# ---- design 1 ----
File: src/rtl/riscv_pkg.sv
// riscv_pkg: shared encodings and types for the RV32I memory stage.
package riscv_pkg;
  localparam logic [2:0] F3_LB  = 3'b000;
  localparam logic [2:0] F3_LH  = 3'b001;
  localparam logic [2:0] F3_LW  = 3'b010;
  localparam logic [2:0] F3_LBU = 3'b100;
  localparam logic [2:0] F3_LHU = 3'b101;
  localparam logic [2:0] F3_SB  = 3'b000;
  localparam logic [2:0] F3_SH  = 3'b001;
  localparam logic [2:0] F3_SW  = 3'b010;
  localparam logic [1:0] RES_ALU = 2'b00;
  localparam logic [1:0] RES_MEM = 2'b01;
  localparam logic [1:0] RES_PC4 = 2'b10;
  typedef enum logic [1:0] {IDLE, WAIT_GNT, WAIT_RDATA} mem_state_t;
  typedef struct packed {
    logic        reg_write;
    logic [1:0]  result_src;
    logic [31:0] alu_result;
    logic [31:0] read_data;
    logic [4:0]  rd;
    logic [31:0] pc_plus4;
    logic        misalign;
  } wb_t;
endpackage

File: src/rtl/lsu_align.sv
// lsu_align: store lane/byte-enable generation, load extraction/extension, misalign detection.
module lsu_align
  import riscv_pkg::*;
(
  input  logic [2:0]  funct3_i,
  input  logic [1:0]  off_i,
  input  logic [31:0] wdata_i,
  input  logic [31:0] rdata_i,
  output logic [3:0]  be_o,
  output logic [31:0] wdata_o,
  output logic [31:0] rdata_o,
  output logic        misalign_o
);
  logic [7:0]  byte_sel;
  logic [15:0] half_sel;
  always_comb begin
    byte_sel   = rdata_i[{off_i, 3'b000} +: 8];
    half_sel   = off_i[1] ? rdata_i[31:16] : rdata_i[15:0];
    be_o       = funct3_i[1:0] == F3_SB[1:0] ? 4'b0001 << off_i :
                 funct3_i[1:0] == F3_SH[1:0] ? 4'b0011 << off_i : 4'b1111;
    wdata_o    = funct3_i[1:0] == F3_SB[1:0] ? {4{wdata_i[7:0]}} :
                 funct3_i[1:0] == F3_SH[1:0] ? {2{wdata_i[15:0]}} : wdata_i;
    rdata_o    = funct3_i == F3_LB  ? {{24{byte_sel[7]}}, byte_sel} :
                 funct3_i == F3_LH  ? {{16{half_sel[15]}}, half_sel} :
                 funct3_i == F3_LBU ? {24'b0, byte_sel} :
                 funct3_i == F3_LHU ? {16'b0, half_sel} : rdata_i;
    misalign_o = funct3_i[1:0] == F3_LH[1:0] ? off_i[0] :
                 funct3_i[1:0] == F3_LW[1:0] ? |off_i : 1'b0;
  end
endmodule

File: src/rtl/mem_stage.sv
// mem_stage: RV32I memory-access stage with req/gnt/rvalid bus FSM and MEM/WB register.
module mem_stage
  import riscv_pkg::*;
(
  input  logic        clk,
  input  logic        rst,
  input  logic        ValidM,
  input  logic        RegWriteM,
  input  logic        MemReadM,
  input  logic        MemWriteM,
  input  logic [2:0]  Funct3M,
  input  logic [1:0]  ResultSrcM,
  input  logic [31:0] AluResultM,
  input  logic [31:0] WriteDataM,
  input  logic [4:0]  RdM,
  input  logic [31:0] PCPlus4M,
  output logic        StallM,
  output logic        dmem_req,
  output logic        dmem_we,
  output logic [31:0] dmem_addr,
  output logic [3:0]  dmem_be,
  output logic [31:0] dmem_wdata,
  input  logic        dmem_gnt,
  input  logic        dmem_rvalid,
  input  logic [31:0] dmem_rdata,
  output logic        RegWriteW,
  output logic [1:0]  ResultSrcW,
  output logic [31:0] AluResultW,
  output logic [31:0] ReadDataW,
  output logic [4:0]  RdW,
  output logic [31:0] PCPlus4W,
  output logic        MisalignW
);
  mem_state_t  state_q, state_d;
  wb_t         wb_q, wb_d;
  logic [3:0]  be;
  logic [31:0] load_data;
  logic        misalign, mem_op, access, complete;
  lsu_align u_align (
    .funct3_i  (Funct3M),
    .off_i     (AluResultM[1:0]),
    .wdata_i   (WriteDataM),
    .rdata_i   (dmem_rdata),
    .be_o      (be),
    .wdata_o   (dmem_wdata),
    .rdata_o   (load_data),
    .misalign_o(misalign)
  );
  assign mem_op    = ValidM & (MemReadM | MemWriteM);
  assign access    = mem_op & ~misalign;
  assign complete  = ValidM & ~StallM;
  assign dmem_we   = dmem_req & MemWriteM;
  assign dmem_addr = {AluResultM[31:2], 2'b00};
  assign dmem_be   = dmem_req ? be : 4'b0000;
  always_comb begin
    state_d  = state_q;
    dmem_req = 1'b0;
    StallM   = 1'b0;
    case (state_q)
      IDLE, WAIT_GNT: begin
        dmem_req = access;
        StallM   = access & (~dmem_gnt | MemReadM);
        state_d  = ~access ? IDLE : ~dmem_gnt ? WAIT_GNT : MemReadM ? WAIT_RDATA : IDLE;
      end
      WAIT_RDATA: begin
        StallM  = ~dmem_rvalid;
        state_d = dmem_rvalid ? IDLE : WAIT_RDATA;
      end
      default: state_d = IDLE;
    endcase
  end
  // Bubbles only clear the valid-like fields; the data fields keep their last value.
  always_comb begin
    wb_d           = wb_q;
    wb_d.reg_write = 1'b0;
    wb_d.misalign  = 1'b0;
    if (complete) begin
      wb_d.reg_write  = RegWriteM & ~(mem_op & misalign);
      wb_d.result_src = ResultSrcM;
      wb_d.alu_result = AluResultM;
      wb_d.read_data  = load_data;
      wb_d.rd         = RdM;
      wb_d.pc_plus4   = PCPlus4M;
      wb_d.misalign   = mem_op & misalign;
    end
  end
  always_ff @(posedge clk or posedge rst) begin
    if (rst) begin
      state_q <= IDLE;
      wb_q    <= '0;
    end else begin
      state_q <= state_d;
      wb_q    <= wb_d;
    end
  end
  assign RegWriteW  = wb_q.reg_write;
  assign ResultSrcW = wb_q.result_src;
  assign AluResultW = wb_q.alu_result;
  assign ReadDataW  = wb_q.read_data;
  assign RdW        = wb_q.rd;
  assign PCPlus4W   = wb_q.pc_plus4;
  assign MisalignW  = wb_q.misalign;
endmodule
File: config.mk
export PLATFORM = sky130hd
export DESIGN_NAME = mem_stage
export DESIGN_NICKNAME = d
export VERILOG_FILES = /design/src/rtl/riscv_pkg.sv /design/src/rtl/lsu_align.sv /design/src/rtl/mem_stage.sv
export SDC_FILE = /design/constraint.sdc
export NUM_CORES = 1
export LEC_CHECK = 0
export CORE_UTILIZATION = 38
export DETAILED_ROUTE_END_ITERATION = 10
export HOLD_SLACK_MARGIN = 0.05
export PLACE_DENSITY = 0.88
export SYNTH_ARGS = -nofsm -noshare
export SYNTH_HDL_FRONTEND = slang
export SYNTH_HIERARCHICAL = 1
export SYNTH_SLANG_ARGS = --single-unit
File: constraint.sdc
create_clock -name clk -period 8.7 [get_ports clk]
set_input_delay 0.87 -clock clk [delete_from_list [all_inputs] [get_ports clk]]
set_output_delay 0.87 -clock clk [all_outputs]
set_load 0.02 [all_outputs]
==> results.yml <==
# implementation run metrics
synth:
  synth-xor-area-share_pct: 0
  ys_cells: 452
  syn-instance-count: 452
  synthAdderAreaFrac_pct: 0.856
  synthMuxAreaShare_pct: 31.4
  ys_types: 40
run_status:
  status: "completed"
final_layout:
  final-comb-area_sq_um: 2660
  ff_count: 107
  stdcell_area_sq_um: 9120
  num-nonclk-buffers: 323
cts:
  cts_buffers: 9
drt:
  routed.top_layer: "met4"
  wirelength_microns: 17600
worst_setup_path:
  cpMaxStageDelayCell: "clkdlybuf4s50_1"
  crit_end: "dmem_be[2]"
  cp_num_cells: 11
  worstPathRequired_ns: 7.83
  worstPathMaxFanout: 25
  cp.buffers_inverters: 3
  crit_type: "primary input to primary output"
worst_hold_path:
  min_to: "PCPlus4W[13]"
placement:
  dp_slack_ns: 3.56
  globalplace.congestion: 0.861
  io_buffers: 319
timing:
  hold_violations: 0
  post-route-min-period_ns: 4.97
  finalSetupViolations: 0
  setup_slack_ns: 3.73
floorplanning:
  rows: 44
pwr:
  p_seq_share_pct: 35.7
  p_seq_mw: 0.666
  power.density_nw_per_um2: 204
## synth_stat cells, drive strengths merged
library cell  number
mux2             120
dfrtp            107
buf               62
nand2             29
o21ai             28
mux2i             24
nor2b             11
nor2               9
o22a               8
a221o              7
a22o               7
clkbuf             7
inv                5
and2               4
ha                 4
nand3b             3
and3               2
or2                2
a211o              1
a21oi              1
conb               1
mux4               1
nand3              1
nand4              1
nor3               1
nor3b              1
o21a               1
o21ba              1
o21bai             1
o311a              1
or3b               1
Design 1, the metal 1 layer:
Cells faint in the background.
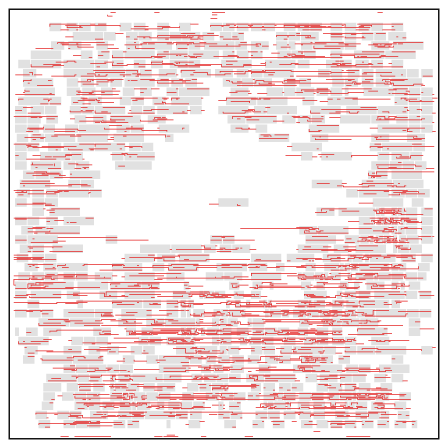
The longest straight run is 41.4 microns. 761 nets have wire on it. The wires run mostly horizontal. The layer holds 41% of the routed length. The layer carries 7270 microns of wire.

Design 1, M2 wires:
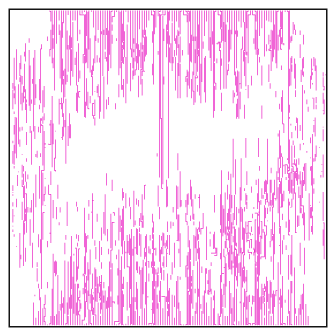
The wires run mostly vertical. 807 nets have wire on it. The layer holds 52% of the routed length. The longest straight run is 67.0 microns.


# ---- design 2 ----
`config.mk`:
```
export PLATFORM = sky130hd
export DESIGN_NAME = sram_1rw_arb
export DESIGN_NICKNAME = d
export VERILOG_FILES = /design/src/rtl/sram_1rw_arb_pkg.sv /design/src/rtl/rr_arb2.sv /design/src/rtl/sram_1rw_arb.sv
export SDC_FILE = /design/constraint.sdc
export NUM_CORES = 1
export LEC_CHECK = 0
export CORE_ASPECT_RATIO = 0.7
export CORE_MARGIN = 4
export CORE_UTILIZATION = 38
export CTS_BUF_LIST = sky130_fd_sc_hd__clkbuf_8
export CTS_CLUSTER_SIZE = 24
export DETAILED_ROUTE_END_ITERATION = 6
export GPL_TIMING_DRIVEN = 1
export PLACE_DENSITY = 0.82
export SLEW_MARGIN = 30
export SYNTH_ARGS = -nofsm -noshare
export SYNTH_HDL_FRONTEND = slang
export SYNTH_HIERARCHICAL = 1
export SYNTH_SLANG_ARGS = --single-unit
```
`constraint.sdc`:
```
create_clock -name clk -period 4.1 [get_ports clk]
set_clock_uncertainty 0.2 [all_clocks]
set_input_delay 0.615 -clock clk [delete_from_list [all_inputs] [get_ports clk]]
set_output_delay 0.615 -clock clk [all_outputs]
set_load 0.01 [all_outputs]
```
`src/rtl/sram_1rw_arb_pkg.sv`:
```
// ----------------------------------------------------------------------------
// sram_1rw_arb_pkg
// Shared types and helpers for the two-client 1RW SRAM arbiter.
//   state_t     : sequencer state (INIT = zero-fill in progress, RUN = serving)
//   CLIENTS_N   : number of arbitrated clients
//   slice_base  : lowest bit index of a client's field inside a packed
//                 per-client bus (client i occupies [i*width +: width])
// ----------------------------------------------------------------------------
package sram_1rw_arb_pkg;

    typedef enum logic {
        INIT = 1'b0,
        RUN  = 1'b1
    } state_t;

    localparam int CLIENTS_N = 2;

    function automatic int slice_base(input int client, input int width);
        return client * width;
    endfunction

endpackage

```
`src/rtl/rr_arb2.sv`:
```
// ----------------------------------------------------------------------------
// rr_arb2
// Two-way round-robin arbiter. A lone requester always wins; when both
// request, the pointer picks the winner. After every accepted grant the
// pointer moves to the client that did not win.
//   clk, rst : clock, synchronous active-high reset (pointer -> client 0)
//   req      : per-client request
//   ack      : the current grant is being taken this cycle
//   gnt      : one-hot (or zero) grant, combinational from req and pointer
// ----------------------------------------------------------------------------
module rr_arb2
    import sram_1rw_arb_pkg::*;
(
    input  logic                 clk,
    input  logic                 rst,
    input  logic [CLIENTS_N-1:0] req,
    input  logic                 ack,
    output logic [CLIENTS_N-1:0] gnt
);

    // ptr = 0 favours client 0, ptr = 1 favours client 1
    logic ptr;

    // Grant selection: the pointer only matters on a tie
    always_comb begin
        gnt = 2'b00;
        if (req == 2'b11) begin
            gnt = ptr ? 2'b10 : 2'b01;
        end else begin
            gnt = req;
        end
    end

    // Pointer update: after granting client 0 favour client 1 and vice versa,
    // which is exactly gnt[0]
    always_ff @(posedge clk) begin
        if (rst) begin
            ptr <= 1'b0;
        end else if (ack && (gnt != 2'b00)) begin
            ptr <= gnt[0];
        end
    end

endmodule

```
`src/rtl/sram_1rw_arb.sv`:
```
// ----------------------------------------------------------------------------
// sram_1rw_arb
// Two-client arbiter/sequencer in front of a single-port synchronous SRAM
// with 1-cycle registered read data. Zero-fills the array after reset
// (INIT_EN=1), then round-robin arbitrates client commands onto the SRAM
// port and returns read data through a per-client response register.
//   clk, rst        : clock, synchronous active-high reset
//   init_done       : zero-fill complete, commands accepted
//   cmd_valid_i/cmd_ready_o/cmd_we_i/cmd_addr_i/cmd_wdata_i : per-client command
//   rsp_valid_o/rsp_ready_i/rsp_rdata_o                     : per-client response
//   sram_addr/sram_din/sram_ce/sram_oe/sram_dout            : SRAM macro port
// ----------------------------------------------------------------------------
module sram_1rw_arb
    import sram_1rw_arb_pkg::*;
#(
    parameter  int W       = 32,
    parameter  int N       = 256,
    parameter  bit INIT_EN = 1'b1,
    localparam int A       = $clog2(N)
) (
    input  logic                   clk,
    input  logic                   rst,
    output logic                   init_done,
    input  logic [CLIENTS_N-1:0]   cmd_valid_i,
    output logic [CLIENTS_N-1:0]   cmd_ready_o,
    input  logic [CLIENTS_N-1:0]   cmd_we_i,
    input  logic [CLIENTS_N*A-1:0] cmd_addr_i,
    input  logic [CLIENTS_N*W-1:0] cmd_wdata_i,
    output logic [CLIENTS_N-1:0]   rsp_valid_o,
    input  logic [CLIENTS_N-1:0]   rsp_ready_i,
    output logic [CLIENTS_N*W-1:0] rsp_rdata_o,
    output logic [A-1:0]           sram_addr,
    output logic [W-1:0]           sram_din,
    output logic                   sram_ce,
    output logic                   sram_oe,
    input  logic [W-1:0]           sram_dout
);

    localparam logic [A-1:0] LAST_ADDR = A'(N - 1);

    state_t               state;
    state_t               state_nxt;
    logic [A-1:0]         cnt;
    logic [CLIENTS_N-1:0] pend;
    logic [CLIENTS_N-1:0] elig;
    logic [CLIENTS_N-1:0] gnt;
    logic                 run_en;
    logic                 init_active;
    logic                 win;

    // SRAM and command outputs are held quiet while rst is asserted so the
    // macro sees no access during the reset cycle itself
    assign run_en      = (state == RUN) && !rst;
    assign init_active = (state == INIT) && !rst;
    assign init_done   = (state == RUN);
    assign cmd_ready_o = gnt;
    assign win         = gnt[1];

    // A read needs a free response slot: nothing in flight and the register
    // either empty or being popped this very cycle (pop bypass)
    always_comb begin
        elig = '0;
        for (int i = 0; i < CLIENTS_N; i++) begin
            elig[i] = run_en && cmd_valid_i[i] &&
                      (cmd_we_i[i] || (!pend[i] && (!rsp_valid_o[i] || rsp_ready_i[i])));
        end
    end

    rr_arb2 u_arb (
        .clk (clk),
        .rst (rst),
        .req (elig),
        .ack (|gnt),
        .gnt (gnt)
    );

    // SRAM port mux: zero-fill address during INIT, granted client in RUN
    always_comb begin
        sram_ce   = 1'b0;
        sram_oe   = 1'b0;
        sram_addr = '0;
        sram_din  = '0;
        if (init_active) begin
            sram_ce   = 1'b1;
            sram_addr = cnt;
        end else if (|gnt) begin
            sram_ce   = 1'b1;
            sram_oe   = ~cmd_we_i[win];
            sram_addr = cmd_addr_i[slice_base(int'(win), A) +: A];
            sram_din  = cmd_wdata_i[slice_base(int'(win), W) +: W];
        end
    end

    // Leave INIT right after the last word has been written
    always_comb begin
        state_nxt = state;
        if ((state == INIT) && (cnt == LAST_ADDR)) begin
            state_nxt = RUN;
        end
    end

    // State register and zero-fill address counter
    always_ff @(posedge clk) begin
        if (rst) begin
            state <= INIT_EN ? INIT : RUN;
            cnt   <= '0;
        end else begin
            state <= state_nxt;
            if (state == INIT) begin
                cnt <= cnt + A'(1);
            end
        end
    end

    // Read return path: pend marks the cycle the SRAM data is on sram_dout;
    // it is captured into the client's response register one cycle later
    always_ff @(posedge clk) begin
        if (rst) begin
            pend        <= '0;
            rsp_valid_o <= '0;
            rsp_rdata_o <= '0;
        end else begin
            for (int i = 0; i < CLIENTS_N; i++) begin
                pend[i] <= gnt[i] & ~cmd_we_i[i];
                if (pend[i]) begin
                    rsp_valid_o[i]                     <= 1'b1;
                    rsp_rdata_o[slice_base(i, W) +: W] <= sram_dout;
                end else if (rsp_ready_i[i]) begin
                    rsp_valid_o[i] <= 1'b0;
                end
            end
        end
    end

endmodule

```
Design 2, the metal 1 layer:
Cells faint in the background.
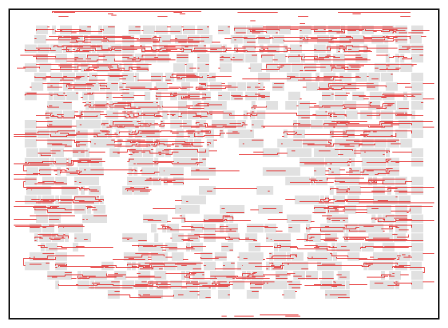
The layer holds 44% of the routed length. The layer carries 5130 microns of wire. 654 nets have wire on it. The wires run mostly horizontal. The longest straight run is 49.7 microns.

Design 2, M2 wires:
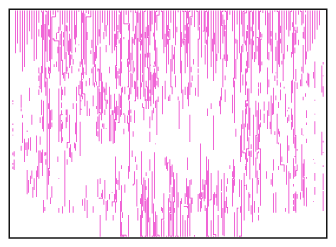
The layer carries 5790 microns of wire. The wires run mostly vertical. The layer holds 49% of the routed length.

==> results.yml <==
# implementation run metrics
run_status:
  status: "completed"
cts:
  cts_buffers: 9
  numClockSinks: 78
final_layout:
  num-nonclk-inverters: 3
  clkCellAreaFrac_pct: 3.27
  num-nonclk-buffers: 240
  fin_nets: 721
  finish.utilization_pct: 67.5
  top_register: "rsp_rdata_o"
  buf_share_pct: 38.7
  stdcell_area_sq_um: 6130
  drive_gt1_share_pct: 5.45
  regArea_sq_um: 1560
  layout_top_cell: "clkdlybuf4s50_1"
worst_setup_path:
  rrSetupSlack_ns: 2.03
  reg2regPathDepth: 6
  cpMaxStageDelayCell: "clkdlybuf4s50_1"
  cp_top_family: "buffers and inverters"
  cp-end-kind: "primary output"
  timing.rr.end: "u_arb/ptr"
synth:
  ys_types: 34
  syn_avg_cell_area_sq_um: 9.35
  synth-xor-area-share_pct: 0.992
  synthAdderAreaFrac_pct: 0.354
  fp_nets: 499
  flop_cell: "dfxtp_1"
placement:
  dp_hpwl_microns: 9100
  dp_slack_ns: 0.114
timing:
  fmax_mhz: 255
  setup-tns-final_ns: 0
  setup_slack_ns: 0.184
  rsz0062_at_grt: "false"
worst_hold_path:
  hp-start: "pend[1]"
  min_to: "rsp_valid_o[1]"
  hp-class: "flop to flop"
drt:
  wirelength_microns: 11700
  drt_iter0_markers: 189
  wl_per_cell_microns: 16.1
  dr.pass1.iters: 4
pwr:
  ir_worst_vdd_v: 0.000182
  leakage_nw: 2.11
floorplanning:
  dieArea_sq_um: 10900
  pin_count: 231
grt:
  grt_use_total_pct: 19.9
  grt_pass1_wl_microns: 17200
## power breakdown
part	internal, mW	switching (mW)
clock network	0.309	0.261
logic	0.122	0.0540
registers	0.759	0.00426
## worst max path at each step
stage / startpoint / end / depth (start not counted)
2_1_floorplan: rst / sram_addr[0] / 8
6_report: rsp_ready_i[0] / sram_din[8] / 10
3_3_place_gp: rsp_ready_i[0] / sram_din[6] / 10
3_5_place_dp: rsp_ready_i[0] / sram_din[8] / 10
5_1_grt: rsp_ready_i[0] / sram_din[8] / 10
4_1_cts: rsp_ready_i[0] / sram_din[8] / 10

# ---- design 3 ----
## config.mk

```make
export PLATFORM = sky130hd
export DESIGN_NAME = tick_scheduler
export DESIGN_NICKNAME = d
export VERILOG_FILES = /design/src/rtl/tick_scheduler.sv
export SDC_FILE = /design/constraint.sdc
export NUM_CORES = 1
export LEC_CHECK = 0
export CORE_ASPECT_RATIO = 2
export CORE_MARGIN = 8
export CORE_UTILIZATION = 56
export CTS_CLUSTER_SIZE = 24
export DETAILED_ROUTE_END_ITERATION = 6
export PLACE_DENSITY_LB_ADDON = 0.15
export SETUP_SLACK_MARGIN = 0.2
export SLEW_MARGIN = 20
export SYNTH_ARGS = -nofsm -noshare
export SYNTH_HDL_FRONTEND = slang
export SYNTH_SLANG_ARGS = --single-unit
```

## constraint.sdc

```tcl
create_clock -name clock -period 2.4 [get_ports clock]
set_clock_uncertainty 0.2 [all_clocks]
set_input_delay 0.24 -clock clock [delete_from_list [all_inputs] [get_ports clock]]
set_output_delay 0.24 -clock clock [all_outputs]
set_load 0.1 [all_outputs]
```

## src/rtl/tick_scheduler.sv

```systemverilog
// tick_scheduler: programmable clock-enable generator.
// Emits a one-cycle tick every N cycles and a div_out that toggles on each
// tick. Divisor and burst length are loaded through a valid/ready handshake
// into shadow registers; runs are sequenced with start/stop in either
// free-running (count 0) or fixed-burst mode. All outputs come from flops.
module tick_scheduler #(
  parameter int WIDTH = 8
) (
  input  logic             clock,
  input  logic             reset,
  input  logic [WIDTH-1:0] cfg_div,
  input  logic [WIDTH-1:0] cfg_count,
  input  logic             cfg_valid,
  output logic             cfg_ready,
  input  logic             start,
  input  logic             stop,
  output logic             tick,
  output logic             div_out,
  output logic             busy,
  output logic             done
);

  typedef enum logic [0:0] {
    IDLE = 1'b0,
    RUN  = 1'b1
  } state_t;

  localparam logic [WIDTH-1:0] ZERO = {WIDTH{1'b0}};
  localparam logic [WIDTH-1:0] ONE  = WIDTH'(1'b1);

  // Reload value for the period counter; a divisor of 0 behaves like 1.
  function automatic logic [WIDTH-1:0] reload_val(input logic [WIDTH-1:0] d);
    logic [WIDTH-1:0] r;
    if (d == ZERO) begin
      r = ZERO;
    end else begin
      r = d - ONE;
    end
    return r;
  endfunction

  state_t           state_r, state_s;
  logic [WIDTH-1:0] cnt_r, cnt_s;
  logic [WIDTH-1:0] rem_r, rem_s;
  logic [WIDTH-1:0] sh_div_r, sh_div_s;
  logic [WIDTH-1:0] sh_cnt_r, sh_cnt_s;
  logic             pending_r, pending_s;
  logic             phase_r, phase_s;
  logic             done_r, done_s;

  logic             tick_s;
  logic             cfg_ready_s;
  logic             cfg_acc_s;

  // Output decode: everything below depends on registers only.
  always_comb begin
    tick_s      = (state_r == RUN) && (cnt_r == ZERO);
    cfg_ready_s = (state_r == IDLE) || !pending_r;
  end

  assign cfg_acc_s = cfg_valid & cfg_ready_s;

  // Next-state and datapath update for the IDLE/RUN sequencer.
  always_comb begin
    state_s   = state_r;
    cnt_s     = cnt_r;
    rem_s     = rem_r;
    sh_div_s  = sh_div_r;
    sh_cnt_s  = sh_cnt_r;
    pending_s = pending_r;
    phase_s   = phase_r;
    done_s    = 1'b0;

    case (state_r)
      IDLE: begin
        if (cfg_acc_s) begin
          sh_div_s = cfg_div;
          sh_cnt_s = cfg_count;
        end else begin
          sh_div_s = sh_div_r;
        end
        if (start) begin
          // Bypass: a config accepted on the same edge is used immediately.
          state_s = RUN;
          cnt_s   = cfg_acc_s ? reload_val(cfg_div) : reload_val(sh_div_r);
          rem_s   = cfg_acc_s ? cfg_count : sh_cnt_r;
        end else begin
          state_s = IDLE;
        end
      end
      RUN: begin
        if (tick_s) begin
          // Reload uses the shadow divisor, so changes land on a period boundary.
          cnt_s     = reload_val(sh_div_r);
          phase_s   = ~phase_r;
          pending_s = 1'b0;
          if (rem_r == ONE) begin
            state_s = IDLE;
            done_s  = 1'b1;
          end else if (rem_r != ZERO) begin
            rem_s = rem_r - ONE;
          end else begin
            rem_s = ZERO;
          end
        end else begin
          cnt_s = cnt_r - ONE;
        end
        if (cfg_acc_s) begin
          sh_div_s  = cfg_div;
          sh_cnt_s  = cfg_count;
          pending_s = 1'b1;
        end else begin
          sh_cnt_s = sh_cnt_r;
        end
        if (stop) begin
          // Abort: back to IDLE without done; shadows are kept.
          state_s   = IDLE;
          done_s    = 1'b0;
          pending_s = 1'b0;
        end else begin
          done_s = done_s;
        end
      end
      default: begin
        state_s   = IDLE;
        pending_s = 1'b0;
      end
    endcase
  end

  // State and datapath registers with synchronous reset.
  always_ff @(posedge clock) begin
    if (reset) begin
      state_r   <= IDLE;
      cnt_r     <= ZERO;
      rem_r     <= ZERO;
      sh_div_r  <= ONE;
      sh_cnt_r  <= ZERO;
      pending_r <= 1'b0;
      phase_r   <= 1'b0;
      done_r    <= 1'b0;
    end else begin
      state_r   <= state_s;
      cnt_r     <= cnt_s;
      rem_r     <= rem_s;
      sh_div_r  <= sh_div_s;
      sh_cnt_r  <= sh_cnt_s;
      pending_r <= pending_s;
      phase_r   <= phase_s;
      done_r    <= done_s;
    end
  end

  assign tick      = tick_s;
  assign busy      = (state_r == RUN);
  assign cfg_ready = cfg_ready_s;
  assign div_out   = phase_r;
  assign done      = done_r;

endmodule
```

Design 3, the metal 1 layer:
Cells faint in the background.
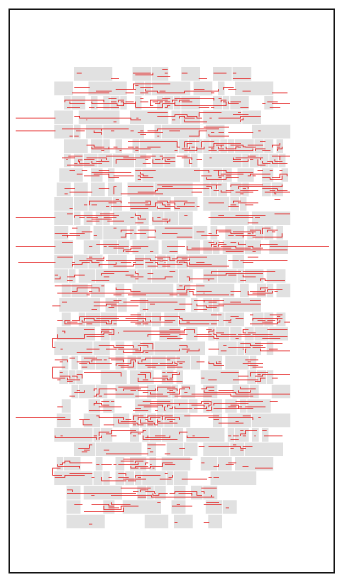
The layer carries 2280 microns of wire. 342 nets have wire on it.

Design 3, M2 wires:
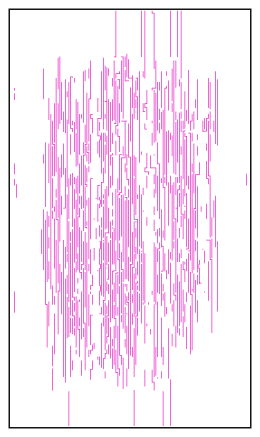
312 nets have wire on it. The layer carries 3990 microns of wire. The layer holds 57% of the routed length. The wires run mostly vertical.

[state kept, by name, indices dropped and copies added, names as in the netlist]
signal     count
sh_cnt_r       8
div_out        1
done           1
sh_div_r       8
cnt_r          8
busy           1
pending_r      1
rem_r          8
[what timing repair did]
item	CTS	global route
resized	5	15
setup endpoints to repair	3	8
setup buffers	1	4
cloned	0	0
pin swaps	1	4
[critical path, stage by stage, from the launching register on]
cell and delay, ns:
dfxtp_2 0.33, or4_4 0.56, or2_4 0.28, clkinv_4 0.05, buf_8 0.10, buf_12 0.16
==> results.yml <==
# implementation run metrics
cts:
  numClockSinks: 36
  cts_buffer_depth: 2
  cts.htree.levels: 2
  clock_latency_ns: 0.30
pwr:
  power.density_nw_per_um2: 622
  maxPowerGroup: "registers"
  switchingPower_mw: 0.617
  p_seq_share_pct: 38.7
  powerClk_mw: 0.533
  switching_share_pct: 33.8
final_layout:
  synthToLayoutAreaGrowth_pct: 30.0
  num-nonclk-inverters: 14
  nMultiInputCombCells: 232
  clkbuf_count: 6
  regArea_sq_um: 733
  clkCellAreaFrac_pct: 3.66
worst_setup_path:
  critPathLaunch: "cnt_r[3]"
  reg2regPathDepth: 5
  cp-end-kind: "primary output"
  worstPathRequired_ns: 1.96
  crit_path_start_kind: "flop"
synth:
  ys_types: 47
  syn_avg_cell_area_sq_um: 7.59
  syn-instance-count: 298
  syn-cell-area_sq_um: 2260
  top_logic_kind: "AND-OR/OR-AND gates"
  ys_seq_elements: 36
drt:
  drt-met1-wl_microns: 2280
  wl_met3_microns: 315
timing:
  setup_slack_ns: 0.180
  fmax_mhz: 450
  post-route-min-period_ns: 2.22
  rsz0062_at_grt: "true"
  relSlewSlack_pct: 71.1
floorplanning:
  pin_count: 26
  die_w_microns: 60.9
grt:
  busiest_layer: "met2"
  gr-total-overflow: 0
worst_hold_path:
  hp-start: "sh_cnt_r[4]"
  hp-class: "flop to flop"
run_status:
  status: "completed"
flow_run:
  warnings: 33
  drv_cap: 0

# ---- design 4 ----
Design 4, routing congestion:
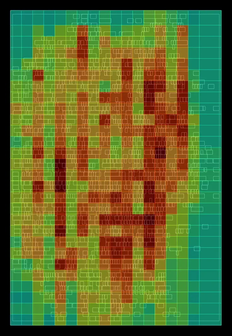
$ cat src/rtl/mdu_pkg.sv
// Shared types and helpers for the multiply/divide unit: FSM states,
// Booth recoding selections and the iteration-count helper.
package mdu_pkg;

  typedef enum logic [1:0] {
    IDLE,
    RUN,
    DONE
  } state_t;

  typedef enum logic [2:0] {
    B_ZERO,
    B_POS1,
    B_POS2,
    B_NEG1,
    B_NEG2
  } booth_sel_t;

  // Radix-4 steps needed to consume a (p+2)-bit extended multiplier.
  function automatic logic [5:0] iter_count(input int p);
    return 6'((p + 2) / 2);
  endfunction

endpackage

$ cat src/rtl/booth_mult_unit_if.sv
// Operand/result bundle of the Booth multiplier; the master issues
// operations, the slave (the multiplier) returns busy/done/product.
interface booth_mult_unit_if #(
  parameter int PARALLELISM = 32
);
  logic                       start;
  logic                       usigned;
  logic [PARALLELISM-1:0]     multiplicand;
  logic [PARALLELISM-1:0]     multiplier;
  logic                       busy;
  logic                       done;
  logic [2*PARALLELISM-1:0]   product;

  modport master (
    output start, usigned, multiplicand, multiplier,
    input  busy, done, product
  );

  modport slave (
    input  start, usigned, multiplicand, multiplier,
    output busy, done, product
  );
endinterface

$ cat src/rtl/booth_recoder.sv
// Radix-4 Booth recoder: maps the window {q[1], q[0], q[-1]} to a
// partial-product selection.
module booth_recoder
  import mdu_pkg::*;
(
  input  logic [2:0]  i_window,
  output booth_sel_t  o_sel
);

  // NOTE: every output of a combinational block gets a default first, so
  // no path leaves it unassigned and no latch is inferred.
  always_comb begin
    o_sel = B_ZERO;
    case (i_window)
      3'b001, 3'b010: o_sel = B_POS1;
      3'b011:         o_sel = B_POS2;
      3'b100:         o_sel = B_NEG2;
      3'b101, 3'b110: o_sel = B_NEG1;
      default:        o_sel = B_ZERO;
    endcase
  end

endmodule

$ cat src/rtl/booth_mult_unit.sv
// Sequential radix-4 Booth multiplier: retires two multiplier bits per
// cycle and returns a 2P-bit product with a one-cycle done pulse.
module booth_mult_unit
  import mdu_pkg::*;
#(
  parameter int PARALLELISM = 32
) (
  input  logic               clk,
  input  logic               rst,
  booth_mult_unit_if.slave   bus
);

  localparam int P  = PARALLELISM;
  localparam int QW = P + 2;
  localparam int AW = P + 4;

  state_t            r_state;
  state_t            w_state_next;
  logic [AW-1:0]     r_a;
  logic [QW-1:0]     r_qr;
  logic [QW-1:0]     r_m;
  logic              r_qm1;
  logic [5:0]        r_cnt;
  logic [2*P-1:0]    r_product;

  booth_sel_t        w_sel;
  logic [AW-1:0]     w_op;
  logic              w_neg;
  logic [AW-1:0]     w_sum;
  logic [AW-1:0]     w_a_next;
  logic [QW-1:0]     w_qr_next;
  logic [QW-1:0]     w_m_ext;
  logic [QW-1:0]     w_q_ext;
  logic              w_last;

  // Unsigned operands are zero-extended, signed ones sign-extended.
  assign w_m_ext = bus.usigned ? {2'b00, bus.multiplicand}
                               : {{2{bus.multiplicand[P-1]}}, bus.multiplicand};
  assign w_q_ext = bus.usigned ? {2'b00, bus.multiplier}
                               : {{2{bus.multiplier[P-1]}}, bus.multiplier};

  booth_recoder u_recoder (
    .i_window (r_qr[1:0] == 2'b00 ? {2'b00, r_qm1} : {r_qr[1:0], r_qm1}),
    .o_sel    (w_sel)
  );

  // Negative selections use ones' complement with a carry-in of one.
  always_comb begin
    w_op  = '0;
    w_neg = 1'b0;
    case (w_sel)
      B_POS1: w_op = {{2{r_m[QW-1]}}, r_m};
      B_POS2: w_op = {r_m[QW-1], r_m, 1'b0};
      B_NEG1: begin
        w_op  = ~{{2{r_m[QW-1]}}, r_m};
        w_neg = 1'b1;
      end
      B_NEG2: begin
        w_op  = ~{r_m[QW-1], r_m, 1'b0};
        w_neg = 1'b1;
      end
      default: w_op = '0;
    endcase
  end

  assign w_sum     = r_a + w_op + AW'(w_neg);
  assign w_a_next  = {{2{w_sum[AW-1]}}, w_sum[AW-1:2]};
  assign w_qr_next = {w_sum[1:0], r_qr[QW-1:2]};
  assign w_last    = (r_cnt == 6'd1);

  // NOTE: sequential state uses non-blocking assignments so every register
  // samples pre-edge values regardless of statement order.
  always_ff @(posedge clk) begin
    if (rst) r_state <= IDLE;
    else     r_state <= w_state_next;
  end

  always_comb begin
    w_state_next = r_state;
    case (r_state)
      IDLE:    if (bus.start) w_state_next = RUN;
      RUN:     if (w_last)    w_state_next = DONE;
      DONE:    w_state_next = IDLE;
      default: w_state_next = IDLE;
    endcase
  end

  always_ff @(posedge clk) begin
    if (rst) begin
      r_a       <= '0;
      r_qr      <= '0;
      r_m       <= '0;
      r_qm1     <= 1'b0;
      r_cnt     <= '0;
      r_product <= '0;
    end else begin
      case (r_state)
        IDLE: begin
          if (bus.start) begin
            r_m   <= w_m_ext;
            r_qr  <= w_q_ext;
            r_a   <= '0;
            r_qm1 <= 1'b0;
            r_cnt <= iter_count(P);
          end
        end
        RUN: begin
          r_a   <= w_a_next;
          r_qr  <= w_qr_next;
          r_qm1 <= r_qr[1];
          r_cnt <= r_cnt - 6'd1;
          // Capture on the final step so the product is valid in DONE.
          if (w_last) r_product <= {w_a_next[P-3:0], w_qr_next};
        end
        default: ;
      endcase
    end
  end

  assign bus.busy    = (r_state != IDLE);
  assign bus.done    = (r_state == DONE);
  assign bus.product = r_product;

endmodule

$ cat src/flat_wrapper.sv
// flat-port wrapper written by rule: the top's interface ports become plain ports
module booth_mult_unit_flat import mdu_pkg::*;
#(
  parameter int PARALLELISM = 32
)
  (clk, rst, bus_start, bus_usigned, bus_multiplicand, bus_multiplier, bus_busy, bus_done, bus_product);
  booth_mult_unit_if #(.PARALLELISM(PARALLELISM)) bus_i ();
  input  logic clk;
  input  logic rst;
  input wire logic [$bits(bus_i.start)-1:0] bus_start;
  input wire logic [$bits(bus_i.usigned)-1:0] bus_usigned;
  input wire logic [$bits(bus_i.multiplicand)-1:0] bus_multiplicand;
  input wire logic [$bits(bus_i.multiplier)-1:0] bus_multiplier;
  output wire logic [$bits(bus_i.busy)-1:0] bus_busy;
  output wire logic [$bits(bus_i.done)-1:0] bus_done;
  output wire logic [$bits(bus_i.product)-1:0] bus_product;
  assign bus_i.start = bus_start;
  assign bus_i.usigned = bus_usigned;
  assign bus_i.multiplicand = bus_multiplicand;
  assign bus_i.multiplier = bus_multiplier;
  assign bus_busy = bus_i.busy;
  assign bus_done = bus_i.done;
  assign bus_product = bus_i.product;
  booth_mult_unit #(.PARALLELISM(PARALLELISM)) u_core (.clk(clk), .rst(rst), .bus(bus_i));
endmodule
$ cat config.mk
export PLATFORM = sky130hd
export DESIGN_NAME = booth_mult_unit_flat
export DESIGN_NICKNAME = d
export VERILOG_FILES = /design/src/rtl/mdu_pkg.sv /design/src/rtl/booth_mult_unit_if.sv /design/src/rtl/booth_recoder.sv /design/src/rtl/booth_mult_unit.sv /design/src/flat_wrapper.sv
export SDC_FILE = /design/constraint.sdc
export NUM_CORES = 1
export LEC_CHECK = 0
export ABC_AREA = 1
export CAP_MARGIN = 20
export CORE_ASPECT_RATIO = 1.5
export CORE_UTILIZATION = 38
export DETAILED_ROUTE_END_ITERATION = 7
export PLACE_DENSITY = 0.69
export SYNTH_ARGS = -nofsm -noshare
export SYNTH_HDL_FRONTEND = slang
export SYNTH_SLANG_ARGS = --single-unit
$ cat constraint.sdc
create_clock -name clk -period 3.1 [get_ports clk]
set_input_delay 0.93 -clock clk [delete_from_list [all_inputs] [get_ports clk]]
set_output_delay 0.93 -clock clk [all_outputs]
set_load 0.03 [all_outputs]
==> results.yml <==
# implementation run metrics
pwr:
  p_total_mw: 5.97
  ir_worst_vdd_v: 0.000408
  leakage_nw: 5.48
  p_seq_mw: 2.50
synth:
  edf_count: 0
  simple_gate_share_pct: 30.5
  synth_top_cell_by_count: "nand2_1"
worst_setup_path:
  reg2regPathDepth: 20
  crit_path_start_kind: "flop"
  worstPathMaxFanout: 19
  rrSetupSlack_ns: 0.17
  cpMaxStageDelayCell: "fa_2"
  critPathArrivalTime_ns: 3.31
timing:
  rsz0062_at_grt: "true"
  tightestPinTransition_ns: 0.557
  finalSetupViolations: 0
  setup_slack_ns: 0.167
drt:
  viasPerCell: 5.14
  wirelength_microns: 29500
  wl_met3_microns: 1630
  num_vias: 9833
run_status:
  status: "completed"
cts:
  cts_buffer_depth: 2
  hold_buffers: 0
floorplanning:
  pin_count: 134
worst_hold_path:
  hp-start: "u_core.r_qr[9]"
  min_path_cells: 2
final_layout:
  ff_count: 174
grt:
  antenna_found_initial: 0
  grt_pass1_wl_microns: 47200
Notes on 'routing congestion' of design 4 above:
gr usage total: 23.6%
GR peak layer: met2
GRT met2 Usage: 42.2%
DR WL/cell: 15.4 microns
GR Layer Usage met3: 4.93%

-- metal layers --
| metal | track usage, % | vias up |
|---|---|---|
| met3 | 4.93 | 68 |
| met2 | 42.2 | 291 |
| met5 | 0 | - |
| li1 | - | 4961 |
| met1 | 26.2 | 4513 |
| met4 | 10.9 | 0 |
-- registers in the layout (all words and copies together), names as in the netlist --
signal / count
u_core.r_state: 2
u_core.r_a: 34
u_core.r_qm1: 1
u_core.bus.product: 64
u_core.r_m: 33
u_core.r_cnt: 6
u_core.r_qr: 34

# ---- design 5 ----
--- src/rtl/serializer_8_if.sv ---
// Parallel-load / serial-out bus between a frame producer and serializer_8.
// Start is the request; the serializer takes it on any edge where it is not shifting (Busy=0).
interface serializer_8_if #(
    parameter int WIDTH = 8
);
    localparam int CW = $clog2(WIDTH);

    logic             Start;
    logic [WIDTH-1:0] Din;
    logic             MsbFirst;
    logic             SerOut;
    logic             Busy;
    logic             Done;
    logic [CW-1:0]    BitCount;

    modport master (
        output Start, Din, MsbFirst,
        input  SerOut, Busy, Done, BitCount
    );

    modport slave (
        input  Start, Din, MsbFirst,
        output SerOut, Busy, Done, BitCount
    );
endinterface

--- src/rtl/serializer_8.sv ---
// Frame serializer: loads WIDTH bits on an accepted Start and shifts them out one per cycle,
// followed by a single-cycle Done. Outputs come only from registered state.
module serializer_8 #(
    parameter int WIDTH = 8
) (
    input  logic           Clock,
    input  logic           Reset,
    serializer_8_if.slave  bus,
    output logic [1:0]     DbgState
);
    localparam int CW = $clog2(WIDTH);
    localparam logic [CW-1:0] LAST = CW'(WIDTH - 1);

    typedef enum logic [1:0] {
        IDLE  = 2'd0,
        SHIFT = 2'd1,
        DONE  = 2'd2
    } state_t;

    state_t           state;
    logic [WIDTH-1:0] shreg;
    logic             msb_q;
    logic [CW-1:0]    cnt;
    logic             busy_q;
    logic             done_q;

    always_ff @(posedge Clock or negedge Reset) begin
        if (!Reset) begin
            state  <= IDLE;
            shreg  <= '0;
            msb_q  <= 1'b0;
            cnt    <= '0;
            busy_q <= 1'b0;
            done_q <= 1'b0;
        end else begin
            case (state)
                IDLE: begin
                    if (bus.Start) begin
                        state  <= SHIFT;
                        shreg  <= bus.Din;
                        msb_q  <= bus.MsbFirst;
                        cnt    <= '0;
                        busy_q <= 1'b1;
                    end
                end
                SHIFT: begin
                    // Start is deliberately not looked at here: no reload, no queuing.
                    if (cnt == LAST) begin
                        state  <= DONE;
                        shreg  <= '0;
                        cnt    <= '0;
                        busy_q <= 1'b0;
                        done_q <= 1'b1;
                    end else begin
                        cnt   <= cnt + CW'(1);
                        shreg <= msb_q ? {shreg[WIDTH-2:0], 1'b0} : {1'b0, shreg[WIDTH-1:1]};
                    end
                end
                DONE: begin
                    done_q <= 1'b0;
                    if (bus.Start) begin
                        state  <= SHIFT;
                        shreg  <= bus.Din;
                        msb_q  <= bus.MsbFirst;
                        cnt    <= '0;
                        busy_q <= 1'b1;
                    end else begin
                        state <= IDLE;
                    end
                end
                default: begin
                    state  <= IDLE;
                    busy_q <= 1'b0;
                    done_q <= 1'b0;
                    cnt    <= '0;
                end
            endcase
        end
    end

    // The output end of the shift register depends on the captured bit order.
    assign bus.SerOut   = busy_q & (msb_q ? shreg[WIDTH-1] : shreg[0]);
    assign bus.Busy     = busy_q;
    assign bus.Done     = done_q;
    assign bus.BitCount = cnt;
    assign DbgState     = state;
endmodule
--- src/flat_wrapper.sv ---
// flat-port wrapper written by rule: the top's interface ports become plain ports
module serializer_8_flat 
#(
    parameter int WIDTH = 8
)
  (Clock, Reset, DbgState, bus_Start, bus_Din, bus_MsbFirst, bus_SerOut, bus_Busy, bus_Done, bus_BitCount);
  serializer_8_if #(.WIDTH(WIDTH)) bus_i ();
  input  logic Clock;
  input  logic Reset;
  output logic [1:0] DbgState;
  input wire logic [$bits(bus_i.Start)-1:0] bus_Start;
  input wire logic [$bits(bus_i.Din)-1:0] bus_Din;
  input wire logic [$bits(bus_i.MsbFirst)-1:0] bus_MsbFirst;
  output wire logic [$bits(bus_i.SerOut)-1:0] bus_SerOut;
  output wire logic [$bits(bus_i.Busy)-1:0] bus_Busy;
  output wire logic [$bits(bus_i.Done)-1:0] bus_Done;
  output wire logic [$bits(bus_i.BitCount)-1:0] bus_BitCount;
  assign bus_i.Start = bus_Start;
  assign bus_i.Din = bus_Din;
  assign bus_i.MsbFirst = bus_MsbFirst;
  assign bus_SerOut = bus_i.SerOut;
  assign bus_Busy = bus_i.Busy;
  assign bus_Done = bus_i.Done;
  assign bus_BitCount = bus_i.BitCount;
  serializer_8 #(.WIDTH(WIDTH)) u_core (.Clock(Clock), .Reset(Reset), .bus(bus_i), .DbgState(DbgState));
endmodule
--- config.mk ---
export PLATFORM = sky130hd
export DESIGN_NAME = serializer_8_flat
export DESIGN_NICKNAME = d
export VERILOG_FILES = /design/src/rtl/serializer_8_if.sv /design/src/rtl/serializer_8.sv /design/src/flat_wrapper.sv
export SDC_FILE = /design/constraint.sdc
export NUM_CORES = 1
export LEC_CHECK = 0
export ABC_AREA = 0
export CORE_MARGIN = 2
export CORE_UTILIZATION = 44
export DETAILED_ROUTE_END_ITERATION = 7
export GPL_TIMING_DRIVEN = 0
export PLACE_DENSITY = 0.79
export REMOVE_ABC_BUFFERS = 1
export SYNTH_ARGS = -nofsm -noshare
export SYNTH_HDL_FRONTEND = slang
export SYNTH_SLANG_ARGS = --single-unit
--- constraint.sdc ---
create_clock -name Clock -period 1.94 [get_ports Clock]
set_input_delay 0.291 -clock Clock [delete_from_list [all_inputs] [get_ports Clock]]
set_output_delay 0.291 -clock Clock [all_outputs]
set_load 0.02 [all_outputs]
Design 5, the metal 1 layer:
Cells faint in the background.
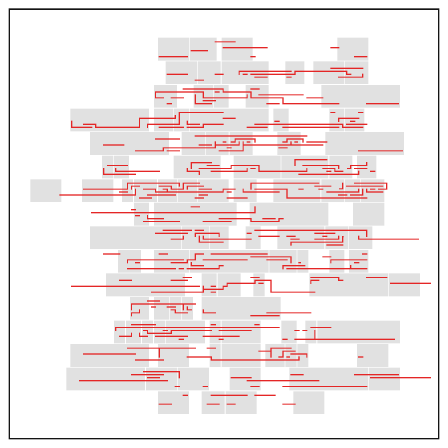
104 nets have wire on it. The layer holds 47% of the routed length. The wires run mostly horizontal. The longest straight run is 18.9 microns. The layer carries 813 microns of wire.

Design 5, M2 wires:
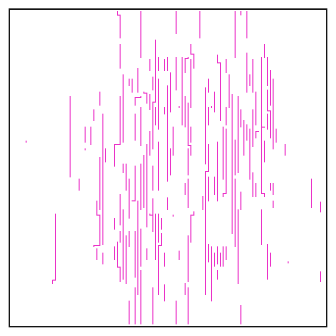
101 nets have wire on it. The layer holds 47% of the routed length.

==> results.yml <==
# implementation run metrics
floorplanning:
  pin_count: 20
  rows: 16
  die_y_microns: 49.4
  die_w_microns: 49.4
  dieArea_sq_um: 2440
grt:
  grt_pass1_vias: 634
  antenna_found_initial: 0
drt:
  drc: 0
  routed.top_layer: "met4"
  drt-met1-wl_microns: 813
synth:
  simple_gate_share_pct: 13.0
  synth-async-reset-ratio_pct: 100
  top_logic_kind: "AND-OR/OR-AND gates"
  syn-cell-area_sq_um: 907
  synthMuxAreaShare_pct: 12.3
worst_setup_path:
  critPathLaunch: "u_core.DbgState[0]"
  worstPathMaxFanout: 26
  worstPathRequired_ns: 1.65
  critPathArrivalTime_ns: 1.55
  cpMaxStageDelayCell: "clkdlybuf4s50_1"
  worstReg2RegStart: "u_core.bus.BitCount[0]"
pwr:
  ir_worst_vdd_v: 0.000756
  comb-power_mw: 0.868
flow_run:
  warnings: 26
  drv_cap: 0
run_status:
  status: "completed"
cts:
  hold_buffers: 0
  numClockSinks: 16
  post_cts_buffers: 0
placement:
  dp_slack_ns: 0.0278
final_layout:
  stdcell_area_sq_um: 1120
  top_register: "u_core.shreg"
layout make-up:
cell class,instances,area share (%)
repair buffers,19,16.9
clock buffers,3,2.02
well taps,27,3.02
inverters,1,0.336
multi-input cells,65,41.3
flip-flops and latches,16,36.4
cell usage in the layout, fill, tap and decap left out, types with 2 or more instances in the layout:
cell type,Yosys,routed
dfrtp_1,16,13
dfrtp_2,0,2
a22oi_1,6,6
a32oi_1,2,2
o21ai_0,4,4
nor2_1,5,5
clkdlybuf4s50_1,0,18
nand2_1,8,8
a211oi_1,8,8
a21oi_1,9,9
ha_1,3,3
mux2_4,6,6
nor2b_1,10,10
clkbuf_4,0,3

# ---- design 6 ----
Design 6, routing congestion:
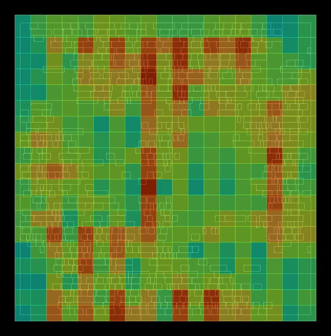
Design 6, M2 wires:
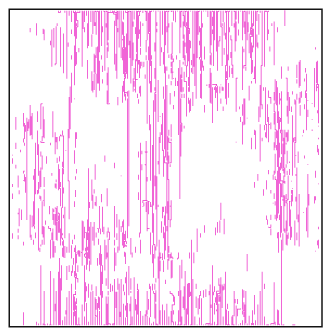
--- config.mk ---
export PLATFORM = sky130hd
export DESIGN_NAME = mem_stage
export DESIGN_NICKNAME = d
export VERILOG_FILES = /design/src/rtl/mem_stage_pkg.sv /design/src/rtl/mem_lsu_align.sv /design/src/rtl/mem_stage.sv
export SDC_FILE = /design/constraint.sdc
export NUM_CORES = 1
export LEC_CHECK = 0
export CORE_AREA = 2 2 130 132
export CTS_CLUSTER_SIZE = 16
export DETAILED_ROUTE_END_ITERATION = 12
export DIE_AREA = 0 0 132 134
export PLACE_DENSITY = 0.76
export SKIP_CTS_REPAIR_TIMING = 1
export SLEW_MARGIN = 20
export SYNTH_ARGS = -nofsm -noshare
export SYNTH_HDL_FRONTEND = slang
export SYNTH_SLANG_ARGS = --single-unit
export TNS_END_PERCENT = 20
--- constraint.sdc ---
create_clock -name clk_100M -period 2.8 [get_ports clk_100M]
set_input_delay 0.56 -clock clk_100M [delete_from_list [all_inputs] [get_ports clk_100M]]
set_output_delay 0.56 -clock clk_100M [all_outputs]
set_load 0.05 [all_outputs]
--- src/rtl/mem_stage_pkg.sv ---
// Shared definitions for the memory stage: RV32I load/store opcodes and funct3 codes,
// data-bus geometry and the access FSM state encoding.
package mem_stage_pkg;

    localparam logic [6:0] OPC_LOAD  = 7'b0000011;
    localparam logic [6:0] OPC_STORE = 7'b0100011;

    localparam logic [2:0] F3_B  = 3'b000;
    localparam logic [2:0] F3_H  = 3'b001;
    localparam logic [2:0] F3_W  = 3'b010;
    localparam logic [2:0] F3_BU = 3'b100;
    localparam logic [2:0] F3_HU = 3'b101;

    localparam int BUS_W     = 32;
    localparam int BUS_LANES = 4;

    typedef enum logic [1:0] {
        ST_IDLE   = 2'd0,
        ST_REQ    = 2'd1,
        ST_WAIT_R = 2'd2
    } mem_state_e;

    function automatic logic is_load_f3(input logic [2:0] f3);
        return f3 inside {F3_B, F3_H, F3_W, F3_BU, F3_HU};
    endfunction

    function automatic logic is_store_f3(input logic [2:0] f3);
        return f3 inside {F3_B, F3_H, F3_W};
    endfunction

endpackage

--- src/rtl/mem_lsu_align.sv ---
// Byte-lane logic for the memory stage: byte enables, store-data replication and
// load-data extraction with sign/zero extension.
module mem_lsu_align
    import mem_stage_pkg::*;
(
    input  logic [2:0]           funct3,
    input  logic [1:0]           addr_lo,
    input  logic [BUS_W-1:0]     store_data,
    input  logic [BUS_W-1:0]     load_raw,
    output logic [BUS_LANES-1:0] byte_en,
    output logic [BUS_W-1:0]     store_lanes,
    output logic [BUS_W-1:0]     load_data
);

    logic [7:0]  ld_byte;
    logic [15:0] ld_half;

    always_comb begin
        ld_byte = load_raw[7:0];
        case (addr_lo)
            2'd1:    ld_byte = load_raw[15:8];
            2'd2:    ld_byte = load_raw[23:16];
            2'd3:    ld_byte = load_raw[31:24];
            default: ld_byte = load_raw[7:0];
        endcase
        // Halfword lane ignores a[0]; word ignores both bits (aligned down).
        ld_half = addr_lo[1] ? load_raw[31:16] : load_raw[15:0];
    end

    always_comb begin
        byte_en     = '0;
        store_lanes = store_data;
        load_data   = load_raw;
        case (funct3)
            F3_B: begin
                byte_en     = 4'b0001 << addr_lo;
                store_lanes = {4{store_data[7:0]}};
                load_data   = {{24{ld_byte[7]}}, ld_byte};
            end
            F3_H: begin
                byte_en     = addr_lo[1] ? 4'b1100 : 4'b0011;
                store_lanes = {2{store_data[15:0]}};
                load_data   = {{16{ld_half[15]}}, ld_half};
            end
            F3_W: begin
                byte_en = 4'b1111;
            end
            F3_BU: begin
                byte_en   = 4'b0001 << addr_lo;
                load_data = {24'd0, ld_byte};
            end
            F3_HU: begin
                byte_en   = addr_lo[1] ? 4'b1100 : 4'b0011;
                load_data = {16'd0, ld_half};
            end
            default: byte_en = '0;
        endcase
    end

endmodule

--- src/rtl/mem_stage.sv ---
// RV32I memory-access stage: load/store FSM on a req/gnt/rvalid data bus, WB registers.
// Define MEM_MISALIGN_TRAP_EN to trap misaligned halfword/word accesses via misalign_o.
module mem_stage
    import mem_stage_pkg::*;
#(
    parameter int ADDR_W = 32,
    parameter int DATA_W = 32
) (
    input  logic              clk_100M,
    input  logic              arst_n,
    input  logic              clear,
    input  logic [31:0]       inst_i,
    input  logic [31:0]       reg_waddr_i,
    input  logic              reg_w_ena_i,
    input  logic [31:0]       reg_w_data_i,
    input  logic [ADDR_W-1:0] ram_waddr_i,
    input  logic [DATA_W-1:0] ram_wdata_i,
    output logic              dmem_req_o,
    output logic              dmem_we_o,
    output logic [3:0]        dmem_be_o,
    output logic [ADDR_W-1:0] dmem_addr_o,
    output logic [DATA_W-1:0] dmem_wdata_o,
    input  logic              dmem_gnt_i,
    input  logic              dmem_rvalid_i,
    input  logic [DATA_W-1:0] dmem_rdata_i,
    output logic [31:0]       reg_waddr_o,
    output logic              reg_w_ena_o,
    output logic [31:0]       reg_w_data_o,
    output logic              valid_o,
    output logic              hold_flag_o
`ifdef MEM_MISALIGN_TRAP_EN
    ,
    output logic              misalign_o
`endif
);

    mem_state_e  state, state_n;
    logic        drop, drop_n;
    logic        req, done, pass;
    logic [6:0]  opcode;
    logic [2:0]  funct3;
    logic        is_load, is_store, mem_op, misalign;
    logic [3:0]  byte_en;
    logic [31:0] store_lanes, load_data;
    logic        unused_inst;

    assign opcode      = inst_i[6:0];
    assign funct3      = inst_i[14:12];
    assign is_load     = (opcode == OPC_LOAD)  && is_load_f3(funct3);
    assign is_store    = (opcode == OPC_STORE) && is_store_f3(funct3);
    assign mem_op      = is_load || is_store;
    assign unused_inst = ^{inst_i[31:15], inst_i[11:7]};

`ifdef MEM_MISALIGN_TRAP_EN
    assign misalign = mem_op &&
                      (((funct3[1:0] == 2'b01) && ram_waddr_i[0]) ||
                       ((funct3[1:0] == 2'b10) && (ram_waddr_i[1:0] != 2'b00)));
`else
    assign misalign = 1'b0;
`endif

    mem_lsu_align u_align (
        .funct3      (funct3),
        .addr_lo     (ram_waddr_i[1:0]),
        .store_data  (ram_wdata_i),
        .load_raw    (dmem_rdata_i),
        .byte_en     (byte_en),
        .store_lanes (store_lanes),
        .load_data   (load_data)
    );

    // clear withdraws any request not yet granted, so the slave never sees a
    // flushed access; only an rvalid already owed can arrive later (drop flag).
    always_comb begin
        state_n = state;
        drop_n  = drop;
        req     = 1'b0;
        done    = 1'b0;
        pass    = 1'b0;
        case (state)
            ST_IDLE: begin
                if (drop && dmem_rvalid_i) begin
                    drop_n = 1'b0;
                end
                if (clear) begin
                    state_n = ST_IDLE;
                end else if (!mem_op) begin
                    pass = 1'b1;
                end else if (misalign) begin
                    done = 1'b1;
                end else if (!drop) begin
                    req = 1'b1;
                    if (!dmem_gnt_i) begin
                        state_n = ST_REQ;
                    end else if (is_store) begin
                        done = 1'b1;
                    end else begin
                        state_n = ST_WAIT_R;
                    end
                end
            end
            ST_REQ: begin
                if (clear) begin
                    state_n = ST_IDLE;
                end else begin
                    req = 1'b1;
                    if (dmem_gnt_i) begin
                        if (is_store) begin
                            done    = 1'b1;
                            state_n = ST_IDLE;
                        end else begin
                            state_n = ST_WAIT_R;
                        end
                    end
                end
            end
            ST_WAIT_R: begin
                if (clear) begin
                    state_n = ST_IDLE;
                    drop_n  = !dmem_rvalid_i;
                end else if (dmem_rvalid_i) begin
                    done    = 1'b1;
                    state_n = ST_IDLE;
                end
            end
            default: begin
                state_n = ST_IDLE;
                drop_n  = 1'b0;
            end
        endcase
    end

    assign dmem_req_o   = req;
    assign dmem_we_o    = req && is_store;
    assign dmem_be_o    = req ? byte_en : 4'b0000;
    assign dmem_addr_o  = {ram_waddr_i[ADDR_W-1:2], 2'b00};
    assign dmem_wdata_o = store_lanes;
    assign hold_flag_o  = mem_op && !misalign && !done;

    always_ff @(posedge clk_100M or negedge arst_n) begin
        if (!arst_n) begin
            state <= ST_IDLE;
            drop  <= 1'b0;
        end else begin
            state <= state_n;
            drop  <= drop_n;
        end
    end

    always_ff @(posedge clk_100M or negedge arst_n) begin
        if (!arst_n) begin
            reg_waddr_o  <= '0;
            reg_w_ena_o  <= 1'b0;
            reg_w_data_o <= '0;
            valid_o      <= 1'b0;
        end else if (clear) begin
            valid_o <= 1'b0;
        end else if (done) begin
            reg_waddr_o  <= reg_waddr_i;
            reg_w_ena_o  <= is_load && !misalign && reg_w_ena_i;
            reg_w_data_o <= (is_load && !misalign) ? load_data : reg_w_data_i;
            valid_o      <= 1'b1;
        end else if (pass) begin
            reg_waddr_o  <= reg_waddr_i;
            reg_w_ena_o  <= reg_w_ena_i;
            reg_w_data_o <= reg_w_data_i;
            valid_o      <= 1'b1;
        end else begin
            valid_o <= 1'b0;
        end
    end

`ifdef MEM_MISALIGN_TRAP_EN
    always_ff @(posedge clk_100M or negedge arst_n) begin
        if (!arst_n) begin
            misalign_o <= 1'b0;
        end else begin
            misalign_o <= !clear && done && misalign;
        end
    end
`endif

endmodule

==> results.yml <==
# implementation run metrics
drt:
  route.antenna.remaining_nets: 0
  wl_met2_microns: 7540
  num_vias: 4123
  drt-met1-wl_microns: 6800
grt:
  grt_pass1_wl_microns: 24100
  grt_pass1_vias: 4260
pwr:
  power.density_nw_per_um2: 477
  p_seq_mw: 1.15
  p_clk_share_pct: 29.7
  p_comb_share_pct: 38.5
  comb-power_mw: 1.39
  p_total_mw: 3.61
  maxPowerGroup: "combinational cells"
final_layout:
  sh_seq_area_pct: 22.8
  num-nonclk-inverters: 11
  num-nonclk-buffers: 284
  largest_class: "buffers"
  fin_nets: 877
  regArea_sq_um: 1730
  drive_gt1_share_pct: 27.9
  ff_count: 69
  diodes: 0
  finish.utilization_pct: 46.5
  comb_share_pct: 30.9
floorplanning:
  die_w_microns: 132
  die_y_microns: 134
  rows: 47
worst_setup_path:
  cp_top_family: "buffers and inverters"
  cpMaxStageDelayCell: "clkdlybuf4s50_1"
  crit_path_start_kind: "primary input"
  worstPathRequired_ns: 2.24
  cp_slowest_stage_delay_ns: 0.45
  rrSetupSlack_ns: 0.61
  worstPathCellList: "clkdlybuf4s50_1 > buf_4 > nor2_1 > nand3_1 > o21a_1 > nor2b_1 > buf_12"
  cp.buffers_inverters: 3
cts:
  cts_buffers: 9
  clk_pin_slew_worst_paths_ns: 0.06
timing:
  min_period_over_period_pct: 96.4
  hold_ws_ns: 0.354
  slew_viol_final: 0
  finClkSkew_ns: 0.00604
synth:
  yosysTopAreaCell: "dfrtp_1"
  ys_seq_share_pct: 39.0
  syn-cell-area_sq_um: 4420
  synth-xor-area-share_pct: 0
  synth_top_area_share_pct: 39.0
  synth_chip_area_sq_um: 4420
  ys_cells: 447
placement:
  dp_slack_ns: -0.103
  place_area_sq_um: 7250
run_status:
  status: "completed"
flow_run:
  drv_cap: 0
About 'routing congestion' of design 6:
met1 Use GR: 22.3%
GR Layer Usage met3: 5.44%
GRT met2 Usage: 28.9%

About 'M2 wires' of design 6:
The layer carries 7540 microns of wire. The layer holds 48% of the routed length.

synth_stat cells, drive strengths merged, types with 7 or more instances:
| cell | number |
|---|---|
| dfrtp | 69 |
| nand2b | 12 |
| mux2 | 74 |
| nand2 | 38 |
| a31o | 7 |
| or3 | 8 |
| o21a | 10 |
| nor2 | 36 |
| o21ai | 27 |
| buf | 51 |
| a21oi | 39 |
| inv | 11 |
| mux2i | 24 |
| clkbuf | 13 |
sequential cells by signal (all words and copies together), names as in the netlist:
name / count
reg_w_data_o: 32
drop: 1
state: 2
reg_w_ena_o: 1
valid_o: 1
reg_waddr_o: 32

# ---- design 7 ----
## src/rtl/freq_gen_if.sv

```systemverilog
// freq_gen_if: command and status signals of the square-wave generator
interface freq_gen_if #(
  parameter int FREQ_DATA_NBIT = 32,
  parameter int FREQ_CNT_NBIT  = 16
);
  logic                      start;
  logic                      stop;
  logic [FREQ_DATA_NBIT-1:0] i_period;
  logic [FREQ_DATA_NBIT-1:0] i_high;
  logic [FREQ_CNT_NBIT-1:0]  i_cnt;
  logic                      o_io;
  logic [FREQ_CNT_NBIT-1:0]  o_cnt;
  logic                      o_busy;
  logic                      o_err;
  logic                      done;
  modport master (
    output start, stop, i_period, i_high, i_cnt,
    input  o_io, o_cnt, o_busy, o_err, done
  );
  modport slave (
    input  start, stop, i_period, i_high, i_cnt,
    output o_io, o_cnt, o_busy, o_err, done
  );
endinterface

```

## src/rtl/freq_gen.sv

```systemverilog
// freq_gen: programmable square-wave generator with pulse count and sticky done
module freq_gen #(
  parameter int FREQ_DATA_NBIT = 32,
  parameter int FREQ_CNT_NBIT  = 16
) (
  input logic       clk,
  input logic       rst_n,
  freq_gen_if.slave bus
);
  typedef enum logic [1:0] {IDLE, RUN, FINISH} state_t;
  state_t                    state;
  logic [FREQ_DATA_NBIT-1:0] per, hi, phase, np;
  logic [FREQ_CNT_NBIT-1:0]  n, cnt_nx;
  logic                      wrap, last, bad;
  // phase stepping, period-end detection and start-config validity
  always_comb begin
    wrap   = phase == per - FREQ_DATA_NBIT'(1);
    np     = wrap ? '0 : phase + FREQ_DATA_NBIT'(1);
    cnt_nx = bus.o_cnt + FREQ_CNT_NBIT'(1);
    last   = wrap && n != '0 && cnt_nx == n;
    bad    = bus.i_period < FREQ_DATA_NBIT'(2) || bus.i_high == '0 || bus.i_high >= bus.i_period;
  end
  // control FSM; a period that ends on the stop edge still counts as completed
  always_ff @(posedge clk or negedge rst_n) begin
    if (!rst_n) begin
      state      <= IDLE;
      per        <= '0;
      hi         <= '0;
      n          <= '0;
      phase      <= '0;
      bus.o_io   <= 1'b0;
      bus.o_cnt  <= '0;
      bus.o_busy <= 1'b0;
      bus.o_err  <= 1'b0;
      bus.done   <= 1'b0;
    end else if (bus.start) begin
      per        <= bus.i_period;
      hi         <= bus.i_high;
      n          <= bus.i_cnt;
      phase      <= '0;
      bus.o_cnt  <= '0;
      bus.o_io   <= !bad;
      bus.o_busy <= !bad;
      bus.o_err  <= bad;
      bus.done   <= bad;
      state      <= bad ? FINISH : RUN;
    end else begin
      case (state)
        RUN: begin
          bus.o_cnt <= wrap ? cnt_nx : bus.o_cnt;
          if (bus.stop || last) begin
            bus.o_io   <= 1'b0;
            bus.o_busy <= 1'b0;
            bus.done   <= 1'b1;
            state      <= FINISH;
          end else begin
            phase    <= np;
            bus.o_io <= np < hi;
          end
        end
        FINISH:  state <= IDLE;
        default: state <= IDLE;
      endcase
    end
  end
endmodule
```

## src/flat_wrapper.sv

```systemverilog
// flat-port wrapper written by rule: the top's interface ports become plain ports
module freq_gen_flat 
#(
  parameter int FREQ_DATA_NBIT = 32,
  parameter int FREQ_CNT_NBIT  = 16
)
  (clk, rst_n, bus_start, bus_stop, bus_i_period, bus_i_high, bus_i_cnt, bus_o_io, bus_o_cnt, bus_o_busy, bus_o_err, bus_done);
  freq_gen_if #(.FREQ_DATA_NBIT(FREQ_DATA_NBIT), .FREQ_CNT_NBIT(FREQ_CNT_NBIT)) bus_i ();
  input logic clk;
  input logic rst_n;
  input wire logic [$bits(bus_i.start)-1:0] bus_start;
  input wire logic [$bits(bus_i.stop)-1:0] bus_stop;
  input wire logic [$bits(bus_i.i_period)-1:0] bus_i_period;
  input wire logic [$bits(bus_i.i_high)-1:0] bus_i_high;
  input wire logic [$bits(bus_i.i_cnt)-1:0] bus_i_cnt;
  output wire logic [$bits(bus_i.o_io)-1:0] bus_o_io;
  output wire logic [$bits(bus_i.o_cnt)-1:0] bus_o_cnt;
  output wire logic [$bits(bus_i.o_busy)-1:0] bus_o_busy;
  output wire logic [$bits(bus_i.o_err)-1:0] bus_o_err;
  output wire logic [$bits(bus_i.done)-1:0] bus_done;
  assign bus_i.start = bus_start;
  assign bus_i.stop = bus_stop;
  assign bus_i.i_period = bus_i_period;
  assign bus_i.i_high = bus_i_high;
  assign bus_i.i_cnt = bus_i_cnt;
  assign bus_o_io = bus_i.o_io;
  assign bus_o_cnt = bus_i.o_cnt;
  assign bus_o_busy = bus_i.o_busy;
  assign bus_o_err = bus_i.o_err;
  assign bus_done = bus_i.done;
  freq_gen #(.FREQ_DATA_NBIT(FREQ_DATA_NBIT), .FREQ_CNT_NBIT(FREQ_CNT_NBIT)) u_core (.clk(clk), .rst_n(rst_n), .bus(bus_i));
endmodule
```

## config.mk

```make
export PLATFORM = sky130hd
export DESIGN_NAME = freq_gen_flat
export DESIGN_NICKNAME = d
export VERILOG_FILES = /design/src/rtl/freq_gen_if.sv /design/src/rtl/freq_gen.sv /design/src/flat_wrapper.sv
export SDC_FILE = /design/constraint.sdc
export NUM_CORES = 1
export LEC_CHECK = 0
export CORE_MARGIN = 3
export CORE_UTILIZATION = 25
export CTS_CLUSTER_SIZE = 8
export DETAILED_ROUTE_END_ITERATION = 6
export GPL_TIMING_DRIVEN = 0
export PLACE_DENSITY = 0.46
export SKIP_LAST_GASP = 1
export SYNTH_ARGS = -nofsm -noshare
export SYNTH_HDL_FRONTEND = slang
export SYNTH_SLANG_ARGS = --single-unit
```

## constraint.sdc

```tcl
create_clock -name clk -period 9.35 [get_ports clk]
set_input_delay 1.87 -clock clk [delete_from_list [all_inputs] [get_ports clk]]
set_output_delay 1.87 -clock clk [all_outputs]
set_load 0.005 [all_outputs]
```

Design 7, the metal 1 layer:
Cells faint in the background.
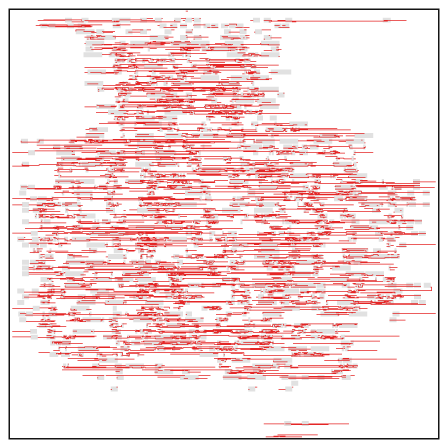
1262 nets have wire on it. The layer carries 16000 microns of wire. The layer holds 50% of the routed length.

Design 7, M2 wires:
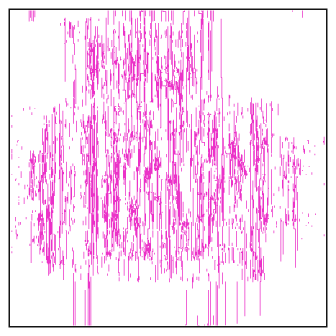
The layer holds 44% of the routed length. 1154 nets have wire on it. The layer carries 14200 microns of wire.

[power groups by stage]
| stage | Sequential (mW) | Combinational [mW] | Clock [mW] |
|---|---|---|---|
| after floorplan | 0.650 | 0.161 | 0 |
| after CTS | 0.652 | 0.288 | 0.729 |
| after detailed placement | 0.662 | 0.286 | 0 |
| after global routing | 0.657 | 0.319 | 0.755 |
| after global placement | 0.662 | 0.281 | 0 |
| final | 0.652 | 0.283 | 0.712 |
==> results.yml <==
# implementation run metrics
run_status:
  status: "completed"
drt:
  viasPerCell: 4.86
  wl_met2_microns: 14200
pwr:
  ir_worst_vdd_v: 0.000113
  p_comb_share_pct: 17.2
  p_seq_share_pct: 39.6
  p_clk_share_pct: 43.2
worst_setup_path:
  worstPathMaxFanout: 10
  cp_num_cells: 23
  cp.buffers_inverters: 6
  cp_top_family: "simple AND/OR/NAND/NOR gates"
  critPathArrivalTime_ns: 6.38
  worstPathRequired_ns: 9.65
  timing.rr.end: "u_core.bus.o_io"
timing:
  min_period_over_period_pct: 65.0
  tightestPinTransition_ns: 0.925
worst_hold_path:
  hp-class: "flop to flop"
synth:
  aoi_share_pct: 13.4
  ys_types: 65
  flop_cell: "dfrtp_1"
  yosysTopAreaCell: "dfrtp_1"
  edf_count: 0
flow_run:
  drv_cap: 0
final_layout:
  buf_share_pct: 11.0
  most-common-layout-cells: "134 x dfrtp_1, 114 x inv_1, 102 x clkdlybuf4s50_1, 91 x o21ai_0, 73 x nand2_1"
  ff_count: 134
cts:
  clock_latency_ns: 0.43
  cts_buffer_depth: 2
floorplanning:
  dieArea_sq_um: 40800
  taps: 511
  core-area_sq_um: 37800
grt:
  grt_pass1_vias: 8407
  busiest_layer: "met2"
placement:
  globalplace.congestion: 0.848

# ---- design 8 ----
Design 8, the metal 1 layer:
Cells faint in the background.
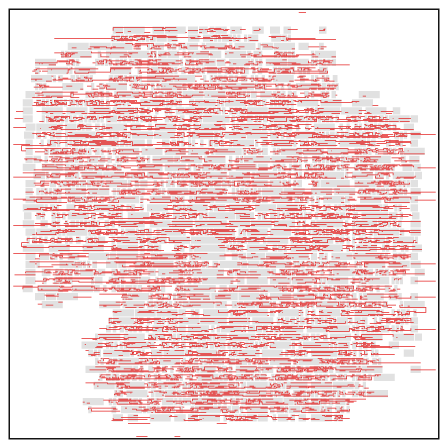
--- src/rtl/ring_input_buffer_pkg.sv ---
// ring_pkg: shared sizes and types for the ring-router input buffer
package ring_pkg;
   localparam int BUFFER_SIZE = 4;
   localparam int PACKET_SIZE = 49;
   localparam int PTR_LEN = 2;
   localparam int VALID_BIT = PACKET_SIZE - 1;
   typedef logic [PACKET_SIZE-1:0] packet_t;
   typedef logic [PTR_LEN-1:0] slot_ptr_t;
   typedef logic [PTR_LEN:0] count_t;
   localparam count_t OCC_MAX = count_t'(BUFFER_SIZE);
endpackage

--- src/rtl/ring_input_buffer_find_empty.sv ---
// find_empty_buffer: lowest-index free slot finder, slot 0 has highest priority
module find_empty_buffer
   import ring_pkg::*;
(
   input  packet_t   buffer [BUFFER_SIZE],
   output slot_ptr_t empty_pos,
   output logic      empty_pos_found
);
   always_comb begin
      empty_pos_found = !(buffer[0][VALID_BIT] && buffer[1][VALID_BIT] &&
                          buffer[2][VALID_BIT] && buffer[3][VALID_BIT]);
      empty_pos = !buffer[0][VALID_BIT] ? 2'd0 :
                  !buffer[1][VALID_BIT] ? 2'd1 :
                  !buffer[2][VALID_BIT] ? 2'd2 : 2'd3;
   end
endmodule

--- src/rtl/ring_input_buffer.sv ---
// ring_input_buffer: ingress packet store, lowest free slot write, arrival-order output
module ring_input_buffer
   import ring_pkg::*;
(
   input  logic    clk,
   input  logic    rst,
   input  logic    in_valid,
   input  packet_t in_packet,
   output logic    in_ready,
   output logic    out_valid,
   output packet_t out_packet,
   input  logic    out_ready,
   output count_t  occupancy
);
   packet_t   buffer [BUFFER_SIZE];
   slot_ptr_t queue  [BUFFER_SIZE];
   slot_ptr_t head, tail, empty_pos;
   logic      empty_pos_found, push, pop;
   find_empty_buffer u_find (
      .buffer          (buffer),
      .empty_pos       (empty_pos),
      .empty_pos_found (empty_pos_found)
   );
   always_comb begin
      in_ready   = empty_pos_found;
      out_valid  = occupancy != '0;
      out_packet = out_valid ? buffer[queue[head]] : '0;
      push       = in_valid && in_ready && in_packet[VALID_BIT];
      pop        = out_valid && out_ready;
   end
   // push targets a slot free before the edge, so it never collides with the popped slot
   always_ff @(posedge clk) begin
      if (rst) begin
         for (int i = 0; i < BUFFER_SIZE; i++) begin
            buffer[i] <= '0;
            queue[i]  <= '0;
         end
         head      <= '0;
         tail      <= '0;
         occupancy <= '0;
      end else begin
         if (push) begin
            buffer[empty_pos] <= in_packet;
            queue[tail]       <= empty_pos;
            tail              <= tail + 1'b1;
         end
         if (pop) begin
            buffer[queue[head]] <= '0;
            head                <= head + 1'b1;
         end
         occupancy <= (push && !pop) ? occupancy + 1'b1 :
                      (pop && !push) ? occupancy - 1'b1 : occupancy;
      end
   end
   a_no_overflow: assert property (@(posedge clk) disable iff (rst)
      occupancy <= OCC_MAX && !(push && !pop && occupancy == OCC_MAX));
   a_no_underflow: assert property (@(posedge clk) disable iff (rst)
      !(pop && !push && occupancy == '0));
endmodule

--- config.mk ---
export PLATFORM = sky130hd
export DESIGN_NAME = ring_input_buffer
export DESIGN_NICKNAME = d
export VERILOG_FILES = /design/src/rtl/ring_input_buffer_pkg.sv /design/src/rtl/ring_input_buffer_find_empty.sv /design/src/rtl/ring_input_buffer.sv
export SDC_FILE = /design/constraint.sdc
export NUM_CORES = 1
export LEC_CHECK = 0
export ABC_AREA = 1
export CAP_MARGIN = 20
export CORE_MARGIN = 4
export CORE_UTILIZATION = 58
export CTS_CLUSTER_DIAMETER = 120
export CTS_CLUSTER_SIZE = 25
export DETAILED_ROUTE_END_ITERATION = 8
export GPL_TIMING_DRIVEN = 1
export PLACE_DENSITY = 0.9
export SYNTH_ARGS = -nofsm -noshare
export SYNTH_HDL_FRONTEND = slang
export SYNTH_SLANG_ARGS = --single-unit
--- constraint.sdc ---
create_clock -name clk -period 2.5 [get_ports clk]
set_input_delay 0.5 -clock clk [delete_from_list [all_inputs] [get_ports clk]]
set_output_delay 0.5 -clock clk [all_outputs]
set_load 0.02 [all_outputs]
==> results.yml <==
# implementation run metrics
synth:
  fp_nets: 1792
  synth_top_cell_by_count: "nand2_1"
  netlist_top_cells_area: "dfxtp_1 38%, nand2_1 25%, inv_1 5.6%"
  synth_chip_area_sq_um: 10700
worst_setup_path:
  cpMaxStageDelayCell: "edfxtp_1"
  cp.buffers_inverters: 3
drt:
  wl_per_cell_microns: 17.0
  drt_iter0_markers: 1591
timing:
  setup_slack_ns: -0.276
  finalSetupViolations: 49
grt:
  gr-usage-met1_pct: 37.7
  antenna_found_initial: 0
placement:
  dp_slack_ns: -0.109
final_layout:
  nFillCells: 1204
  clkCellAreaFrac_pct: 2.59
  num-nonclk-buffers: 186
flow_run:
  warnings: 28
run_status:
  status: "complete, but fails checks"
  violations: "setup timing"
## Picture notes: 'the metal 1 layer' of design 8
The layer carries 12800 microns of wire. The wires run mostly horizontal. The layer holds 37% of the routed length.

-- final timing paths --
check	cells past startpoint	slack, ns	start	end
worst min register to register	2	0.49	buffer[179]	buffer[179]
worst min-delay path	2	0.49	buffer[179]	buffer[179]
worst max-delay path	10	-0.28	queue[0][0]	out_packet[4]
worst max register to register	7	0.32	buffer[195]	buffer[59]
-- power breakdown --
| part | switching [mW] | total [mW] | leakage [nW] | internal, mW |
|---|---|---|---|---|
| Combinational | 2.40 | 3.91 | 4.44 | 1.51 |
| Sequential | 0.152 | 3.73 | 1.74 | 3.58 |
| Clock | 1.14 | 2.10 | 0.169 | 0.959 |

# ---- design 9 ----
Design 9, the metal 1 layer:
Cells faint in the background.
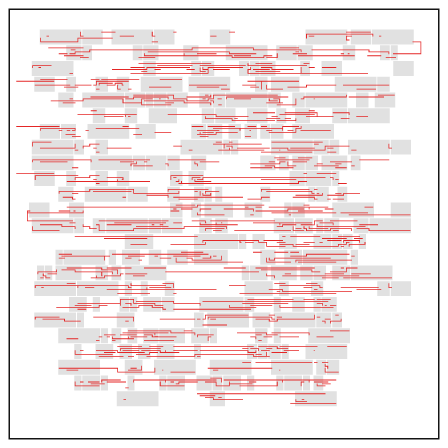
Design 9, M2 wires:
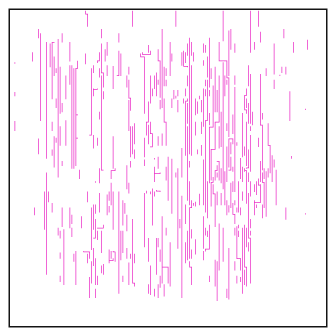
--- src/rtl/uart_rx.sv ---
// uart_rx: 8N1 serial receiver with synchronizer, framing-error and overrun reporting
module uart_rx #(
   parameter int DIVISOR = 10417
) (
   input  logic       clk,
   input  logic       rst,
   input  logic       rx_serial_in,
   input  logic       rx_read,
   output logic [7:0] rx_data,
   output logic       rx_valid,
   output logic       rx_busy,
   output logic       rx_overrun,
   output logic       rx_frame_err
);
   typedef enum logic [2:0] {IDLE, START, DATA, STOP, BREAK} state_e;
   localparam logic [15:0] HALF_M1 = 16'(DIVISOR / 2 - 1);
   localparam logic [15:0] FULL_M1 = 16'(DIVISOR - 1);
   state_e      state_q, state_d;
   logic [1:0]  sync_q;
   logic [15:0] cnt_q, cnt_d;
   logic [2:0]  idx_q, idx_d;
   logic [7:0]  shift_q, shift_d, data_q, data_d;
   logic        valid_q, valid_d, ovr_q, ovr_d, ferr_q, ferr_d;
   logic        rxs, tick, accept;
   assign rxs = sync_q[1];
   // state register: synchronizer, FSM state, baud counter, bit index, shift register
   always_ff @(posedge clk) begin
      if (rst) begin
         sync_q  <= 2'b11;
         state_q <= IDLE;
         cnt_q   <= '0;
         idx_q   <= '0;
         shift_q <= '0;
      end else begin
         sync_q  <= {sync_q[0], rx_serial_in};
         state_q <= state_d;
         cnt_q   <= cnt_d;
         idx_q   <= idx_d;
         shift_q <= shift_d;
      end
   end
   // next state: half-period wait to the start-bit centre, then full periods per bit
   always_comb begin
      tick    = cnt_q == ((state_q == START) ? HALF_M1 : FULL_M1);
      state_d = state_q;
      cnt_d   = cnt_q + 16'd1;
      idx_d   = idx_q;
      shift_d = shift_q;
      case (state_q)
         IDLE: begin
            cnt_d = '0;
            if (!rxs) state_d = START;
         end
         START: if (tick) begin
            cnt_d   = '0;
            idx_d   = '0;
            state_d = rxs ? IDLE : DATA;
         end
         DATA: if (tick) begin
            cnt_d          = '0;
            shift_d[idx_q] = rxs;
            idx_d          = idx_q + 3'd1;
            if (idx_q == 3'd7) state_d = STOP;
         end
         STOP: if (tick) begin
            cnt_d   = '0;
            state_d = rxs ? IDLE : BREAK;
         end
         BREAK: begin
            cnt_d = '0;
            if (rxs) state_d = IDLE;
         end
         default: begin
            cnt_d   = '0;
            state_d = IDLE;
         end
      endcase
   end
   // outputs: accept on a high stop sample, error pulse on a low one
   always_comb begin
      accept  = (state_q == STOP) && tick && rxs;
      ferr_d  = (state_q == STOP) && tick && !rxs;
      data_d  = accept ? shift_q : data_q;
      valid_d = accept | (valid_q & ~rx_read);
      ovr_d   = ovr_q | (accept & valid_q & ~rx_read);
      rx_busy = state_q != IDLE;
   end
   // output registers
   always_ff @(posedge clk) begin
      if (rst) begin
         data_q  <= '0;
         valid_q <= 1'b0;
         ovr_q   <= 1'b0;
         ferr_q  <= 1'b0;
      end else begin
         data_q  <= data_d;
         valid_q <= valid_d;
         ovr_q   <= ovr_d;
         ferr_q  <= ferr_d;
      end
   end
   assign rx_data      = data_q;
   assign rx_valid     = valid_q;
   assign rx_overrun   = ovr_q;
   assign rx_frame_err = ferr_q;
endmodule
--- config.mk ---
export PLATFORM = sky130hd
export DESIGN_NAME = uart_rx
export DESIGN_NICKNAME = d
export VERILOG_FILES = /design/src/rtl/uart_rx.sv
export SDC_FILE = /design/constraint.sdc
export NUM_CORES = 1
export LEC_CHECK = 0
export ABC_CLOCK_PERIOD_IN_PS = 3300
export CELL_PAD_IN_SITES_DETAIL_PLACEMENT = 0
export CELL_PAD_IN_SITES_GLOBAL_PLACEMENT = 1
export CORE_MARGIN = 3
export CORE_UTILIZATION = 47
export CTS_CLUSTER_SIZE = 8
export DETAILED_ROUTE_END_ITERATION = 16
export GPL_ROUTABILITY_DRIVEN = 0
export PLACE_DENSITY_LB_ADDON = 0.1
export SETUP_SLACK_MARGIN = 0.5
export SLEW_MARGIN = 10
export SYNTH_ARGS = -nofsm -noshare
export SYNTH_HDL_FRONTEND = slang
export SYNTH_SLANG_ARGS = --single-unit
--- constraint.sdc ---
create_clock -name clk -period 3.3 [get_ports clk]
set_input_delay 0.66 -clock clk [delete_from_list [all_inputs] [get_ports clk]]
set_output_delay 0.66 -clock clk [all_outputs]
set_load 0.005 [all_outputs]
==> results.yml <==
# implementation run metrics
synth:
  syn_avg_cell_area_sq_um: 8.77
  synthAdderAreaFrac_pct: 1.73
  top_logic_kind: "simple AND/OR/NAND/NOR gates"
  synth_top_cell_by_count: "dfxtp_1"
  yosys_warnings: 0
grt:
  grt_use_met3_pct: 4.05
  grt_use_total_pct: 18.8
  gr-total-overflow: 0
  grt_pass1_wl_microns: 8000
placement:
  io_buffers: 15
  dp_hpwl_microns: 3070
  place_inst: 295
worst_setup_path:
  crit_type: "flop to primary output"
  crit_path_start_kind: "flop"
  reg2regPathDepth: 4
  cp_slowest_stage_delay_ns: 0.44
pwr:
  ir_worst_vdd_v: 0.000218
  p_total_mw: 0.883
  powerClk_mw: 0.322
  internal_power_mw: 0.684
  leakage_nw: 0.739
  p_comb_share_pct: 4.2
floorplanning:
  rows: 24
  die_y_microns: 74.0
  taps: 52
drt:
  wirelength_microns: 4650
  wl_met3_microns: 175
  wl_met2_microns: 1960
  num_vias: 1793
cts:
  post_cts_buffers: 0
  ctsResizeCount: 0
  clk_pin_slew_worst_paths_ns: 0.08
  cts_buffer_depth: 2
final_layout:
  most-common-layout-cells: "43 x dfxtp_1, 18 x nor2_1, 18 x nand4_1, 16 x a21oi_1, 15 x clkdlybuf4s50_1"
  ff_count: 43
  largest_class: "logic gates"
  synthToLayoutAreaGrowth_pct: 9.72
  clkCellAreaFrac_pct: 3.41
  nMultiInputCombCells: 178
flow_run:
  drv_cap: 0
  warnings: 26
timing:
  hold_violations: 0
  post-route-min-period_ns: 2.21
  relSlewSlack_pct: 55.5
  setup-tns-final_ns: 0
run_status:
  status: "completed"
About 'the metal 1 layer' of design 9:
The longest straight run is 22.5 microns. 237 nets have wire on it.

About 'M2 wires' of design 9:
The layer carries 1960 microns of wire. 199 nets have wire on it. The wires run mostly vertical. The layer holds 42% of the routed length.

==> worst paths after layout <==
path / start / end / slack [ns]
worst max register to register: cnt_q[3] / cnt_q[2] / 1.15
worst max-delay path: state_q[0] / rx_busy / 1.09
worst min register to register: sync_q[0] / sync_q[1] / 0.41
worst min-delay path: sync_q[0] / sync_q[1] / 0.41
==> metrics by stage <==
stage | hold WS [ns] | setup WS, ns | instance area, sq um
floorplan | 0.383 | 1.61 | 2180
global placement | 0.403 | 1.18 | 2310
detailed placement | 0.394 | 1.13 | 2310
CTS | 0.418 | 1.09 | 2390
global route | 0.439 | 0.940 | 2390
finish | 0.414 | 1.09 | 2390

# ---- design 10 ----
Design 10, the metal 1 layer:
Cells faint in the background.
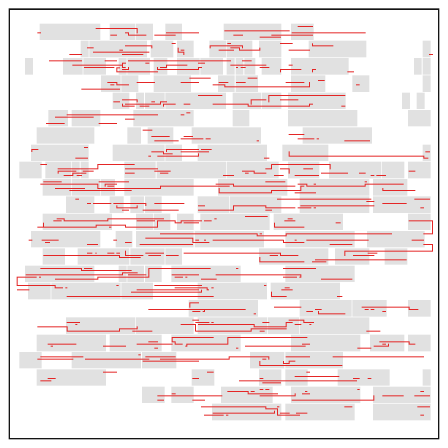
Design 10, M2 wires:
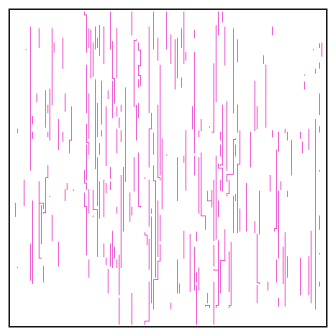
==> src/rtl/bc_input_port.sv <==
// Keyboard-side input stage: valid/ready FIFO feeding the INPR register and FGI flag.
// Define BC_INPUT_PORT_PARITY_EN to drop odd-parity bytes and count them in err_cnt.
module bc_input_port #(
    parameter int unsigned DEPTH = 4
) (
    input  logic                       clk,
    input  logic                       rst,
    input  logic                       in_valid,
    input  logic [7:0]                 in_data,
    input  logic                       in_parity,
    output logic                       in_ready,
    input  logic                       inp_ack,
    output logic [7:0]                 INPR,
    output logic                       FGI,
    output logic [$clog2(DEPTH+1)-1:0] fifo_level,
    output logic [7:0]                 err_cnt
);

    localparam int unsigned LW = $clog2(DEPTH + 1);
    localparam int unsigned PW = $clog2(DEPTH);

    typedef enum logic {StEmpty, StFull} state_e;

    state_e          state_q, state_d;
    logic [7:0]      mem_q [DEPTH];
    logic [PW-1:0]   wr_ptr_q, rd_ptr_q;
    logic [LW-1:0]   level_q, level_d;
    logic [7:0]      inpr_q;
    logic            accept;
    logic            push;
    logic            load;

    // Full blocks acceptance even if a pop lands on the same edge.
    assign in_ready   = (level_q != LW'(DEPTH));
    assign accept     = in_valid & in_ready;
    assign fifo_level = level_q;
    assign INPR       = inpr_q;
    assign FGI        = (state_q == StFull);

`ifdef BC_INPUT_PORT_PARITY_EN
    logic       parity_ok;
    logic [7:0] err_q;

    assign parity_ok = ~^{in_data, in_parity};
    assign push      = accept & parity_ok;
    assign err_cnt   = err_q;

    always_ff @(posedge clk or posedge rst) begin
        if (rst) begin
            err_q <= 8'h00;
        end else if (accept && !parity_ok && err_q != 8'hFF) begin
            err_q <= err_q + 8'd1;
        end
    end
`else
    logic unused_parity;

    assign unused_parity = in_parity;
    assign push          = accept;
    assign err_cnt       = 8'h00;
`endif

    always_comb begin
        state_d = state_q;
        load    = 1'b0;
        unique case (state_q)
            StEmpty: begin
                if (level_q != '0) begin
                    load    = 1'b1;
                    state_d = StFull;
                end
            end
            StFull: begin
                if (inp_ack) begin
                    state_d = StEmpty;
                end
            end
            default: state_d = StEmpty;
        endcase
    end

    always_comb begin
        level_d = level_q;
        if (push && !load) begin
            level_d = level_q + LW'(1);
        end else if (!push && load) begin
            level_d = level_q - LW'(1);
        end
    end

    always_ff @(posedge clk or posedge rst) begin
        if (rst) begin
            state_q  <= StEmpty;
            wr_ptr_q <= '0;
            rd_ptr_q <= '0;
            level_q  <= '0;
            inpr_q   <= 8'h00;
        end else begin
            state_q <= state_d;
            level_q <= level_d;
            if (push) begin
                wr_ptr_q <= wr_ptr_q + PW'(1);
            end
            if (load) begin
                inpr_q   <= mem_q[rd_ptr_q];
                rd_ptr_q <= rd_ptr_q + PW'(1);
            end
        end
    end

    // Storage needs no reset: level and pointers define which entries are live.
    always_ff @(posedge clk) begin
        if (push) begin
            mem_q[wr_ptr_q] <= in_data;
        end
    end

endmodule

==> config.mk <==
export PLATFORM = sky130hd
export DESIGN_NAME = bc_input_port
export DESIGN_NICKNAME = d
export VERILOG_FILES = /design/src/rtl/bc_input_port.sv
export SDC_FILE = /design/constraint.sdc
export NUM_CORES = 1
export LEC_CHECK = 0
export CAP_MARGIN = 5
export CORE_MARGIN = 1
export CORE_UTILIZATION = 47
export CTS_BUF_LIST = sky130_fd_sc_hd__clkbuf_8 sky130_fd_sc_hd__clkbuf_16
export CTS_CLUSTER_DIAMETER = 150
export CTS_CLUSTER_SIZE = 14
export DETAILED_ROUTE_END_ITERATION = 7
export PLACE_DENSITY_LB_ADDON = 0.12
export SYNTH_ARGS = -nofsm -noshare
export SYNTH_HDL_FRONTEND = slang
export SYNTH_SLANG_ARGS = --single-unit
==> constraint.sdc <==
create_clock -name clk -period 1.9 [get_ports clk]
set_input_delay 0.38 -clock clk [delete_from_list [all_inputs] [get_ports clk]]
set_output_delay 0.38 -clock clk [all_outputs]
set_load 0.01 [all_outputs]
==> results.yml <==
# implementation run metrics
synth:
  synth-async-reset-ratio_pct: 33.3
  aoi_share_pct: 0.810
  synthMuxAreaShare_pct: 16.1
  common_cells: "32 x edfxtp_1, 16 x dfrtp_1, 8 x buf_4, 8 x mux2_4, 8 x mux4_2"
  yosysTopAreaCell: "edfxtp_1"
  syn-instance-count: 107
  synth_top_area_share_pct: 47.9
  top_logic_kind: "multiplexers"
  netlist_top_cells_area: "edfxtp_1 48%, dfrtp_1 20%, mux4_2 9.0%"
  simple_gate_share_pct: 3.49
  edf_count: 32
  synthAdderAreaFrac_pct: 4.11
  syn_avg_cell_area_sq_um: 18.8
  ys_seq_share_pct: 67.8
  synth_top_cell_by_count: "edfxtp_1"
  synth-xor-area-share_pct: 2.62
pwr:
  comb-power_mw: 1.76
  powerClk_mw: 0.844
  p_comb_share_pct: 41.1
  p_seq_mw: 1.67
  p_total_mw: 4.28
  ir_worst_vdd_v: 0.000800
  switchingPower_mw: 1.22
  internal_power_mw: 3.06
cts:
  clk_pin_slew_worst_paths_ns: 0.09
  cts_buffer_depth: 2
  cts_tree: "done"
  clock_latency_ns: 0.30
drt:
  wl_met3_microns: 154
  viasPerCell: 4.90
  wl_met2_microns: 1580
  num_vias: 1004
  wl_per_cell_microns: 15.8
placement:
  globalplace.congestion: 0.655
  io_buffers: 24
  dp_slack_ns: -0.228
final_layout:
  clkbuf_count: 5
  nMultiInputCombCells: 50
  comb_share_pct: 23.2
  largest_reg_flops: 32
  drive_gt1_share_pct: 35.5
  num-nonclk-inverters: 6
  final_cells: 205
  diodes: 0
  num-nonclk-buffers: 43
  most-common-layout-cells: "32 x edfxtp_1, 24 x clkdlybuf4s50_1, 18 x buf_4, 13 x dfrtp_1"
run_status:
  status: "completed"
worst_setup_path:
  cp_slowest_stage_delay_ns: 0.52
  worstPathRequired_ns: 1.52
  crit_path_start_kind: "flop"
  cp_top_family: "buffers and inverters"
  worstReg2RegStart: "fifo_level[2]"
  critPathLaunch: "fifo_level[2]"
  rrSetupSlack_ns: 0.09
  cp.buffers_inverters: 2
grt:
  grt_pass1_wl_microns: 4920
  busiest_layer: "met2"
  grt_use_total_pct: 16.5
flow_run:
  warnings: 31
timing:
  hold_ws_ns: 0.347
  rsz0062_at_grt: "true"
floorplanning:
  rows: 23
  fp_util_pct: 49.5
  core-area_sq_um: 4060
worst_hold_path:
  hp-class: "primary input to asynchronous set/reset pin"
Notes on 'the metal 1 layer' of design 10 above:
The layer holds 45% of the routed length. The longest straight run is 23.0 microns. The wires run mostly horizontal. The layer carries 1450 microns of wire. 145 nets have wire on it.

Notes on 'M2 wires' of design 10 above:
The layer holds 49% of the routed length. The wires run mostly vertical.

-- timing repair --
item / 4_1_cts / 5_1_grt
buffers inserted: 2 / 3
pin swaps: 1 / 5
hold buffers: 0 / 0
resized: 0 / 1
endpoints found under the setup margin: 1 / 2
-- final timing paths --
path	to	cells after the start
worst max-delay path	in_ready	3
worst min-delay path	INPR[4]	2
worst max register to register	fifo_level[2]	9
worst min register to register	INPR[3]	1
max in group asynchronous	fifo_level[1]	3
min in group clk	INPR[3]	1

# ---- design 11 ----
[src/rtl/spart_pkg.sv]
// Shared types and constants for the SPART control block.
package spart_pkg;

  typedef enum logic [1:0] {
    ADDR_DATA   = 2'b00,
    ADDR_STATUS = 2'b01,
    ADDR_DB_LO  = 2'b10,
    ADDR_DB_HI  = 2'b11
  } ioaddr_t;

  typedef enum logic [1:0] {
    RX_IDLE,
    RX_BUSY,
    RX_DONE
  } rx_state_t;

  localparam int STAT_TBR  = 0;
  localparam int STAT_RDA  = 1;
  localparam int STAT_OVR  = 2;
  localparam int STAT_DROP = 3;

  localparam logic [15:0] DB_RESET_DEFAULT = 16'd5208;
  localparam logic [15:0] MIN_DB_DEFAULT   = 16'd16;

endpackage

[src/rtl/spart_baud_div.sv]
// Reloadable 16-bit down-counter: ticks when the count reaches 1, then
// reloads from reload_value so a new period only applies at the next reload.
module spart_baud_div #(
  parameter logic [15:0] RESET_VAL = 16'd1
) (
  input  logic        clk,
  input  logic        rst_n,
  input  logic        en,
  input  logic        load,
  input  logic [15:0] load_value,
  input  logic [15:0] reload_value,
  output logic        tick
);

  logic [15:0] cnt_q;
  logic [15:0] cnt_d;

  assign tick = en && (cnt_q == 16'd1);

  // Next count: explicit load wins, then reload on tick, else count down.
  always_comb begin
    cnt_d = cnt_q;
    if (load) begin
      cnt_d = load_value;
    end else if (tick) begin
      cnt_d = reload_value;
    end else if (en) begin
      cnt_d = cnt_q - 16'd1;
    end
  end

  // Counter register.
  always_ff @(posedge clk or negedge rst_n) begin
    if (!rst_n) begin
      cnt_q <= RESET_VAL;
    end else begin
      cnt_q <= cnt_d;
    end
  end

endmodule

[src/rtl/spart_ctrl.sv]
// SPART control: baud generation, RX tick sequencing and CPU bus decode.
module spart_ctrl
  import spart_pkg::*;
#(
  parameter logic [15:0] DB_RESET = DB_RESET_DEFAULT,
  parameter logic [15:0] MIN_DB   = MIN_DB_DEFAULT
) (
  input  logic       clk,
  input  logic       rst_n,
  input  logic       iocs,
  input  logic       iorw,
  input  logic [1:0] ioaddr,
  input  logic [7:0] bus_wdata,
  output logic [7:0] bus_rdata,
  input  logic       rxd,
  input  logic       rda,
  input  logic [7:0] rx_data,
  output logic       rx_baud,
  output logic       rx_read_en,
  input  logic       tbr,
  output logic       tx_baud,
  output logic       tx_load,
  output logic [7:0] tx_data
);

  logic        sync1_q, sync1_d, sync2_q, sync2_d;
  logic        rx_sync;
  rx_state_t   rx_state_q, rx_state_d;
  logic [3:0]  rx_bits_q, rx_bits_d;
  logic [15:0] db_q, db_d;
  logic [7:0]  db_lo_q, db_lo_d;
  logic [7:0]  tx_data_q, tx_data_d;
  logic        tx_load_q, tx_load_d;
  logic        ovr_q, ovr_d;
  logic        drop_q, drop_d;

  ioaddr_t     addr;
  logic        bus_rd, bus_wr, stat_rd;
  logic        rx_en, rx_load, rx_tick;
  logic [15:0] db_half, db_commit;
  logic [7:0]  status;

  assign addr       = ioaddr_t'(ioaddr);
  assign bus_rd     = iocs & iorw;
  assign bus_wr     = iocs & ~iorw;
  assign rx_read_en = bus_rd && (addr == ADDR_DATA);
  assign stat_rd    = bus_rd && (addr == ADDR_STATUS);
  assign rx_sync    = sync2_q;
  assign rx_en      = (rx_state_q == RX_BUSY);
  assign rx_load    = (rx_state_q == RX_IDLE) && !rx_sync;
  assign db_half    = {1'b0, db_q[15:1]};
  assign db_commit  = {bus_wdata, db_lo_q};
  assign rx_baud    = rx_tick;
  assign tx_load    = tx_load_q;
  assign tx_data    = tx_data_q;

  spart_baud_div #(.RESET_VAL(DB_RESET)) u_tx_div (
    .clk          (clk),
    .rst_n        (rst_n),
    .en           (1'b1),
    .load         (1'b0),
    .load_value   (db_q),
    .reload_value (db_q),
    .tick         (tx_baud)
  );

  spart_baud_div #(.RESET_VAL(16'd0)) u_rx_div (
    .clk          (clk),
    .rst_n        (rst_n),
    .en           (rx_en),
    .load         (rx_load),
    .load_value   (db_half),
    .reload_value (db_q),
    .tick         (rx_tick)
  );

  // Two-stage rxd synchronizer, idle-high like the receiver's own.
  always_comb begin
    sync1_d = rxd;
    sync2_d = sync1_q;
  end

  // RX sequencer: half-bit delay to mid start bit, then ten ticks, one done cycle.
  always_comb begin
    rx_state_d = rx_state_q;
    rx_bits_d  = rx_bits_q;
    case (rx_state_q)
      RX_IDLE: begin
        if (!rx_sync) begin
          rx_state_d = RX_BUSY;
          rx_bits_d  = 4'd0;
        end
      end
      RX_BUSY: begin
        if (rx_tick) begin
          if (rx_bits_q == 4'd9) begin
            rx_state_d = RX_DONE;
          end else begin
            rx_bits_d = rx_bits_q + 4'd1;
          end
        end
      end
      RX_DONE: rx_state_d = RX_IDLE;
      default: rx_state_d = RX_IDLE;
    endcase
  end

  // Bus writes and sticky flags; a set in the same cycle as a status-read clear wins.
  always_comb begin
    db_d      = db_q;
    db_lo_d   = db_lo_q;
    tx_data_d = tx_data_q;
    tx_load_d = 1'b0;
    ovr_d     = ovr_q;
    drop_d    = drop_q;
    if (stat_rd) begin
      ovr_d  = 1'b0;
      drop_d = 1'b0;
    end
    if (bus_wr) begin
      case (addr)
        ADDR_DATA: begin
          if (tbr) begin
            tx_data_d = bus_wdata;
            tx_load_d = 1'b1;
          end else begin
            drop_d = 1'b1;
          end
        end
        ADDR_DB_LO: db_lo_d = bus_wdata;
        ADDR_DB_HI: db_d = (db_commit < MIN_DB) ? MIN_DB : db_commit;
        default: ;
      endcase
    end
    if ((rx_state_q == RX_DONE) && rda && !rx_read_en) begin
      ovr_d = 1'b1;
    end
  end

  // Combinational read mux; idle bus reads as zero.
  always_comb begin
    status            = 8'h00;
    status[STAT_TBR]  = tbr;
    status[STAT_RDA]  = rda;
    status[STAT_OVR]  = ovr_q;
    status[STAT_DROP] = drop_q;
    bus_rdata         = 8'h00;
    if (bus_rd) begin
      case (addr)
        ADDR_DATA:   bus_rdata = rx_data;
        ADDR_STATUS: bus_rdata = status;
        ADDR_DB_LO:  bus_rdata = db_q[7:0];
        ADDR_DB_HI:  bus_rdata = db_q[15:8];
        default:     bus_rdata = 8'h00;
      endcase
    end
  end

  // State registers.
  always_ff @(posedge clk or negedge rst_n) begin
    if (!rst_n) begin
      sync1_q    <= 1'b1;
      sync2_q    <= 1'b1;
      rx_state_q <= RX_IDLE;
      rx_bits_q  <= 4'd0;
      db_q       <= DB_RESET;
      db_lo_q    <= 8'h00;
      tx_data_q  <= 8'h00;
      tx_load_q  <= 1'b0;
      ovr_q      <= 1'b0;
      drop_q     <= 1'b0;
    end else begin
      sync1_q    <= sync1_d;
      sync2_q    <= sync2_d;
      rx_state_q <= rx_state_d;
      rx_bits_q  <= rx_bits_d;
      db_q       <= db_d;
      db_lo_q    <= db_lo_d;
      tx_data_q  <= tx_data_d;
      tx_load_q  <= tx_load_d;
      ovr_q      <= ovr_d;
      drop_q     <= drop_d;
    end
  end

endmodule

[config.mk]
export PLATFORM = sky130hd
export DESIGN_NAME = spart_ctrl
export DESIGN_NICKNAME = d
export VERILOG_FILES = /design/src/rtl/spart_pkg.sv /design/src/rtl/spart_baud_div.sv /design/src/rtl/spart_ctrl.sv
export SDC_FILE = /design/constraint.sdc
export NUM_CORES = 1
export LEC_CHECK = 0
export ABC_CLOCK_PERIOD_IN_PS = 2400
export CORE_ASPECT_RATIO = 0.8
export CORE_MARGIN = 3
export CORE_UTILIZATION = 50
export DETAILED_ROUTE_END_ITERATION = 7
export PLACE_DENSITY = 0.72
export SETUP_SLACK_MARGIN = 0.5
export SLEW_MARGIN = 10
export SYNTH_ARGS = -nofsm -noshare
export SYNTH_HDL_FRONTEND = slang
export SYNTH_SLANG_ARGS = --single-unit
export TNS_END_PERCENT = 50
[constraint.sdc]
create_clock -name clk -period 2.4 [get_ports clk]
set_input_delay 0.36 -clock clk [delete_from_list [all_inputs] [get_ports clk]]
set_output_delay 0.36 -clock clk [all_outputs]
set_load 0.01 [all_outputs]
Design 11, M3 wires:
Cells faint in the background.
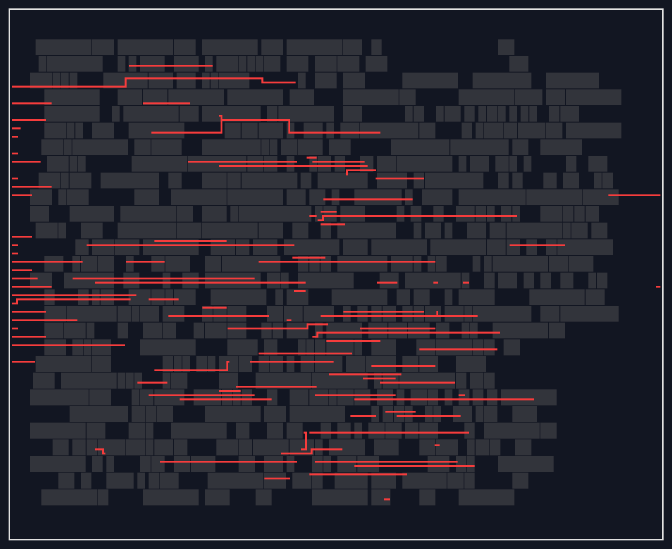
The layer carries 1000 microns of wire. 75 nets have wire on it. The longest straight run is 34.0 microns. The wires run mostly horizontal.

==> results.yml <==
# implementation run metrics
drt:
  drt-met1-wl_microns: 4840
  wirelength_microns: 11500
worst_hold_path:
  min_path_cells: 0
synth:
  top_logic_kind: "simple AND/OR/NAND/NOR gates"
  ys_seq_share_pct: 46.9
  ys_types: 56
cts:
  hold_buffers: 1
  cts_tree: "done"
final_layout:
  final_cells: 610
floorplanning:
  die_w_microns: 106
  rows: 28
worst_setup_path:
  cp_top_family: "simple AND/OR/NAND/NOR gates"
  cp-end-kind: "primary output"
  cp.buffers_inverters: 1
  reg2regPathDepth: 6
run_status:
  status: "completed"
pwr:
  power.density_nw_per_um2: 620
timing:
  setup-tns-final_ns: 0
grt:
  grt_use_met3_pct: 6.48
Design 11, routing congestion:
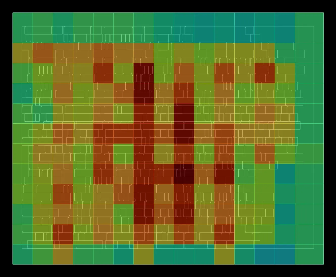
met1 Use GR: 36.5%
gr usage total: 26.1%

==> report_power, final <==
part / internal (mW) / switching, mW
sequential: 1.44 / 0.156
clock: 0.498 / 0.531
combinational: 0.340 / 0.289
total: 2.27 / 0.976
==> sequential cells by signal, indices dropped and copies added (netlist names) <==
register and cells:
db_lo_q 8, db_q 16, drop_q 1, ovr_q 1, rx_bits_q 4, rx_state_q 2
rx_sync 1, sync1_q 1, tx_data 8, tx_load 1, u_rx_div.cnt_q 16, u_tx_div.cnt_q 16

# ---- design 12 ----
Design 12, the metal 1 layer:
Cells faint in the background.
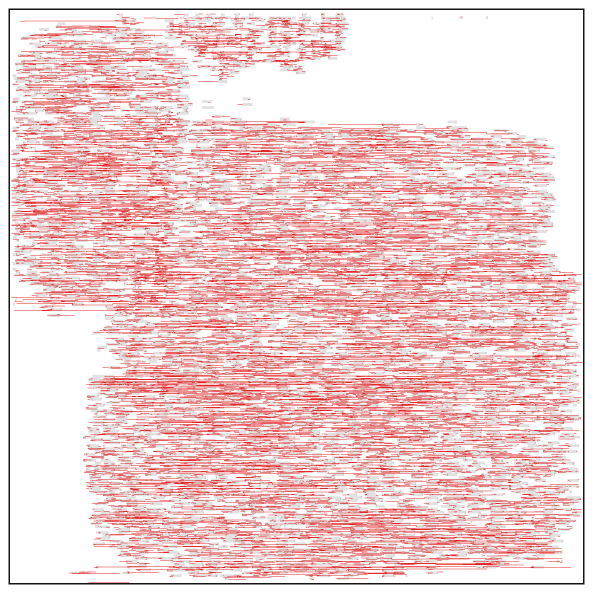
Design 12, M2 wires:
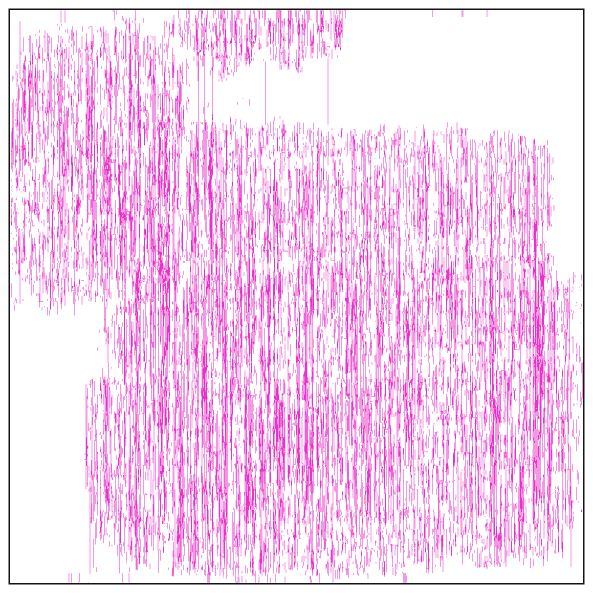
===== src/rtl/icache_refill_pkg.sv =====
// rtl/icache_refill_pkg.sv - shared types and address-geometry helpers for the instruction cache
package icache_refill_pkg;

    typedef enum logic [2:0] {
        S_IDLE    = 3'd0,
        S_LOOKUP  = 3'd1,
        S_MEM_REQ = 3'd2,
        S_REFILL  = 3'd3,
        S_RESP    = 3'd4
    } state_e;

    // Byte-offset bits inside one line.
    function automatic int off_bits(input int line_words);
        return $clog2(line_words * 4);
    endfunction

    // Index bits selecting the line.
    function automatic int idx_bits(input int num_lines);
        return $clog2(num_lines);
    endfunction

    // Remaining upper address bits stored as the tag.
    function automatic int tag_bits(input int line_words, input int num_lines);
        return 32 - idx_bits(num_lines) - off_bits(line_words);
    endfunction

    // Word-select width; kept at one bit for single-word lines so vectors stay legal.
    function automatic int word_bits(input int line_words);
        return (line_words > 1) ? $clog2(line_words) : 1;
    endfunction

    // Clears the in-line byte offset, giving the address of the first word of the line.
    function automatic logic [31:0] line_base(input logic [31:0] addr, input int off_b);
        return addr & ~((32'd1 << off_b) - 32'd1);
    endfunction

endpackage


===== src/rtl/icache_refill_if.sv =====
// rtl/icache_refill_if.sv - fetch-side and memory-side handshake bundle for the instruction cache
interface icache_refill_if;

    logic        cpu_req_valid;
    logic        cpu_req_ready;
    logic [31:0] cpu_addr;
    logic        cpu_resp_valid;
    logic [31:0] cpu_resp_data;
    logic        flush;
    logic        mem_req_valid;
    logic        mem_req_ready;
    logic [31:0] mem_req_addr;
    logic        mem_resp_valid;
    logic [31:0] mem_resp_data;

    // Cache view: serves fetch requests and issues refills.
    modport slave (
        input  cpu_req_valid, cpu_addr, flush, mem_req_ready, mem_resp_valid, mem_resp_data,
        output cpu_req_ready, cpu_resp_valid, cpu_resp_data, mem_req_valid, mem_req_addr
    );

    // Environment view: fetch stage plus instruction memory.
    modport master (
        output cpu_req_valid, cpu_addr, flush, mem_req_ready, mem_resp_valid, mem_resp_data,
        input  cpu_req_ready, cpu_resp_valid, cpu_resp_data, mem_req_valid, mem_req_addr
    );

endinterface


===== src/rtl/icache_refill_data_ram.sv =====
// rtl/icache_refill_data_ram.sv - line data storage, one refill write port and one async read port
module icache_refill_data_ram #(
    parameter int NUM_LINES  = 16,
    parameter int LINE_WORDS = 4,
    parameter int IDX_B      = 4,
    parameter int WORD_B     = 2
) (
    input  logic              clk,
    input  logic              we,
    input  logic [IDX_B-1:0]  w_idx,
    input  logic [WORD_B-1:0] w_word,
    input  logic [31:0]       wdata,
    input  logic [IDX_B-1:0]  r_idx,
    input  logic [WORD_B-1:0] r_word,
    output logic [31:0]       rdata
);

    logic [31:0] mem [NUM_LINES][LINE_WORDS];

    // Refill beats land here one word at a time; contents need no reset since valid bits gate use.
    always_ff @(posedge clk) begin
        if (we) begin
            mem[w_idx][w_word] <= wdata;
        end
    end

    assign rdata = mem[r_idx][r_word];

endmodule


===== src/rtl/icache_refill.sv =====
// rtl/icache_refill.sv - direct-mapped instruction cache with line refill FSM, flush and hit/miss counters
module icache_refill
    import icache_refill_pkg::*;
#(
    parameter int LINE_WORDS = 4,
    parameter int NUM_LINES  = 16,
    parameter int CNT_W      = 32
) (
    input  logic             clk,
    input  logic             reset,
    icache_refill_if.slave   bus,
    output logic [CNT_W-1:0] hit_count,
    output logic [CNT_W-1:0] miss_count
);

    localparam int OFF_B  = off_bits(LINE_WORDS);
    localparam int IDX_B  = idx_bits(NUM_LINES);
    localparam int TAG_B  = tag_bits(LINE_WORDS, NUM_LINES);
    localparam int WORD_B = word_bits(LINE_WORDS);
    localparam logic [WORD_B-1:0] LAST_BEAT = WORD_B'(LINE_WORDS - 1);

    state_e              state_q, state_d;
    logic [31:2]         addr_q, addr_d;
    logic [WORD_B-1:0]   beat_cnt_q, beat_cnt_d;
    logic                flush_pend_q, flush_pend_d;
    logic [NUM_LINES-1:0] valid_q, valid_d;
    logic [TAG_B-1:0]    tag_q [NUM_LINES];
    logic                resp_valid_q, resp_valid_d;
    logic [31:0]         resp_data_q, resp_data_d;
    logic [CNT_W-1:0]    hit_q, hit_d, miss_q, miss_d;

    logic                tag_we;
    logic                ram_we;
    logic [TAG_B-1:0]    req_tag;
    logic [IDX_B-1:0]    req_idx;
    logic [WORD_B-1:0]   req_word;
    logic [31:0]         ram_rdata;
    logic                lookup_hit;
    logic                last_beat;

    assign req_tag = addr_q[31 -: TAG_B];
    assign req_idx = addr_q[OFF_B +: IDX_B];

    generate
        if (LINE_WORDS > 1) begin : g_word_sel
            assign req_word = addr_q[OFF_B-1:2];
        end else begin : g_word_zero
            assign req_word = '0;
        end
    endgenerate

    assign lookup_hit = valid_q[req_idx] && (tag_q[req_idx] == req_tag);
    assign last_beat  = (beat_cnt_q == LAST_BEAT);

    icache_refill_data_ram #(
        .NUM_LINES  (NUM_LINES),
        .LINE_WORDS (LINE_WORDS),
        .IDX_B      (IDX_B),
        .WORD_B     (WORD_B)
    ) u_data_ram (
        .clk    (clk),
        .we     (ram_we),
        .w_idx  (req_idx),
        .w_word (beat_cnt_q),
        .wdata  (bus.mem_resp_data),
        .r_idx  (req_idx),
        .r_word (req_word),
        .rdata  (ram_rdata)
    );

    assign bus.cpu_req_ready  = (state_q == S_IDLE) && !reset;
    assign bus.cpu_resp_valid = resp_valid_q;
    assign bus.cpu_resp_data  = resp_data_q;
    assign bus.mem_req_valid  = (state_q == S_MEM_REQ);
    assign bus.mem_req_addr   = (state_q == S_MEM_REQ) ? line_base({addr_q, 2'b00}, OFF_B) : 32'd0;
    assign hit_count          = hit_q;
    assign miss_count         = miss_q;

    // Next-state, response and bookkeeping decisions for the request in flight.
    always_comb begin
        state_d      = state_q;
        addr_d       = addr_q;
        beat_cnt_d   = beat_cnt_q;
        flush_pend_d = flush_pend_q;
        valid_d      = valid_q;
        resp_valid_d = 1'b0;
        resp_data_d  = resp_data_q;
        hit_d        = hit_q;
        miss_d       = miss_q;
        tag_we       = 1'b0;
        ram_we       = 1'b0;

        case (state_q)
            S_IDLE: begin
                if (bus.flush) begin
                    valid_d = '0;
                end
                if (bus.cpu_req_valid) begin
                    addr_d  = bus.cpu_addr[31:2];
                    state_d = S_LOOKUP;
                end
            end
            S_LOOKUP: begin
                // The hit decision reads valid_q, so a same-cycle flush only affects later lookups.
                if (bus.flush) begin
                    valid_d = '0;
                end
                if (lookup_hit) begin
                    resp_valid_d = 1'b1;
                    resp_data_d  = ram_rdata;
                    hit_d        = (hit_q == '1) ? hit_q : hit_q + 1'b1;
                    state_d      = S_IDLE;
                end else begin
                    miss_d  = (miss_q == '1) ? miss_q : miss_q + 1'b1;
                    state_d = S_MEM_REQ;
                end
            end
            S_MEM_REQ: begin
                if (bus.flush) begin
                    flush_pend_d = 1'b1;
                end
                if (bus.mem_req_ready) begin
                    state_d = S_REFILL;
                end
            end
            S_REFILL: begin
                if (bus.flush) begin
                    flush_pend_d = 1'b1;
                end
                if (bus.mem_resp_valid) begin
                    ram_we = 1'b1;
                    if (last_beat) begin
                        beat_cnt_d = '0;
                        tag_we     = 1'b1;
                        valid_d[req_idx] = !(flush_pend_q || bus.flush);
                        resp_valid_d = 1'b1;
                        // The final beat is still on the bus, not yet in the RAM.
                        resp_data_d  = (req_word == LAST_BEAT) ? bus.mem_resp_data : ram_rdata;
                        state_d      = S_RESP;
                    end else begin
                        beat_cnt_d = beat_cnt_q + 1'b1;
                    end
                end
            end
            S_RESP: begin
                state_d = S_IDLE;
                if (flush_pend_q || bus.flush) begin
                    valid_d      = '0;
                    flush_pend_d = 1'b0;
                end
            end
            default: begin
                state_d = S_IDLE;
            end
        endcase
    end

    // Control state, valid bits and counters; reset drops any partial refill.
    always_ff @(posedge clk or posedge reset) begin
        if (reset) begin
            state_q      <= S_IDLE;
            addr_q       <= '0;
            beat_cnt_q   <= '0;
            flush_pend_q <= 1'b0;
            valid_q      <= '0;
            resp_valid_q <= 1'b0;
            resp_data_q  <= '0;
            hit_q        <= '0;
            miss_q       <= '0;
        end else begin
            state_q      <= state_d;
            addr_q       <= addr_d;
            beat_cnt_q   <= beat_cnt_d;
            flush_pend_q <= flush_pend_d;
            valid_q      <= valid_d;
            resp_valid_q <= resp_valid_d;
            resp_data_q  <= resp_data_d;
            hit_q        <= hit_d;
            miss_q       <= miss_d;
        end
    end

    // Tag storage is only meaningful under a set valid bit, so it needs no reset.
    always_ff @(posedge clk) begin
        if (tag_we) begin
            tag_q[req_idx] <= req_tag;
        end
    end

endmodule


===== src/flat_wrapper.sv =====
// flat-port wrapper written by rule: the top's interface ports become plain ports
module icache_refill_flat import icache_refill_pkg::*;
#(
    parameter int LINE_WORDS = 4,
    parameter int NUM_LINES  = 16,
    parameter int CNT_W      = 32
)
  (clk, reset, hit_count, miss_count, bus_cpu_req_valid, bus_cpu_addr, bus_flush, bus_mem_req_ready, bus_mem_resp_valid, bus_mem_resp_data, bus_cpu_req_ready, bus_cpu_resp_valid, bus_cpu_resp_data, bus_mem_req_valid, bus_mem_req_addr);
  icache_refill_if bus_i ();
  input  logic clk;
  input  logic reset;
  output logic [CNT_W-1:0] hit_count;
  output logic [CNT_W-1:0] miss_count;
  input wire logic [$bits(bus_i.cpu_req_valid)-1:0] bus_cpu_req_valid;
  input wire logic [$bits(bus_i.cpu_addr)-1:0] bus_cpu_addr;
  input wire logic [$bits(bus_i.flush)-1:0] bus_flush;
  input wire logic [$bits(bus_i.mem_req_ready)-1:0] bus_mem_req_ready;
  input wire logic [$bits(bus_i.mem_resp_valid)-1:0] bus_mem_resp_valid;
  input wire logic [$bits(bus_i.mem_resp_data)-1:0] bus_mem_resp_data;
  output wire logic [$bits(bus_i.cpu_req_ready)-1:0] bus_cpu_req_ready;
  output wire logic [$bits(bus_i.cpu_resp_valid)-1:0] bus_cpu_resp_valid;
  output wire logic [$bits(bus_i.cpu_resp_data)-1:0] bus_cpu_resp_data;
  output wire logic [$bits(bus_i.mem_req_valid)-1:0] bus_mem_req_valid;
  output wire logic [$bits(bus_i.mem_req_addr)-1:0] bus_mem_req_addr;
  assign bus_i.cpu_req_valid = bus_cpu_req_valid;
  assign bus_i.cpu_addr = bus_cpu_addr;
  assign bus_i.flush = bus_flush;
  assign bus_i.mem_req_ready = bus_mem_req_ready;
  assign bus_i.mem_resp_valid = bus_mem_resp_valid;
  assign bus_i.mem_resp_data = bus_mem_resp_data;
  assign bus_cpu_req_ready = bus_i.cpu_req_ready;
  assign bus_cpu_resp_valid = bus_i.cpu_resp_valid;
  assign bus_cpu_resp_data = bus_i.cpu_resp_data;
  assign bus_mem_req_valid = bus_i.mem_req_valid;
  assign bus_mem_req_addr = bus_i.mem_req_addr;
  icache_refill #(.LINE_WORDS(LINE_WORDS), .NUM_LINES(NUM_LINES), .CNT_W(CNT_W)) u_core (.clk(clk), .reset(reset), .bus(bus_i), .hit_count(hit_count), .miss_count(miss_count));
endmodule

===== config.mk =====
export PLATFORM = sky130hd
export DESIGN_NAME = icache_refill_flat
export DESIGN_NICKNAME = d
export VERILOG_FILES = /design/src/rtl/icache_refill_pkg.sv /design/src/rtl/icache_refill_if.sv /design/src/rtl/icache_refill_data_ram.sv /design/src/rtl/icache_refill.sv /design/src/flat_wrapper.sv
export SDC_FILE = /design/constraint.sdc
export NUM_CORES = 2
export LEC_CHECK = 0
export CAP_MARGIN = 20
export CORE_MARGIN = 2
export CORE_UTILIZATION = 35
export DETAILED_ROUTE_END_ITERATION = 16
export PLACE_DENSITY_LB_ADDON = 0.15
export SLEW_MARGIN = 20
export SYNTH_ARGS = -nofsm -noshare
export SYNTH_HDL_FRONTEND = slang
export SYNTH_SLANG_ARGS = --single-unit

===== constraint.sdc =====
create_clock -name clk -period 5.61 [get_ports clk]
set_input_delay 1.122 -clock clk [delete_from_list [all_inputs] [get_ports clk]]
set_output_delay 1.122 -clock clk [all_outputs]
set_load 0.005 [all_outputs]

==> results.yml <==
# implementation run metrics
final_layout:
  regArea_sq_um: 76800
  final-comb-area_sq_um: 22800
  stdcell_area_sq_um: 118000
  sh_seq_area_pct: 65.2
  buf_share_pct: 3.37
  final_cells: 8887
  nFillCells: 24952
worst_setup_path:
  cp_num_cells: 10
  critPathArrivalTime_ns: 5.41
  timing.rr.end: "u_core.bus.cpu_resp_data[8]"
  worstReg2RegStart: "u_core.addr_q[5]"
  worstPathRequired_ns: 6.34
cts:
  ctsResizeCount: 0
  cts_tree: "done"
  numClockSinks: 2581
pwr:
  maxPowerGroup: "registers"
  p_seq_mw: 23.2
  ir_worst_vdd_v: 0.000368
  comb-power_mw: 16.1
synth:
  synthAdderAreaFrac_pct: 0.0749
  ys_cells: 4442
  yosysTopAreaCell: "edfxtp_1"
  simple_gate_share_pct: 2.03
  synthMuxAreaShare_pct: 18.2
  syn_avg_cell_area_sq_um: 22.6
  synth_chip_area_sq_um: 100000
  syn-cell-area_sq_um: 100000
run_status:
  status: "completed"
placement:
  dp_slack_ns: 0.931
  dp_hpwl_microns: 143000
timing:
  rsz0062_at_grt: "false"
  min_period_over_period_pct: 83.4
  setup_slack_ns: 0.930
  fmax_mhz: 214
  hold_violations: 0
drt:
  drt_iter0_markers: 5160
  num_vias: 47392
  route.antenna.remaining_nets: 0
  dr.pass1.iters: 7
  wl_per_cell_microns: 30.4
grt:
  grt_pass1_wl_microns: 380000
floorplanning:
  fp_util_pct: 35.2
  pin_count: 201
worst_hold_path:
  min_path_cells: 1
  hp-class: "flop to flop"
Notes on 'the metal 1 layer' of design 12 above:
The wires run mostly horizontal. The layer holds 44% of the routed length. The layer carries 119 mm of wire. The longest straight run is 164 microns.

Notes on 'M2 wires' of design 12 above:
The layer carries 130 mm of wire. The longest straight run is 211 microns. The wires run mostly vertical. The layer holds 48% of the routed length.

[kinds of logic (layout without fill, tap and decap cells)]
family / count (synthesis) / in the layout
AND-OR/OR-AND: 162 / 162
XOR/XNOR: 85 / 85
adder cells (fa/ha/maj): 6 / 6
buffers and inverters: 296 / 974
flip-flops: 2581 / 2581
multiplexers: 882 / 882
other: 1 / 6
AND/OR/NAND/NOR: 429 / 429

# ---- design 13 ----
<file path="config.mk">
export PLATFORM = sky130hd
export DESIGN_NAME = seq_pattern_tx
export DESIGN_NICKNAME = d
export VERILOG_FILES = /design/src/rtl/seq_pattern_tx.sv
export SDC_FILE = /design/constraint.sdc
export NUM_CORES = 1
export LEC_CHECK = 0
export CAP_MARGIN = 20
export CORE_MARGIN = 2
export CORE_UTILIZATION = 42
export DETAILED_ROUTE_END_ITERATION = 10
export PLACE_DENSITY = 0.73
export SLEW_MARGIN = 20
export SYNTH_ARGS = -nofsm -noshare
export SYNTH_HDL_FRONTEND = slang
export SYNTH_SLANG_ARGS = --single-unit
</file>
<file path="constraint.sdc">
create_clock -name clk -period 1.7 [get_ports clk]
set_input_delay 0.17 -clock clk [delete_from_list [all_inputs] [get_ports clk]]
set_output_delay 0.17 -clock clk [all_outputs]
set_load 0.02 [all_outputs]
</file>
<file path="src/rtl/seq_pattern_tx.sv">
// Serial frame transmitter: shifts up to eight pattern bits MSB-first onto x_out
// and keeps a modulo-4 running count of the 1-bits it has emitted.
module seq_pattern_tx #(
    parameter logic IDLE_LEVEL = 1'b0
) (
    input  logic       clk,
    input  logic       rst,
    input  logic       start,
    input  logic [7:0] data_in,
    input  logic [3:0] len,
    input  logic       clr_cnt,
    output logic       x_out,
    output logic       busy,
    output logic       done,
    output logic       ready,
    output logic [1:0] ones_cnt
);

    typedef enum logic [1:0] {
        IDLE  = 2'd0,
        SHIFT = 2'd1,
        DONE  = 2'd2
    } state_t;

    state_t     state_r, state_s;
    logic [7:0] shreg_r, shreg_s;
    logic [2:0] rem_r, rem_s;
    logic       x_r, x_s;
    logic       busy_r, busy_s;
    logic       done_r, done_s;
    logic [1:0] cnt_r, cnt_s;
    logic       emit_one_s;
    logic [3:0] len_m1_s;

    // Lengths beyond the register width saturate to a full byte.
    function automatic logic [3:0] clamp_len(input logic [3:0] l);
        if (l > 4'd8) begin
            clamp_len = 4'd8;
        end else begin
            clamp_len = l;
        end
    endfunction

    // Next-state, next-output and ones-counter logic.
    always_comb begin
        state_s    = state_r;
        shreg_s    = shreg_r;
        rem_s      = rem_r;
        x_s        = x_r;
        busy_s     = busy_r;
        done_s     = done_r;
        emit_one_s = 1'b0;
        len_m1_s   = clamp_len(len) - 4'd1;
        case (state_r)
            IDLE: begin
                if (start && (len != 4'd0)) begin
                    x_s        = data_in[7];
                    busy_s     = 1'b1;
                    shreg_s    = {data_in[6:0], 1'b0};
                    rem_s      = len_m1_s[2:0];
                    emit_one_s = data_in[7];
                    state_s    = SHIFT;
                end else begin
                    state_s = IDLE;
                end
            end
            SHIFT: begin
                if (rem_r != 3'd0) begin
                    x_s        = shreg_r[7];
                    shreg_s    = {shreg_r[6:0], 1'b0};
                    rem_s      = rem_r - 3'd1;
                    emit_one_s = shreg_r[7];
                end else begin
                    x_s     = IDLE_LEVEL;
                    busy_s  = 1'b0;
                    done_s  = 1'b1;
                    state_s = DONE;
                end
            end
            DONE: begin
                done_s  = 1'b0;
                state_s = IDLE;
            end
            default: begin
                x_s     = IDLE_LEVEL;
                busy_s  = 1'b0;
                done_s  = 1'b0;
                state_s = IDLE;
            end
        endcase
        // A clear wins over an increment landing on the same edge.
        if (clr_cnt) begin
            cnt_s = 2'd0;
        end else if (emit_one_s) begin
            cnt_s = cnt_r + 2'd1;
        end else begin
            cnt_s = cnt_r;
        end
    end

    // State and output registers with asynchronous active-low reset.
    always_ff @(posedge clk or negedge rst) begin
        if (!rst) begin
            state_r <= IDLE;
            shreg_r <= 8'd0;
            rem_r   <= 3'd0;
            x_r     <= IDLE_LEVEL;
            busy_r  <= 1'b0;
            done_r  <= 1'b0;
            cnt_r   <= 2'd0;
        end else begin
            state_r <= state_s;
            shreg_r <= shreg_s;
            rem_r   <= rem_s;
            x_r     <= x_s;
            busy_r  <= busy_s;
            done_r  <= done_s;
            cnt_r   <= cnt_s;
        end
    end

    assign x_out    = x_r;
    assign busy     = busy_r;
    assign done     = done_r;
    assign ones_cnt = cnt_r;
    assign ready    = (state_r == IDLE);

endmodule
</file>
==> results.yml <==
# implementation run metrics
worst_setup_path:
  cp.buffers_inverters: 0
  worstPathRequired_ns: 1.88
  cp-end-kind: "flop"
  timing.rr.end: "rem_r[2]"
  crit_end: "rem_r[2]"
  worstPathCellList: "and2b_4 > nor3b_2 > a21oi_2 > ha_2 > xnor2_2 > o21ai_1 > a22o_1"
  cpMaxStageDelayCell: "dfrtp_1"
  critPathArrivalTime_ns: 1.84
floorplanning:
  rows: 16
  taps: 27
  pin_count: 22
placement:
  place_area_sq_um: 1190
  place_inst: 144
  io_buffers: 21
  dp_slack_ns: -0.140
  dp_hpwl_microns: 1470
final_layout:
  largest_reg_flops: 7
  num-nonclk-buffers: 34
  ff_count: 17
  drive_gt1_share_pct: 24.4
  reg.largest.list: "shreg_r: 7 flops, rem_r: 3 flops"
  final_cells: 150
  largest_class: "logic gates"
  num-nonclk-inverters: 4
  comb_share_pct: 35.3
synth:
  syn_avg_cell_area_sq_um: 9.84
  edf_count: 0
  synth_top_area_share_pct: 49.1
  syn-instance-count: 88
  ys_seq_elements: 17
  aoi_share_pct: 18.5
pwr:
  switching_share_pct: 39.9
  p_total_mw: 2.31
  leakage_nw: 0.546
  p_clk_share_pct: 9.0
cts:
  clk_pin_slew_worst_paths_ns: 0.09
  cts.htree.levels: 1
  cts_buffers: 3
grt:
  grt_pass1_wl_microns: 3290
drt:
  wl_per_cell_microns: 13.1
  wl_met2_microns: 1070
  drt-met1-wl_microns: 813
  drt_iter0_markers: 3
timing:
  hold_ws_ns: 0.208
  finClkSkew_ns: 0.00228
  tightestPinTransition_ns: 0.448
  relSlewSlack_pct: 69.9
worst_hold_path:
  hp-class: "primary input to asynchronous set/reset pin"
run_status:
  status: "completed"
[power groups by stage]
stage / clock network, mW / logic (mW) / registers (mW)
after floorplan: 0 / 0.805 / 0.770
after global routing: 0.243 / 1.50 / 0.760
final: 0.209 / 1.37 / 0.731
after CTS: 0.215 / 1.29 / 0.725
after global placement: 0 / 1.26 / 0.718
after detailed placement: 0 / 1.29 / 0.732
[repair_timing]
| item | 4_1_cts | 5_1_grt |
|---|---|---|
| endpoints found under the setup margin | 1 | 3 |
| endpoints found under the hold margin | 0 | 0 |
| buffers inserted | 0 | 2 |
| pin swaps | 0 | 4 |
| resized | 1 | 6 |
Design 13, the metal 1 layer:
Cells faint in the background.
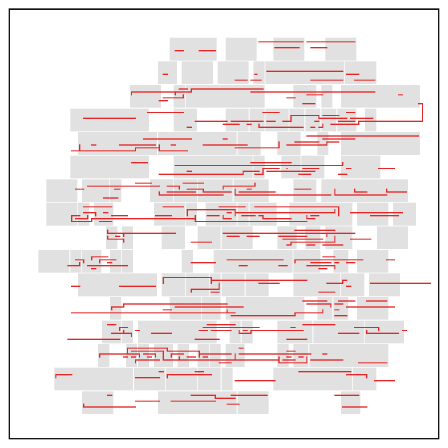
The layer holds 41% of the routed length. The wires run mostly horizontal. 124 nets have wire on it.

Design 13, M2 wires:
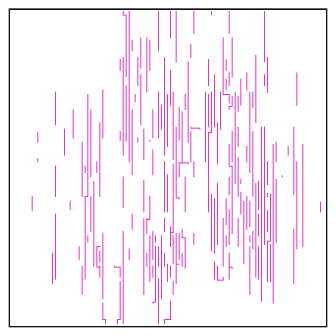
121 nets have wire on it. The wires run mostly vertical. The layer holds 54% of the routed length. The longest straight run is 27.2 microns. The layer carries 1070 microns of wire.


# ---- design 14 ----
Design 14, M2 wires:
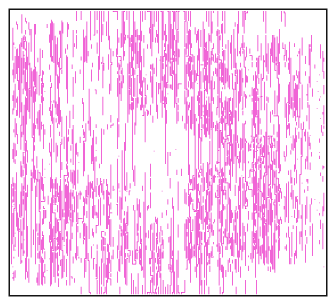
### config.mk
export PLATFORM = sky130hd
export DESIGN_NAME = fetch_stage
export DESIGN_NICKNAME = d
export VERILOG_FILES = /design/src/rtl/fetch_stage.sv
export SDC_FILE = /design/constraint.sdc
export NUM_CORES = 1
export LEC_CHECK = 0
export CAP_MARGIN = 0
export CORE_ASPECT_RATIO = 0.9
export CORE_UTILIZATION = 50
export DETAILED_ROUTE_END_ITERATION = 6
export GPL_ROUTABILITY_DRIVEN = 0
export PLACE_DENSITY = 0.88
export SYNTH_ARGS = -nofsm -noshare
export SYNTH_HDL_FRONTEND = slang
export SYNTH_SLANG_ARGS = --single-unit
### constraint.sdc
create_clock -name clock -period 6.6 [get_ports clock]
set_input_delay 0.99 -clock clock [delete_from_list [all_inputs] [get_ports clock]]
set_output_delay 0.99 -clock clock [all_outputs]
set_load 0.03 [all_outputs]
### src/rtl/fetch_stage.sv
`default_nettype none
// ============================================================================
// Module      : fetch_stage
// Description : RV32 instruction-fetch stage with PC register, IF/ID pipeline
//               register, branch redirect squash and redirect counter.
// Revision    : 1.0 - initial release
// ============================================================================
module fetch_stage #(
    parameter logic [31:0] RESET_PC = 32'h0000_0000,
    parameter logic [31:0] NOP      = 32'h0000_0013
) (
    input  logic        clock,
    input  logic        reset,
    input  logic        stall,
    input  logic        PCsrc,
    input  logic [31:0] branchTarget,
    output logic [31:0] imemAddr,
    input  logic [31:0] imemData,
    output logic [31:0] ifid_pc,
    output logic [31:0] ifid_pcPlus4,
    output logic [31:0] ifid_instr,
    output logic        ifid_valid,
    output logic        flushIDEX,
    output logic [31:0] redirectCount
);

    localparam logic [31:0] c_PC_STEP = 32'd4;

    logic [31:0] r_pc;
    logic [31:0] r_ifid_pc;
    logic [31:0] r_ifid_pcplus4;
    logic [31:0] r_ifid_instr;
    logic        r_ifid_valid;
    logic [31:0] r_redirect_count;

    logic [31:0] w_pc_plus4;
    logic [31:0] w_target;

    assign w_pc_plus4 = r_pc + c_PC_STEP;
    // jalr targets may have bit 0 set; fetch addresses are always halfword aligned
    assign w_target   = {branchTarget[31:1], 1'b0};

    always_ff @(posedge clock) begin
        if (reset) begin
            r_pc             <= RESET_PC;
            r_ifid_pc        <= 32'd0;
            r_ifid_pcplus4   <= 32'd0;
            r_ifid_instr     <= NOP;
            r_ifid_valid     <= 1'b0;
            r_redirect_count <= 32'd0;
        end else if (PCsrc) begin
            // IF/ID PC fields hold; only the instruction slot is squashed
            r_pc             <= w_target;
            r_ifid_instr     <= NOP;
            r_ifid_valid     <= 1'b0;
            r_redirect_count <= r_redirect_count + 32'd1;
        end else if (!stall) begin
            r_pc             <= w_pc_plus4;
            r_ifid_pc        <= r_pc;
            r_ifid_pcplus4   <= w_pc_plus4;
            r_ifid_instr     <= imemData;
            r_ifid_valid     <= 1'b1;
        end
    end

    assign imemAddr      = r_pc;
    assign ifid_pc       = r_ifid_pc;
    assign ifid_pcPlus4  = r_ifid_pcplus4;
    assign ifid_instr    = r_ifid_instr;
    assign ifid_valid    = r_ifid_valid;
    assign redirectCount = r_redirect_count;
    // Ungated on purpose: ID/EX has its own reset and must see every redirect
    assign flushIDEX     = PCsrc;

endmodule
`default_nettype wire
==> results.yml <==
# implementation run metrics
synth:
  flop_cell: "dfxtp_1"
  synth_chip_area_sq_um: 7100
  aoi_share_pct: 14.8
  synth_top_area_share_pct: 44.3
  common_cells: "157 x dfxtp_1, 103 x nor2_1, 94 x nand2_1, 55 x a21oi_1, 47 x clkbuf_1"
  simple_gate_share_pct: 25.7
  ys_types: 54
  top_logic_kind: "simple AND/OR/NAND/NOR gates"
  synth_top_cell_by_count: "dfxtp_1"
cts:
  numClockSinks: 157
  clock_latency_ns: 0.42
  ctsResizeCount: 0
  root_buffer: "clkbuf_16"
  post_cts_buffers: 0
final_layout:
  final_cells: 1218
  diodes: 0
  final-comb-area_sq_um: 3580
  most-common-layout-cells: "223 x clkdlybuf4s50_1, 157 x dfxtp_1, 102 x nor2_1, 94 x nand2_1, 55 x a21oi_1"
  clkbuf_count: 21
  clkCellAreaFrac_pct: 6.00
  buf_share_pct: 23.1
  sh_seq_area_pct: 31.8
drt:
  wirelength_microns: 21500
  wl_per_cell_microns: 17.7
  drt_iter0_markers: 716
grt:
  busiest_layer: "met2"
  grt_use_total_pct: 29.2
  grt_pass1_wl_microns: 33600
  antenna_found_initial: 0
pwr:
  p_seq_mw: 1.04
  p_total_mw: 2.35
  leakage_nw: 3.35
  maxPowerGroup: "registers"
flow_run:
  drv_cap: 0
floorplanning:
  die_y_microns: 115
  core-area_sq_um: 13600
  dieArea_sq_um: 14700
  pin_count: 230
run_status:
  status: "completed"
worst_setup_path:
  crit_type: "primary input to primary output"
  cp_slowest_stage_delay_ns: 0.76
placement:
  dp_hpwl_microns: 14000
  place_area_sq_um: 9300
  dp_slack_ns: 3.02
timing:
  min_period_over_period_pct: 54.5
  relSlewSlack_pct: 24.1
worst_hold_path:
  min_path_cells: 2
About 'M2 wires' of design 14:
The wires run mostly vertical. The layer holds 49% of the routed length. 945 nets have wire on it.

## path summary, 6_finish.rpt
check	slack [ns]	start	to
setup / recovery	3.00	PCsrc	flushIDEX
hold reg to reg	0.45	ifid_pc[2]	ifid_pc[2]
hold / removal	0.45	ifid_pc[2]	ifid_pc[2]
setup reg to reg	3.65	imemAddr[2]	ifid_pcPlus4[20]
## state kept, by name, summed over array words and instances, names as in the netlist
register / cells
imemAddr: 31
ifid_valid: 1
ifid_pc: 31
redirectCount: 32
ifid_pcPlus4: 30
ifid_instr: 32

# ---- design 15 ----
Design 15, the metal 1 layer:
Cells faint in the background.
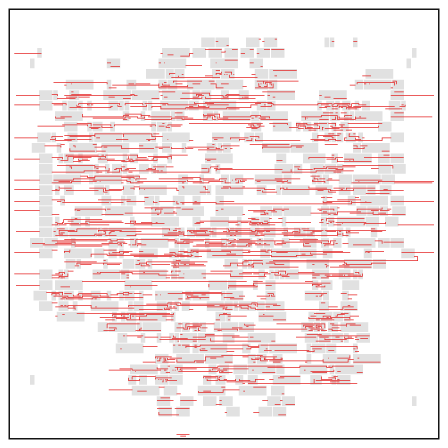
Design 15, M2 wires:
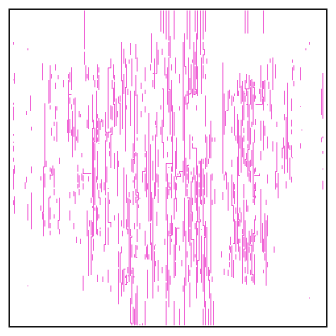
==> src/rtl/uart_pkg.sv <==
// rtl/uart_pkg.sv - shared constants and types for the UART receive FIFO controller
package uart_pkg;

    // Word offsets of the register window, taken from mem_addr[3:2]
    localparam logic [1:0] RegRxData = 2'd0;
    localparam logic [1:0] RegStatus = 2'd1;
    localparam logic [1:0] RegCtrl   = 2'd2;
    localparam logic [1:0] RegThresh = 2'd3;

    // STATUS bit positions
    localparam int StatNotEmptyBit = 0;
    localparam int StatOverrunBit  = 1;
    localparam int StatFullBit     = 2;
    localparam int StatCountLsb    = 16;

    // CTRL bit positions
    localparam int CtrlIrqEnBit = 0;
    localparam int CtrlFlushBit = 1;

    // RXDATA value returned when nothing is buffered
    localparam logic [31:0] RxEmptyFlag = 32'h0000_0100;

    typedef enum logic [1:0] {
        IDLE   = 2'd0,
        ACCESS = 2'd1,
        ACK    = 2'd2
    } uart_bus_state_e;

endpackage

==> src/rtl/uart_rx_ctrl_if.sv <==
// rtl/uart_rx_ctrl_if.sv - CPU data-bus access port of the UART receive controller
interface uart_rx_ctrl_if #(
    parameter int AddrWidth = 4
) ();

    logic                 mem_req;
    logic                 mem_we;
    logic [AddrWidth-1:0] mem_addr;
    logic [31:0]          mem_wdata;
    logic [31:0]          mem_rdata;
    logic                 mem_ack;

    modport master (
        output mem_req,
        output mem_we,
        output mem_addr,
        output mem_wdata,
        input  mem_rdata,
        input  mem_ack
    );

    modport slave (
        input  mem_req,
        input  mem_we,
        input  mem_addr,
        input  mem_wdata,
        output mem_rdata,
        output mem_ack
    );

endinterface

==> src/rtl/uart_rx_fifo_track.sv <==
// rtl/uart_rx_fifo_track.sv - read index, fill count and overrun tracking for the receive buffer
module uart_rx_fifo_track #(
    parameter  int BufferSizeInt = 64,
    localparam int IdxW          = $clog2(BufferSizeInt),
    localparam int CntW          = IdxW + 1
) (
    input  logic            clk,
    input  logic            rst_n,
    input  logic [IdxW-1:0] i_wr_idx,
    input  logic            i_pop,
    input  logic            i_flush,
    input  logic            i_clr_overrun,
    output logic [IdxW-1:0] o_rd_idx,
    output logic [CntW-1:0] o_count,
    output logic            o_overrun
);

    logic [IdxW-1:0] r_wr_idx_q;
    logic [IdxW-1:0] r_rd_idx;
    logic [CntW-1:0] r_count;
    logic            r_overrun;

    logic            w_push;
    logic            w_full;
    logic            w_overrun_push;

    // The receiver moves wr_idx by at most one per cycle, so any change is one byte
    assign w_push         = (i_wr_idx != r_wr_idx_q);
    assign w_full         = (r_count == CntW'(BufferSizeInt));
    // A full buffer plus a new byte means the oldest byte was overwritten,
    // unless a pop frees the slot or a flush discards everything anyway
    assign w_overrun_push = w_push && w_full && !i_pop && !i_flush;

    // Index and count bookkeeping; flush takes priority over any concurrent push
    always_ff @(posedge clk) begin
        if (!rst_n) begin
            r_wr_idx_q <= '0;
            r_rd_idx   <= '0;
            r_count    <= '0;
        end else begin
            r_wr_idx_q <= i_wr_idx;
            if (i_flush) begin
                r_rd_idx <= i_wr_idx;
                r_count  <= '0;
            end else if (w_push && i_pop) begin
                r_rd_idx <= r_rd_idx + 1'b1;
            end else if (w_overrun_push) begin
                r_rd_idx <= r_rd_idx + 1'b1;
            end else if (w_push) begin
                r_count  <= r_count + 1'b1;
            end else if (i_pop) begin
                r_rd_idx <= r_rd_idx + 1'b1;
                r_count  <= r_count - 1'b1;
            end
        end
    end

    // Sticky overrun flag; a fresh overrun wins over a same-cycle clear
    always_ff @(posedge clk) begin
        if (!rst_n) begin
            r_overrun <= 1'b0;
        end else if (w_overrun_push) begin
            r_overrun <= 1'b1;
        end else if (i_clr_overrun) begin
            r_overrun <= 1'b0;
        end
    end

    assign o_rd_idx  = r_rd_idx;
    assign o_count   = r_count;
    assign o_overrun = r_overrun;

endmodule

==> src/rtl/uart_rx_ctrl.sv <==
// rtl/uart_rx_ctrl.sv - memory-mapped FIFO view of the UART receive buffer
module uart_rx_ctrl
    import uart_pkg::*;
#(
    parameter  int BufferSizeInt = 64,
    parameter  int AddrWidth     = 4,
    localparam int IdxW          = $clog2(BufferSizeInt),
    localparam int CntW          = IdxW + 1
) (
    input  logic            clk,
    input  logic            rst_n,
    input  logic [IdxW-1:0] wr_idx,
    output logic [IdxW-1:0] rd_idx,
    input  logic [7:0]      rd_byte,
    uart_rx_ctrl_if.slave   bus,
    output logic            irq
);

    uart_bus_state_e r_state;
    logic            r_we;
    logic [1:0]      r_reg;
    logic [15:0]     r_wdata;
    logic [31:0]     r_rdata;
    logic            r_ack;
    logic            r_irq_en;
    logic [15:0]     r_thresh;
    logic            r_irq;

    logic            w_access;
    logic            w_empty;
    logic            w_pop;
    logic            w_flush;
    logic            w_clr_overrun;
    logic [CntW-1:0] w_count;
    logic            w_overrun;
    logic [31:0]     w_rdata;

    // Side effects only ever happen in the single ACCESS cycle of a transaction
    assign w_access      = (r_state == ACCESS);
    assign w_empty       = (w_count == '0);
    assign w_pop         = w_access && !r_we && (r_reg == RegRxData) && !w_empty;
    assign w_flush       = w_access && r_we && (r_reg == RegCtrl) && r_wdata[CtrlFlushBit];
    assign w_clr_overrun = w_access && r_we && (r_reg == RegStatus) && r_wdata[StatOverrunBit];

    uart_rx_fifo_track #(
        .BufferSizeInt (BufferSizeInt)
    ) u_fifo_track (
        .clk           (clk),
        .rst_n         (rst_n),
        .i_wr_idx      (wr_idx),
        .i_pop         (w_pop),
        .i_flush       (w_flush),
        .i_clr_overrun (w_clr_overrun),
        .o_rd_idx      (rd_idx),
        .o_count       (w_count),
        .o_overrun     (w_overrun)
    );

    // Read data for the latched register, formed from live state during ACCESS
    always_comb begin
        w_rdata = '0;
        case (r_reg)
            RegRxData: begin
                if (w_empty) begin
                    w_rdata = RxEmptyFlag;
                end else begin
                    w_rdata[7:0] = rd_byte;
                end
            end
            RegStatus: begin
                w_rdata[StatNotEmptyBit]        = !w_empty;
                w_rdata[StatOverrunBit]         = w_overrun;
                w_rdata[StatFullBit]            = (w_count == CntW'(BufferSizeInt));
                w_rdata[StatCountLsb +: 16]     = 16'(w_count);
            end
            RegCtrl: begin
                w_rdata[CtrlIrqEnBit] = r_irq_en;
            end
            default: begin
                w_rdata[15:0] = r_thresh;
            end
        endcase
    end

    // Bus sequencer: latch request, act for one cycle, then pulse ack
    always_ff @(posedge clk) begin
        if (!rst_n) begin
            r_state <= IDLE;
            r_we    <= 1'b0;
            r_reg   <= '0;
            r_wdata <= '0;
            r_rdata <= '0;
            r_ack   <= 1'b0;
        end else begin
            case (r_state)
                IDLE: begin
                    r_ack <= 1'b0;
                    if (bus.mem_req) begin
                        r_we    <= bus.mem_we;
                        // The window is four words; the top two address bits pick one
                        r_reg   <= bus.mem_addr[AddrWidth-1 -: 2];
                        r_wdata <= bus.mem_wdata[15:0];
                        r_state <= ACCESS;
                    end
                end
                ACCESS: begin
                    r_rdata <= w_rdata;
                    r_ack   <= 1'b1;
                    r_state <= ACK;
                end
                ACK: begin
                    r_ack   <= 1'b0;
                    r_state <= IDLE;
                end
                default: begin
                    r_ack   <= 1'b0;
                    r_state <= IDLE;
                end
            endcase
        end
    end

    // Control and threshold registers; a zero threshold would be meaningless, so it becomes 1
    always_ff @(posedge clk) begin
        if (!rst_n) begin
            r_irq_en <= 1'b0;
            r_thresh <= 16'd1;
        end else if (w_access && r_we) begin
            if (r_reg == RegCtrl) begin
                r_irq_en <= r_wdata[CtrlIrqEnBit];
            end else if (r_reg == RegThresh) begin
                r_thresh <= (r_wdata == 16'd0) ? 16'd1 : r_wdata;
            end
        end
    end

    // Level interrupt, registered so it follows the count one cycle later
    always_ff @(posedge clk) begin
        if (!rst_n) begin
            r_irq <= 1'b0;
        end else begin
            r_irq <= r_irq_en && (16'(w_count) >= r_thresh);
        end
    end

    assign bus.mem_rdata = r_rdata;
    assign bus.mem_ack   = r_ack;
    assign irq           = r_irq;

endmodule

==> src/flat_wrapper.sv <==
// flat-port wrapper written by rule: the top's interface ports become plain ports
module uart_rx_ctrl_flat import uart_pkg::*;
#(
    parameter  int BufferSizeInt = 64,
    parameter  int AddrWidth     = 4,
    localparam int IdxW          = $clog2(BufferSizeInt),
    localparam int CntW          = IdxW + 1
)
  (clk, rst_n, wr_idx, rd_idx, rd_byte, irq, bus_mem_req, bus_mem_we, bus_mem_addr, bus_mem_wdata, bus_mem_rdata, bus_mem_ack);
  uart_rx_ctrl_if #(.AddrWidth(AddrWidth)) bus_i ();
  input  logic clk;
  input  logic rst_n;
  input  logic [IdxW-1:0] wr_idx;
  output logic [IdxW-1:0] rd_idx;
  input  logic [7:0] rd_byte;
  output logic irq;
  input wire logic [$bits(bus_i.mem_req)-1:0] bus_mem_req;
  input wire logic [$bits(bus_i.mem_we)-1:0] bus_mem_we;
  input wire logic [$bits(bus_i.mem_addr)-1:0] bus_mem_addr;
  input wire logic [$bits(bus_i.mem_wdata)-1:0] bus_mem_wdata;
  output wire logic [$bits(bus_i.mem_rdata)-1:0] bus_mem_rdata;
  output wire logic [$bits(bus_i.mem_ack)-1:0] bus_mem_ack;
  assign bus_i.mem_req = bus_mem_req;
  assign bus_i.mem_we = bus_mem_we;
  assign bus_i.mem_addr = bus_mem_addr;
  assign bus_i.mem_wdata = bus_mem_wdata;
  assign bus_mem_rdata = bus_i.mem_rdata;
  assign bus_mem_ack = bus_i.mem_ack;
  uart_rx_ctrl #(.BufferSizeInt(BufferSizeInt), .AddrWidth(AddrWidth)) u_core (.clk(clk), .rst_n(rst_n), .wr_idx(wr_idx), .rd_idx(rd_idx), .rd_byte(rd_byte), .bus(bus_i), .irq(irq));
endmodule
==> config.mk <==
export PLATFORM = sky130hd
export DESIGN_NAME = uart_rx_ctrl_flat
export DESIGN_NICKNAME = d
export VERILOG_FILES = /design/src/rtl/uart_pkg.sv /design/src/rtl/uart_rx_ctrl_if.sv /design/src/rtl/uart_rx_fifo_track.sv /design/src/rtl/uart_rx_ctrl.sv /design/src/flat_wrapper.sv
export SDC_FILE = /design/constraint.sdc
export NUM_CORES = 1
export LEC_CHECK = 0
export CAP_MARGIN = 20
export CORE_MARGIN = 5
export CORE_UTILIZATION = 39
export CTS_CLUSTER_DIAMETER = 100
export CTS_CLUSTER_SIZE = 24
export DETAILED_ROUTE_END_ITERATION = 8
export HOLD_SLACK_MARGIN = 0.03
export PLACE_DENSITY = 0.63
export SYNTH_ARGS = -nofsm -noshare
export SYNTH_HDL_FRONTEND = slang
export SYNTH_SLANG_ARGS = --single-unit
==> constraint.sdc <==
create_clock -name clk -period 3.4 [get_ports clk]
set_input_delay 0.34 -clock clk [delete_from_list [all_inputs] [get_ports clk]]
set_output_delay 0.34 -clock clk [all_outputs]
set_load 0.02 [all_outputs]
==> results.yml <==
# implementation run metrics
final_layout:
  final-comb-area_sq_um: 2090
  largest_reg_flops: 23
  final_cells: 639
  synthToLayoutAreaGrowth_pct: 23.2
  regArea_sq_um: 1660
grt:
  grt_pass1_vias: 3051
  antenna_found_initial: 0
  grt_use_total_pct: 15.8
  busiest_layer: "met2"
synth:
  ys_cells: 444
  edf_count: 0
  syn-instance-count: 444
  synth_top_cell_by_count: "nand2_1"
  yosysTopAreaCell: "dfxtp_1"
  synth-xor-area-share_pct: 2.68
timing:
  setup-tns-final_ns: 0
  hold_violations: 0
  relSlewSlack_pct: 40.7
  fmax_mhz: 366
pwr:
  p_seq_share_pct: 48.2
  leakage_nw: 1.77
  switching_share_pct: 31.0
drt:
  wl_met3_microns: 407
  drt_iter0_markers: 167
  routed.top_layer: "met4"
  dr.pass1.iters: 4
worst_setup_path:
  crit_type: "primary input to flop"
  worstReg2RegStart: "u_core.u_fifo_track.r_wr_idx_q[2]"
  cp_num_cells: 12
  cp-end-kind: "flop"
floorplanning:
  fp_util_pct: 40.2
  die_y_microns: 110
placement:
  place_inst: 623
cts:
  clock_latency_ns: 0.35
  root_buffer: "clkbuf_8"
  post_cts_buffers: 0
  numClockSinks: 83
run_status:
  status: "completed"
worst_hold_path:
  hp-start: "u_core.r_thresh[13]"
Notes on 'the metal 1 layer' of design 15 above:
The layer carries 4400 microns of wire. The longest straight run is 37.3 microns. The layer holds 48% of the routed length. The wires run mostly horizontal.

Notes on 'M2 wires' of design 15 above:
435 nets have wire on it. The wires run mostly vertical.

==> through the flow <==
step	hold slack, ns	cell area (sq um)	utilization [%]
floorplan	0.443	3960	-
global placement	0.463	4650	47.6
detailed placement	0.462	4650	47.6
CTS	0.471	4840	49.5
global route	0.496	4840	49.5
finish	0.472	4840	49.5
==> layout make-up <==
cell class	instances	area share, %
inverter	10	0.776
sequential	83	34.4
tap	133	3.44
timing repair buffer	71	14.3
clock inverter	6	0.983
clock buffer	10	2.85
multi-input combinational	326	43.3

# ---- design 16 ----
Design 16, the metal 1 layer:
Cells faint in the background.
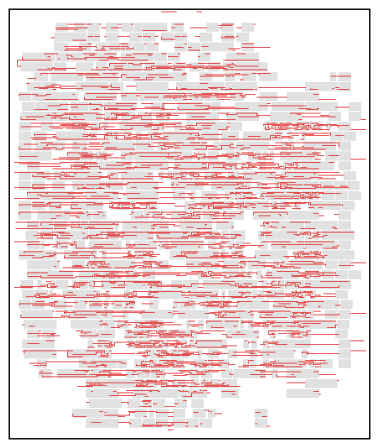
[src/rtl/astropix_frame_reader_pkg.sv]
// Shared constants for the AstroPix lane frame reader: FSM encodings, frame layout, error bits.
package astropix_frame_reader_pkg;

  typedef logic [2:0] state_t;

  localparam state_t StLen     = 3'd0;
  localparam state_t StId      = 3'd1;
  localparam state_t StHdr     = 3'd2;
  localparam state_t StPayload = 3'd3;
  localparam state_t StTs      = 3'd4;
  localparam state_t StDrop    = 3'd5;
  localparam state_t StOut     = 3'd6;

  localparam logic [7:0]  LenOffset = 8'd6;
  localparam int unsigned TsBytes   = 4;

  localparam int unsigned ErrLenBit   = 0;
  localparam int unsigned ErrEarlyBit = 1;
  localparam int unsigned ErrFrameBit = 2;

  localparam logic [7:0] IdleByte = 8'h3D;

  // LEN byte a well-formed frame must carry for a given payload count.
  function automatic logic [7:0] expected_len(input logic [2:0] plen);
    return {5'd0, plen} + LenOffset;
  endfunction

endpackage

[src/rtl/astropix_frame_reader.sv]
// Parses framed AstroPix lane bytes into one record per frame with error flags.
// Optional ASTROPIX_FRAME_READER_ERRCNT_EN adds a saturating error-record counter.
module astropix_frame_reader
  import astropix_frame_reader_pkg::*;
#(
  parameter int unsigned LANE_COUNT  = 8,
  parameter int unsigned MAX_PAYLOAD = 7
) (
  input  logic                     clk,
  input  logic                     rst,
  input  logic [7:0]               s_axis_tdata,
  input  logic                     s_axis_tvalid,
  output logic                     s_axis_tready,
  input  logic                     s_axis_tlast,
  output logic [7:0]               m_lane_id,
  output logic [7:0]               m_header,
  output logic [8*MAX_PAYLOAD-1:0] m_payload,
  output logic [2:0]               m_payload_len,
  output logic [31:0]              m_timestamp,
  output logic [2:0]               m_err,
  output logic                     m_valid,
  input  logic                     m_ready,
  output logic                     stat_frame_ok,
  output logic                     stat_frame_err,
  input  logic                     cfg_flush
`ifdef ASTROPIX_FRAME_READER_ERRCNT_EN
  ,
  output logic [15:0]              stat_err_count
`endif
);

  state_t                   state_q, state_d;
  logic                     rdy_q;
  logic [7:0]               len_q, len_d;
  logic [7:0]               lane_q, lane_d;
  logic [7:0]               hdr_q, hdr_d;
  logic [8*MAX_PAYLOAD-1:0] payload_q, payload_d;
  logic [31:0]              ts_q, ts_d;
  logic [2:0]               err_q, err_d;
  logic [2:0]               idx_q, idx_d;
  logic [1:0]               ts_cnt_q, ts_cnt_d;
  logic                     ok_q, ok_d;
  logic                     errp_q, errp_d;
  logic                     accept;
  logic                     clear_rec;

  // tready held low through reset and for the cycle reset releases.
  assign s_axis_tready = rdy_q && (state_q != StOut);
  assign accept        = s_axis_tvalid && s_axis_tready;

  assign m_valid        = (state_q == StOut);
  assign m_lane_id      = lane_q;
  assign m_header       = hdr_q;
  assign m_payload      = payload_q;
  assign m_payload_len  = hdr_q[2:0];
  assign m_timestamp    = ts_q;
  assign m_err          = err_q;
  assign stat_frame_ok  = ok_q;
  assign stat_frame_err = errp_q;

  always_comb begin
    state_d   = state_q;
    len_d     = len_q;
    lane_d    = lane_q;
    hdr_d     = hdr_q;
    payload_d = payload_q;
    ts_d      = ts_q;
    err_d     = err_q;
    idx_d     = idx_q;
    ts_cnt_d  = ts_cnt_q;
    ok_d      = 1'b0;
    errp_d    = 1'b0;
    clear_rec = 1'b0;

    if (cfg_flush) begin
      state_d   = StLen;
      clear_rec = 1'b1;
    end else begin
      unique case (state_q)
        StLen: begin
          if (accept) begin
            len_d = s_axis_tdata;
            if (s_axis_tlast) begin
              err_d[ErrEarlyBit] = 1'b1;
              state_d            = StOut;
            end else begin
              state_d = StId;
            end
          end
        end
        StId: begin
          if (accept) begin
            lane_d = s_axis_tdata;
            if ({24'd0, s_axis_tdata} >= LANE_COUNT) err_d[ErrFrameBit] = 1'b1;
            if (s_axis_tlast) begin
              err_d[ErrEarlyBit] = 1'b1;
              state_d            = StOut;
            end else begin
              state_d = StHdr;
            end
          end
        end
        StHdr: begin
          if (accept) begin
            hdr_d = s_axis_tdata;
            if (len_q != expected_len(s_axis_tdata[2:0])) err_d[ErrLenBit] = 1'b1;
            if (s_axis_tlast) begin
              err_d[ErrEarlyBit] = 1'b1;
              state_d            = StOut;
            end else if (len_q != expected_len(s_axis_tdata[2:0])) begin
              state_d = StDrop;
            end else if (s_axis_tdata[2:0] != 3'd0) begin
              state_d = StPayload;
            end else begin
              state_d = StTs;
            end
          end
        end
        StPayload: begin
          if (accept) begin
            for (int unsigned k = 0; k < MAX_PAYLOAD; k++) begin
              if (idx_q == 3'(k)) payload_d[8*k +: 8] = s_axis_tdata;
            end
            idx_d = idx_q + 3'd1;
            if (s_axis_tlast) begin
              err_d[ErrEarlyBit] = 1'b1;
              state_d            = StOut;
            end else if (idx_q == hdr_q[2:0] - 3'd1) begin
              state_d = StTs;
            end
          end
        end
        StTs: begin
          if (accept) begin
            ts_d[{ts_cnt_q, 3'b000} +: 8] = s_axis_tdata;
            ts_cnt_d = ts_cnt_q + 2'd1;
            if (ts_cnt_q == 2'(TsBytes - 1)) begin
              if (s_axis_tlast) begin
                state_d = StOut;
              end else begin
                err_d[ErrFrameBit] = 1'b1;
                state_d            = StDrop;
              end
            end else if (s_axis_tlast) begin
              err_d[ErrEarlyBit] = 1'b1;
              state_d            = StOut;
            end
          end
        end
        StDrop: begin
          if (accept && s_axis_tlast) state_d = StOut;
        end
        StOut: begin
          if (m_ready) begin
            state_d   = StLen;
            clear_rec = 1'b1;
          end
        end
        default: begin
          state_d   = StLen;
          clear_rec = 1'b1;
        end
      endcase

      // Stat pulses are registered so they coincide with the first m_valid cycle.
      if (state_d == StOut && state_q != StOut) begin
        ok_d   = (err_d == 3'd0);
        errp_d = (err_d != 3'd0);
      end
    end

    if (clear_rec) begin
      len_d     = '0;
      lane_d    = '0;
      hdr_d     = '0;
      payload_d = '0;
      ts_d      = '0;
      err_d     = '0;
      idx_d     = '0;
      ts_cnt_d  = '0;
    end
  end

  always_ff @(posedge clk or posedge rst) begin
    if (rst) begin
      state_q   <= StLen;
      rdy_q     <= 1'b0;
      len_q     <= '0;
      lane_q    <= '0;
      hdr_q     <= '0;
      payload_q <= '0;
      ts_q      <= '0;
      err_q     <= '0;
      idx_q     <= '0;
      ts_cnt_q  <= '0;
      ok_q      <= 1'b0;
      errp_q    <= 1'b0;
    end else begin
      state_q   <= state_d;
      rdy_q     <= 1'b1;
      len_q     <= len_d;
      lane_q    <= lane_d;
      hdr_q     <= hdr_d;
      payload_q <= payload_d;
      ts_q      <= ts_d;
      err_q     <= err_d;
      idx_q     <= idx_d;
      ts_cnt_q  <= ts_cnt_d;
      ok_q      <= ok_d;
      errp_q    <= errp_d;
    end
  end

`ifdef ASTROPIX_FRAME_READER_ERRCNT_EN
  logic [15:0] cnt_q, cnt_d;

  always_comb begin
    cnt_d = cnt_q;
    if (cfg_flush) begin
      cnt_d = '0;
    end else if (errp_d && cnt_q != 16'hFFFF) begin
      cnt_d = cnt_q + 16'd1;
    end
  end

  always_ff @(posedge clk or posedge rst) begin
    if (rst) cnt_q <= '0;
    else     cnt_q <= cnt_d;
  end

  assign stat_err_count = cnt_q;
`endif

endmodule
[config.mk]
export PLATFORM = sky130hd
export DESIGN_NAME = astropix_frame_reader
export DESIGN_NICKNAME = d
export VERILOG_FILES = /design/src/rtl/astropix_frame_reader_pkg.sv /design/src/rtl/astropix_frame_reader.sv
export SDC_FILE = /design/constraint.sdc
export NUM_CORES = 1
export LEC_CHECK = 0
export CORE_ASPECT_RATIO = 1.2
export CORE_MARGIN = 2
export CORE_UTILIZATION = 52
export CTS_BUF_LIST = sky130_fd_sc_hd__clkbuf_8
export CTS_CLUSTER_DIAMETER = 50
export DETAILED_ROUTE_END_ITERATION = 6
export PLACE_DENSITY = 0.82
export RECOVER_POWER = 25
export SLEW_MARGIN = 20
export SYNTH_ARGS = -nofsm -noshare
export SYNTH_HDL_FRONTEND = slang
export SYNTH_SLANG_ARGS = --single-unit
[constraint.sdc]
create_clock -name clk -period 4.47 [get_ports clk]
set_input_delay 0.447 -clock clk [delete_from_list [all_inputs] [get_ports clk]]
set_output_delay 0.447 -clock clk [all_outputs]
set_load 0.01 [all_outputs]
==> results.yml <==
# implementation run metrics
run_status:
  status: "complete, but fails checks"
  violations: "capacitance limit, slew limit"
timing:
  hold_ws_ns: 0.494
  relSlewSlack_pct: -103
  finClkSkew_ns: 0.00925
  rsz0062_at_grt: "false"
  min_period_over_period_pct: 67.2
  slew_viol_final: 71
synth:
  top_logic_kind: "AND-OR/OR-AND gates"
  syn-cell-area_sq_um: 5590
  synth_top_cell_by_count: "dfrtp_1"
  common_cells: "126 x dfrtp_1, 62 x o21ai_0, 39 x nor2_1, 36 x nand2_1, 32 x mux2_2"
  fp_nets: 515
  synth_chip_area_sq_um: 5590
  ys_seq_elements: 126
  synth-xor-area-share_pct: 1.52
  aoi_share_pct: 13.4
  yosys_warnings: 0
  syn-instance-count: 488
  synth_top_area_share_pct: 56.4
  yosysTopAreaCell: "dfrtp_1"
  syn_avg_cell_area_sq_um: 11.5
flow_run:
  drv_cap: 1
pwr:
  power.density_nw_per_um2: 361
  p_clk_share_pct: 36.1
  p_total_mw: 2.63
final_layout:
  nFillCells: 774
  buf_share_pct: 17.8
  num-nonclk-inverters: 13
  regArea_sq_um: 3150
  synthToLayoutAreaGrowth_pct: 30.6
cts:
  clock_latency_ns: 0.43
  cts_buffers: 17
  ctsResizeCount: 0
  cts_tree: "done"
  clk_pin_slew_worst_paths_ns: 0.07
worst_setup_path:
  reg2regPathDepth: 5
  worstPathMaxFanout: 70
  cp_slowest_stage_delay_ns: 1.71
  cp-end-kind: "asynchronous set/reset pin"
  cpMaxStageDelayCell: "clkinvlp_2"
  cp_num_cells: 3
  crit_path_start_kind: "primary input"
  cp_top_family: "buffers and inverters"
grt:
  grt_pass1_wl_microns: 23800
  gr-usage-met1_pct: 34.7
placement:
  place_inst: 723
  dp_slack_ns: 1.54
drt:
  viasPerCell: 5.78
  num_vias: 4364
  wl_per_cell_microns: 19.3
  wl_met3_microns: 742
  routed.top_layer: "met4"
  dr.pass1.iters: 4
floorplanning:
  pin_count: 128
About 'the metal 1 layer' of design 16:
562 nets have wire on it. The longest straight run is 38.2 microns. The layer carries 6130 microns of wire. The wires run mostly horizontal. The layer holds 42% of the routed length.

[state kept, by name, indices dropped and copies added, names as in the netlist]
| signal | count |
|---|---|
| m_err | 3 |
| m_timestamp | 32 |
| ts_cnt_q | 2 |
| rdy_q | 1 |
| idx_q | 3 |
| m_header | 8 |
| state_q | 3 |
| m_lane_id | 8 |
| stat_frame_ok | 1 |
| len_q | 8 |
| stat_frame_err | 1 |
| m_payload | 56 |
[worst register-to-register path: stages (launching register included)]
cell,delay (ns)
dfrtp_1,0.72
or2_1,0.25
a31o_2,0.79
a21oi_1,0.31
or2_2,0.42
o21ai_0,0.20

# ---- design 17 ----
Design 17, the metal 1 layer:
Cells faint in the background.
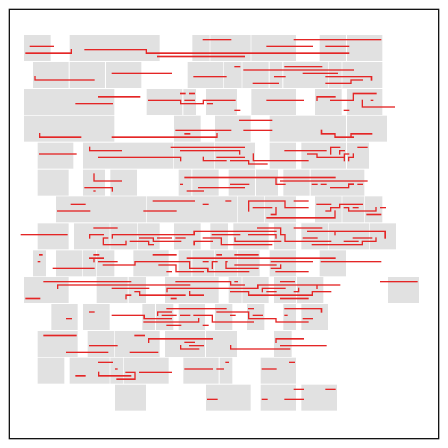
<file path="config.mk">
export PLATFORM = sky130hd
export DESIGN_NAME = jk_sync_counter
export DESIGN_NICKNAME = d
export VERILOG_FILES = /design/src/rtl/jk_sync_counter.sv
export SDC_FILE = /design/constraint.sdc
export NUM_CORES = 1
export LEC_CHECK = 0
export CORE_UTILIZATION = 35
export DETAILED_ROUTE_END_ITERATION = 8
export PLACE_DENSITY = 0.65
export RECOVER_POWER = 100
export SYNTH_ARGS = -nofsm -noshare
export SYNTH_HDL_FRONTEND = slang
export SYNTH_SLANG_ARGS = --single-unit
export TNS_END_PERCENT = 30
</file>
<file path="constraint.sdc">
create_clock -name clk -period 2.5 [get_ports clk]
set_clock_uncertainty 0.15 [all_clocks]
set_input_delay 0.25 -clock clk [delete_from_list [all_inputs] [get_ports clk]]
set_output_delay 0.25 -clock clk [all_outputs]
set_load 0.005 [all_outputs]
</file>
<file path="src/rtl/jk_sync_counter.sv">
// Modulo-MOD up/down counter built from WIDTH JK state cells driven in toggle form.
// Supports a saturating synchronous load, a combinational terminal count and a registered wrap pulse.
module jk_sync_counter #(
  parameter int WIDTH = 4,
  parameter int MOD   = 10
) (
  input  logic             clk,
  input  logic             rst_n,
  input  logic             en,
  input  logic             up,
  input  logic             load,
  input  logic [WIDTH-1:0] din,
  output logic [WIDTH-1:0] q,
  output logic [WIDTH-1:0] j_vec,
  output logic [WIDTH-1:0] k_vec,
  output logic             tc,
  output logic             wrap
);

  // The modulus may equal 2**WIDTH, so comparisons against it need one extra bit.
  localparam logic [WIDTH-1:0] LAST    = WIDTH'(MOD - 1);
  localparam logic [WIDTH:0]   MOD_EXT = (WIDTH + 1)'(MOD);

  logic [WIDTH-1:0] nxt;
  logic             illegal;

  assign illegal = ({1'b0, q} >= MOD_EXT);

  always_comb begin
    nxt = q;
    if (load) begin
      nxt = ({1'b0, din} < MOD_EXT) ? din : LAST;
    end else if (en) begin
      if (illegal)
        nxt = '0;
      else if (up)
        nxt = (q == LAST) ? '0 : q + WIDTH'(1);
      else
        nxt = (q == '0) ? LAST : q - WIDTH'(1);
    end
  end

  // Toggle-form excitation: a cell toggles exactly where q and nxt differ.
  assign j_vec = q ^ nxt;
  assign k_vec = q ^ nxt;

  assign tc = en & ~load & ((up & (q == LAST)) | (~up & (q == '0)));

  always_ff @(posedge clk or negedge rst_n) begin
    if (!rst_n) begin
      q <= '0;
    end else begin
      for (int i = 0; i < WIDTH; i++) begin
        case ({j_vec[i], k_vec[i]})
          2'b01:   q[i] <= 1'b0;
          2'b10:   q[i] <= 1'b1;
          2'b11:   q[i] <= ~q[i];
          default: q[i] <= q[i];
        endcase
      end
    end
  end

  always_ff @(posedge clk or negedge rst_n) begin
    if (!rst_n)
      wrap <= 1'b0;
    else
      wrap <= tc;
  end

endmodule

</file>
==> results.yml <==
# implementation run metrics
grt:
  grt_pass1_wl_microns: 2730
  grt_max_degree: 13
  gr-total-overflow: 0
placement:
  io_buffers: 22
  globalplace.congestion: 0.754
final_layout:
  clkCellAreaFrac_pct: 2.59
  sh_seq_area_pct: 12.3
  final-comb-area_sq_um: 429
  reg.largest.list: "q: 4 flops, wrap: 1 flops"
  finish.utilization_pct: 65.7
  clkbuf_count: 4
  top_register: "q"
  most-common-layout-cells: "18 x buf_4, 9 x inv_1, 9 x clkdlybuf4s50_1, 5 x dlygate4sd2_1, 5 x dfrtp_1"
  nFillCells: 135
pwr:
  p_comb_share_pct: 79.3
  maxPowerGroup: "combinational cells"
  leakage_nw: 0.516
  ir_worst_vdd_v: 0.000681
floorplanning:
  rows: 14
  dieArea_sq_um: 1870
  pin_count: 23
worst_setup_path:
  crit_end: "j_vec[2]"
  cp_num_cells: 7
  crit_path_start_kind: "flop"
  reg2regPathDepth: 7
  cp_top_family: "simple AND/OR/NAND/NOR gates"
synth:
  syn-instance-count: 74
  edf_count: 0
  ys_seq_elements: 5
  ys_types: 37
  yosys_warnings: 0
  synthAdderAreaFrac_pct: 8.39
  fp_nets: 87
cts:
  cts_tree: "done"
  cts_buffer_depth: 2
  cts_buffers: 3
  cts.htree.levels: 1
run_status:
  violations: "setup timing"
  status: "complete, but fails checks"
timing:
  finalSetupViolations: 2
  setup_slack_ns: -0.0114
  rsz0062_at_grt: "true"
  post-route-min-period_ns: 2.51
flow_run:
  drv_cap: 0
  warnings: 28
drt:
  drc: 0
  dr.pass1.iters: 5
  wl_per_cell_microns: 13.0
  route.antenna.remaining_nets: 0
  num_vias: 671
  viasPerCell: 5.37
## Picture notes: 'the metal 1 layer' of design 17
104 nets have wire on it. The layer holds 42% of the routed length.

through the flow:
step / setup slack, ns / cells / hold WS [ns] / power, mW / instance area [sq um]
after detailed placement: -0.319 / 117 / 0.332 / 0.941 / 898
after global placement: -0.311 / 117 / 0.329 / 0.929 / 898
final: -0.0114 / 125 / 0.143 / 1.11 / 1010
after CTS: -0.191 / 123 / 0.0689 / 1.06 / 958
after global routing: -0.0982 / 125 / 0.143 / 1.21 / 1010
after floorplan: 0.332 / 74 / -0.196 / 0.544 / 597
timing repair:
item	4_1_cts	5_1_grt
pin swaps	7	6
endpoints found under the setup margin	8	8
buffers inserted	2	2
gates resized	22	10

# ---- design 18 ----
Design 18, the metal 1 layer:
Cells faint in the background.
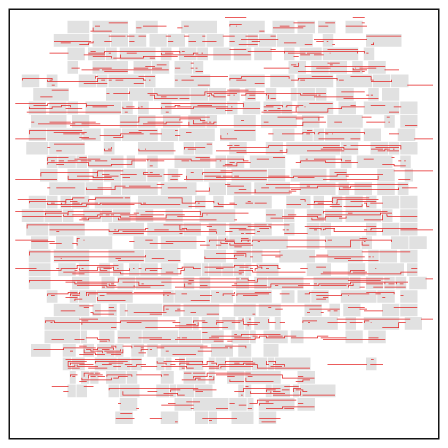
Design 18, M2 wires:
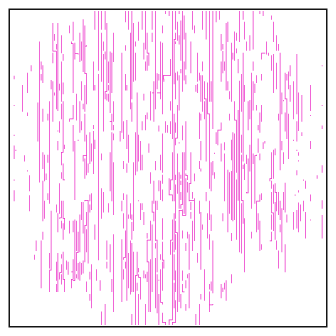
===== src/rtl/mema_row_loader.sv =====
// Serial-to-row loader for the systolic A-operand skew memory: gathers DIM
// elements per row, writes DIM rows, then runs the 2*DIM-1 cycle skew drain.
module mema_row_loader #(
    parameter int BITS_AB = 8,
    parameter int DIM     = 8
) (
    input  logic                      clk,
    input  logic                      rst,
    input  logic                      in_valid,
    output logic                      in_ready,
    input  logic signed [BITS_AB-1:0] in_data,
    input  logic                      stall,
    output logic signed [BITS_AB-1:0] Ain [DIM-1:0],
    output logic [$clog2(DIM)-1:0]    Arow,
    output logic                      WrEn,
    output logic                      en,
    output logic                      busy,
    output logic                      done
);

    localparam int CW = $clog2(DIM);
    localparam int DW = $clog2(2 * DIM);
    localparam logic [CW-1:0] LAST_IDX   = CW'(DIM - 1);
    localparam logic [DW-1:0] LAST_DRAIN = DW'(2 * DIM - 2);

    typedef enum logic [1:0] {
        FILL  = 2'd0,
        WRITE = 2'd1,
        DRAIN = 2'd2,
        DONE  = 2'd3
    } state_t;

    state_t          state;
    state_t          next_state;
    logic [CW-1:0]   col_cnt;
    logic [CW-1:0]   row_cnt;
    logic [DW-1:0]   drain_cnt;
    logic            accept;

    assign accept = in_valid & in_ready;

    always_ff @(posedge clk) begin
        if (rst) begin
            state <= FILL;
        end else begin
            state <= next_state;
        end
    end

    always_comb begin
        next_state = state;
        in_ready   = 1'b0;
        WrEn       = 1'b0;
        en         = 1'b0;
        done       = 1'b0;
        case (state)
            FILL: begin
                in_ready = 1'b1;
                if (in_valid && col_cnt == LAST_IDX) begin
                    next_state = WRITE;
                end
            end
            WRITE: begin
                WrEn       = 1'b1;
                next_state = (row_cnt == LAST_IDX) ? DRAIN : FILL;
            end
            DRAIN: begin
                en = ~stall;
                if (!stall && drain_cnt == LAST_DRAIN) begin
                    next_state = DONE;
                end
            end
            DONE: begin
                done       = 1'b1;
                next_state = FILL;
            end
            default: next_state = FILL;
        endcase
    end

    // Idle means a fresh FILL with nothing of the current matrix taken yet.
    assign busy = !(state == FILL && col_cnt == '0 && row_cnt == '0);

    always_ff @(posedge clk) begin
        if (rst) begin
            col_cnt   <= '0;
            row_cnt   <= '0;
            drain_cnt <= '0;
            Arow      <= '0;
            for (int i = 0; i < DIM; i++) begin
                Ain[i] <= '0;
            end
        end else begin
            case (state)
                FILL: begin
                    if (accept) begin
                        Ain[col_cnt] <= in_data;
                        col_cnt      <= col_cnt + 1'b1;
                        if (col_cnt == LAST_IDX) begin
                            Arow <= row_cnt;
                        end
                    end
                end
                WRITE: begin
                    row_cnt <= row_cnt + 1'b1;
                end
                DRAIN: begin
                    if (en) begin
                        drain_cnt <= (drain_cnt == LAST_DRAIN) ? '0 : drain_cnt + 1'b1;
                    end
                end
                default: ;
            endcase
        end
    end

endmodule


===== config.mk =====
export PLATFORM = sky130hd
export DESIGN_NAME = mema_row_loader
export DESIGN_NICKNAME = d
export VERILOG_FILES = /design/src/rtl/mema_row_loader.sv
export SDC_FILE = /design/constraint.sdc
export NUM_CORES = 1
export LEC_CHECK = 0
export ABC_CLOCK_PERIOD_IN_PS = 1800
export CAP_MARGIN = 10
export CORE_MARGIN = 2
export CORE_UTILIZATION = 49
export CTS_CLUSTER_SIZE = 24
export DETAILED_ROUTE_END_ITERATION = 7
export GPL_ROUTABILITY_DRIVEN = 0
export PLACE_DENSITY = 0.8
export SYNTH_ARGS = -nofsm -noshare
export SYNTH_HDL_FRONTEND = slang
export SYNTH_SLANG_ARGS = --single-unit

===== constraint.sdc =====
create_clock -name clk -period 1.8 [get_ports clk]
set_clock_uncertainty 0.2 [all_clocks]
set_input_delay 0.18 -clock clk [delete_from_list [all_inputs] [get_ports clk]]
set_output_delay 0.18 -clock clk [all_outputs]
set_load 0.03 [all_outputs]

==> results.yml <==
# implementation run metrics
drt:
  drt-met1-wl_microns: 3480
  drc: 0
synth:
  synthAdderAreaFrac_pct: 2.26
  ys_seq_elements: 79
  edf_count: 0
  ys_cells: 314
  common_cells: "79 x dfxtp_1, 73 x nand2b_1, 71 x mux2i_1, 14 x nor2_1, 11 x clkbuf_1"
  syn-instance-count: 314
  fp_nets: 332
worst_setup_path:
  crit_end: "en"
run_status:
  status: "completed"
pwr:
  switchingPower_mw: 0.862
  comb-power_mw: 0.390
  ir_worst_vdd_v: 0.000511
timing:
  post-route-min-period_ns: 1.76
  setup_slack_ns: 0.0374
final_layout:
  ff_count: 79
  synthToLayoutAreaGrowth_pct: 36.3
  largest_reg_flops: 64
floorplanning:
  dieArea_sq_um: 7460
  core-area_sq_um: 6680
worst_hold_path:
  hp-class: "primary input to flop"
flow_run:
  drv_cap: 0
cts:
  cts.htree.levels: 3
## Picture notes: 'the metal 1 layer' of design 18
The layer holds 45% of the routed length. 363 nets have wire on it.

## Picture notes: 'M2 wires' of design 18
The wires run mostly vertical. The layer carries 3650 microns of wire. The layer holds 47% of the routed length. 371 nets have wire on it. The longest straight run is 50.8 microns.

==> timing repair <==
action,in CTS,in global routing
gates resized,7,22
hold buffers,0,0
buffers inserted,1,1
setup endpoints to repair,3,20
==> logic make-up (layout without fill, tap and decap cells) <==
| family | Yosys count | after routing |
|---|---|---|
| AND/OR/NAND/NOR | 115 | 115 |
| flip-flops | 79 | 79 |
| multiplexers | 71 | 71 |
| buffers and inverters | 30 | 118 |
| AND-OR/OR-AND | 11 | 11 |
| adder cells (fa/ha/maj) | 6 | 6 |
| XOR/XNOR | 2 | 2 |

# ---- design 19 ----
===== config.mk =====
export PLATFORM = sky130hd
export DESIGN_NAME = tensor_reader
export DESIGN_NICKNAME = d
export VERILOG_FILES = /design/src/rtl/tensor_reader.sv
export SDC_FILE = /design/constraint.sdc
export NUM_CORES = 1
export LEC_CHECK = 0
export CORE_MARGIN = 2
export CORE_UTILIZATION = 45
export DETAILED_ROUTE_END_ITERATION = 12
export PLACE_DENSITY = 0.8
export SYNTH_ARGS = -nofsm -noshare
export SYNTH_HDL_FRONTEND = slang
export SYNTH_SLANG_ARGS = --single-unit

===== constraint.sdc =====
create_clock -name clk -period 2.3 [get_ports clk]
set_input_delay 0.69 -clock clk [delete_from_list [all_inputs] [get_ports clk]]
set_output_delay 0.69 -clock clk [all_outputs]
set_load 0.1 [all_outputs]

===== src/rtl/tensor_reader.sv =====
// Streams one DIM x DIM entry of the tensor memory onto a valid/ready output.
// Define TENSOR_READER_TRANSPOSE_EN to traverse in column-major order.
module tensor_reader #(
  parameter int ENTRY_NUM = 1,
  parameter int DIM       = 1,
  parameter int DATA_SIZE = 64
) (
  input  logic                 clk,
  input  logic                 rst_n,
  input  logic                 start,
  input  logic [15:0]          entry,
  output logic                 busy,
  output logic                 done,
  output logic                 err,
  output logic                 mem_write,
  output logic [2:0][15:0]     mem_index,
  input  logic [DATA_SIZE-1:0] mem_data,
  output logic                 out_valid,
  input  logic                 out_ready,
  output logic [DATA_SIZE-1:0] out_data,
  output logic [15:0]          out_row,
  output logic [15:0]          out_col,
  output logic                 out_last
);

  localparam logic [15:0] LAST_IDX = 16'(DIM - 1);

  typedef enum logic [1:0] {
    ST_IDLE   = 2'd0,
    ST_STREAM = 2'd1,
    ST_DRAIN  = 2'd2,
    ST_ERR    = 2'd3
  } state_t;

  state_t                 state_r, next_state_s;
  logic [15:0]            entry_r, row_r, col_r;
  logic [15:0]            row_nxt_s, col_nxt_s;
  logic                   entry_bad_s, last_elem_s, load_s, finish_s, accept_s;
  logic                   busy_r, done_r, err_r;
  logic                   out_valid_r, out_last_r;
  logic [DATA_SIZE-1:0]   out_data_r;
  logic [15:0]            out_row_r, out_col_r;

  assign entry_bad_s = ({16'd0, entry} >= $unsigned(32'(ENTRY_NUM)));
  assign last_elem_s = (row_r == LAST_IDX) && (col_r == LAST_IDX);

  // Next state and per-cycle strobes.
  always_comb begin
    next_state_s = state_r;
    load_s       = 1'b0;
    finish_s     = 1'b0;
    accept_s     = 1'b0;
    case (state_r)
      ST_IDLE: begin
        if (start) begin
          if (entry_bad_s) begin
            next_state_s = ST_ERR;
          end else begin
            accept_s     = 1'b1;
            next_state_s = ST_STREAM;
          end
        end else begin
          next_state_s = ST_IDLE;
        end
      end
      ST_STREAM: begin
        load_s = !out_valid_r || out_ready;
        if (load_s && last_elem_s) begin
          next_state_s = ST_DRAIN;
        end else begin
          next_state_s = ST_STREAM;
        end
      end
      ST_DRAIN: begin
        finish_s = out_valid_r && out_ready && out_last_r;
        if (finish_s) begin
          next_state_s = ST_IDLE;
        end else begin
          next_state_s = ST_DRAIN;
        end
      end
      ST_ERR: begin
        next_state_s = ST_IDLE;
      end
      default: begin
        next_state_s = ST_IDLE;
      end
    endcase
  end

  // Coordinate advance; the inner counter wraps into the outer one.
  always_comb begin
    row_nxt_s = row_r;
    col_nxt_s = col_r;
`ifdef TENSOR_READER_TRANSPOSE_EN
    if (row_r == LAST_IDX) begin
      row_nxt_s = 16'd0;
      col_nxt_s = col_r + 16'd1;
    end else begin
      row_nxt_s = row_r + 16'd1;
    end
`else
    if (col_r == LAST_IDX) begin
      col_nxt_s = 16'd0;
      row_nxt_s = row_r + 16'd1;
    end else begin
      col_nxt_s = col_r + 16'd1;
    end
`endif
  end

  // Memory index is only driven while an entry is being walked.
  always_comb begin
    mem_index = '0;
    if (state_r == ST_STREAM || state_r == ST_DRAIN) begin
      mem_index = {entry_r, row_r, col_r};
    end else begin
      mem_index = '0;
    end
  end

  // State, counters, status flags and the output register.
  always_ff @(posedge clk or negedge rst_n) begin
    if (!rst_n) begin
      state_r     <= ST_IDLE;
      entry_r     <= 16'd0;
      row_r       <= 16'd0;
      col_r       <= 16'd0;
      busy_r      <= 1'b0;
      done_r      <= 1'b0;
      err_r       <= 1'b0;
      out_valid_r <= 1'b0;
      out_last_r  <= 1'b0;
      out_data_r  <= '0;
      out_row_r   <= 16'd0;
      out_col_r   <= 16'd0;
    end else begin
      state_r <= next_state_s;
      busy_r  <= (next_state_s == ST_STREAM) || (next_state_s == ST_DRAIN);
      done_r  <= (next_state_s == ST_ERR) || finish_s;
      err_r   <= (next_state_s == ST_ERR);
      if (accept_s) begin
        entry_r <= entry;
        row_r   <= 16'd0;
        col_r   <= 16'd0;
      end else if (load_s && !last_elem_s) begin
        row_r <= row_nxt_s;
        col_r <= col_nxt_s;
      end
      // Hold the beat while the consumer stalls; refill on acceptance.
      if (load_s) begin
        out_valid_r <= 1'b1;
        out_data_r  <= mem_data;
        out_row_r   <= row_r;
        out_col_r   <= col_r;
        out_last_r  <= last_elem_s;
      end else if (finish_s) begin
        out_valid_r <= 1'b0;
        out_last_r  <= 1'b0;
      end
    end
  end

  assign busy      = busy_r;
  assign done      = done_r;
  assign err       = err_r;
  assign mem_write = 1'b0;
  assign out_valid = out_valid_r;
  assign out_data  = out_data_r;
  assign out_row   = out_row_r;
  assign out_col   = out_col_r;
  assign out_last  = out_last_r;

endmodule


Design 19, the metal 1 layer:
Cells faint in the background.
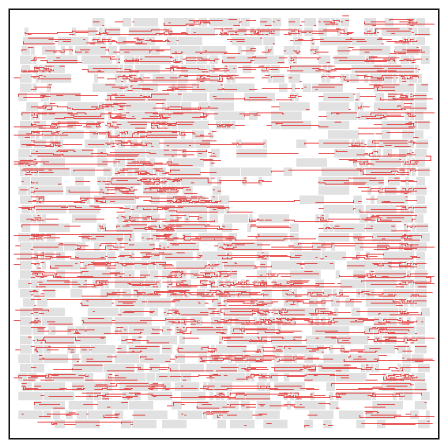
The wires run mostly horizontal. 909 nets have wire on it.

Design 19, M2 wires:
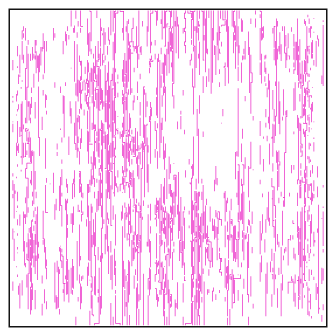
The longest straight run is 42.8 microns. The layer holds 47% of the routed length. The layer carries 8450 microns of wire.

Design 19, M3 wires:
Cells faint in the background.
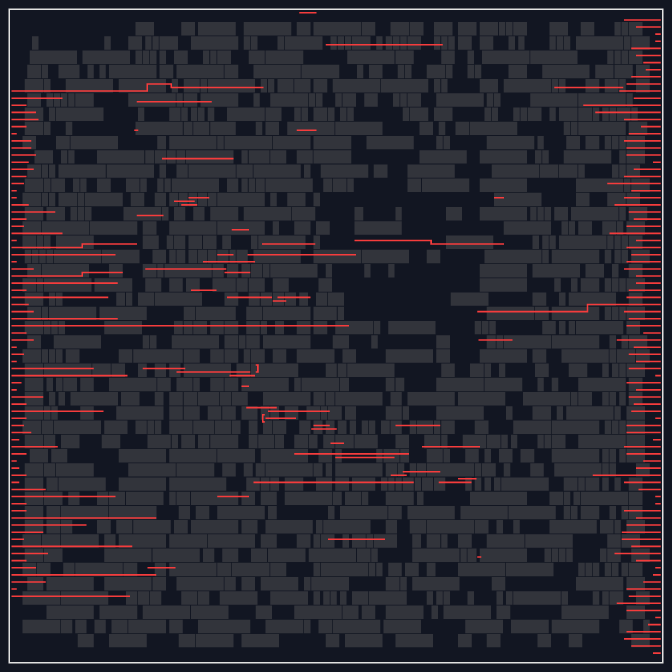
The longest straight run is 64.2 microns. The layer holds 8.4% of the routed length. The wires run mostly horizontal. 196 nets have wire on it.

[through the flow]
stage | area, sq um | util, % | setup WS (ns) | hold slack [ns] | instances
finish | 10400 | 72.5 | -0.0933 | 0.156 | 1188
global route | 10400 | 72.5 | -0.150 | 0.170 | 1188
CTS | 10300 | 72.0 | -0.101 | 0.163 | 1183
detailed placement | 9640 | 67.1 | -0.137 | 0.463 | 1145
global placement | 9640 | 67.1 | -0.0985 | 0.460 | 1145
floorplan | 6610 | - | 0.0327 | 0.394 | 720
==> results.yml <==
# implementation run metrics
worst_setup_path:
  worstPathCellList: "inv_2 > ha_4 > buf_12 > and2_2 > buf_12"
  cpMaxStageDelayCell: "dfrtp_1"
  crit_path_start_kind: "flop"
  worstPathMaxFanout: 16
  cp_slowest_stage_delay_ns: 0.36
  cp_top_family: "buffers and inverters"
grt:
  grt_use_met3_pct: 6.57
  antenna_found_initial: 0
  grt_max_degree: 50
  grt_pass1_wl_microns: 30000
  busiest_layer: "met2"
pwr:
  leakage_nw: 5.23
  maxPowerGroup: "combinational cells"
final_layout:
  final-comb-area_sq_um: 2700
  most-common-layout-cells: "288 x nand2_1, 151 x buf_4, 150 x dfrtp_1, 82 x clkdlybuf4s50_1, 52 x buf_12"
  largest_class: "sequential cells"
  sh_seq_area_pct: 36.3
  diodes: 0
  regArea_sq_um: 3780
  comb_share_pct: 25.9
  largest_reg_flops: 64
  nMultiInputCombCells: 519
  buf_share_pct: 29.3
synth:
  syn-cell-area_sq_um: 6550
  edf_count: 0
  fp_nets: 812
  simple_gate_share_pct: 31.6
  synthMuxAreaShare_pct: 0.153
  ys_seq_share_pct: 57.7
  syn_avg_cell_area_sq_um: 9.10
  syn-instance-count: 720
timing:
  hold_violations: 0
  finalSetupViolations: 48
  setup_slack_ns: -0.0933
  setup-tns-final_ns: -3.11
  rsz0062_at_grt: "true"
drt:
  wl_met3_microns: 1500
  dr.pass1.iters: 5
placement:
  io_buffers: 232
run_status:
  status: "complete, but fails checks"
  violations: "setup timing"
floorplanning:
  fp_util_pct: 45.6

# ---- design 20 ----
Design 20, the metal 1 layer:
Cells faint in the background.
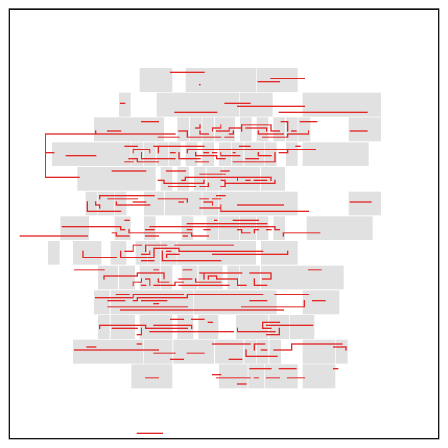
Design 20, M2 wires:
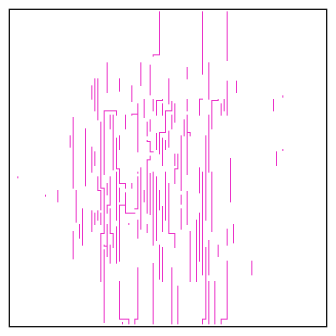
`src/rtl/design_file_four_ip_nand.sv`:
```
// Four-input NAND built from 2-input NAND cells, plus a registered copy, a sticky-valid flag and a saturating low counter.
// Optional structural self-check: define DESIGN_FILE_FOUR_IP_NAND_SELF_CHECK_EN to build it; otherwise err is tied low.

module design_file_four_ip_nand_nand2 (
    input  logic i_a,
    input  logic i_b,
    output logic o_y
);
    assign o_y = ~(i_a & i_b);
endmodule

module design_file_four_ip_nand (
    input  logic       clk,
    input  logic       rst,
    input  logic [3:0] i,
    output logic       y,
    output logic       y_q,
    output logic       y_valid,
    output logic [7:0] low_cnt,
    output logic       err
);
    logic w_n0;
    logic w_n1;
    logic w_a0;
    logic w_a1;
    logic w_y;

    logic       r_y_q;
    logic       r_y_valid;
    logic [7:0] r_low_cnt;

    // Pairwise NANDs, each turned back into an AND by a self-NAND, then combined.
    design_file_four_ip_nand_nand2 u_n0 (.i_a(i[0]), .i_b(i[1]), .o_y(w_n0));
    design_file_four_ip_nand_nand2 u_n1 (.i_a(i[2]), .i_b(i[3]), .o_y(w_n1));
    design_file_four_ip_nand_nand2 u_a0 (.i_a(w_n0), .i_b(w_n0), .o_y(w_a0));
    design_file_four_ip_nand_nand2 u_a1 (.i_a(w_n1), .i_b(w_n1), .o_y(w_a1));
    design_file_four_ip_nand_nand2 u_y  (.i_a(w_a0), .i_b(w_a1), .o_y(w_y));

    assign y = w_y;

    always_ff @(posedge clk) begin
        if (rst) begin
            r_y_q     <= 1'b1;
            r_y_valid <= 1'b0;
            r_low_cnt <= 8'h00;
        end else begin
            r_y_q     <= w_y;
            r_y_valid <= 1'b1;
            if (!w_y && (r_low_cnt != 8'hFF)) begin
                r_low_cnt <= r_low_cnt + 8'h01;
            end
        end
    end

    assign y_q     = r_y_q;
    assign y_valid = r_y_valid;
    assign low_cnt = r_low_cnt;

`ifdef DESIGN_FILE_FOUR_IP_NAND_SELF_CHECK_EN
    logic w_y_ref;
    logic r_err;

    // Behavioral reference kept independent of the gate network above.
    assign w_y_ref = ~&i;

    always_ff @(posedge clk) begin
        if (rst) begin
            r_err <= 1'b0;
        end else if (w_y != w_y_ref) begin
            r_err <= 1'b1;
        end
    end

    assign err = r_err;
`else
    assign err = 1'b0;
`endif

endmodule

```
`config.mk`:
```
export PLATFORM = sky130hd
export DESIGN_NAME = design_file_four_ip_nand
export DESIGN_NICKNAME = d
export VERILOG_FILES = /design/src/rtl/design_file_four_ip_nand.sv
export SDC_FILE = /design/constraint.sdc
export NUM_CORES = 1
export LEC_CHECK = 0
export ABC_AREA = 1
export CAP_MARGIN = 30
export CORE_MARGIN = 4
export CORE_UTILIZATION = 35
export CTS_BUF_LIST = sky130_fd_sc_hd__clkbuf_16
export CTS_CLUSTER_SIZE = 16
export DETAILED_ROUTE_END_ITERATION = 8
export PLACE_DENSITY = 0.71
export REMOVE_ABC_BUFFERS = 1
export SETUP_SLACK_MARGIN = 0.15
export SLEW_MARGIN = 10
export SYNTH_ARGS = -nofsm -noshare
export SYNTH_HDL_FRONTEND = slang
export SYNTH_SLANG_ARGS = --single-unit
```
`constraint.sdc`:
```
create_clock -name clk -period 1.4 [get_ports clk]
set_input_delay 0.14 -clock clk [delete_from_list [all_inputs] [get_ports clk]]
set_output_delay 0.14 -clock clk [all_outputs]
set_load 0.005 [all_outputs]
```
==> results.yml <==
# implementation run metrics
run_status:
  status: "completed"
synth:
  syn-cell-area_sq_um: 537
  aoi_share_pct: 6.29
  ys_cells: 77
  top_logic_kind: "simple AND/OR/NAND/NOR gates"
  ys_seq_share_pct: 37.3
  yosys_warnings: 0
  synth_top_area_share_pct: 37.3
placement:
  dp_hpwl_microns: 880
drt:
  dr.pass1.iters: 4
  wl_per_cell_microns: 11.4
  wl_met2_microns: 611
  wl_met3_microns: 62
  drc: 0
  routed.top_layer: "met4"
cts:
  clk_pin_slew_worst_paths_ns: 0.04
  cts_tree: "done"
worst_setup_path:
  rrSetupSlack_ns: 0.21
  worstPathCellList: "clkdlybuf4s50_1 > nand2_2 > inv_1 > nand2_1 > dlygate4sd2_1"
  worstPathMaxFanout: 3
  worstPathRequired_ns: 1.26
  crit_end: "y"
  timing.rr.end: "low_cnt[4]"
  cp_slowest_stage_delay_ns: 0.48
timing:
  slew_viol_final: 0
  setup-tns-final_ns: 0
final_layout:
  final_cells: 114
  regArea_sq_um: 223
  synthToLayoutAreaGrowth_pct: 58.5
  num-nonclk-inverters: 10
  comb_share_pct: 37.1
  most-common-layout-cells: "18 x nand2_1, 9 x nor2_1, 9 x clkdlybuf4s50_1, 8 x inv_1, 7 x nand3_1"
pwr:
  p_total_mw: 0.839
  leakage_nw: 0.411
flow_run:
  drv_cap: 0
grt:
  gr-total-overflow: 0
  grtUsageMet2_pct: 19.8
floorplanning:
  pin_count: 18
  dieArea_sq_um: 2220
  taps: 15
## Picture notes: 'the metal 1 layer' of design 20
The longest straight run is 17.9 microns. The wires run mostly horizontal. The layer holds 45% of the routed length. The layer carries 592 microns of wire.

## Picture notes: 'M2 wires' of design 20
83 nets have wire on it. The layer carries 611 microns of wire. The layer holds 47% of the routed length.

## critical path, delay by kind of cell
kind                   cells  cell delay, ns
and+or+nand+nor            2            0.16
buffers and inverters      3            0.80
## power by group
part	internal, mW	switching (mW)
Combinational	0.0253	0.0207
Clock	0.375	0.136
Sequential	0.280	0.00226
Total	0.680	0.159
## cell usage after synthesis (2+ instances only)
cell / n
nand2_1: 19
nand2_4: 2
inv_1: 8
dfxtp_1: 10
nor2_4: 2
nand4_1: 2
nand3b_1: 2
a21oi_1: 4
nor2_1: 10
nand2_2: 3
nand3_1: 7

# ---- design 21 ----
### src/rtl/bsg_regbank.sv
// bsg_regbank: per-channel CTRL/data register bank with end-of-transmission interrupt flags and registered reads
module bsg_regbank #(
  parameter int DATA_W    = 8,
  parameter int ADDR_W    = 8,
  parameter int N_CH      = 2,
  parameter int DATA_REGS = 2,
  parameter int BASE_ADDR = 10
) (
  input  logic                             clk,
  input  logic                             rst,
  input  logic                             sel,
  input  logic                             rw,
  input  logic [ADDR_W-1:0]                endereco,
  input  logic [DATA_W-1:0]                data_in,
  output logic [DATA_W-1:0]                data_out,
  output logic                             rd_valid,
  input  logic [N_CH*5-1:0]                ch_status,
  output logic [N_CH-1:0]                  tx_en,
  output logic [N_CH*DATA_REGS*DATA_W-1:0] ch_data,
  output logic [N_CH-1:0]                  irq,
  output logic                             irq_any
);
  localparam int ND = N_CH * DATA_REGS;
  logic [N_CH-1:0] tx_q, msk_q, flag_q, busy_q, armed, busy_now, ev, hit_c;
  logic [ND-1:0] hit_d;
  logic [DATA_W-1:0] dreg [ND];
  logic [DATA_W-1:0] ctrl_rd [N_CH];
  logic [DATA_W-1:0] rdata;
  logic wr, rd;
  assign wr = sel & ~rw;
  assign rd = sel & rw;
  for (genvar c = 0; c < N_CH; c++) begin : g_ch
    localparam logic [ADDR_W-1:0] CA = ADDR_W'(BASE_ADDR + c * (DATA_REGS + 1));
    assign hit_c[c] = endereco == CA;
    assign busy_now[c] = ch_status[c*5];
    assign ctrl_rd[c] = DATA_W'({ch_status[c*5+1 +: 4], ch_status[c*5], flag_q[c], msk_q[c], tx_q[c]});
    for (genvar r = 0; r < DATA_REGS; r++) begin : g_d
      localparam logic [ADDR_W-1:0] DA = ADDR_W'(BASE_ADDR + c * (DATA_REGS + 1) + r + 1);
      assign hit_d[c*DATA_REGS+r] = endereco == DA;
      assign ch_data[(c*DATA_REGS+r)*DATA_W +: DATA_W] = dreg[c*DATA_REGS+r];
    end
  end
  assign ev = busy_q & ~busy_now;
  assign tx_en = tx_q;
  assign irq = flag_q & msk_q;
  assign irq_any = |irq;
  always_comb begin
    rdata = '0;
    for (int i = 0; i < N_CH; i++) rdata = hit_c[i] ? ctrl_rd[i] : rdata;
    for (int i = 0; i < ND; i++) rdata = hit_d[i] ? dreg[i] : rdata;
  end
  always_ff @(posedge clk) begin
    if (rst) begin
      tx_q <= '0;
      msk_q <= '0;
      flag_q <= '0;
      busy_q <= '0;
      armed <= ~busy_now;
      for (int i = 0; i < ND; i++) dreg[i] <= '0;
      data_out <= '0;
      rd_valid <= 1'b0;
    end else begin
      armed <= armed | ~busy_now;
      busy_q <= busy_now & armed;
      flag_q <= ev | (flag_q & ~({N_CH{wr & data_in[2]}} & hit_c));
      for (int i = 0; i < N_CH; i++) begin
        if (wr && hit_c[i]) begin
          tx_q[i] <= data_in[0];
          msk_q[i] <= data_in[1];
        end
      end
      for (int i = 0; i < ND; i++) if (wr && hit_d[i]) dreg[i] <= data_in;
      rd_valid <= rd;
      if (rd) data_out <= rdata;
    end
  end
endmodule

### config.mk
export PLATFORM = sky130hd
export DESIGN_NAME = bsg_regbank
export DESIGN_NICKNAME = d
export VERILOG_FILES = /design/src/rtl/bsg_regbank.sv
export SDC_FILE = /design/constraint.sdc
export NUM_CORES = 1
export LEC_CHECK = 0
export CAP_MARGIN = 40
export CORE_MARGIN = 2
export CORE_UTILIZATION = 40
export CTS_BUF_LIST = sky130_fd_sc_hd__clkbuf_16
export DETAILED_ROUTE_END_ITERATION = 10
export GPL_ROUTABILITY_DRIVEN = 0
export PLACE_DENSITY = 0.72
export SYNTH_ARGS = -nofsm -noshare
export SYNTH_HDL_FRONTEND = slang
export SYNTH_SLANG_ARGS = --single-unit
### constraint.sdc
create_clock -name clk -period 2.7 [get_ports clk]
set_input_delay 0.54 -clock clk [delete_from_list [all_inputs] [get_ports clk]]
set_output_delay 0.54 -clock clk [all_outputs]
set_load 0.1 [all_outputs]
==> results.yml <==
# implementation run metrics
run_status:
  status: "completed"
cts:
  cts_buffers: 5
  clock_latency_ns: 0.28
  hold_buffers: 0
final_layout:
  clkCellAreaFrac_pct: 4.43
  drive_gt1_share_pct: 31.4
  nMultiInputCombCells: 131
  diodes: 0
  clkbuf_count: 5
  layout_top_cell: "buf_4"
floorplanning:
  die_w_microns: 80.9
  die_y_microns: 80.9
  core-area_sq_um: 5820
  pin_count: 76
  fp_util_pct: 40.7
timing:
  slew_viol_final: 0
  post-route-min-period_ns: 2.18
  hold_violations: 0
drt:
  dr.pass1.iters: 4
  routed.top_layer: "met4"
  viasPerCell: 5.28
synth:
  synth_chip_area_sq_um: 2370
  ys_types: 31
  yosys_warnings: 0
  syn-cell-area_sq_um: 2370
pwr:
  maxPowerGroup: "registers"
  powerClk_mw: 0.620
  p_total_mw: 1.97
  p_seq_mw: 0.884
  switching_share_pct: 32.4
  leakage_nw: 1.29
grt:
  grtUsageMet2_pct: 31.9
  gr-usage-met1_pct: 27.0
  grt_use_total_pct: 19.7
  gr-total-overflow: 0
  busiest_layer: "met2"
placement:
  place_inst: 347
  dp_hpwl_microns: 4690
  place_area_sq_um: 3130
worst_setup_path:
  cp_slowest_stage_delay_ns: 0.49
  worstPathCellList: "clkdlybuf4s50_1 > nor2b_1 > nand3_2 > o31ai_1 > buf_4"
  reg2regPathDepth: 3
synthesized netlist by cell type (all sizes together):
cell type / number
nor3b: 2
and2: 33
o21ai: 6
and3b: 1
nor3: 2
or2: 1
nand4: 3
dfxtp: 19
mux2: 16
o22ai: 8
nand2: 4
nor2: 6
inv: 4
nor4: 4
nand3: 3
nand2b: 4
o31ai: 2
a211oi: 8
and3: 3
nor2b: 2
o221ai: 8
mux2i: 4
a21oi: 10
buf: 5
a21o: 1
edfxtp: 32
clkbuf: 5
Design 21, the metal 1 layer:
Cells faint in the background.
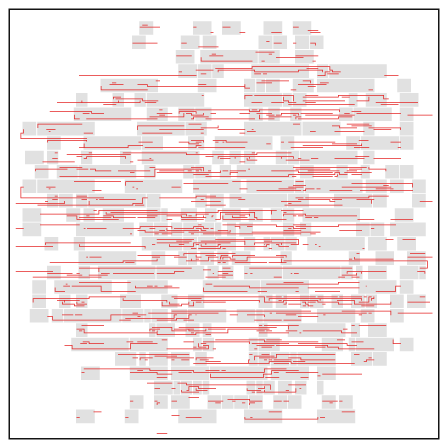
The layer carries 2850 microns of wire. 262 nets have wire on it. The wires run mostly horizontal. The layer holds 45% of the routed length.

Design 21, M2 wires:
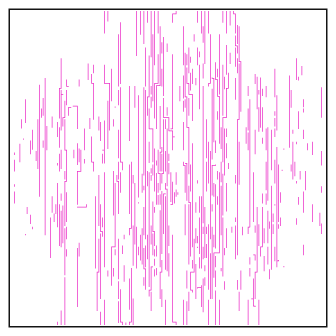
The layer carries 3060 microns of wire. The longest straight run is 40.1 microns.


# ---- design 22 ----
Design 22, M3 wires:
Cells faint in the background.
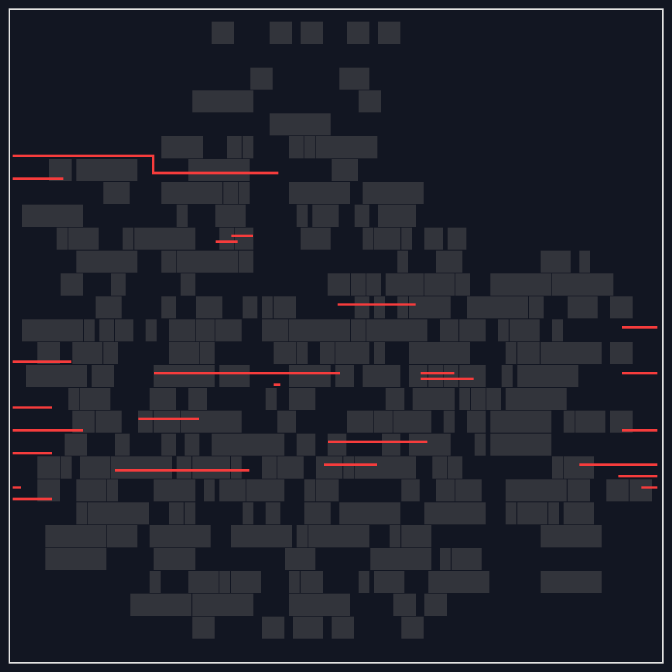
Design 22, the metal 1 layer:
Cells faint in the background.
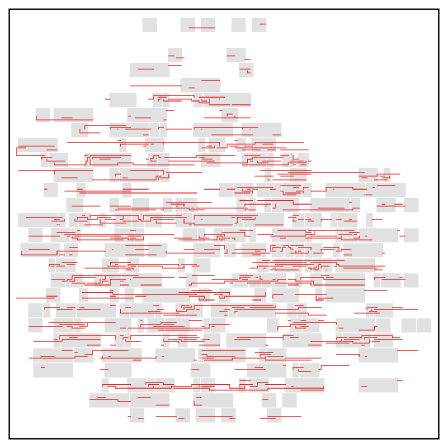
File: src/rtl/vga_timing_gen.sv
// ============================================================================
// Module   : vga_timing_gen
// Brief    : 640x480@60 VGA raster timing: pixel counters, sync, blank, strobes
// Revision : 1.0
// ============================================================================
`default_nettype none

module vga_timing_gen #(
    parameter int H_ACTIVE = 640,
    parameter int H_FP     = 16,
    parameter int H_SYNC   = 96,
    parameter int H_BP     = 48,
    parameter int V_ACTIVE = 480,
    parameter int V_FP     = 10,
    parameter int V_SYNC   = 2,
    parameter int V_BP     = 33
) (
    input  logic       vga_clk,
    input  logic       reset,
    input  logic       pix_en,
    output logic       hs,
    output logic       vs,
    output logic       blank,
    output logic [9:0] DrawX,
    output logic [9:0] DrawY,
    output logic       frame_start,
    output logic       line_start
);

    localparam logic [9:0] C_H_LAST   = 10'(H_ACTIVE + H_FP + H_SYNC + H_BP - 1);
    localparam logic [9:0] C_V_LAST   = 10'(V_ACTIVE + V_FP + V_SYNC + V_BP - 1);
    localparam logic [9:0] C_H_ACT    = 10'(H_ACTIVE);
    localparam logic [9:0] C_V_ACT    = 10'(V_ACTIVE);
    localparam logic [9:0] C_HS_START = 10'(H_ACTIVE + H_FP);
    localparam logic [9:0] C_HS_END   = 10'(H_ACTIVE + H_FP + H_SYNC);
    localparam logic [9:0] C_VS_START = 10'(V_ACTIVE + V_FP);
    localparam logic [9:0] C_VS_END   = 10'(V_ACTIVE + V_FP + V_SYNC);

    logic [9:0] r_hc;
    logic [9:0] r_vc;

    // Outputs decode the pre-increment counters, so they trail r_hc/r_vc by one edge.
    always_ff @(posedge vga_clk) begin
        if (reset) begin
            r_hc        <= 10'd0;
            r_vc        <= 10'd0;
            hs          <= 1'b1;
            vs          <= 1'b1;
            blank       <= 1'b0;
            DrawX       <= 10'd0;
            DrawY       <= 10'd0;
            frame_start <= 1'b0;
            line_start  <= 1'b0;
        end else if (pix_en) begin
            if (r_hc == C_H_LAST) begin
                r_hc <= 10'd0;
                r_vc <= (r_vc == C_V_LAST) ? 10'd0 : r_vc + 10'd1;
            end else begin
                r_hc <= r_hc + 10'd1;
            end
            DrawX       <= r_hc;
            DrawY       <= r_vc;
            hs          <= !((r_hc >= C_HS_START) && (r_hc < C_HS_END));
            vs          <= !((r_vc >= C_VS_START) && (r_vc < C_VS_END));
            blank       <= (r_hc < C_H_ACT) && (r_vc < C_V_ACT);
            line_start  <= (r_hc == 10'd0);
            frame_start <= (r_hc == 10'd0) && (r_vc == 10'd0);
        end
    end

endmodule

`default_nettype wire

File: config.mk
export PLATFORM = sky130hd
export DESIGN_NAME = vga_timing_gen
export DESIGN_NICKNAME = d
export VERILOG_FILES = /design/src/rtl/vga_timing_gen.sv
export SDC_FILE = /design/constraint.sdc
export NUM_CORES = 1
export LEC_CHECK = 0
export CAP_MARGIN = 40
export CORE_UTILIZATION = 35
export CTS_CLUSTER_DIAMETER = 30
export DETAILED_ROUTE_END_ITERATION = 12
export PLACE_DENSITY = 0.66
export SETUP_SLACK_MARGIN = 0.1
export SLEW_MARGIN = 20
export SYNTH_ARGS = -nofsm -noshare
export SYNTH_HDL_FRONTEND = slang
export SYNTH_SLANG_ARGS = --single-unit
File: constraint.sdc
create_clock -name vga_clk -period 2.4 [get_ports vga_clk]
set_clock_uncertainty 0.15 [all_clocks]
set_input_delay 0.24 -clock vga_clk [delete_from_list [all_inputs] [get_ports vga_clk]]
set_output_delay 0.24 -clock vga_clk [all_outputs]
set_load 0.1 [all_outputs]
==> results.yml <==
# implementation run metrics
run_status:
  status: "completed"
final_layout:
  nMultiInputCombCells: 150
  ff_count: 45
  diodes: 0
  clkbuf_count: 7
  final-comb-area_sq_um: 998
  nFillCells: 569
  comb_share_pct: 42.3
  num-nonclk-inverters: 5
timing:
  min_period_over_period_pct: 81.7
  hold_ws_ns: 0.322
  fmax_mhz: 510
grt:
  grt_pass1_vias: 1457
  busiest_layer: "met2"
floorplanning:
  die_w_microns: 77.5
  dieArea_sq_um: 6010
  die_y_microns: 77.5
synth:
  ys_seq_share_pct: 45.1
  syn-instance-count: 216
  yosysTopAreaCell: "dfxtp_1"
  simple_gate_share_pct: 25.1
  synth_chip_area_sq_um: 2000
  flop_cell: "dfxtp_1"
  synth_top_area_share_pct: 45.1
placement:
  dp_hpwl_microns: 2890
flow_run:
  drv_cap: 0
drt:
  drt_iter0_markers: 81
  wl_met2_microns: 2130
  route.antenna.remaining_nets: 0
worst_hold_path:
  hp-start: "blank"
  hp-class: "flop to flop"
worst_setup_path:
  cp_slowest_stage_delay_ns: 0.54
  worstPathCellList: "and4_1 > nand3_1 > o21bai_2 > o21ba_2"
  worstPathMaxFanout: 10
  crit_path_start_kind: "flop"
cts:
  clk_pin_slew_worst_paths_ns: 0.08
  post_cts_buffers: 0
  hold_buffers: 0
  cts_tree: "done"
  cts.htree.levels: 2
  cts_buffers: 5
pwr:
  comb-power_mw: 0.123
## Picture notes: 'M3 wires' of design 22
The layer carries 180 microns of wire. The wires run mostly horizontal.

## Picture notes: 'the metal 1 layer' of design 22
The layer holds 45% of the routed length. The layer carries 1950 microns of wire. 218 nets have wire on it. The wires run mostly horizontal. The longest straight run is 27.6 microns.

[through the flow]
step           area, sq um  cells
2_1_floorplan         2000    216
3_3_place_gp          2260    305
3_5_place_dp          2260    305
4_1_cts               2360    313
5_1_grt               2360    313
6_report              2360    313
[worst max-delay path by stage]
stage,to,slack (ns),cells past startpoint,start
after floorplan,r_vc[4],0.64,6,r_hc[0]
after global routing,r_vc[4],0.29,4,r_hc[3]
after CTS,r_vc[4],0.43,4,r_hc[3]
after detailed placement,r_vc[7],0.26,6,pix_en
after global placement,r_vc[9],0.28,6,pix_en
final,r_vc[4],0.44,4,r_hc[3]

# ---- design 23 ----
===== src/rtl/uartcon_rx.sv =====
// UART receiver for the debug UART: 8N1 frames at a fixed CLKS_PER_BIT clocks per bit.
// Each received byte is held in an output register and offered through a valid/load handshake.
module uartcon_rx #(
    parameter int unsigned CLKS_PER_BIT = 4,
    parameter int unsigned SYNC_STAGES  = 2
) (
    input  logic       clk,
    input  logic       rst_n,
    input  logic       rxd,
    output logic       valid,
    input  logic       load,
    output logic [7:0] data,
    output logic       frame_err,
    output logic       overrun
);

    localparam int unsigned HALF  = CLKS_PER_BIT / 2;
    localparam int unsigned CNT_W = $clog2(CLKS_PER_BIT);
    localparam logic [CNT_W-1:0] CNT_HALF = CNT_W'(HALF - 1);
    localparam logic [CNT_W-1:0] CNT_BIT  = CNT_W'(CLKS_PER_BIT - 1);
    localparam logic [CNT_W-1:0] CNT_ONE  = CNT_W'(1);

    typedef enum logic [2:0] {
        S_IDLE,
        S_START,
        S_DATA,
        S_STOP,
        S_BREAK
    } state_t;

    state_t                 state;
    logic [SYNC_STAGES-1:0] sync;
    logic                   rxd_s;
    logic [CNT_W-1:0]       cnt;
    logic [2:0]             bit_cnt;
    logic [7:0]             shreg;

    // Synchroniser presets to the idle level so reset never looks like a start bit
    always_ff @(posedge clk or negedge rst_n) begin
        if (!rst_n) begin
            sync <= '1;
        end else begin
            sync <= {sync[SYNC_STAGES-2:0], rxd};
        end
    end

    assign rxd_s = sync[SYNC_STAGES-1];

    // Frame FSM with registered outputs; error pulses default low every cycle
    always_ff @(posedge clk or negedge rst_n) begin
        if (!rst_n) begin
            state     <= S_IDLE;
            cnt       <= '0;
            bit_cnt   <= '0;
            shreg     <= '0;
            valid     <= 1'b0;
            data      <= 8'h00;
            frame_err <= 1'b0;
            overrun   <= 1'b0;
        end else begin
            frame_err <= 1'b0;
            overrun   <= 1'b0;

            if (load && valid) begin
                valid <= 1'b0;
            end

            case (state)
                S_IDLE: begin
                    if (!rxd_s) begin
                        state <= S_START;
                        cnt   <= '0;
                    end
                end

                S_START: begin
                    if (cnt == CNT_HALF) begin
                        cnt <= '0;
                        if (rxd_s) begin
                            state <= S_IDLE;
                        end else begin
                            state   <= S_DATA;
                            bit_cnt <= '0;
                        end
                    end else begin
                        cnt <= cnt + CNT_ONE;
                    end
                end

                S_DATA: begin
                    if (cnt == CNT_BIT) begin
                        cnt     <= '0;
                        shreg   <= {rxd_s, shreg[7:1]};
                        bit_cnt <= bit_cnt + 3'd1;
                        if (bit_cnt == 3'd7) begin
                            state <= S_STOP;
                        end
                    end else begin
                        cnt <= cnt + CNT_ONE;
                    end
                end

                // Leaving at the stop-bit midpoint re-arms half a bit early for back-to-back frames
                S_STOP: begin
                    if (cnt == CNT_BIT) begin
                        cnt <= '0;
                        if (rxd_s) begin
                            state <= S_IDLE;
                            if (!valid || load) begin
                                data  <= shreg;
                                valid <= 1'b1;
                            end else begin
                                overrun <= 1'b1;
                            end
                        end else begin
                            frame_err <= 1'b1;
                            state     <= S_BREAK;
                        end
                    end else begin
                        cnt <= cnt + CNT_ONE;
                    end
                end

                S_BREAK: begin
                    if (rxd_s) begin
                        state <= S_IDLE;
                        cnt   <= '0;
                    end
                end

                default: begin
                    state <= S_IDLE;
                    cnt   <= '0;
                end
            endcase
        end
    end

endmodule

===== config.mk =====
export PLATFORM = sky130hd
export DESIGN_NAME = uartcon_rx
export DESIGN_NICKNAME = d
export VERILOG_FILES = /design/src/rtl/uartcon_rx.sv
export SDC_FILE = /design/constraint.sdc
export NUM_CORES = 1
export LEC_CHECK = 0
export CORE_MARGIN = 2
export CORE_UTILIZATION = 52
export CTS_BUF_LIST = sky130_fd_sc_hd__clkbuf_2 sky130_fd_sc_hd__clkbuf_4 sky130_fd_sc_hd__clkbuf_8
export DETAILED_ROUTE_END_ITERATION = 6
export PLACE_DENSITY = 0.75
export REMOVE_ABC_BUFFERS = 1
export SETUP_SLACK_MARGIN = 0.15
export SLEW_MARGIN = 20
export SYNTH_ARGS = -nofsm -noshare
export SYNTH_HDL_FRONTEND = slang
export SYNTH_SLANG_ARGS = --single-unit

===== constraint.sdc =====
create_clock -name clk -period 1.45 [get_ports clk]
set_input_delay 0.2175 -clock clk [delete_from_list [all_inputs] [get_ports clk]]
set_output_delay 0.2175 -clock clk [all_outputs]
set_load 0.02 [all_outputs]

==> results.yml <==
# implementation run metrics
synth:
  synth-async-reset-ratio_pct: 100
  syn-instance-count: 102
  common_cells: "27 x dfrtp_1, 9 x mux2_2, 8 x mux2_4, 6 x ha_1, 6 x nor2_1"
  aoi_share_pct: 8.45
  ys_types: 36
  flop_cell: "dfrtp_1"
  syn-cell-area_sq_um: 1380
  syn_avg_cell_area_sq_um: 13.5
  synthMuxAreaShare_pct: 16.8
cts:
  hold_buffers: 0
  numClockSinks: 29
  cts_tree: "done"
  cts.htree.levels: 2
pwr:
  p_clk_share_pct: 24.2
  power.density_nw_per_um2: 1560
  internal_power_mw: 1.97
  maxPowerGroup: "combinational cells"
  leakage_nw: 0.917
  p_total_mw: 2.90
  comb-power_mw: 1.16
  switchingPower_mw: 0.929
  p_seq_mw: 1.04
  ir_worst_vdd_v: 0.00111
drt:
  viasPerCell: 5.66
  routed.top_layer: "met4"
  wirelength_microns: 2780
  drt_iter0_markers: 24
  wl_met3_microns: 126
  wl_met2_microns: 1330
  drt-met1-wl_microns: 1260
flow_run:
  warnings: 30
  drv_cap: 0
grt:
  grt_pass1_wl_microns: 4550
  gr-total-overflow: 0
  grt_pass1_vias: 948
  grt_use_total_pct: 19.4
worst_setup_path:
  crit_end: "bit_cnt[1]"
  rrSetupSlack_ns: 0.02
  worstPathMaxFanout: 4
  worstPathRequired_ns: 1.65
  cpMaxStageDelayCell: "dfrtp_1"
  worstPathCellList: "buf_6 > inv_4 > ha_4 > nand4bb_1 > a21o_1 > a22o_1"
  crit_type: "flop to flop"
  cp-end-kind: "flop"
  crit_path_start_kind: "flop"
placement:
  dp_hpwl_microns: 1820
timing:
  hold_violations: 0
  relSlewSlack_pct: 82.4
  slew_viol_final: 0
  fmax_mhz: 701
  setup_slack_ns: 0.0235
  setup-tns-final_ns: 0
  finalSetupViolations: 0
worst_hold_path:
  hp-class: "primary input to asynchronous set/reset pin"
floorplanning:
  rows: 18
  pin_count: 15
  dieArea_sq_um: 3080
final_layout:
  diodes: 0
  nFillCells: 158
  layout_top_cell: "dfrtp_1"
  regArea_sq_um: 728
  stdcell_area_sq_um: 1860
run_status:
  status: "completed"
layout make-up:
| class | count | share of cell area [%] |
|---|---|---|
| Timing Repair Buffer | 32 | 16.4 |
| Sequential cell | 29 | 39.2 |
| Clock inverter | 1 | 1.62 |
| Tap cell | 30 | 2.02 |
| Inverter | 2 | 0.539 |
| Multi-Input combinational cell | 65 | 37.0 |
| Clock buffer | 7 | 3.17 |
critical path: cells and delay by family, from the launching register on:
kind	cells	cell delay, ns
buffers and inverters	2	0.20
adder cells (fa/ha/maj)	1	0.12
AND-OR/OR-AND	2	0.43
AND/OR/NAND/NOR	1	0.14
flip-flops	1	0.41
Design 23, M2 wires:
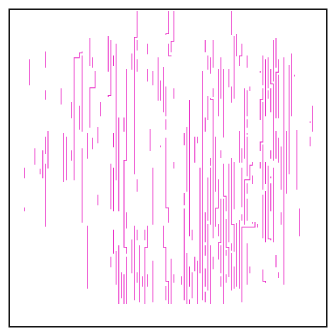
The layer holds 48% of the routed length. The layer carries 1330 microns of wire.

Design 23, routing congestion:
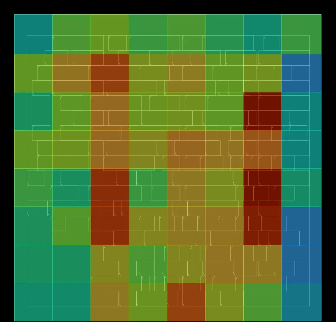
GRT met2 Usage: 31.3%
GR peak layer: met2
DR WL/cell: 16.7 microns
met1 Use GR: 24.2%

Design 23, M3 wires:
Cells faint in the background.
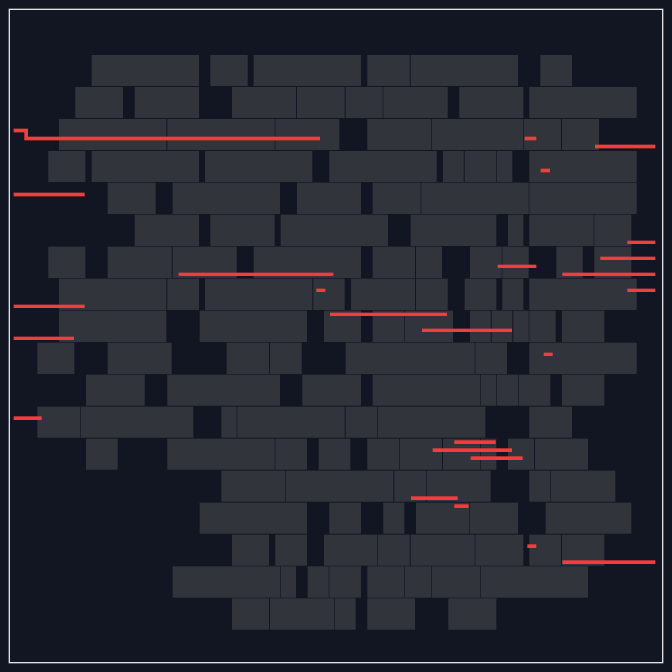
The longest straight run is 24.8 microns. The layer holds 4.6% of the routed length. 18 nets have wire on it. The layer carries 126 microns of wire. The wires run mostly horizontal.


# ---- design 24 ----
Design 24, the metal 1 layer:
Cells faint in the background.
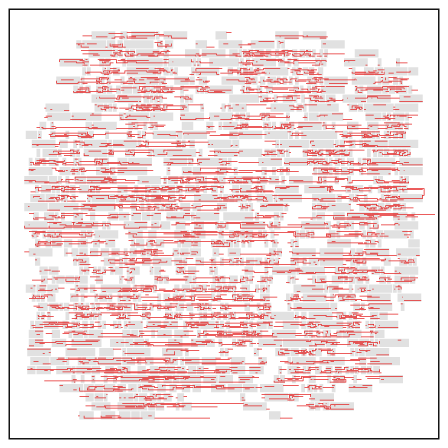
Design 24, M2 wires:
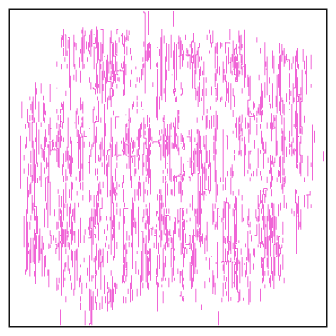
Design 24, routing congestion:
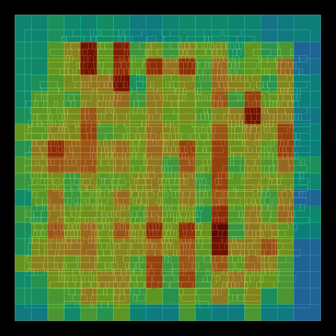
## src/rtl/delay_ctrl_requester.sv

```systemverilog
// delay_ctrl_requester: turns two raw push-buttons into debounced, auto-repeating
// single-cycle slower/faster request pulses for the delay_ctrl conduit, and turns
// the returned delay value into a blink tick and LED.
// Key index 0 is "slower", key index 1 is "faster".
module delay_ctrl_requester #(
    parameter int DEBOUNCE_CYCLES = 50000,
    parameter int REPEAT_CYCLES   = 25000000,
    parameter int TICK_BASE       = 5000000
) (
    input  logic       clk,
    input  logic       reset,
    input  logic       key_slower_n,
    input  logic       key_faster_n,
    input  logic [3:0] delay,
    output logic       delay_slower,
    output logic       delay_faster,
    output logic       tick,
    output logic       led
);

    localparam int DW = $clog2(DEBOUNCE_CYCLES + 1);
    localparam int RW = $clog2(REPEAT_CYCLES + 1);
    localparam int TW = $clog2(16 * TICK_BASE + 1);

    logic [1:0] key_n;
    logic [1:0] pressed;
    logic [1:0] req;

    assign key_n = {key_faster_n, key_slower_n};

    generate
        for (genvar gi = 0; gi < 2; gi++) begin : g_key
            logic          sync1_q;
            logic          sync2_q;
            logic          pressed_q;
            logic          pressed_prev_q;
            logic [DW-1:0] deb_cnt_q;
            logic [RW-1:0] rep_cnt_q;
            logic          alone;
            logic          new_press;
            logic          rep_fire;

            // Two-flop synchronizer; idles at the released (high) level.
            always_ff @(posedge clk) begin
                if (reset) begin
                    sync1_q <= 1'b1;
                    sync2_q <= 1'b1;
                end else begin
                    sync1_q <= key_n[gi];
                    sync2_q <= sync1_q;
                end
            end

            // Debounce: accept a new level only after it has differed for DEBOUNCE_CYCLES cycles.
            always_ff @(posedge clk) begin
                if (reset) begin
                    pressed_q <= 1'b0;
                    deb_cnt_q <= '0;
                end else if (~sync2_q == pressed_q) begin
                    deb_cnt_q <= '0;
                end else if (deb_cnt_q == DW'(DEBOUNCE_CYCLES)) begin
                    pressed_q <= ~sync2_q;
                    deb_cnt_q <= '0;
                end else begin
                    deb_cnt_q <= deb_cnt_q + DW'(1);
                end
            end

            // Previous debounced state, used to find the released->pressed edge.
            always_ff @(posedge clk) begin
                if (reset) begin
                    pressed_prev_q <= 1'b0;
                end else begin
                    pressed_prev_q <= pressed_q;
                end
            end

            // A key only generates requests while it is the sole pressed key.
            assign alone     = pressed_q & ~pressed[1-gi];
            assign new_press = pressed_q & ~pressed_prev_q;
            assign rep_fire  = (rep_cnt_q == RW'(REPEAT_CYCLES - 1));

            // Repeat timer: held at 0 unless alone; restarts on every request so
            // requests are spaced REPEAT_CYCLES apart. Limit drops do not touch it.
            always_ff @(posedge clk) begin
                if (reset || !alone || new_press || rep_fire) begin
                    rep_cnt_q <= '0;
                end else begin
                    rep_cnt_q <= rep_cnt_q + RW'(1);
                end
            end

            assign req[gi]     = alone & (new_press | rep_fire);
            assign pressed[gi] = pressed_q;
        end
    endgenerate

    logic delay_slower_q;
    logic delay_faster_q;

    // Registered request pulses; simultaneous requests cancel, limits drop requests.
    always_ff @(posedge clk) begin
        if (reset) begin
            delay_slower_q <= 1'b0;
            delay_faster_q <= 1'b0;
        end else begin
            delay_slower_q <= req[0] & ~req[1] & (delay != 4'd15);
            delay_faster_q <= req[1] & ~req[0] & (delay != 4'd0);
        end
    end

    assign delay_slower = delay_slower_q;
    assign delay_faster = delay_faster_q;

    logic [TW-1:0] tick_cnt_q;
    logic [TW-1:0] tick_term;
    logic          load_pending_q;
    logic          tick_q;
    logic          led_q;

    // Terminal count for the period, (delay+1)*TICK_BASE-1, unsigned.
    assign tick_term = (TW'({1'b0, delay}) + TW'(1)) * TW'(TICK_BASE) - TW'(1);

    // Blink period counter: first load right after reset, then count down and
    // reload at zero, sampling delay only at each (re)load.
    always_ff @(posedge clk) begin
        if (reset) begin
            tick_cnt_q     <= '0;
            load_pending_q <= 1'b1;
            tick_q         <= 1'b0;
            led_q          <= 1'b0;
        end else begin
            tick_q <= 1'b0;
            if (load_pending_q) begin
                tick_cnt_q     <= tick_term;
                load_pending_q <= 1'b0;
            end else if (tick_cnt_q == '0) begin
                tick_q     <= 1'b1;
                led_q      <= ~led_q;
                tick_cnt_q <= tick_term;
            end else begin
                tick_cnt_q <= tick_cnt_q - TW'(1);
            end
        end
    end

    assign tick = tick_q;
    assign led  = led_q;

endmodule

```

## config.mk

```make
export PLATFORM = sky130hd
export DESIGN_NAME = delay_ctrl_requester
export DESIGN_NICKNAME = d
export VERILOG_FILES = /design/src/rtl/delay_ctrl_requester.sv
export SDC_FILE = /design/constraint.sdc
export NUM_CORES = 1
export LEC_CHECK = 0
export ABC_AREA = 1
export CORE_MARGIN = 4
export CORE_UTILIZATION = 52
export DETAILED_ROUTE_END_ITERATION = 10
export PLACE_DENSITY = 0.7
export SYNTH_ARGS = -nofsm -noshare
export SYNTH_HDL_FRONTEND = slang
export SYNTH_SLANG_ARGS = --single-unit
```

## constraint.sdc

```tcl
create_clock -name clk -period 4.85 [get_ports clk]
set_clock_uncertainty 0.1 [all_clocks]
set_input_delay 0.97 -clock clk [delete_from_list [all_inputs] [get_ports clk]]
set_output_delay 0.97 -clock clk [all_outputs]
set_load 0.01 [all_outputs]
```

==> results.yml <==
# implementation run metrics
run_status:
  status: "completed"
synth:
  synthAdderAreaFrac_pct: 8.50
  synth_top_cell_by_count: "nand2_1"
  ys_seq_elements: 122
  common_cells: "186 x nand2_1, 170 x inv_1, 132 x nor2_1, 122 x dfxtp_1, 54 x a21oi_1"
drt:
  drt_iter0_markers: 276
  num_vias: 6737
  route.antenna.remaining_nets: 0
  wl_per_cell_microns: 11.6
worst_setup_path:
  cp_num_cells: 26
  critPathLaunch: "delay[3]"
  cp_common_cell: "nand2_1"
  critPathArrivalTime_ns: 4.70
timing:
  setup_slack_ns: 0.367
  relSlewSlack_pct: 53.0
  hold_violations: 0
  setup-tns-final_ns: 0
worst_hold_path:
  min_path_cells: 1
cts:
  cts_buffers: 17
grt:
  grt_pass1_vias: 6265
  grt_pass1_wl_microns: 27400
final_layout:
  largest_reg_flops: 50
  clkbuf_count: 19
placement:
  dp_hpwl_microns: 11600
pwr:
  switchingPower_mw: 0.904
  power.density_nw_per_um2: 345
## Picture notes: 'the metal 1 layer' of design 24
The layer holds 50% of the routed length. The longest straight run is 46.9 microns. The wires run mostly horizontal. The layer carries 7770 microns of wire. 1152 nets have wire on it.

## Picture notes: 'M2 wires' of design 24
965 nets have wire on it. The longest straight run is 44.9 microns. The layer carries 7120 microns of wire. The wires run mostly vertical. The layer holds 46% of the routed length.

## Picture notes: 'routing congestion' of design 24
GRT met2 Usage: 32.5%
GR Layer Usage met3: 4.86%

## cells in the final DEF (no fill, tap or decap), types with 14 or more instances in the layout
cell | Yosys | routed
nand3_1 | 53 | 52
dfxtp_1 | 122 | 122
nand4_1 | 27 | 27
clkbuf_16 | 0 | 17
nor3b_1 | 15 | 15
a21oi_1 | 54 | 53
nand2_1 | 186 | 184
inv_1 | 170 | 170
nor2_1 | 132 | 129
buf_4 | 1 | 63
nor2_2 | 13 | 14
nor3_1 | 42 | 42
ha_1 | 45 | 40
o21ai_0 | 43 | 43
xnor2_1 | 20 | 20
xor2_1 | 26 | 25

# ---- design 25 ----
Design 25, routing congestion:
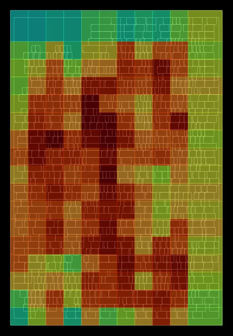
Design 25, M3 wires:
Cells faint in the background.
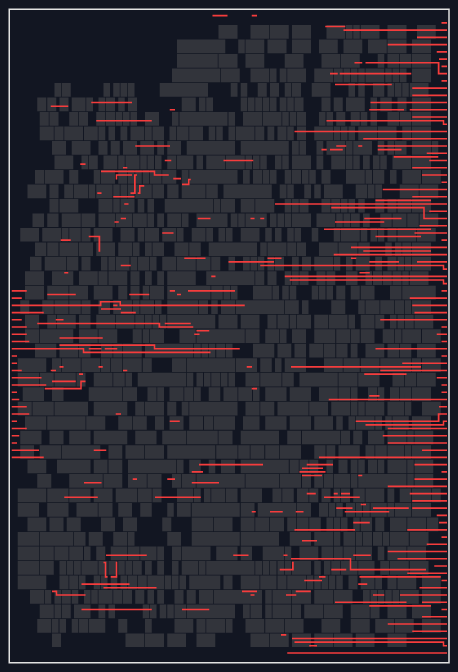
Design 25, M2 wires:
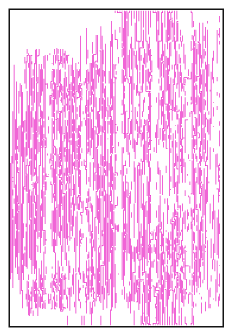
===== src/rtl/mux_scan_n.sv =====
// N-channel sampling multiplexer with a registered, valid/ready output stage.
// Manual mode loads mux_sel. Auto mode round-robins over the enabled channels in ch_en.
module mux_scan_n #(
    parameter int unsigned N_CH   = 16,
    parameter int unsigned DATA_W = 8,
    parameter int unsigned SEL_W  = $clog2(N_CH)
) (
    input  logic                   clk,
    input  logic                   rst,
    input  logic                   mode,
    input  logic [SEL_W-1:0]       mux_sel,
    input  logic [N_CH-1:0]        ch_en,
    input  logic [N_CH*DATA_W-1:0] data_in,
    input  logic                   out_ready,
    output logic                   out_valid,
    output logic [DATA_W-1:0]      data_out,
    output logic [SEL_W-1:0]       out_ch,
    output logic                   scan_wrap,
    output logic                   sel_err
);

    logic              out_valid_q, out_valid_d;
    logic [DATA_W-1:0] data_q, data_d;
    logic [SEL_W-1:0]  ch_q, ch_d;
    logic              wrap_q, wrap_d;
    logic              err_q, err_d;
    logic [SEL_W-1:0]  ptr_q, ptr_d;

    logic              free;
    logic [N_CH-1:0]   en_rot;
    logic [SEL_W:0]    off;
    logic [SEL_W:0]    sum;
    logic              auto_hit;
    logic [SEL_W-1:0]  auto_ch;
    logic [SEL_W-1:0]  hi_ch;
    logic              man_ok;
    logic              hit;
    logic [SEL_W-1:0]  c;
    logic [DATA_W-1:0] word;
    logic [SEL_W:0]    ptr_inc;

    assign free = !out_valid_q || out_ready;

    // Rotate the enable mask so bit 0 corresponds to ptr; the lowest set bit is the next channel.
    always_comb begin
        en_rot   = N_CH'({ch_en, ch_en} >> ptr_q);
        auto_hit = 1'b0;
        off      = '0;
        for (int i = N_CH - 1; i >= 0; i--) begin
            if (en_rot[i]) begin
                auto_hit = 1'b1;
                off      = (SEL_W + 1)'(i);
            end
        end
        sum = {1'b0, ptr_q} + off;
        if (sum >= (SEL_W + 1)'(N_CH)) begin
            sum = sum - (SEL_W + 1)'(N_CH);
        end
        auto_ch = sum[SEL_W-1:0];

        hi_ch  = '0;
        man_ok = 1'b0;
        for (int k = 0; k < N_CH; k++) begin
            if (ch_en[k]) begin
                hi_ch = SEL_W'(k);
            end
            if (ch_en[k] && (mux_sel == SEL_W'(k))) begin
                man_ok = 1'b1;
            end
        end
    end

    always_comb begin
        c   = mode ? auto_ch : mux_sel;
        hit = mode ? auto_hit : man_ok;

        word = '0;
        for (int k = 0; k < N_CH; k++) begin
            if (c == SEL_W'(k)) begin
                word = data_in[k*DATA_W +: DATA_W];
            end
        end

        ptr_inc = {1'b0, c} + (SEL_W + 1)'(1);
        if (ptr_inc == (SEL_W + 1)'(N_CH)) begin
            ptr_inc = '0;
        end

        out_valid_d = out_valid_q;
        data_d      = data_q;
        ch_d        = ch_q;
        wrap_d      = wrap_q;
        err_d       = 1'b0;
        ptr_d       = ptr_q;

        if (free) begin
            if (hit) begin
                out_valid_d = 1'b1;
                data_d      = word;
                ch_d        = c;
                wrap_d      = mode && (c == hi_ch);
                if (mode) begin
                    ptr_d = ptr_inc[SEL_W-1:0];
                end
            end else begin
                out_valid_d = 1'b0;
                wrap_d      = 1'b0;
                err_d       = !mode;
            end
        end
    end

    always_ff @(posedge clk or posedge rst) begin
        if (rst) begin
            out_valid_q <= 1'b0;
            data_q      <= '0;
            ch_q        <= '0;
            wrap_q      <= 1'b0;
            err_q       <= 1'b0;
            ptr_q       <= '0;
        end else begin
            out_valid_q <= out_valid_d;
            data_q      <= data_d;
            ch_q        <= ch_d;
            wrap_q      <= wrap_d;
            err_q       <= err_d;
            ptr_q       <= ptr_d;
        end
    end

    assign out_valid = out_valid_q;
    assign data_out  = data_q;
    assign out_ch    = ch_q;
    assign scan_wrap = wrap_q;
    assign sel_err   = err_q;

endmodule

===== config.mk =====
export PLATFORM = sky130hd
export DESIGN_NAME = mux_scan_n
export DESIGN_NICKNAME = d
export VERILOG_FILES = /design/src/rtl/mux_scan_n.sv
export SDC_FILE = /design/constraint.sdc
export NUM_CORES = 1
export LEC_CHECK = 0
export ABC_AREA = 1
export CORE_ASPECT_RATIO = 1.5
export CORE_MARGIN = 1
export CORE_UTILIZATION = 40
export CTS_CLUSTER_DIAMETER = 100
export DETAILED_ROUTE_END_ITERATION = 12
export PLACE_DENSITY = 0.79
export SLEW_MARGIN = 15
export SYNTH_ARGS = -nofsm -noshare
export SYNTH_HDL_FRONTEND = slang
export SYNTH_SLANG_ARGS = --single-unit

===== constraint.sdc =====
create_clock -name clk -period 5 [get_ports clk]
set_clock_uncertainty 0.1 [all_clocks]
set_input_delay 1.5 -clock clk [delete_from_list [all_inputs] [get_ports clk]]
set_output_delay 1.5 -clock clk [all_outputs]
set_load 0.01 [all_outputs]

==> results.yml <==
# implementation run metrics
timing:
  slew_viol_final: 0
  setup-tns-final_ns: -3.72
  setup_slack_ns: -0.511
  fmax_mhz: 181
  finalSetupViolations: 8
  min_period_over_period_pct: 110
synth:
  top_logic_kind: "simple AND/OR/NAND/NOR gates"
  edf_count: 0
  synth-xor-area-share_pct: 1.13
final_layout:
  stdcell_area_sq_um: 7300
  regArea_sq_um: 475
run_status:
  status: "complete, but fails checks"
  violations: "setup timing"
cts:
  hold_buffers: 0
  clk_pin_slew_worst_paths_ns: 0.05
worst_hold_path:
  min_to: "data_out[1]"
worst_setup_path:
  cp-end-kind: "flop"
pwr:
  comb-power_mw: 5.16
drt:
  wirelength_microns: 18500
## Picture notes: 'routing congestion' of design 25
DR WL/cell: 17.0 microns
GRT met2 Usage: 65.7%
GR peak layer: met2
Post-Route Utilization: 78.4%

## Picture notes: 'M3 wires' of design 25
The wires run mostly horizontal. The layer holds 8.6% of the routed length.

## Picture notes: 'M2 wires' of design 25
971 nets have wire on it. The layer holds 52% of the routed length. The layer carries 9650 microns of wire. The longest straight run is 65.3 microns. The wires run mostly vertical.

-- state kept, by name (all words and copies together) (netlist names) --
register   count
data_out       8
out_valid      1
ptr_q          4
sel_err        1
out_ch         4
scan_wrap      1
-- per-layer routing --
layer | vias to the layer above | part of all wire [%] | GRT usage [%]
li1 | 2855 | - | -
met3 | 98 | 8.6 | 7.43
met1 | 2707 | 33 | 31.8
met4 | 0 | 6.7 | 26.0
met5 | - | 0 | 0
met2 | 309 | 52 | 65.7

# ---- design 26 ----
Design 26, the metal 1 layer:
Cells faint in the background.
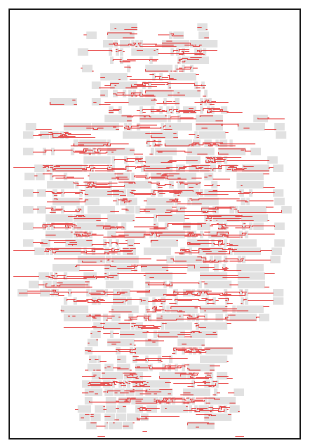
Design 26, M2 wires:
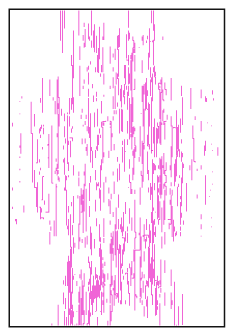
Design 26, M3 wires:
Cells faint in the background.
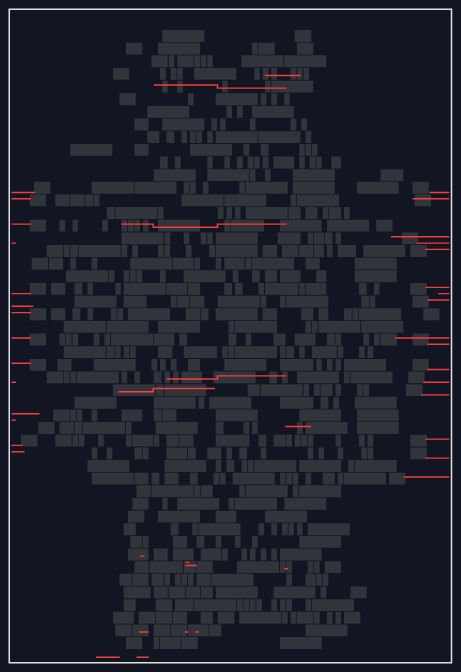
[src/rtl/cla_pipe_addsub.sv]
// cla_pipe_addsub: pipelined carry-lookahead adder/subtractor, one GROUP-bit slice per stage
//
// Ports:
//   clk, rst_n            clock (rising edge), asynchronous active-low reset
//   in_valid / in_ready   operand handshake; in_ready = !out_valid | out_ready
//   a, b [WIDTH]          operands
//   cin                   carry-in for add (ignored when sub=1)
//   sub                   0: a+b+cin, 1: a-b (a + ~b + 1)
//   sat                   clamp to signed max/min on overflow (only with CLA_PIPE_SAT_EN)
//   out_valid / out_ready result handshake
//   sum [WIDTH]           result modulo 2^WIDTH
//   cout                  carry-out; for sub, 1 = no borrow
//   ovf                   signed overflow (carry into MSB xor cout)
//   zero                  sum == 0
//
// Optional feature macro: CLA_PIPE_SAT_EN adds the sat input and saturating sum.
module cla_pipe_addsub #(
    parameter int WIDTH = 16,
    parameter int GROUP = 4
) (
    input  logic             clk,
    input  logic             rst_n,
    input  logic             in_valid,
    output logic             in_ready,
    input  logic [WIDTH-1:0] a,
    input  logic [WIDTH-1:0] b,
    input  logic             cin,
    input  logic             sub,
`ifdef CLA_PIPE_SAT_EN
    input  logic             sat,
`endif
    output logic             out_valid,
    input  logic             out_ready,
    output logic [WIDTH-1:0] sum,
    output logic             cout,
    output logic             ovf,
    output logic             zero
);
    localparam int NSTG = WIDTH / GROUP;

    logic             vld_q [NSTG];
    logic             vld_d [NSTG];
    logic [WIDTH-1:0] s_q   [NSTG];
    logic [WIDTH-1:0] s_d   [NSTG];
    logic [WIDTH-1:0] a_q   [NSTG];
    logic [WIDTH-1:0] a_d   [NSTG];
    logic [WIDTH-1:0] b_q   [NSTG];
    logic [WIDTH-1:0] b_d   [NSTG];
    logic             c_q   [NSTG];
    logic             c_d   [NSTG];
`ifdef CLA_PIPE_SAT_EN
    logic             sat_q [NSTG];
    logic             sat_d [NSTG];
`endif
    logic             ovf_q, ovf_d;
    logic             zero_q, zero_d;
    logic             adv;

    // Flat lookahead: each carry is a sum of products of g/p terms and the
    // slice carry-in, so no carry depends on a lower carry inside the slice.
    function automatic logic [GROUP:0] cla(
        input logic [GROUP-1:0] g,
        input logic [GROUP-1:0] p,
        input logic             ci
    );
        logic [GROUP:0]   c;
        logic [GROUP-1:0] m;
        c    = '0;
        c[0] = ci;
        for (int i = 0; i < GROUP; i++) begin
            m        = GROUP'((1 << (i + 1)) - 1);
            c[i + 1] = ci & (&(p | ~m));
            for (int j = 0; j <= i; j++) begin
                m        = GROUP'((1 << (i + 1)) - (1 << (j + 1)));
                c[i + 1] = c[i + 1] | (g[j] & (&(p | ~m)));
            end
        end
        return c;
    endfunction

    assign adv       = !out_valid | out_ready;
    assign in_ready  = adv;
    assign out_valid = vld_q[NSTG-1];
    assign sum       = s_q[NSTG-1];
    assign cout      = c_q[NSTG-1];
    assign ovf       = ovf_q;
    assign zero      = zero_q;

    always_comb begin
        logic [WIDTH-1:0] sa, sb, ss;
        logic             sc;
        logic [GROUP-1:0] g, p;
        logic [GROUP:0]   cc;
        int               j;
`ifdef CLA_PIPE_SAT_EN
        logic             st;
`endif
        ovf_d  = 1'b0;
        zero_d = 1'b0;
        for (int k = 0; k < NSTG; k++) begin
            j  = (k > 0) ? k - 1 : 0;
            // Stage 0 takes the raw operands; B is inverted once here for sub.
            sa = (k == 0) ? a : a_q[j];
            sb = (k == 0) ? (sub ? ~b : b) : b_q[j];
            sc = (k == 0) ? (sub | cin) : c_q[j];
            ss = (k == 0) ? '0 : s_q[j];
            g  = sa[k*GROUP +: GROUP] & sb[k*GROUP +: GROUP];
            p  = sa[k*GROUP +: GROUP] ^ sb[k*GROUP +: GROUP];
            cc = cla(g, p, sc);
            ss[k*GROUP +: GROUP] = p ^ cc[GROUP-1:0];
            vld_d[k] = (k == 0) ? in_valid : vld_q[j];
            a_d[k]   = sa;
            b_d[k]   = sb;
            c_d[k]   = cc[GROUP];
`ifdef CLA_PIPE_SAT_EN
            st       = (k == 0) ? sat : sat_q[j];
            sat_d[k] = st;
`endif
            if (k == NSTG - 1) begin
                ovf_d = cc[GROUP] ^ cc[GROUP-1];
`ifdef CLA_PIPE_SAT_EN
                // Clamp direction follows the sign of the original A operand.
                if (st && ovf_d)
                    ss = {sa[WIDTH-1], {(WIDTH-1){~sa[WIDTH-1]}}};
`endif
                zero_d = ~|ss;
            end
            s_d[k] = ss;
        end
    end

    always_ff @(posedge clk or negedge rst_n) begin
        if (!rst_n) begin
            for (int k = 0; k < NSTG; k++) begin
                vld_q[k] <= 1'b0;
                s_q[k]   <= '0;
                a_q[k]   <= '0;
                b_q[k]   <= '0;
                c_q[k]   <= 1'b0;
`ifdef CLA_PIPE_SAT_EN
                sat_q[k] <= 1'b0;
`endif
            end
            ovf_q  <= 1'b0;
            zero_q <= 1'b0;
        end else if (adv) begin
            for (int k = 0; k < NSTG; k++) begin
                vld_q[k] <= vld_d[k];
                s_q[k]   <= s_d[k];
                a_q[k]   <= a_d[k];
                b_q[k]   <= b_d[k];
                c_q[k]   <= c_d[k];
`ifdef CLA_PIPE_SAT_EN
                sat_q[k] <= sat_d[k];
`endif
            end
            ovf_q  <= ovf_d;
            zero_q <= zero_d;
        end
    end
endmodule

[config.mk]
export PLATFORM = sky130hd
export DESIGN_NAME = cla_pipe_addsub
export DESIGN_NICKNAME = d
export VERILOG_FILES = /design/src/rtl/cla_pipe_addsub.sv
export SDC_FILE = /design/constraint.sdc
export NUM_CORES = 1
export LEC_CHECK = 0
export CAP_MARGIN = 20
export CORE_ASPECT_RATIO = 1.5
export CORE_MARGIN = 2
export CORE_UTILIZATION = 35
export DETAILED_ROUTE_END_ITERATION = 16
export HOLD_SLACK_MARGIN = 0.03
export PLACE_DENSITY = 0.65
export SLEW_MARGIN = 20
export SYNTH_ARGS = -nofsm -noshare
export SYNTH_HDL_FRONTEND = slang
export SYNTH_SLANG_ARGS = --single-unit
[constraint.sdc]
create_clock -name clk -period 2 [get_ports clk]
set_input_delay 0.4 -clock clk [delete_from_list [all_inputs] [get_ports clk]]
set_output_delay 0.4 -clock clk [all_outputs]
set_load 0.03 [all_outputs]
==> results.yml <==
# implementation run metrics
run_status:
  status: "completed"
final_layout:
  diodes: 0
  drive_gt1_share_pct: 8.46
  buf_share_pct: 13.6
  nMultiInputCombCells: 330
  nFillCells: 1210
  synthToLayoutAreaGrowth_pct: 26.5
  stdcell_area_sq_um: 5480
grt:
  grt_pass1_wl_microns: 14200
  gr-total-overflow: 0
  busiest_layer: "met2"
  gr-usage-met1_pct: 17.6
  grt_max_degree: 46
  grt_use_total_pct: 13.7
timing:
  hold_violations: 0
  post-route-min-period_ns: 1.89
  min_period_over_period_pct: 94.3
  hold_ws_ns: 0.464
drt:
  dr.pass1.iters: 4
  num_vias: 3066
  viasPerCell: 4.48
  wl_per_cell_microns: 11.8
worst_setup_path:
  crit_end: "c_q[3]"
  reg2regPathDepth: 7
pwr:
  p_seq_mw: 3.38
  maxPowerGroup: "registers"
  leakage_nw: 2.66
  powerClk_mw: 1.63
  p_comb_share_pct: 39.8
flow_run:
  warnings: 26
synth:
  synth-async-reset-ratio_pct: 100
  syn-instance-count: 464
  synthMuxAreaShare_pct: 0.260
  synth_top_area_share_pct: 56.6
  ys_types: 34
  netlist_top_cells_area: "dfrtp_1 57%, nand2_1 18%, ha_1 4.6%"
  synth-xor-area-share_pct: 5.26
placement:
  place_inst: 668
cts:
  hold_buffers: 1
  cts_buffers: 9
About 'the metal 1 layer' of design 26:
The layer carries 3610 microns of wire. The longest straight run is 31.7 microns. The layer holds 44% of the routed length. The wires run mostly horizontal. 511 nets have wire on it.

About 'M2 wires' of design 26:
The layer holds 50% of the routed length. The wires run mostly vertical. 436 nets have wire on it.

About 'M3 wires' of design 26:
The layer carries 280 microns of wire. 37 nets have wire on it. The wires run mostly horizontal. The layer holds 3.5% of the routed length.

==> cell usage in the layout (no fill, tap or decap), types with 2 or more instances in the layout <==
cell type / instances
nand2_1: 211
dfrtp_1: 98
clkdlybuf4s50_1: 55
o21ai_0: 22
xnor2_1: 18
ha_1: 16
buf_4: 15
inv_1: 12
nor2_1: 12
a21oi_1: 12
clkbuf_16: 9
xor2_1: 7
fa_1: 4
a21o_1: 3
buf_12: 3
o21a_1: 2
nand2b_1: 2
o21bai_1: 2
clkinv_2: 2
clkbuf_8: 2

# ---- design 27 ----
Design 27, the metal 1 layer:
Cells faint in the background.
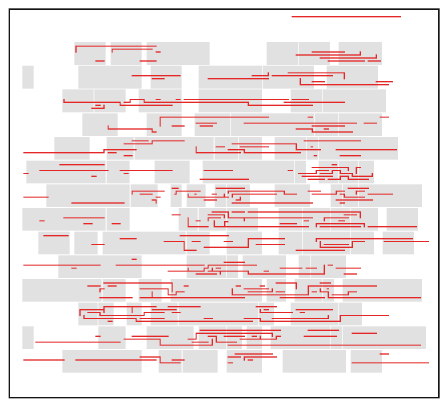
Design 27, M2 wires:
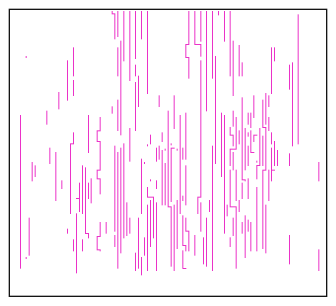
[src/rtl/spi_mcu_arbiter.sv]
// spi_mcu_arbiter: round-robin owner of the shared MCU SPI link, with MCU ready edge routing to the owner.
// Optional bus watchdog enabled by defining SPI_ARB_TIMEOUT_EN.
module spi_mcu_arbiter #(
  parameter int CLIENTS        = 2,
  parameter int GUARD_CYCLES   = 4,
  parameter int TIMEOUT_CYCLES = 65535
) (
  input  logic               i_sclk,
  input  logic               i_nreset,
  input  logic               i_mcu_ready,
  input  logic [CLIENTS-1:0] i_req,
  input  logic [CLIENTS-1:0] i_clk_running,
  input  logic [CLIENTS-1:0] i_clk_stretch,
  input  logic [CLIENTS-1:0] i_spi_do,
  input  logic [CLIENTS-1:0] i_nsel,
  output logic [CLIENTS-1:0] o_grant,
  output logic [CLIENTS-1:0] o_ready_falling_edge,
  output logic [CLIENTS-1:0] o_timeout,
  output logic               o_clk_running,
  output logic               o_clk_stretch,
  output logic               o_spi_do,
  output logic               o_nsel
);
  localparam int PW = (CLIENTS > 2) ? 2 : 1;
  typedef enum logic [1:0] {IDLE, OWN, GUARD} state_t;
  state_t             r_state;
  logic [PW-1:0]      r_ptr, r_own, w_pick;
  logic               w_any, w_fall, w_owned, w_rel, w_expire;
  logic [3:0]         r_gcnt;
  logic [2:0]         r_sync;
  logic [CLIENTS-1:0] r_grant, r_rfe;
  // Walk downwards so the requester closest to the pointer is the last one written.
  always_comb begin
    w_pick = '0;
    w_any  = 1'b0;
    for (int i = CLIENTS - 1; i >= 0; i--) begin
      if (i_req[(int'(r_ptr) + i) % CLIENTS]) begin
        w_pick = PW'((int'(r_ptr) + i) % CLIENTS);
        w_any  = 1'b1;
      end
    end
  end
  assign w_fall               = r_sync[2] & ~r_sync[1];
  assign w_owned              = |r_grant;
  assign w_rel                = ~i_req[r_own];
  assign o_grant              = r_grant;
  assign o_ready_falling_edge = r_rfe;
  assign o_nsel               = w_owned ? i_nsel[r_own] : 1'b1;
  assign o_clk_running        = w_owned ? i_clk_running[r_own] : 1'b0;
  assign o_clk_stretch        = w_owned ? i_clk_stretch[r_own] : 1'b0;
  assign o_spi_do             = w_owned ? i_spi_do[r_own] : 1'b1;
`ifdef SPI_ARB_TIMEOUT_EN
  logic [15:0]        r_wd;
  logic [CLIENTS-1:0] r_to;
  logic               w_wd_clr;
  assign w_wd_clr  = o_clk_running | (|r_rfe);
  assign w_expire  = (r_state == OWN) && !w_rel && !w_wd_clr && (r_wd == 16'(TIMEOUT_CYCLES - 1));
  assign o_timeout = r_to;
  always_ff @(posedge i_sclk or negedge i_nreset) begin
    if (!i_nreset) begin
      r_wd <= '0;
      r_to <= '0;
    end else begin
      r_wd <= (r_state == OWN && !w_wd_clr) ? r_wd + 16'd1 : 16'd0;
      r_to <= w_expire ? r_grant : '0;
    end
  end
`else
  logic w_unused_timeout;
  assign w_unused_timeout = ^16'(TIMEOUT_CYCLES);
  assign w_expire         = 1'b0;
  assign o_timeout        = '0;
`endif
  always_ff @(posedge i_sclk or negedge i_nreset) begin
    if (!i_nreset) begin
      r_state <= IDLE;
      r_ptr   <= '0;
      r_own   <= '0;
      r_grant <= '0;
      r_gcnt  <= '0;
      r_sync  <= 3'b111;
      r_rfe   <= '0;
    end else begin
      r_sync <= {r_sync[1:0], i_mcu_ready};
      r_rfe  <= w_fall ? r_grant : '0;
      case (r_state)
        IDLE: if (w_any) begin
          r_state <= OWN;
          r_own   <= w_pick;
          r_grant <= CLIENTS'(1) << w_pick;
          r_ptr   <= (w_pick == PW'(CLIENTS - 1)) ? '0 : w_pick + 1'b1;
        end
        OWN: if (w_rel || w_expire) begin
          r_state <= GUARD;
          r_grant <= '0;
          r_gcnt  <= '0;
        end
        GUARD: if (r_gcnt == 4'(GUARD_CYCLES - 1)) r_state <= IDLE;
               else r_gcnt <= r_gcnt + 4'd1;
        default: r_state <= IDLE;
      endcase
    end
  end
endmodule

[config.mk]
export PLATFORM = sky130hd
export DESIGN_NAME = spi_mcu_arbiter
export DESIGN_NICKNAME = d
export VERILOG_FILES = /design/src/rtl/spi_mcu_arbiter.sv
export SDC_FILE = /design/constraint.sdc
export NUM_CORES = 1
export LEC_CHECK = 0
export CAP_MARGIN = 25
export CORE_ASPECT_RATIO = 0.9
export CORE_UTILIZATION = 40
export CTS_BUF_LIST = sky130_fd_sc_hd__clkbuf_4 sky130_fd_sc_hd__clkbuf_8
export DETAILED_ROUTE_END_ITERATION = 7
export GPL_TIMING_DRIVEN = 1
export PLACE_DENSITY_LB_ADDON = 0.05
export SETUP_SLACK_MARGIN = 0.5
export SLEW_MARGIN = 10
export SYNTH_ARGS = -nofsm -noshare
export SYNTH_HDL_FRONTEND = slang
export SYNTH_SLANG_ARGS = --single-unit
[constraint.sdc]
create_clock -name i_sclk -period 1.6 [get_ports i_sclk]
set_input_delay 0.24 -clock i_sclk [delete_from_list [all_inputs] [get_ports i_sclk]]
set_output_delay 0.24 -clock i_sclk [all_outputs]
set_load 0.05 [all_outputs]
==> results.yml <==
# implementation run metrics
floorplanning:
  die_w_microns: 49.2
  taps: 24
  fp_util_pct: 45.3
  rows: 14
  pin_count: 23
worst_setup_path:
  crit_type: "flop to primary output"
  timing.rr.end: "r_gcnt[1]"
synth:
  synth_top_cell_by_count: "dfrtp_1"
  synthAdderAreaFrac_pct: 1.56
  synth_top_area_share_pct: 37.5
  common_cells: "12 x dfrtp_1, 6 x inv_1, 5 x o21ai_0"
  synthMuxAreaShare_pct: 6.88
  edf_count: 0
  syn-instance-count: 75
  aoi_share_pct: 18.0
  ys_seq_share_pct: 47.3
  netlist_top_cells_area: "dfrtp_1 38%, dfstp_2 9.8%, mux2i_1 5.0%"
final_layout:
  fin_nets: 121
  reg.largest.list: "r_gcnt: 4 flops, r_sync: 3 flops"
  final-comb-area_sq_um: 454
  largest_class: "logic gates"
  largest_reg_flops: 4
  finish.utilization_pct: 72.8
  nMultiInputCombCells: 50
pwr:
  p_seq_share_pct: 30.3
  p_seq_mw: 0.739
  leakage_nw: 0.519
  p_total_mw: 2.44
  maxPowerGroup: "combinational cells"
grt:
  grt_use_total_pct: 20.1
  grtUsageMet2_pct: 31.5
  busiest_layer: "met2"
  grt_max_degree: 11
cts:
  clock_latency_ns: 0.28
  cts.htree.levels: 1
drt:
  drt_iter0_markers: 16
  wl_per_cell_microns: 15.0
  wl_met2_microns: 932
  drt-met1-wl_microns: 916
  viasPerCell: 5.25
  drc: 0
  dr.pass1.iters: 4
placement:
  io_buffers: 20
  dp_slack_ns: 0.128
  place_inst: 118
timing:
  rsz0062_at_grt: "true"
  setup-tns-final_ns: 0
  finalSetupViolations: 0
  hold_ws_ns: 0.236
  slew_viol_final: 0
  min_period_over_period_pct: 96.9
run_status:
  status: "completed"
## Picture notes: 'the metal 1 layer' of design 27
The layer holds 47% of the routed length. The longest straight run is 22.1 microns. The wires run mostly horizontal.

## Picture notes: 'M2 wires' of design 27
111 nets have wire on it. The layer carries 933 microns of wire. The layer holds 48% of the routed length.

==> worst max-delay path, cell delays in order (launching register included) <==
cell	delay (ns)
dfrtp_2	0.48
mux2i_2	0.30
o21ai_4	0.10
buf_12	0.15
==> layout by cell type, fill, tap and decap left out, drive strengths merged, types with 3 or more instances in the layout <==
cell	instances
a21oi	5
buf	19
clkbuf	3
clkdlybuf4s50	12
dfrtp	12
dfstp	3
inv	6
mux2i	4
nand2	3
nand2b	3
nor2	5
o21ai	7

# ---- design 28 ----
`src/rtl/square_tone_gen_if.sv`:
```
// Codec write channel: one stereo sample per write/write_ready handshake,
// plus a wrap pulse marking acceptance of the last sample of a tone period.
interface square_tone_gen_if #(
    parameter int SAMPLE_W = 24
);
    logic                write;
    logic                write_ready;
    logic [SAMPLE_W-1:0] writedata_left;
    logic [SAMPLE_W-1:0] writedata_right;
    logic                wrap;

    modport master (
        output write, writedata_left, writedata_right, wrap,
        input  write_ready
    );

    modport slave (
        input  write, writedata_left, writedata_right, wrap,
        output write_ready
    );
endinterface

```
`src/rtl/square_tone_gen.sv`:
```
// Square-wave tone generator: turns a period (in samples) into a stream of
// +/-AMPLITUDE stereo samples delivered through the codec write handshake.
module square_tone_gen #(
    parameter int                          PERIOD_W  = 24,
    parameter int                          SAMPLE_W  = 24,
    parameter logic signed [SAMPLE_W-1:0]  AMPLITUDE = 24'sd2000000
) (
    input  logic                clk,
    input  logic                reset,
    input  logic                enable,
    input  logic [PERIOD_W-1:0] period,
    square_tone_gen_if.master   bus
);

    typedef enum logic {
        IDLE  = 1'b0,
        DRIVE = 1'b1
    } state_t;

    localparam logic [SAMPLE_W-1:0] POS_SAMPLE = AMPLITUDE;
    localparam logic [SAMPLE_W-1:0] NEG_SAMPLE = SAMPLE_W'(-AMPLITUDE);

    state_t              state, state_n;
    logic [PERIOD_W-1:0] cnt, cnt_n;
    logic [PERIOD_W-1:0] p_lat, p_lat_n;
    logic                write_q, write_n;
    logic [SAMPLE_W-1:0] data_q, data_n;
    logic                wrap_q, wrap_n;

    // Periods below 2 cannot hold both a high and a low sample.
    function automatic logic [PERIOD_W-1:0] clamp_period(input logic [PERIOD_W-1:0] p);
        return (p < PERIOD_W'(2)) ? PERIOD_W'(2) : p;
    endfunction

    // High phase covers the first p>>1 samples; odd periods spend the extra one low.
    function automatic logic [SAMPLE_W-1:0] sample_for(input logic [PERIOD_W-1:0] c,
                                                       input logic [PERIOD_W-1:0] p);
        return (c < (p >> 1)) ? POS_SAMPLE : NEG_SAMPLE;
    endfunction

    // NOTE: every signal written here gets a default first, so no path leaves a latch.
    always_comb begin
        state_n = state;
        cnt_n   = cnt;
        p_lat_n = p_lat;
        write_n = write_q;
        data_n  = data_q;
        wrap_n  = 1'b0;

        case (state)
            IDLE: begin
                write_n = 1'b0;
                data_n  = '0;
                if (enable) begin
                    state_n = DRIVE;
                    cnt_n   = '0;
                    p_lat_n = clamp_period(period);
                    write_n = 1'b1;
                    data_n  = sample_for(PERIOD_W'(0), p_lat_n);
                end
            end
            DRIVE: begin
                // Outputs are only allowed to move on an accept; a stall holds everything.
                if (bus.write_ready) begin
                    if (cnt == p_lat - PERIOD_W'(1)) begin
                        cnt_n   = '0;
                        p_lat_n = clamp_period(period);
                        wrap_n  = 1'b1;
                    end else begin
                        cnt_n = cnt + PERIOD_W'(1);
                    end

                    if (enable) begin
                        data_n = sample_for(cnt_n, p_lat_n);
                    end else begin
                        state_n = IDLE;
                        write_n = 1'b0;
                        data_n  = '0;
                    end
                end
            end
            default: state_n = IDLE;
        endcase
    end

    // NOTE: sequential state uses non-blocking assignments so all registers update together.
    always_ff @(posedge clk or negedge reset) begin
        if (!reset) begin
            state   <= IDLE;
            cnt     <= '0;
            p_lat   <= PERIOD_W'(2);
            write_q <= 1'b0;
            data_q  <= '0;
            wrap_q  <= 1'b0;
        end else begin
            state   <= state_n;
            cnt     <= cnt_n;
            p_lat   <= p_lat_n;
            write_q <= write_n;
            data_q  <= data_n;
            wrap_q  <= wrap_n;
        end
    end

    assign bus.write           = write_q;
    assign bus.writedata_left  = data_q;
    assign bus.writedata_right = data_q;
    assign bus.wrap            = wrap_q;

endmodule

```
`src/flat_wrapper.sv`:
```
// flat-port wrapper written by rule: the top's interface ports become plain ports
module square_tone_gen_flat 
#(
    parameter int                          PERIOD_W  = 24,
    parameter int                          SAMPLE_W  = 24,
    parameter logic signed [SAMPLE_W-1:0]  AMPLITUDE = 24'sd2000000
)
  (clk, reset, enable, period, bus_write, bus_writedata_left, bus_writedata_right, bus_wrap, bus_write_ready);
  square_tone_gen_if #(.SAMPLE_W(SAMPLE_W)) bus_i ();
  input  logic clk;
  input  logic reset;
  input  logic enable;
  input  logic [PERIOD_W-1:0] period;
  output wire logic [$bits(bus_i.write)-1:0] bus_write;
  output wire logic [$bits(bus_i.writedata_left)-1:0] bus_writedata_left;
  output wire logic [$bits(bus_i.writedata_right)-1:0] bus_writedata_right;
  output wire logic [$bits(bus_i.wrap)-1:0] bus_wrap;
  input wire logic [$bits(bus_i.write_ready)-1:0] bus_write_ready;
  assign bus_write = bus_i.write;
  assign bus_writedata_left = bus_i.writedata_left;
  assign bus_writedata_right = bus_i.writedata_right;
  assign bus_wrap = bus_i.wrap;
  assign bus_i.write_ready = bus_write_ready;
  square_tone_gen #(.PERIOD_W(PERIOD_W), .SAMPLE_W(SAMPLE_W), .AMPLITUDE(AMPLITUDE)) u_core (.clk(clk), .reset(reset), .enable(enable), .period(period), .bus(bus_i));
endmodule
```
`config.mk`:
```
export PLATFORM = sky130hd
export DESIGN_NAME = square_tone_gen_flat
export DESIGN_NICKNAME = d
export VERILOG_FILES = /design/src/rtl/square_tone_gen_if.sv /design/src/rtl/square_tone_gen.sv /design/src/flat_wrapper.sv
export SDC_FILE = /design/constraint.sdc
export NUM_CORES = 1
export LEC_CHECK = 0
export ABC_CLOCK_PERIOD_IN_PS = 8500
export CORE_MARGIN = 2
export CORE_UTILIZATION = 35
export DETAILED_ROUTE_END_ITERATION = 12
export PLACE_DENSITY = 0.65
export RECOVER_POWER = 50
export SYNTH_ARGS = -nofsm -noshare
export SYNTH_HDL_FRONTEND = slang
export SYNTH_SLANG_ARGS = --single-unit
```
`constraint.sdc`:
```
create_clock -name clk -period 8.5 [get_ports clk]
set_clock_uncertainty 0.1 [all_clocks]
set_input_delay 2.125 -clock clk [delete_from_list [all_inputs] [get_ports clk]]
set_output_delay 2.125 -clock clk [all_outputs]
set_load 0.005 [all_outputs]
```
Design 28, the metal 1 layer:
Cells faint in the background.
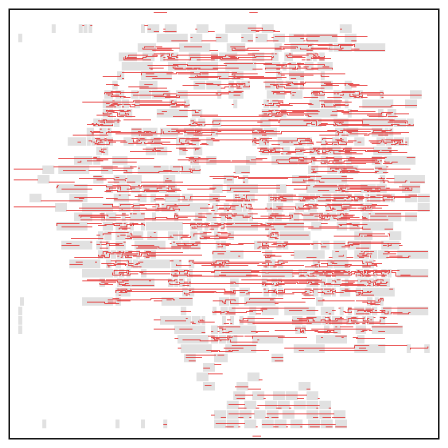
The layer holds 45% of the routed length. The longest straight run is 40.0 microns. The wires run mostly horizontal.

Design 28, M2 wires:
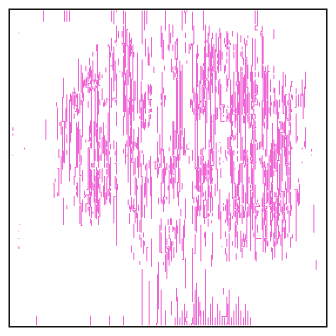
The layer holds 49% of the routed length. The longest straight run is 41.6 microns. 554 nets have wire on it. The wires run mostly vertical. The layer carries 6630 microns of wire.

Design 28, M3 wires:
Cells faint in the background.
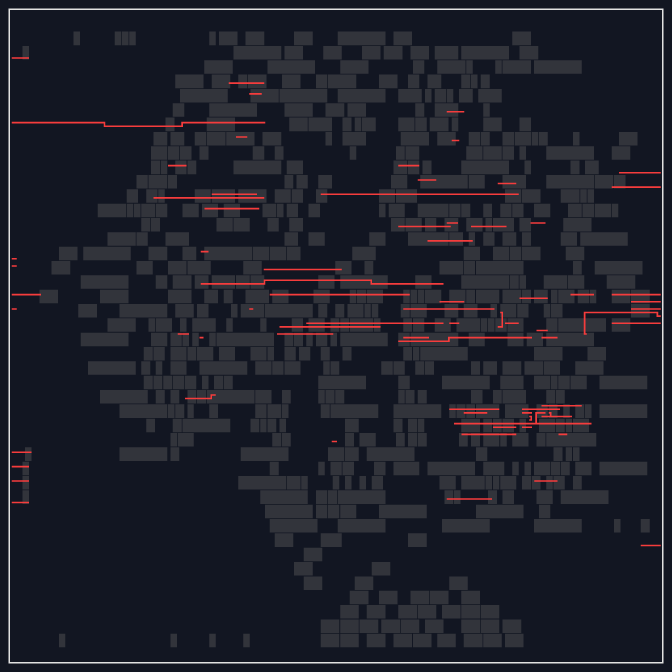
The layer carries 595 microns of wire. The layer holds 4.4% of the routed length. 60 nets have wire on it.

==> results.yml <==
# implementation run metrics
run_status:
  status: "complete, but fails checks"
  violations: "capacitance limit, slew limit"
worst_setup_path:
  worstPathMaxFanout: 40
  critPathArrivalTime_ns: 6.56
  critPathLaunch: "u_core.p_lat[0]"
  worstPathCellList: "inv_1 > ha_1 > or4b_1 > nor2_1 > nor4bb_1 > o211ai_1 > nor4_1 > and4bb_2 > buf_4 > nor2_1 > ha_1 > a21o_1 > a21o_1 > a221oi_1 > o21ai_0 > a221oi_1 > o2111ai_1 > or3_1 > nand2_1"
  cp_top_family: "simple AND/OR/NAND/NOR gates"
  worstPathRequired_ns: 8.65
  cpMaxStageDelayCell: "and4bb_2"
  crit_path_start_kind: "flop"
  crit_end: "u_core.bus.writedata_left[20]"
drt:
  num_vias: 4281
  wl_met3_microns: 594
  wl_met2_microns: 6630
  dr.pass1.iters: 5
  route.antenna.remaining_nets: 0
  drt-met1-wl_microns: 6120
cts:
  ctsResizeCount: 0
  numClockSinks: 54
  cts_buffer_depth: 2
  cts.htree.levels: 2
worst_hold_path:
  min_path_cells: 1
  min_to: "u_core.bus.write"
pwr:
  p_total_mw: 0.838
  switching_share_pct: 34.5
  p_seq_share_pct: 41.6
  maxPowerGroup: "registers"
  p_seq_mw: 0.349
  switchingPower_mw: 0.289
placement:
  io_buffers: 63
  place_inst: 752
  place_area_sq_um: 5390
grt:
  gr-total-overflow: 0
  busiest_layer: "met2"
  grt_use_met3_pct: 2.43
  gr-usage-met1_pct: 24.3
  grt_pass1_wl_microns: 21500
synth:
  ys_seq_share_pct: 27.0
  ys_cells: 579
  synth_chip_area_sq_um: 5010
  yosysTopAreaCell: "dfrtp_1"
  yosys_warnings: 0
  synth-async-reset-ratio_pct: 100
  synth_top_cell_by_count: "dfrtp_1"
  syn-cell-area_sq_um: 5010
timing:
  fmax_mhz: 156
  post-route-min-period_ns: 6.42
  slew_viol_final: 55
  hold_ws_ns: 0.427
  finalSetupViolations: 0
  setup_slack_ns: 2.08
floorplanning:
  core-area_sq_um: 13900
  dieArea_sq_um: 15300
  die_w_microns: 124
flow_run:
  drv_cap: 1
  warnings: 26
final_layout:
  fin_nets: 631
  most-common-layout-cells: "53 x dfrtp_1, 46 x clkdlybuf4s50_1, 39 x nor2_1, 36 x xnor2_1, 35 x o21ai_0"
  layout_top_cell: "dfrtp_1"
[cell type report]
cell class                      count  area [sq um]  area share (%)
Tap cell                          180           225            4.05
Sequential cell                    54          1350            24.3
Inverter                           12          45.0           0.810
Clock buffer                        5           125            2.25
Timing Repair Buffer               67           652            11.7
Multi-Input combinational cell    439          3110            56.0
Clock inverter                      3          47.5           0.855
[kinds of logic after synthesis]
kind of cell	count (synthesis)	share of synthesized area, %
mux	44	10.7
compound gates	104	13.1
other cells	1	0.0748
buf+inv	99	11.9
flops	54	27.0
simple gates	209	23.5
fa+ha+maj	24	5.99
xor+xnor	44	7.68


==> notes/layouts.md <==
Pictures saved along the way, in no particular order.

M3 wires.
Cells faint in the background.
picture 1
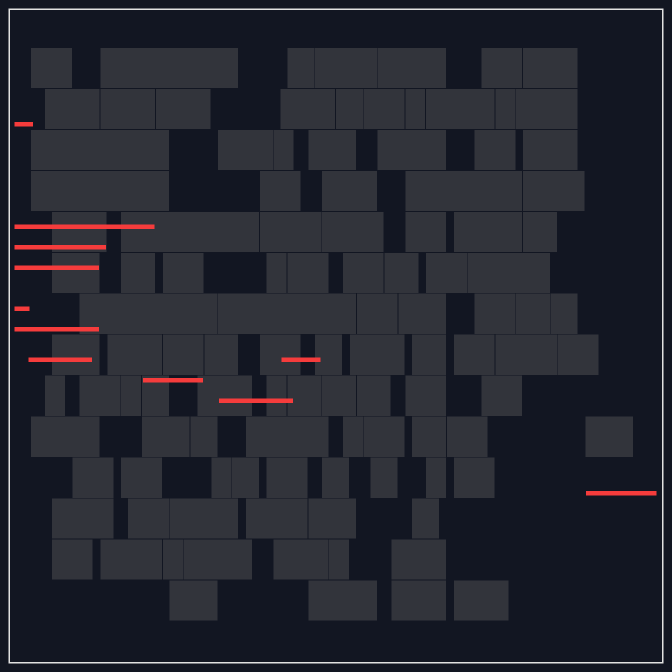
picture 2
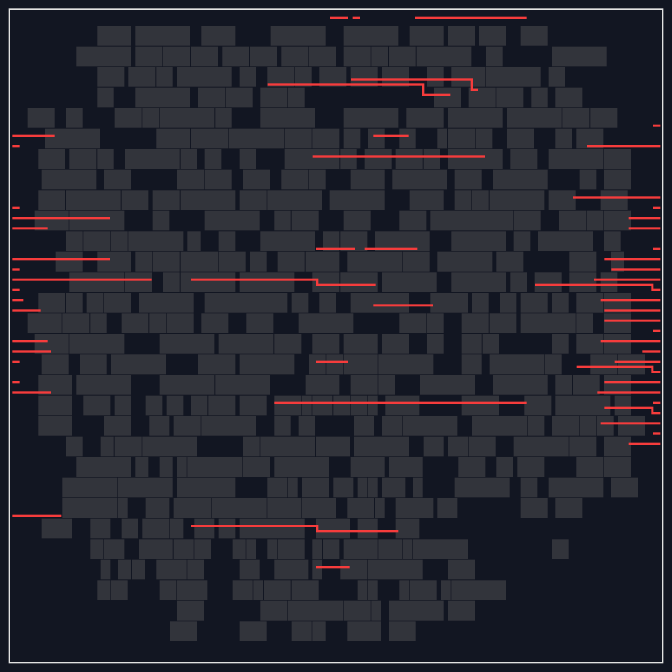
picture 3
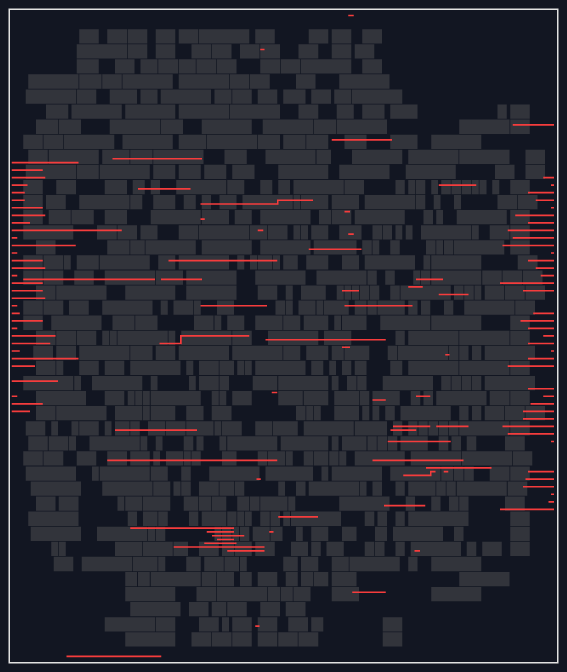
picture 4
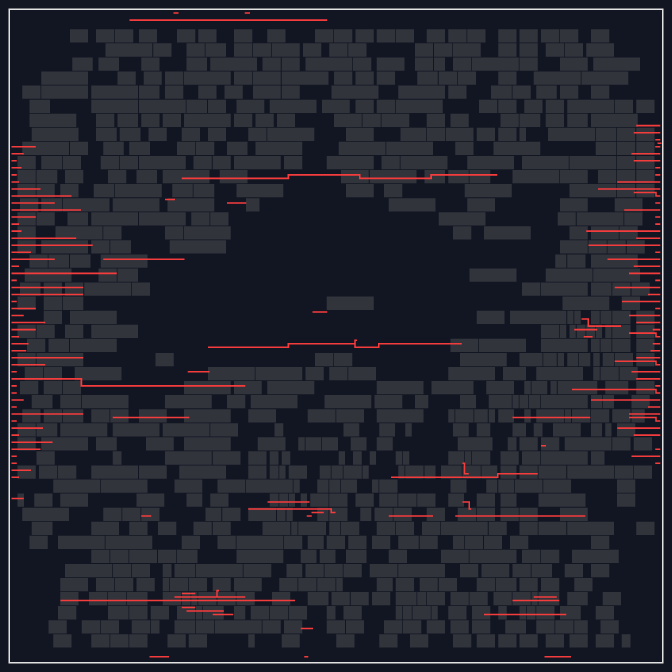
picture 5
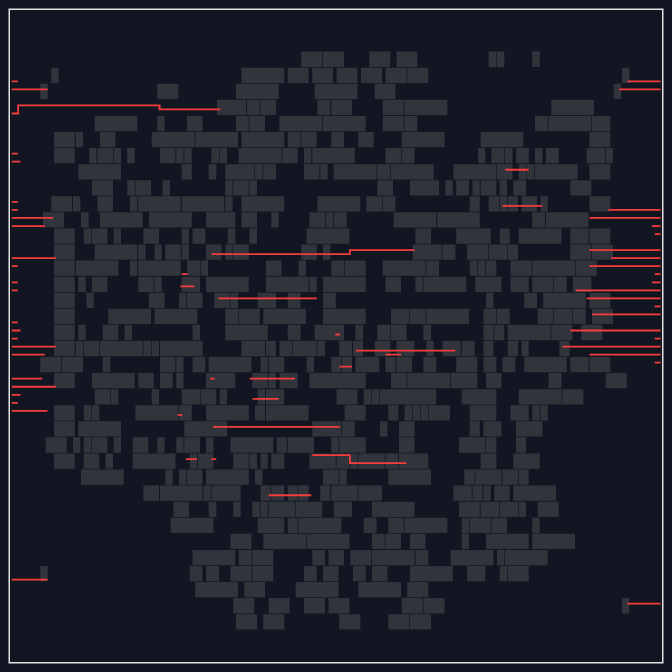
picture 6
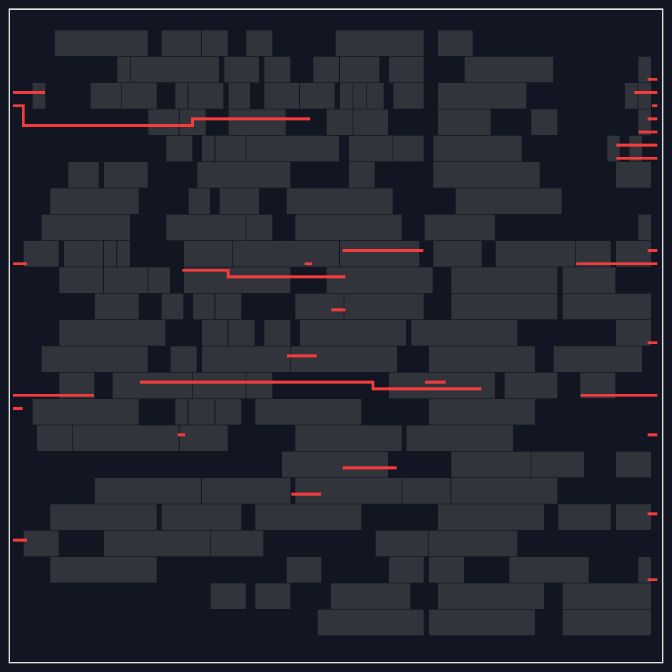
Design 16 is picture 3.
Design 17 is picture 1.
Design 1 is picture 4.
Design 10 is picture 6.
Design 18 is picture 2.
Design 15 is picture 5.

Key to picture 5:
55 nets have wire on it. The wires run mostly horizontal.


==> notes/layouts.md <==
Pictures saved along the way, in no particular order.

M3 wires.
Cells faint in the background.
panel A
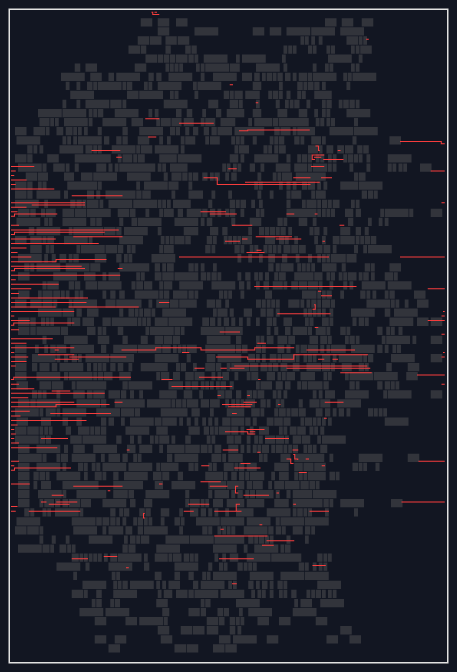
panel B
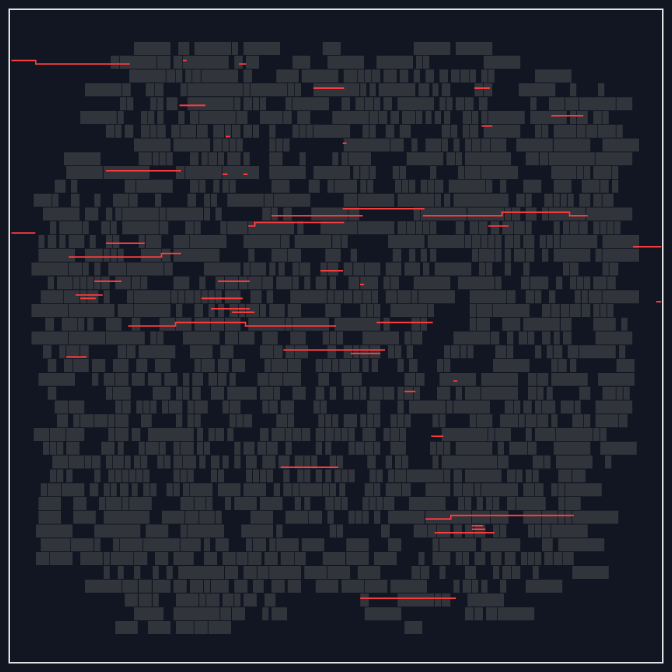
panel C
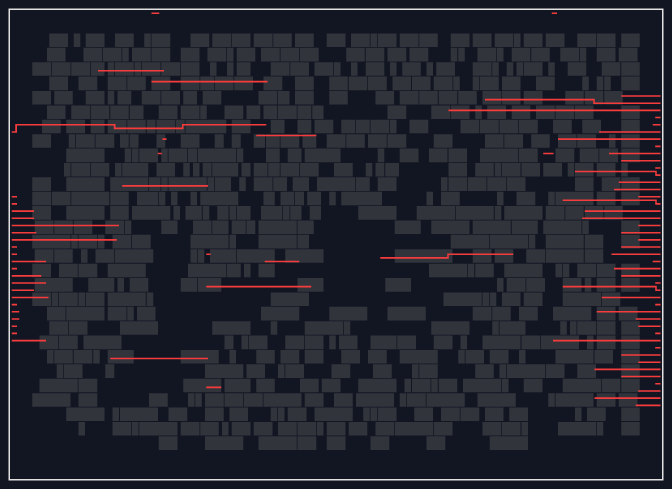
design 24: panel B
design 2: panel C
design 4: panel A

Power and IR drop assume default switching activity.
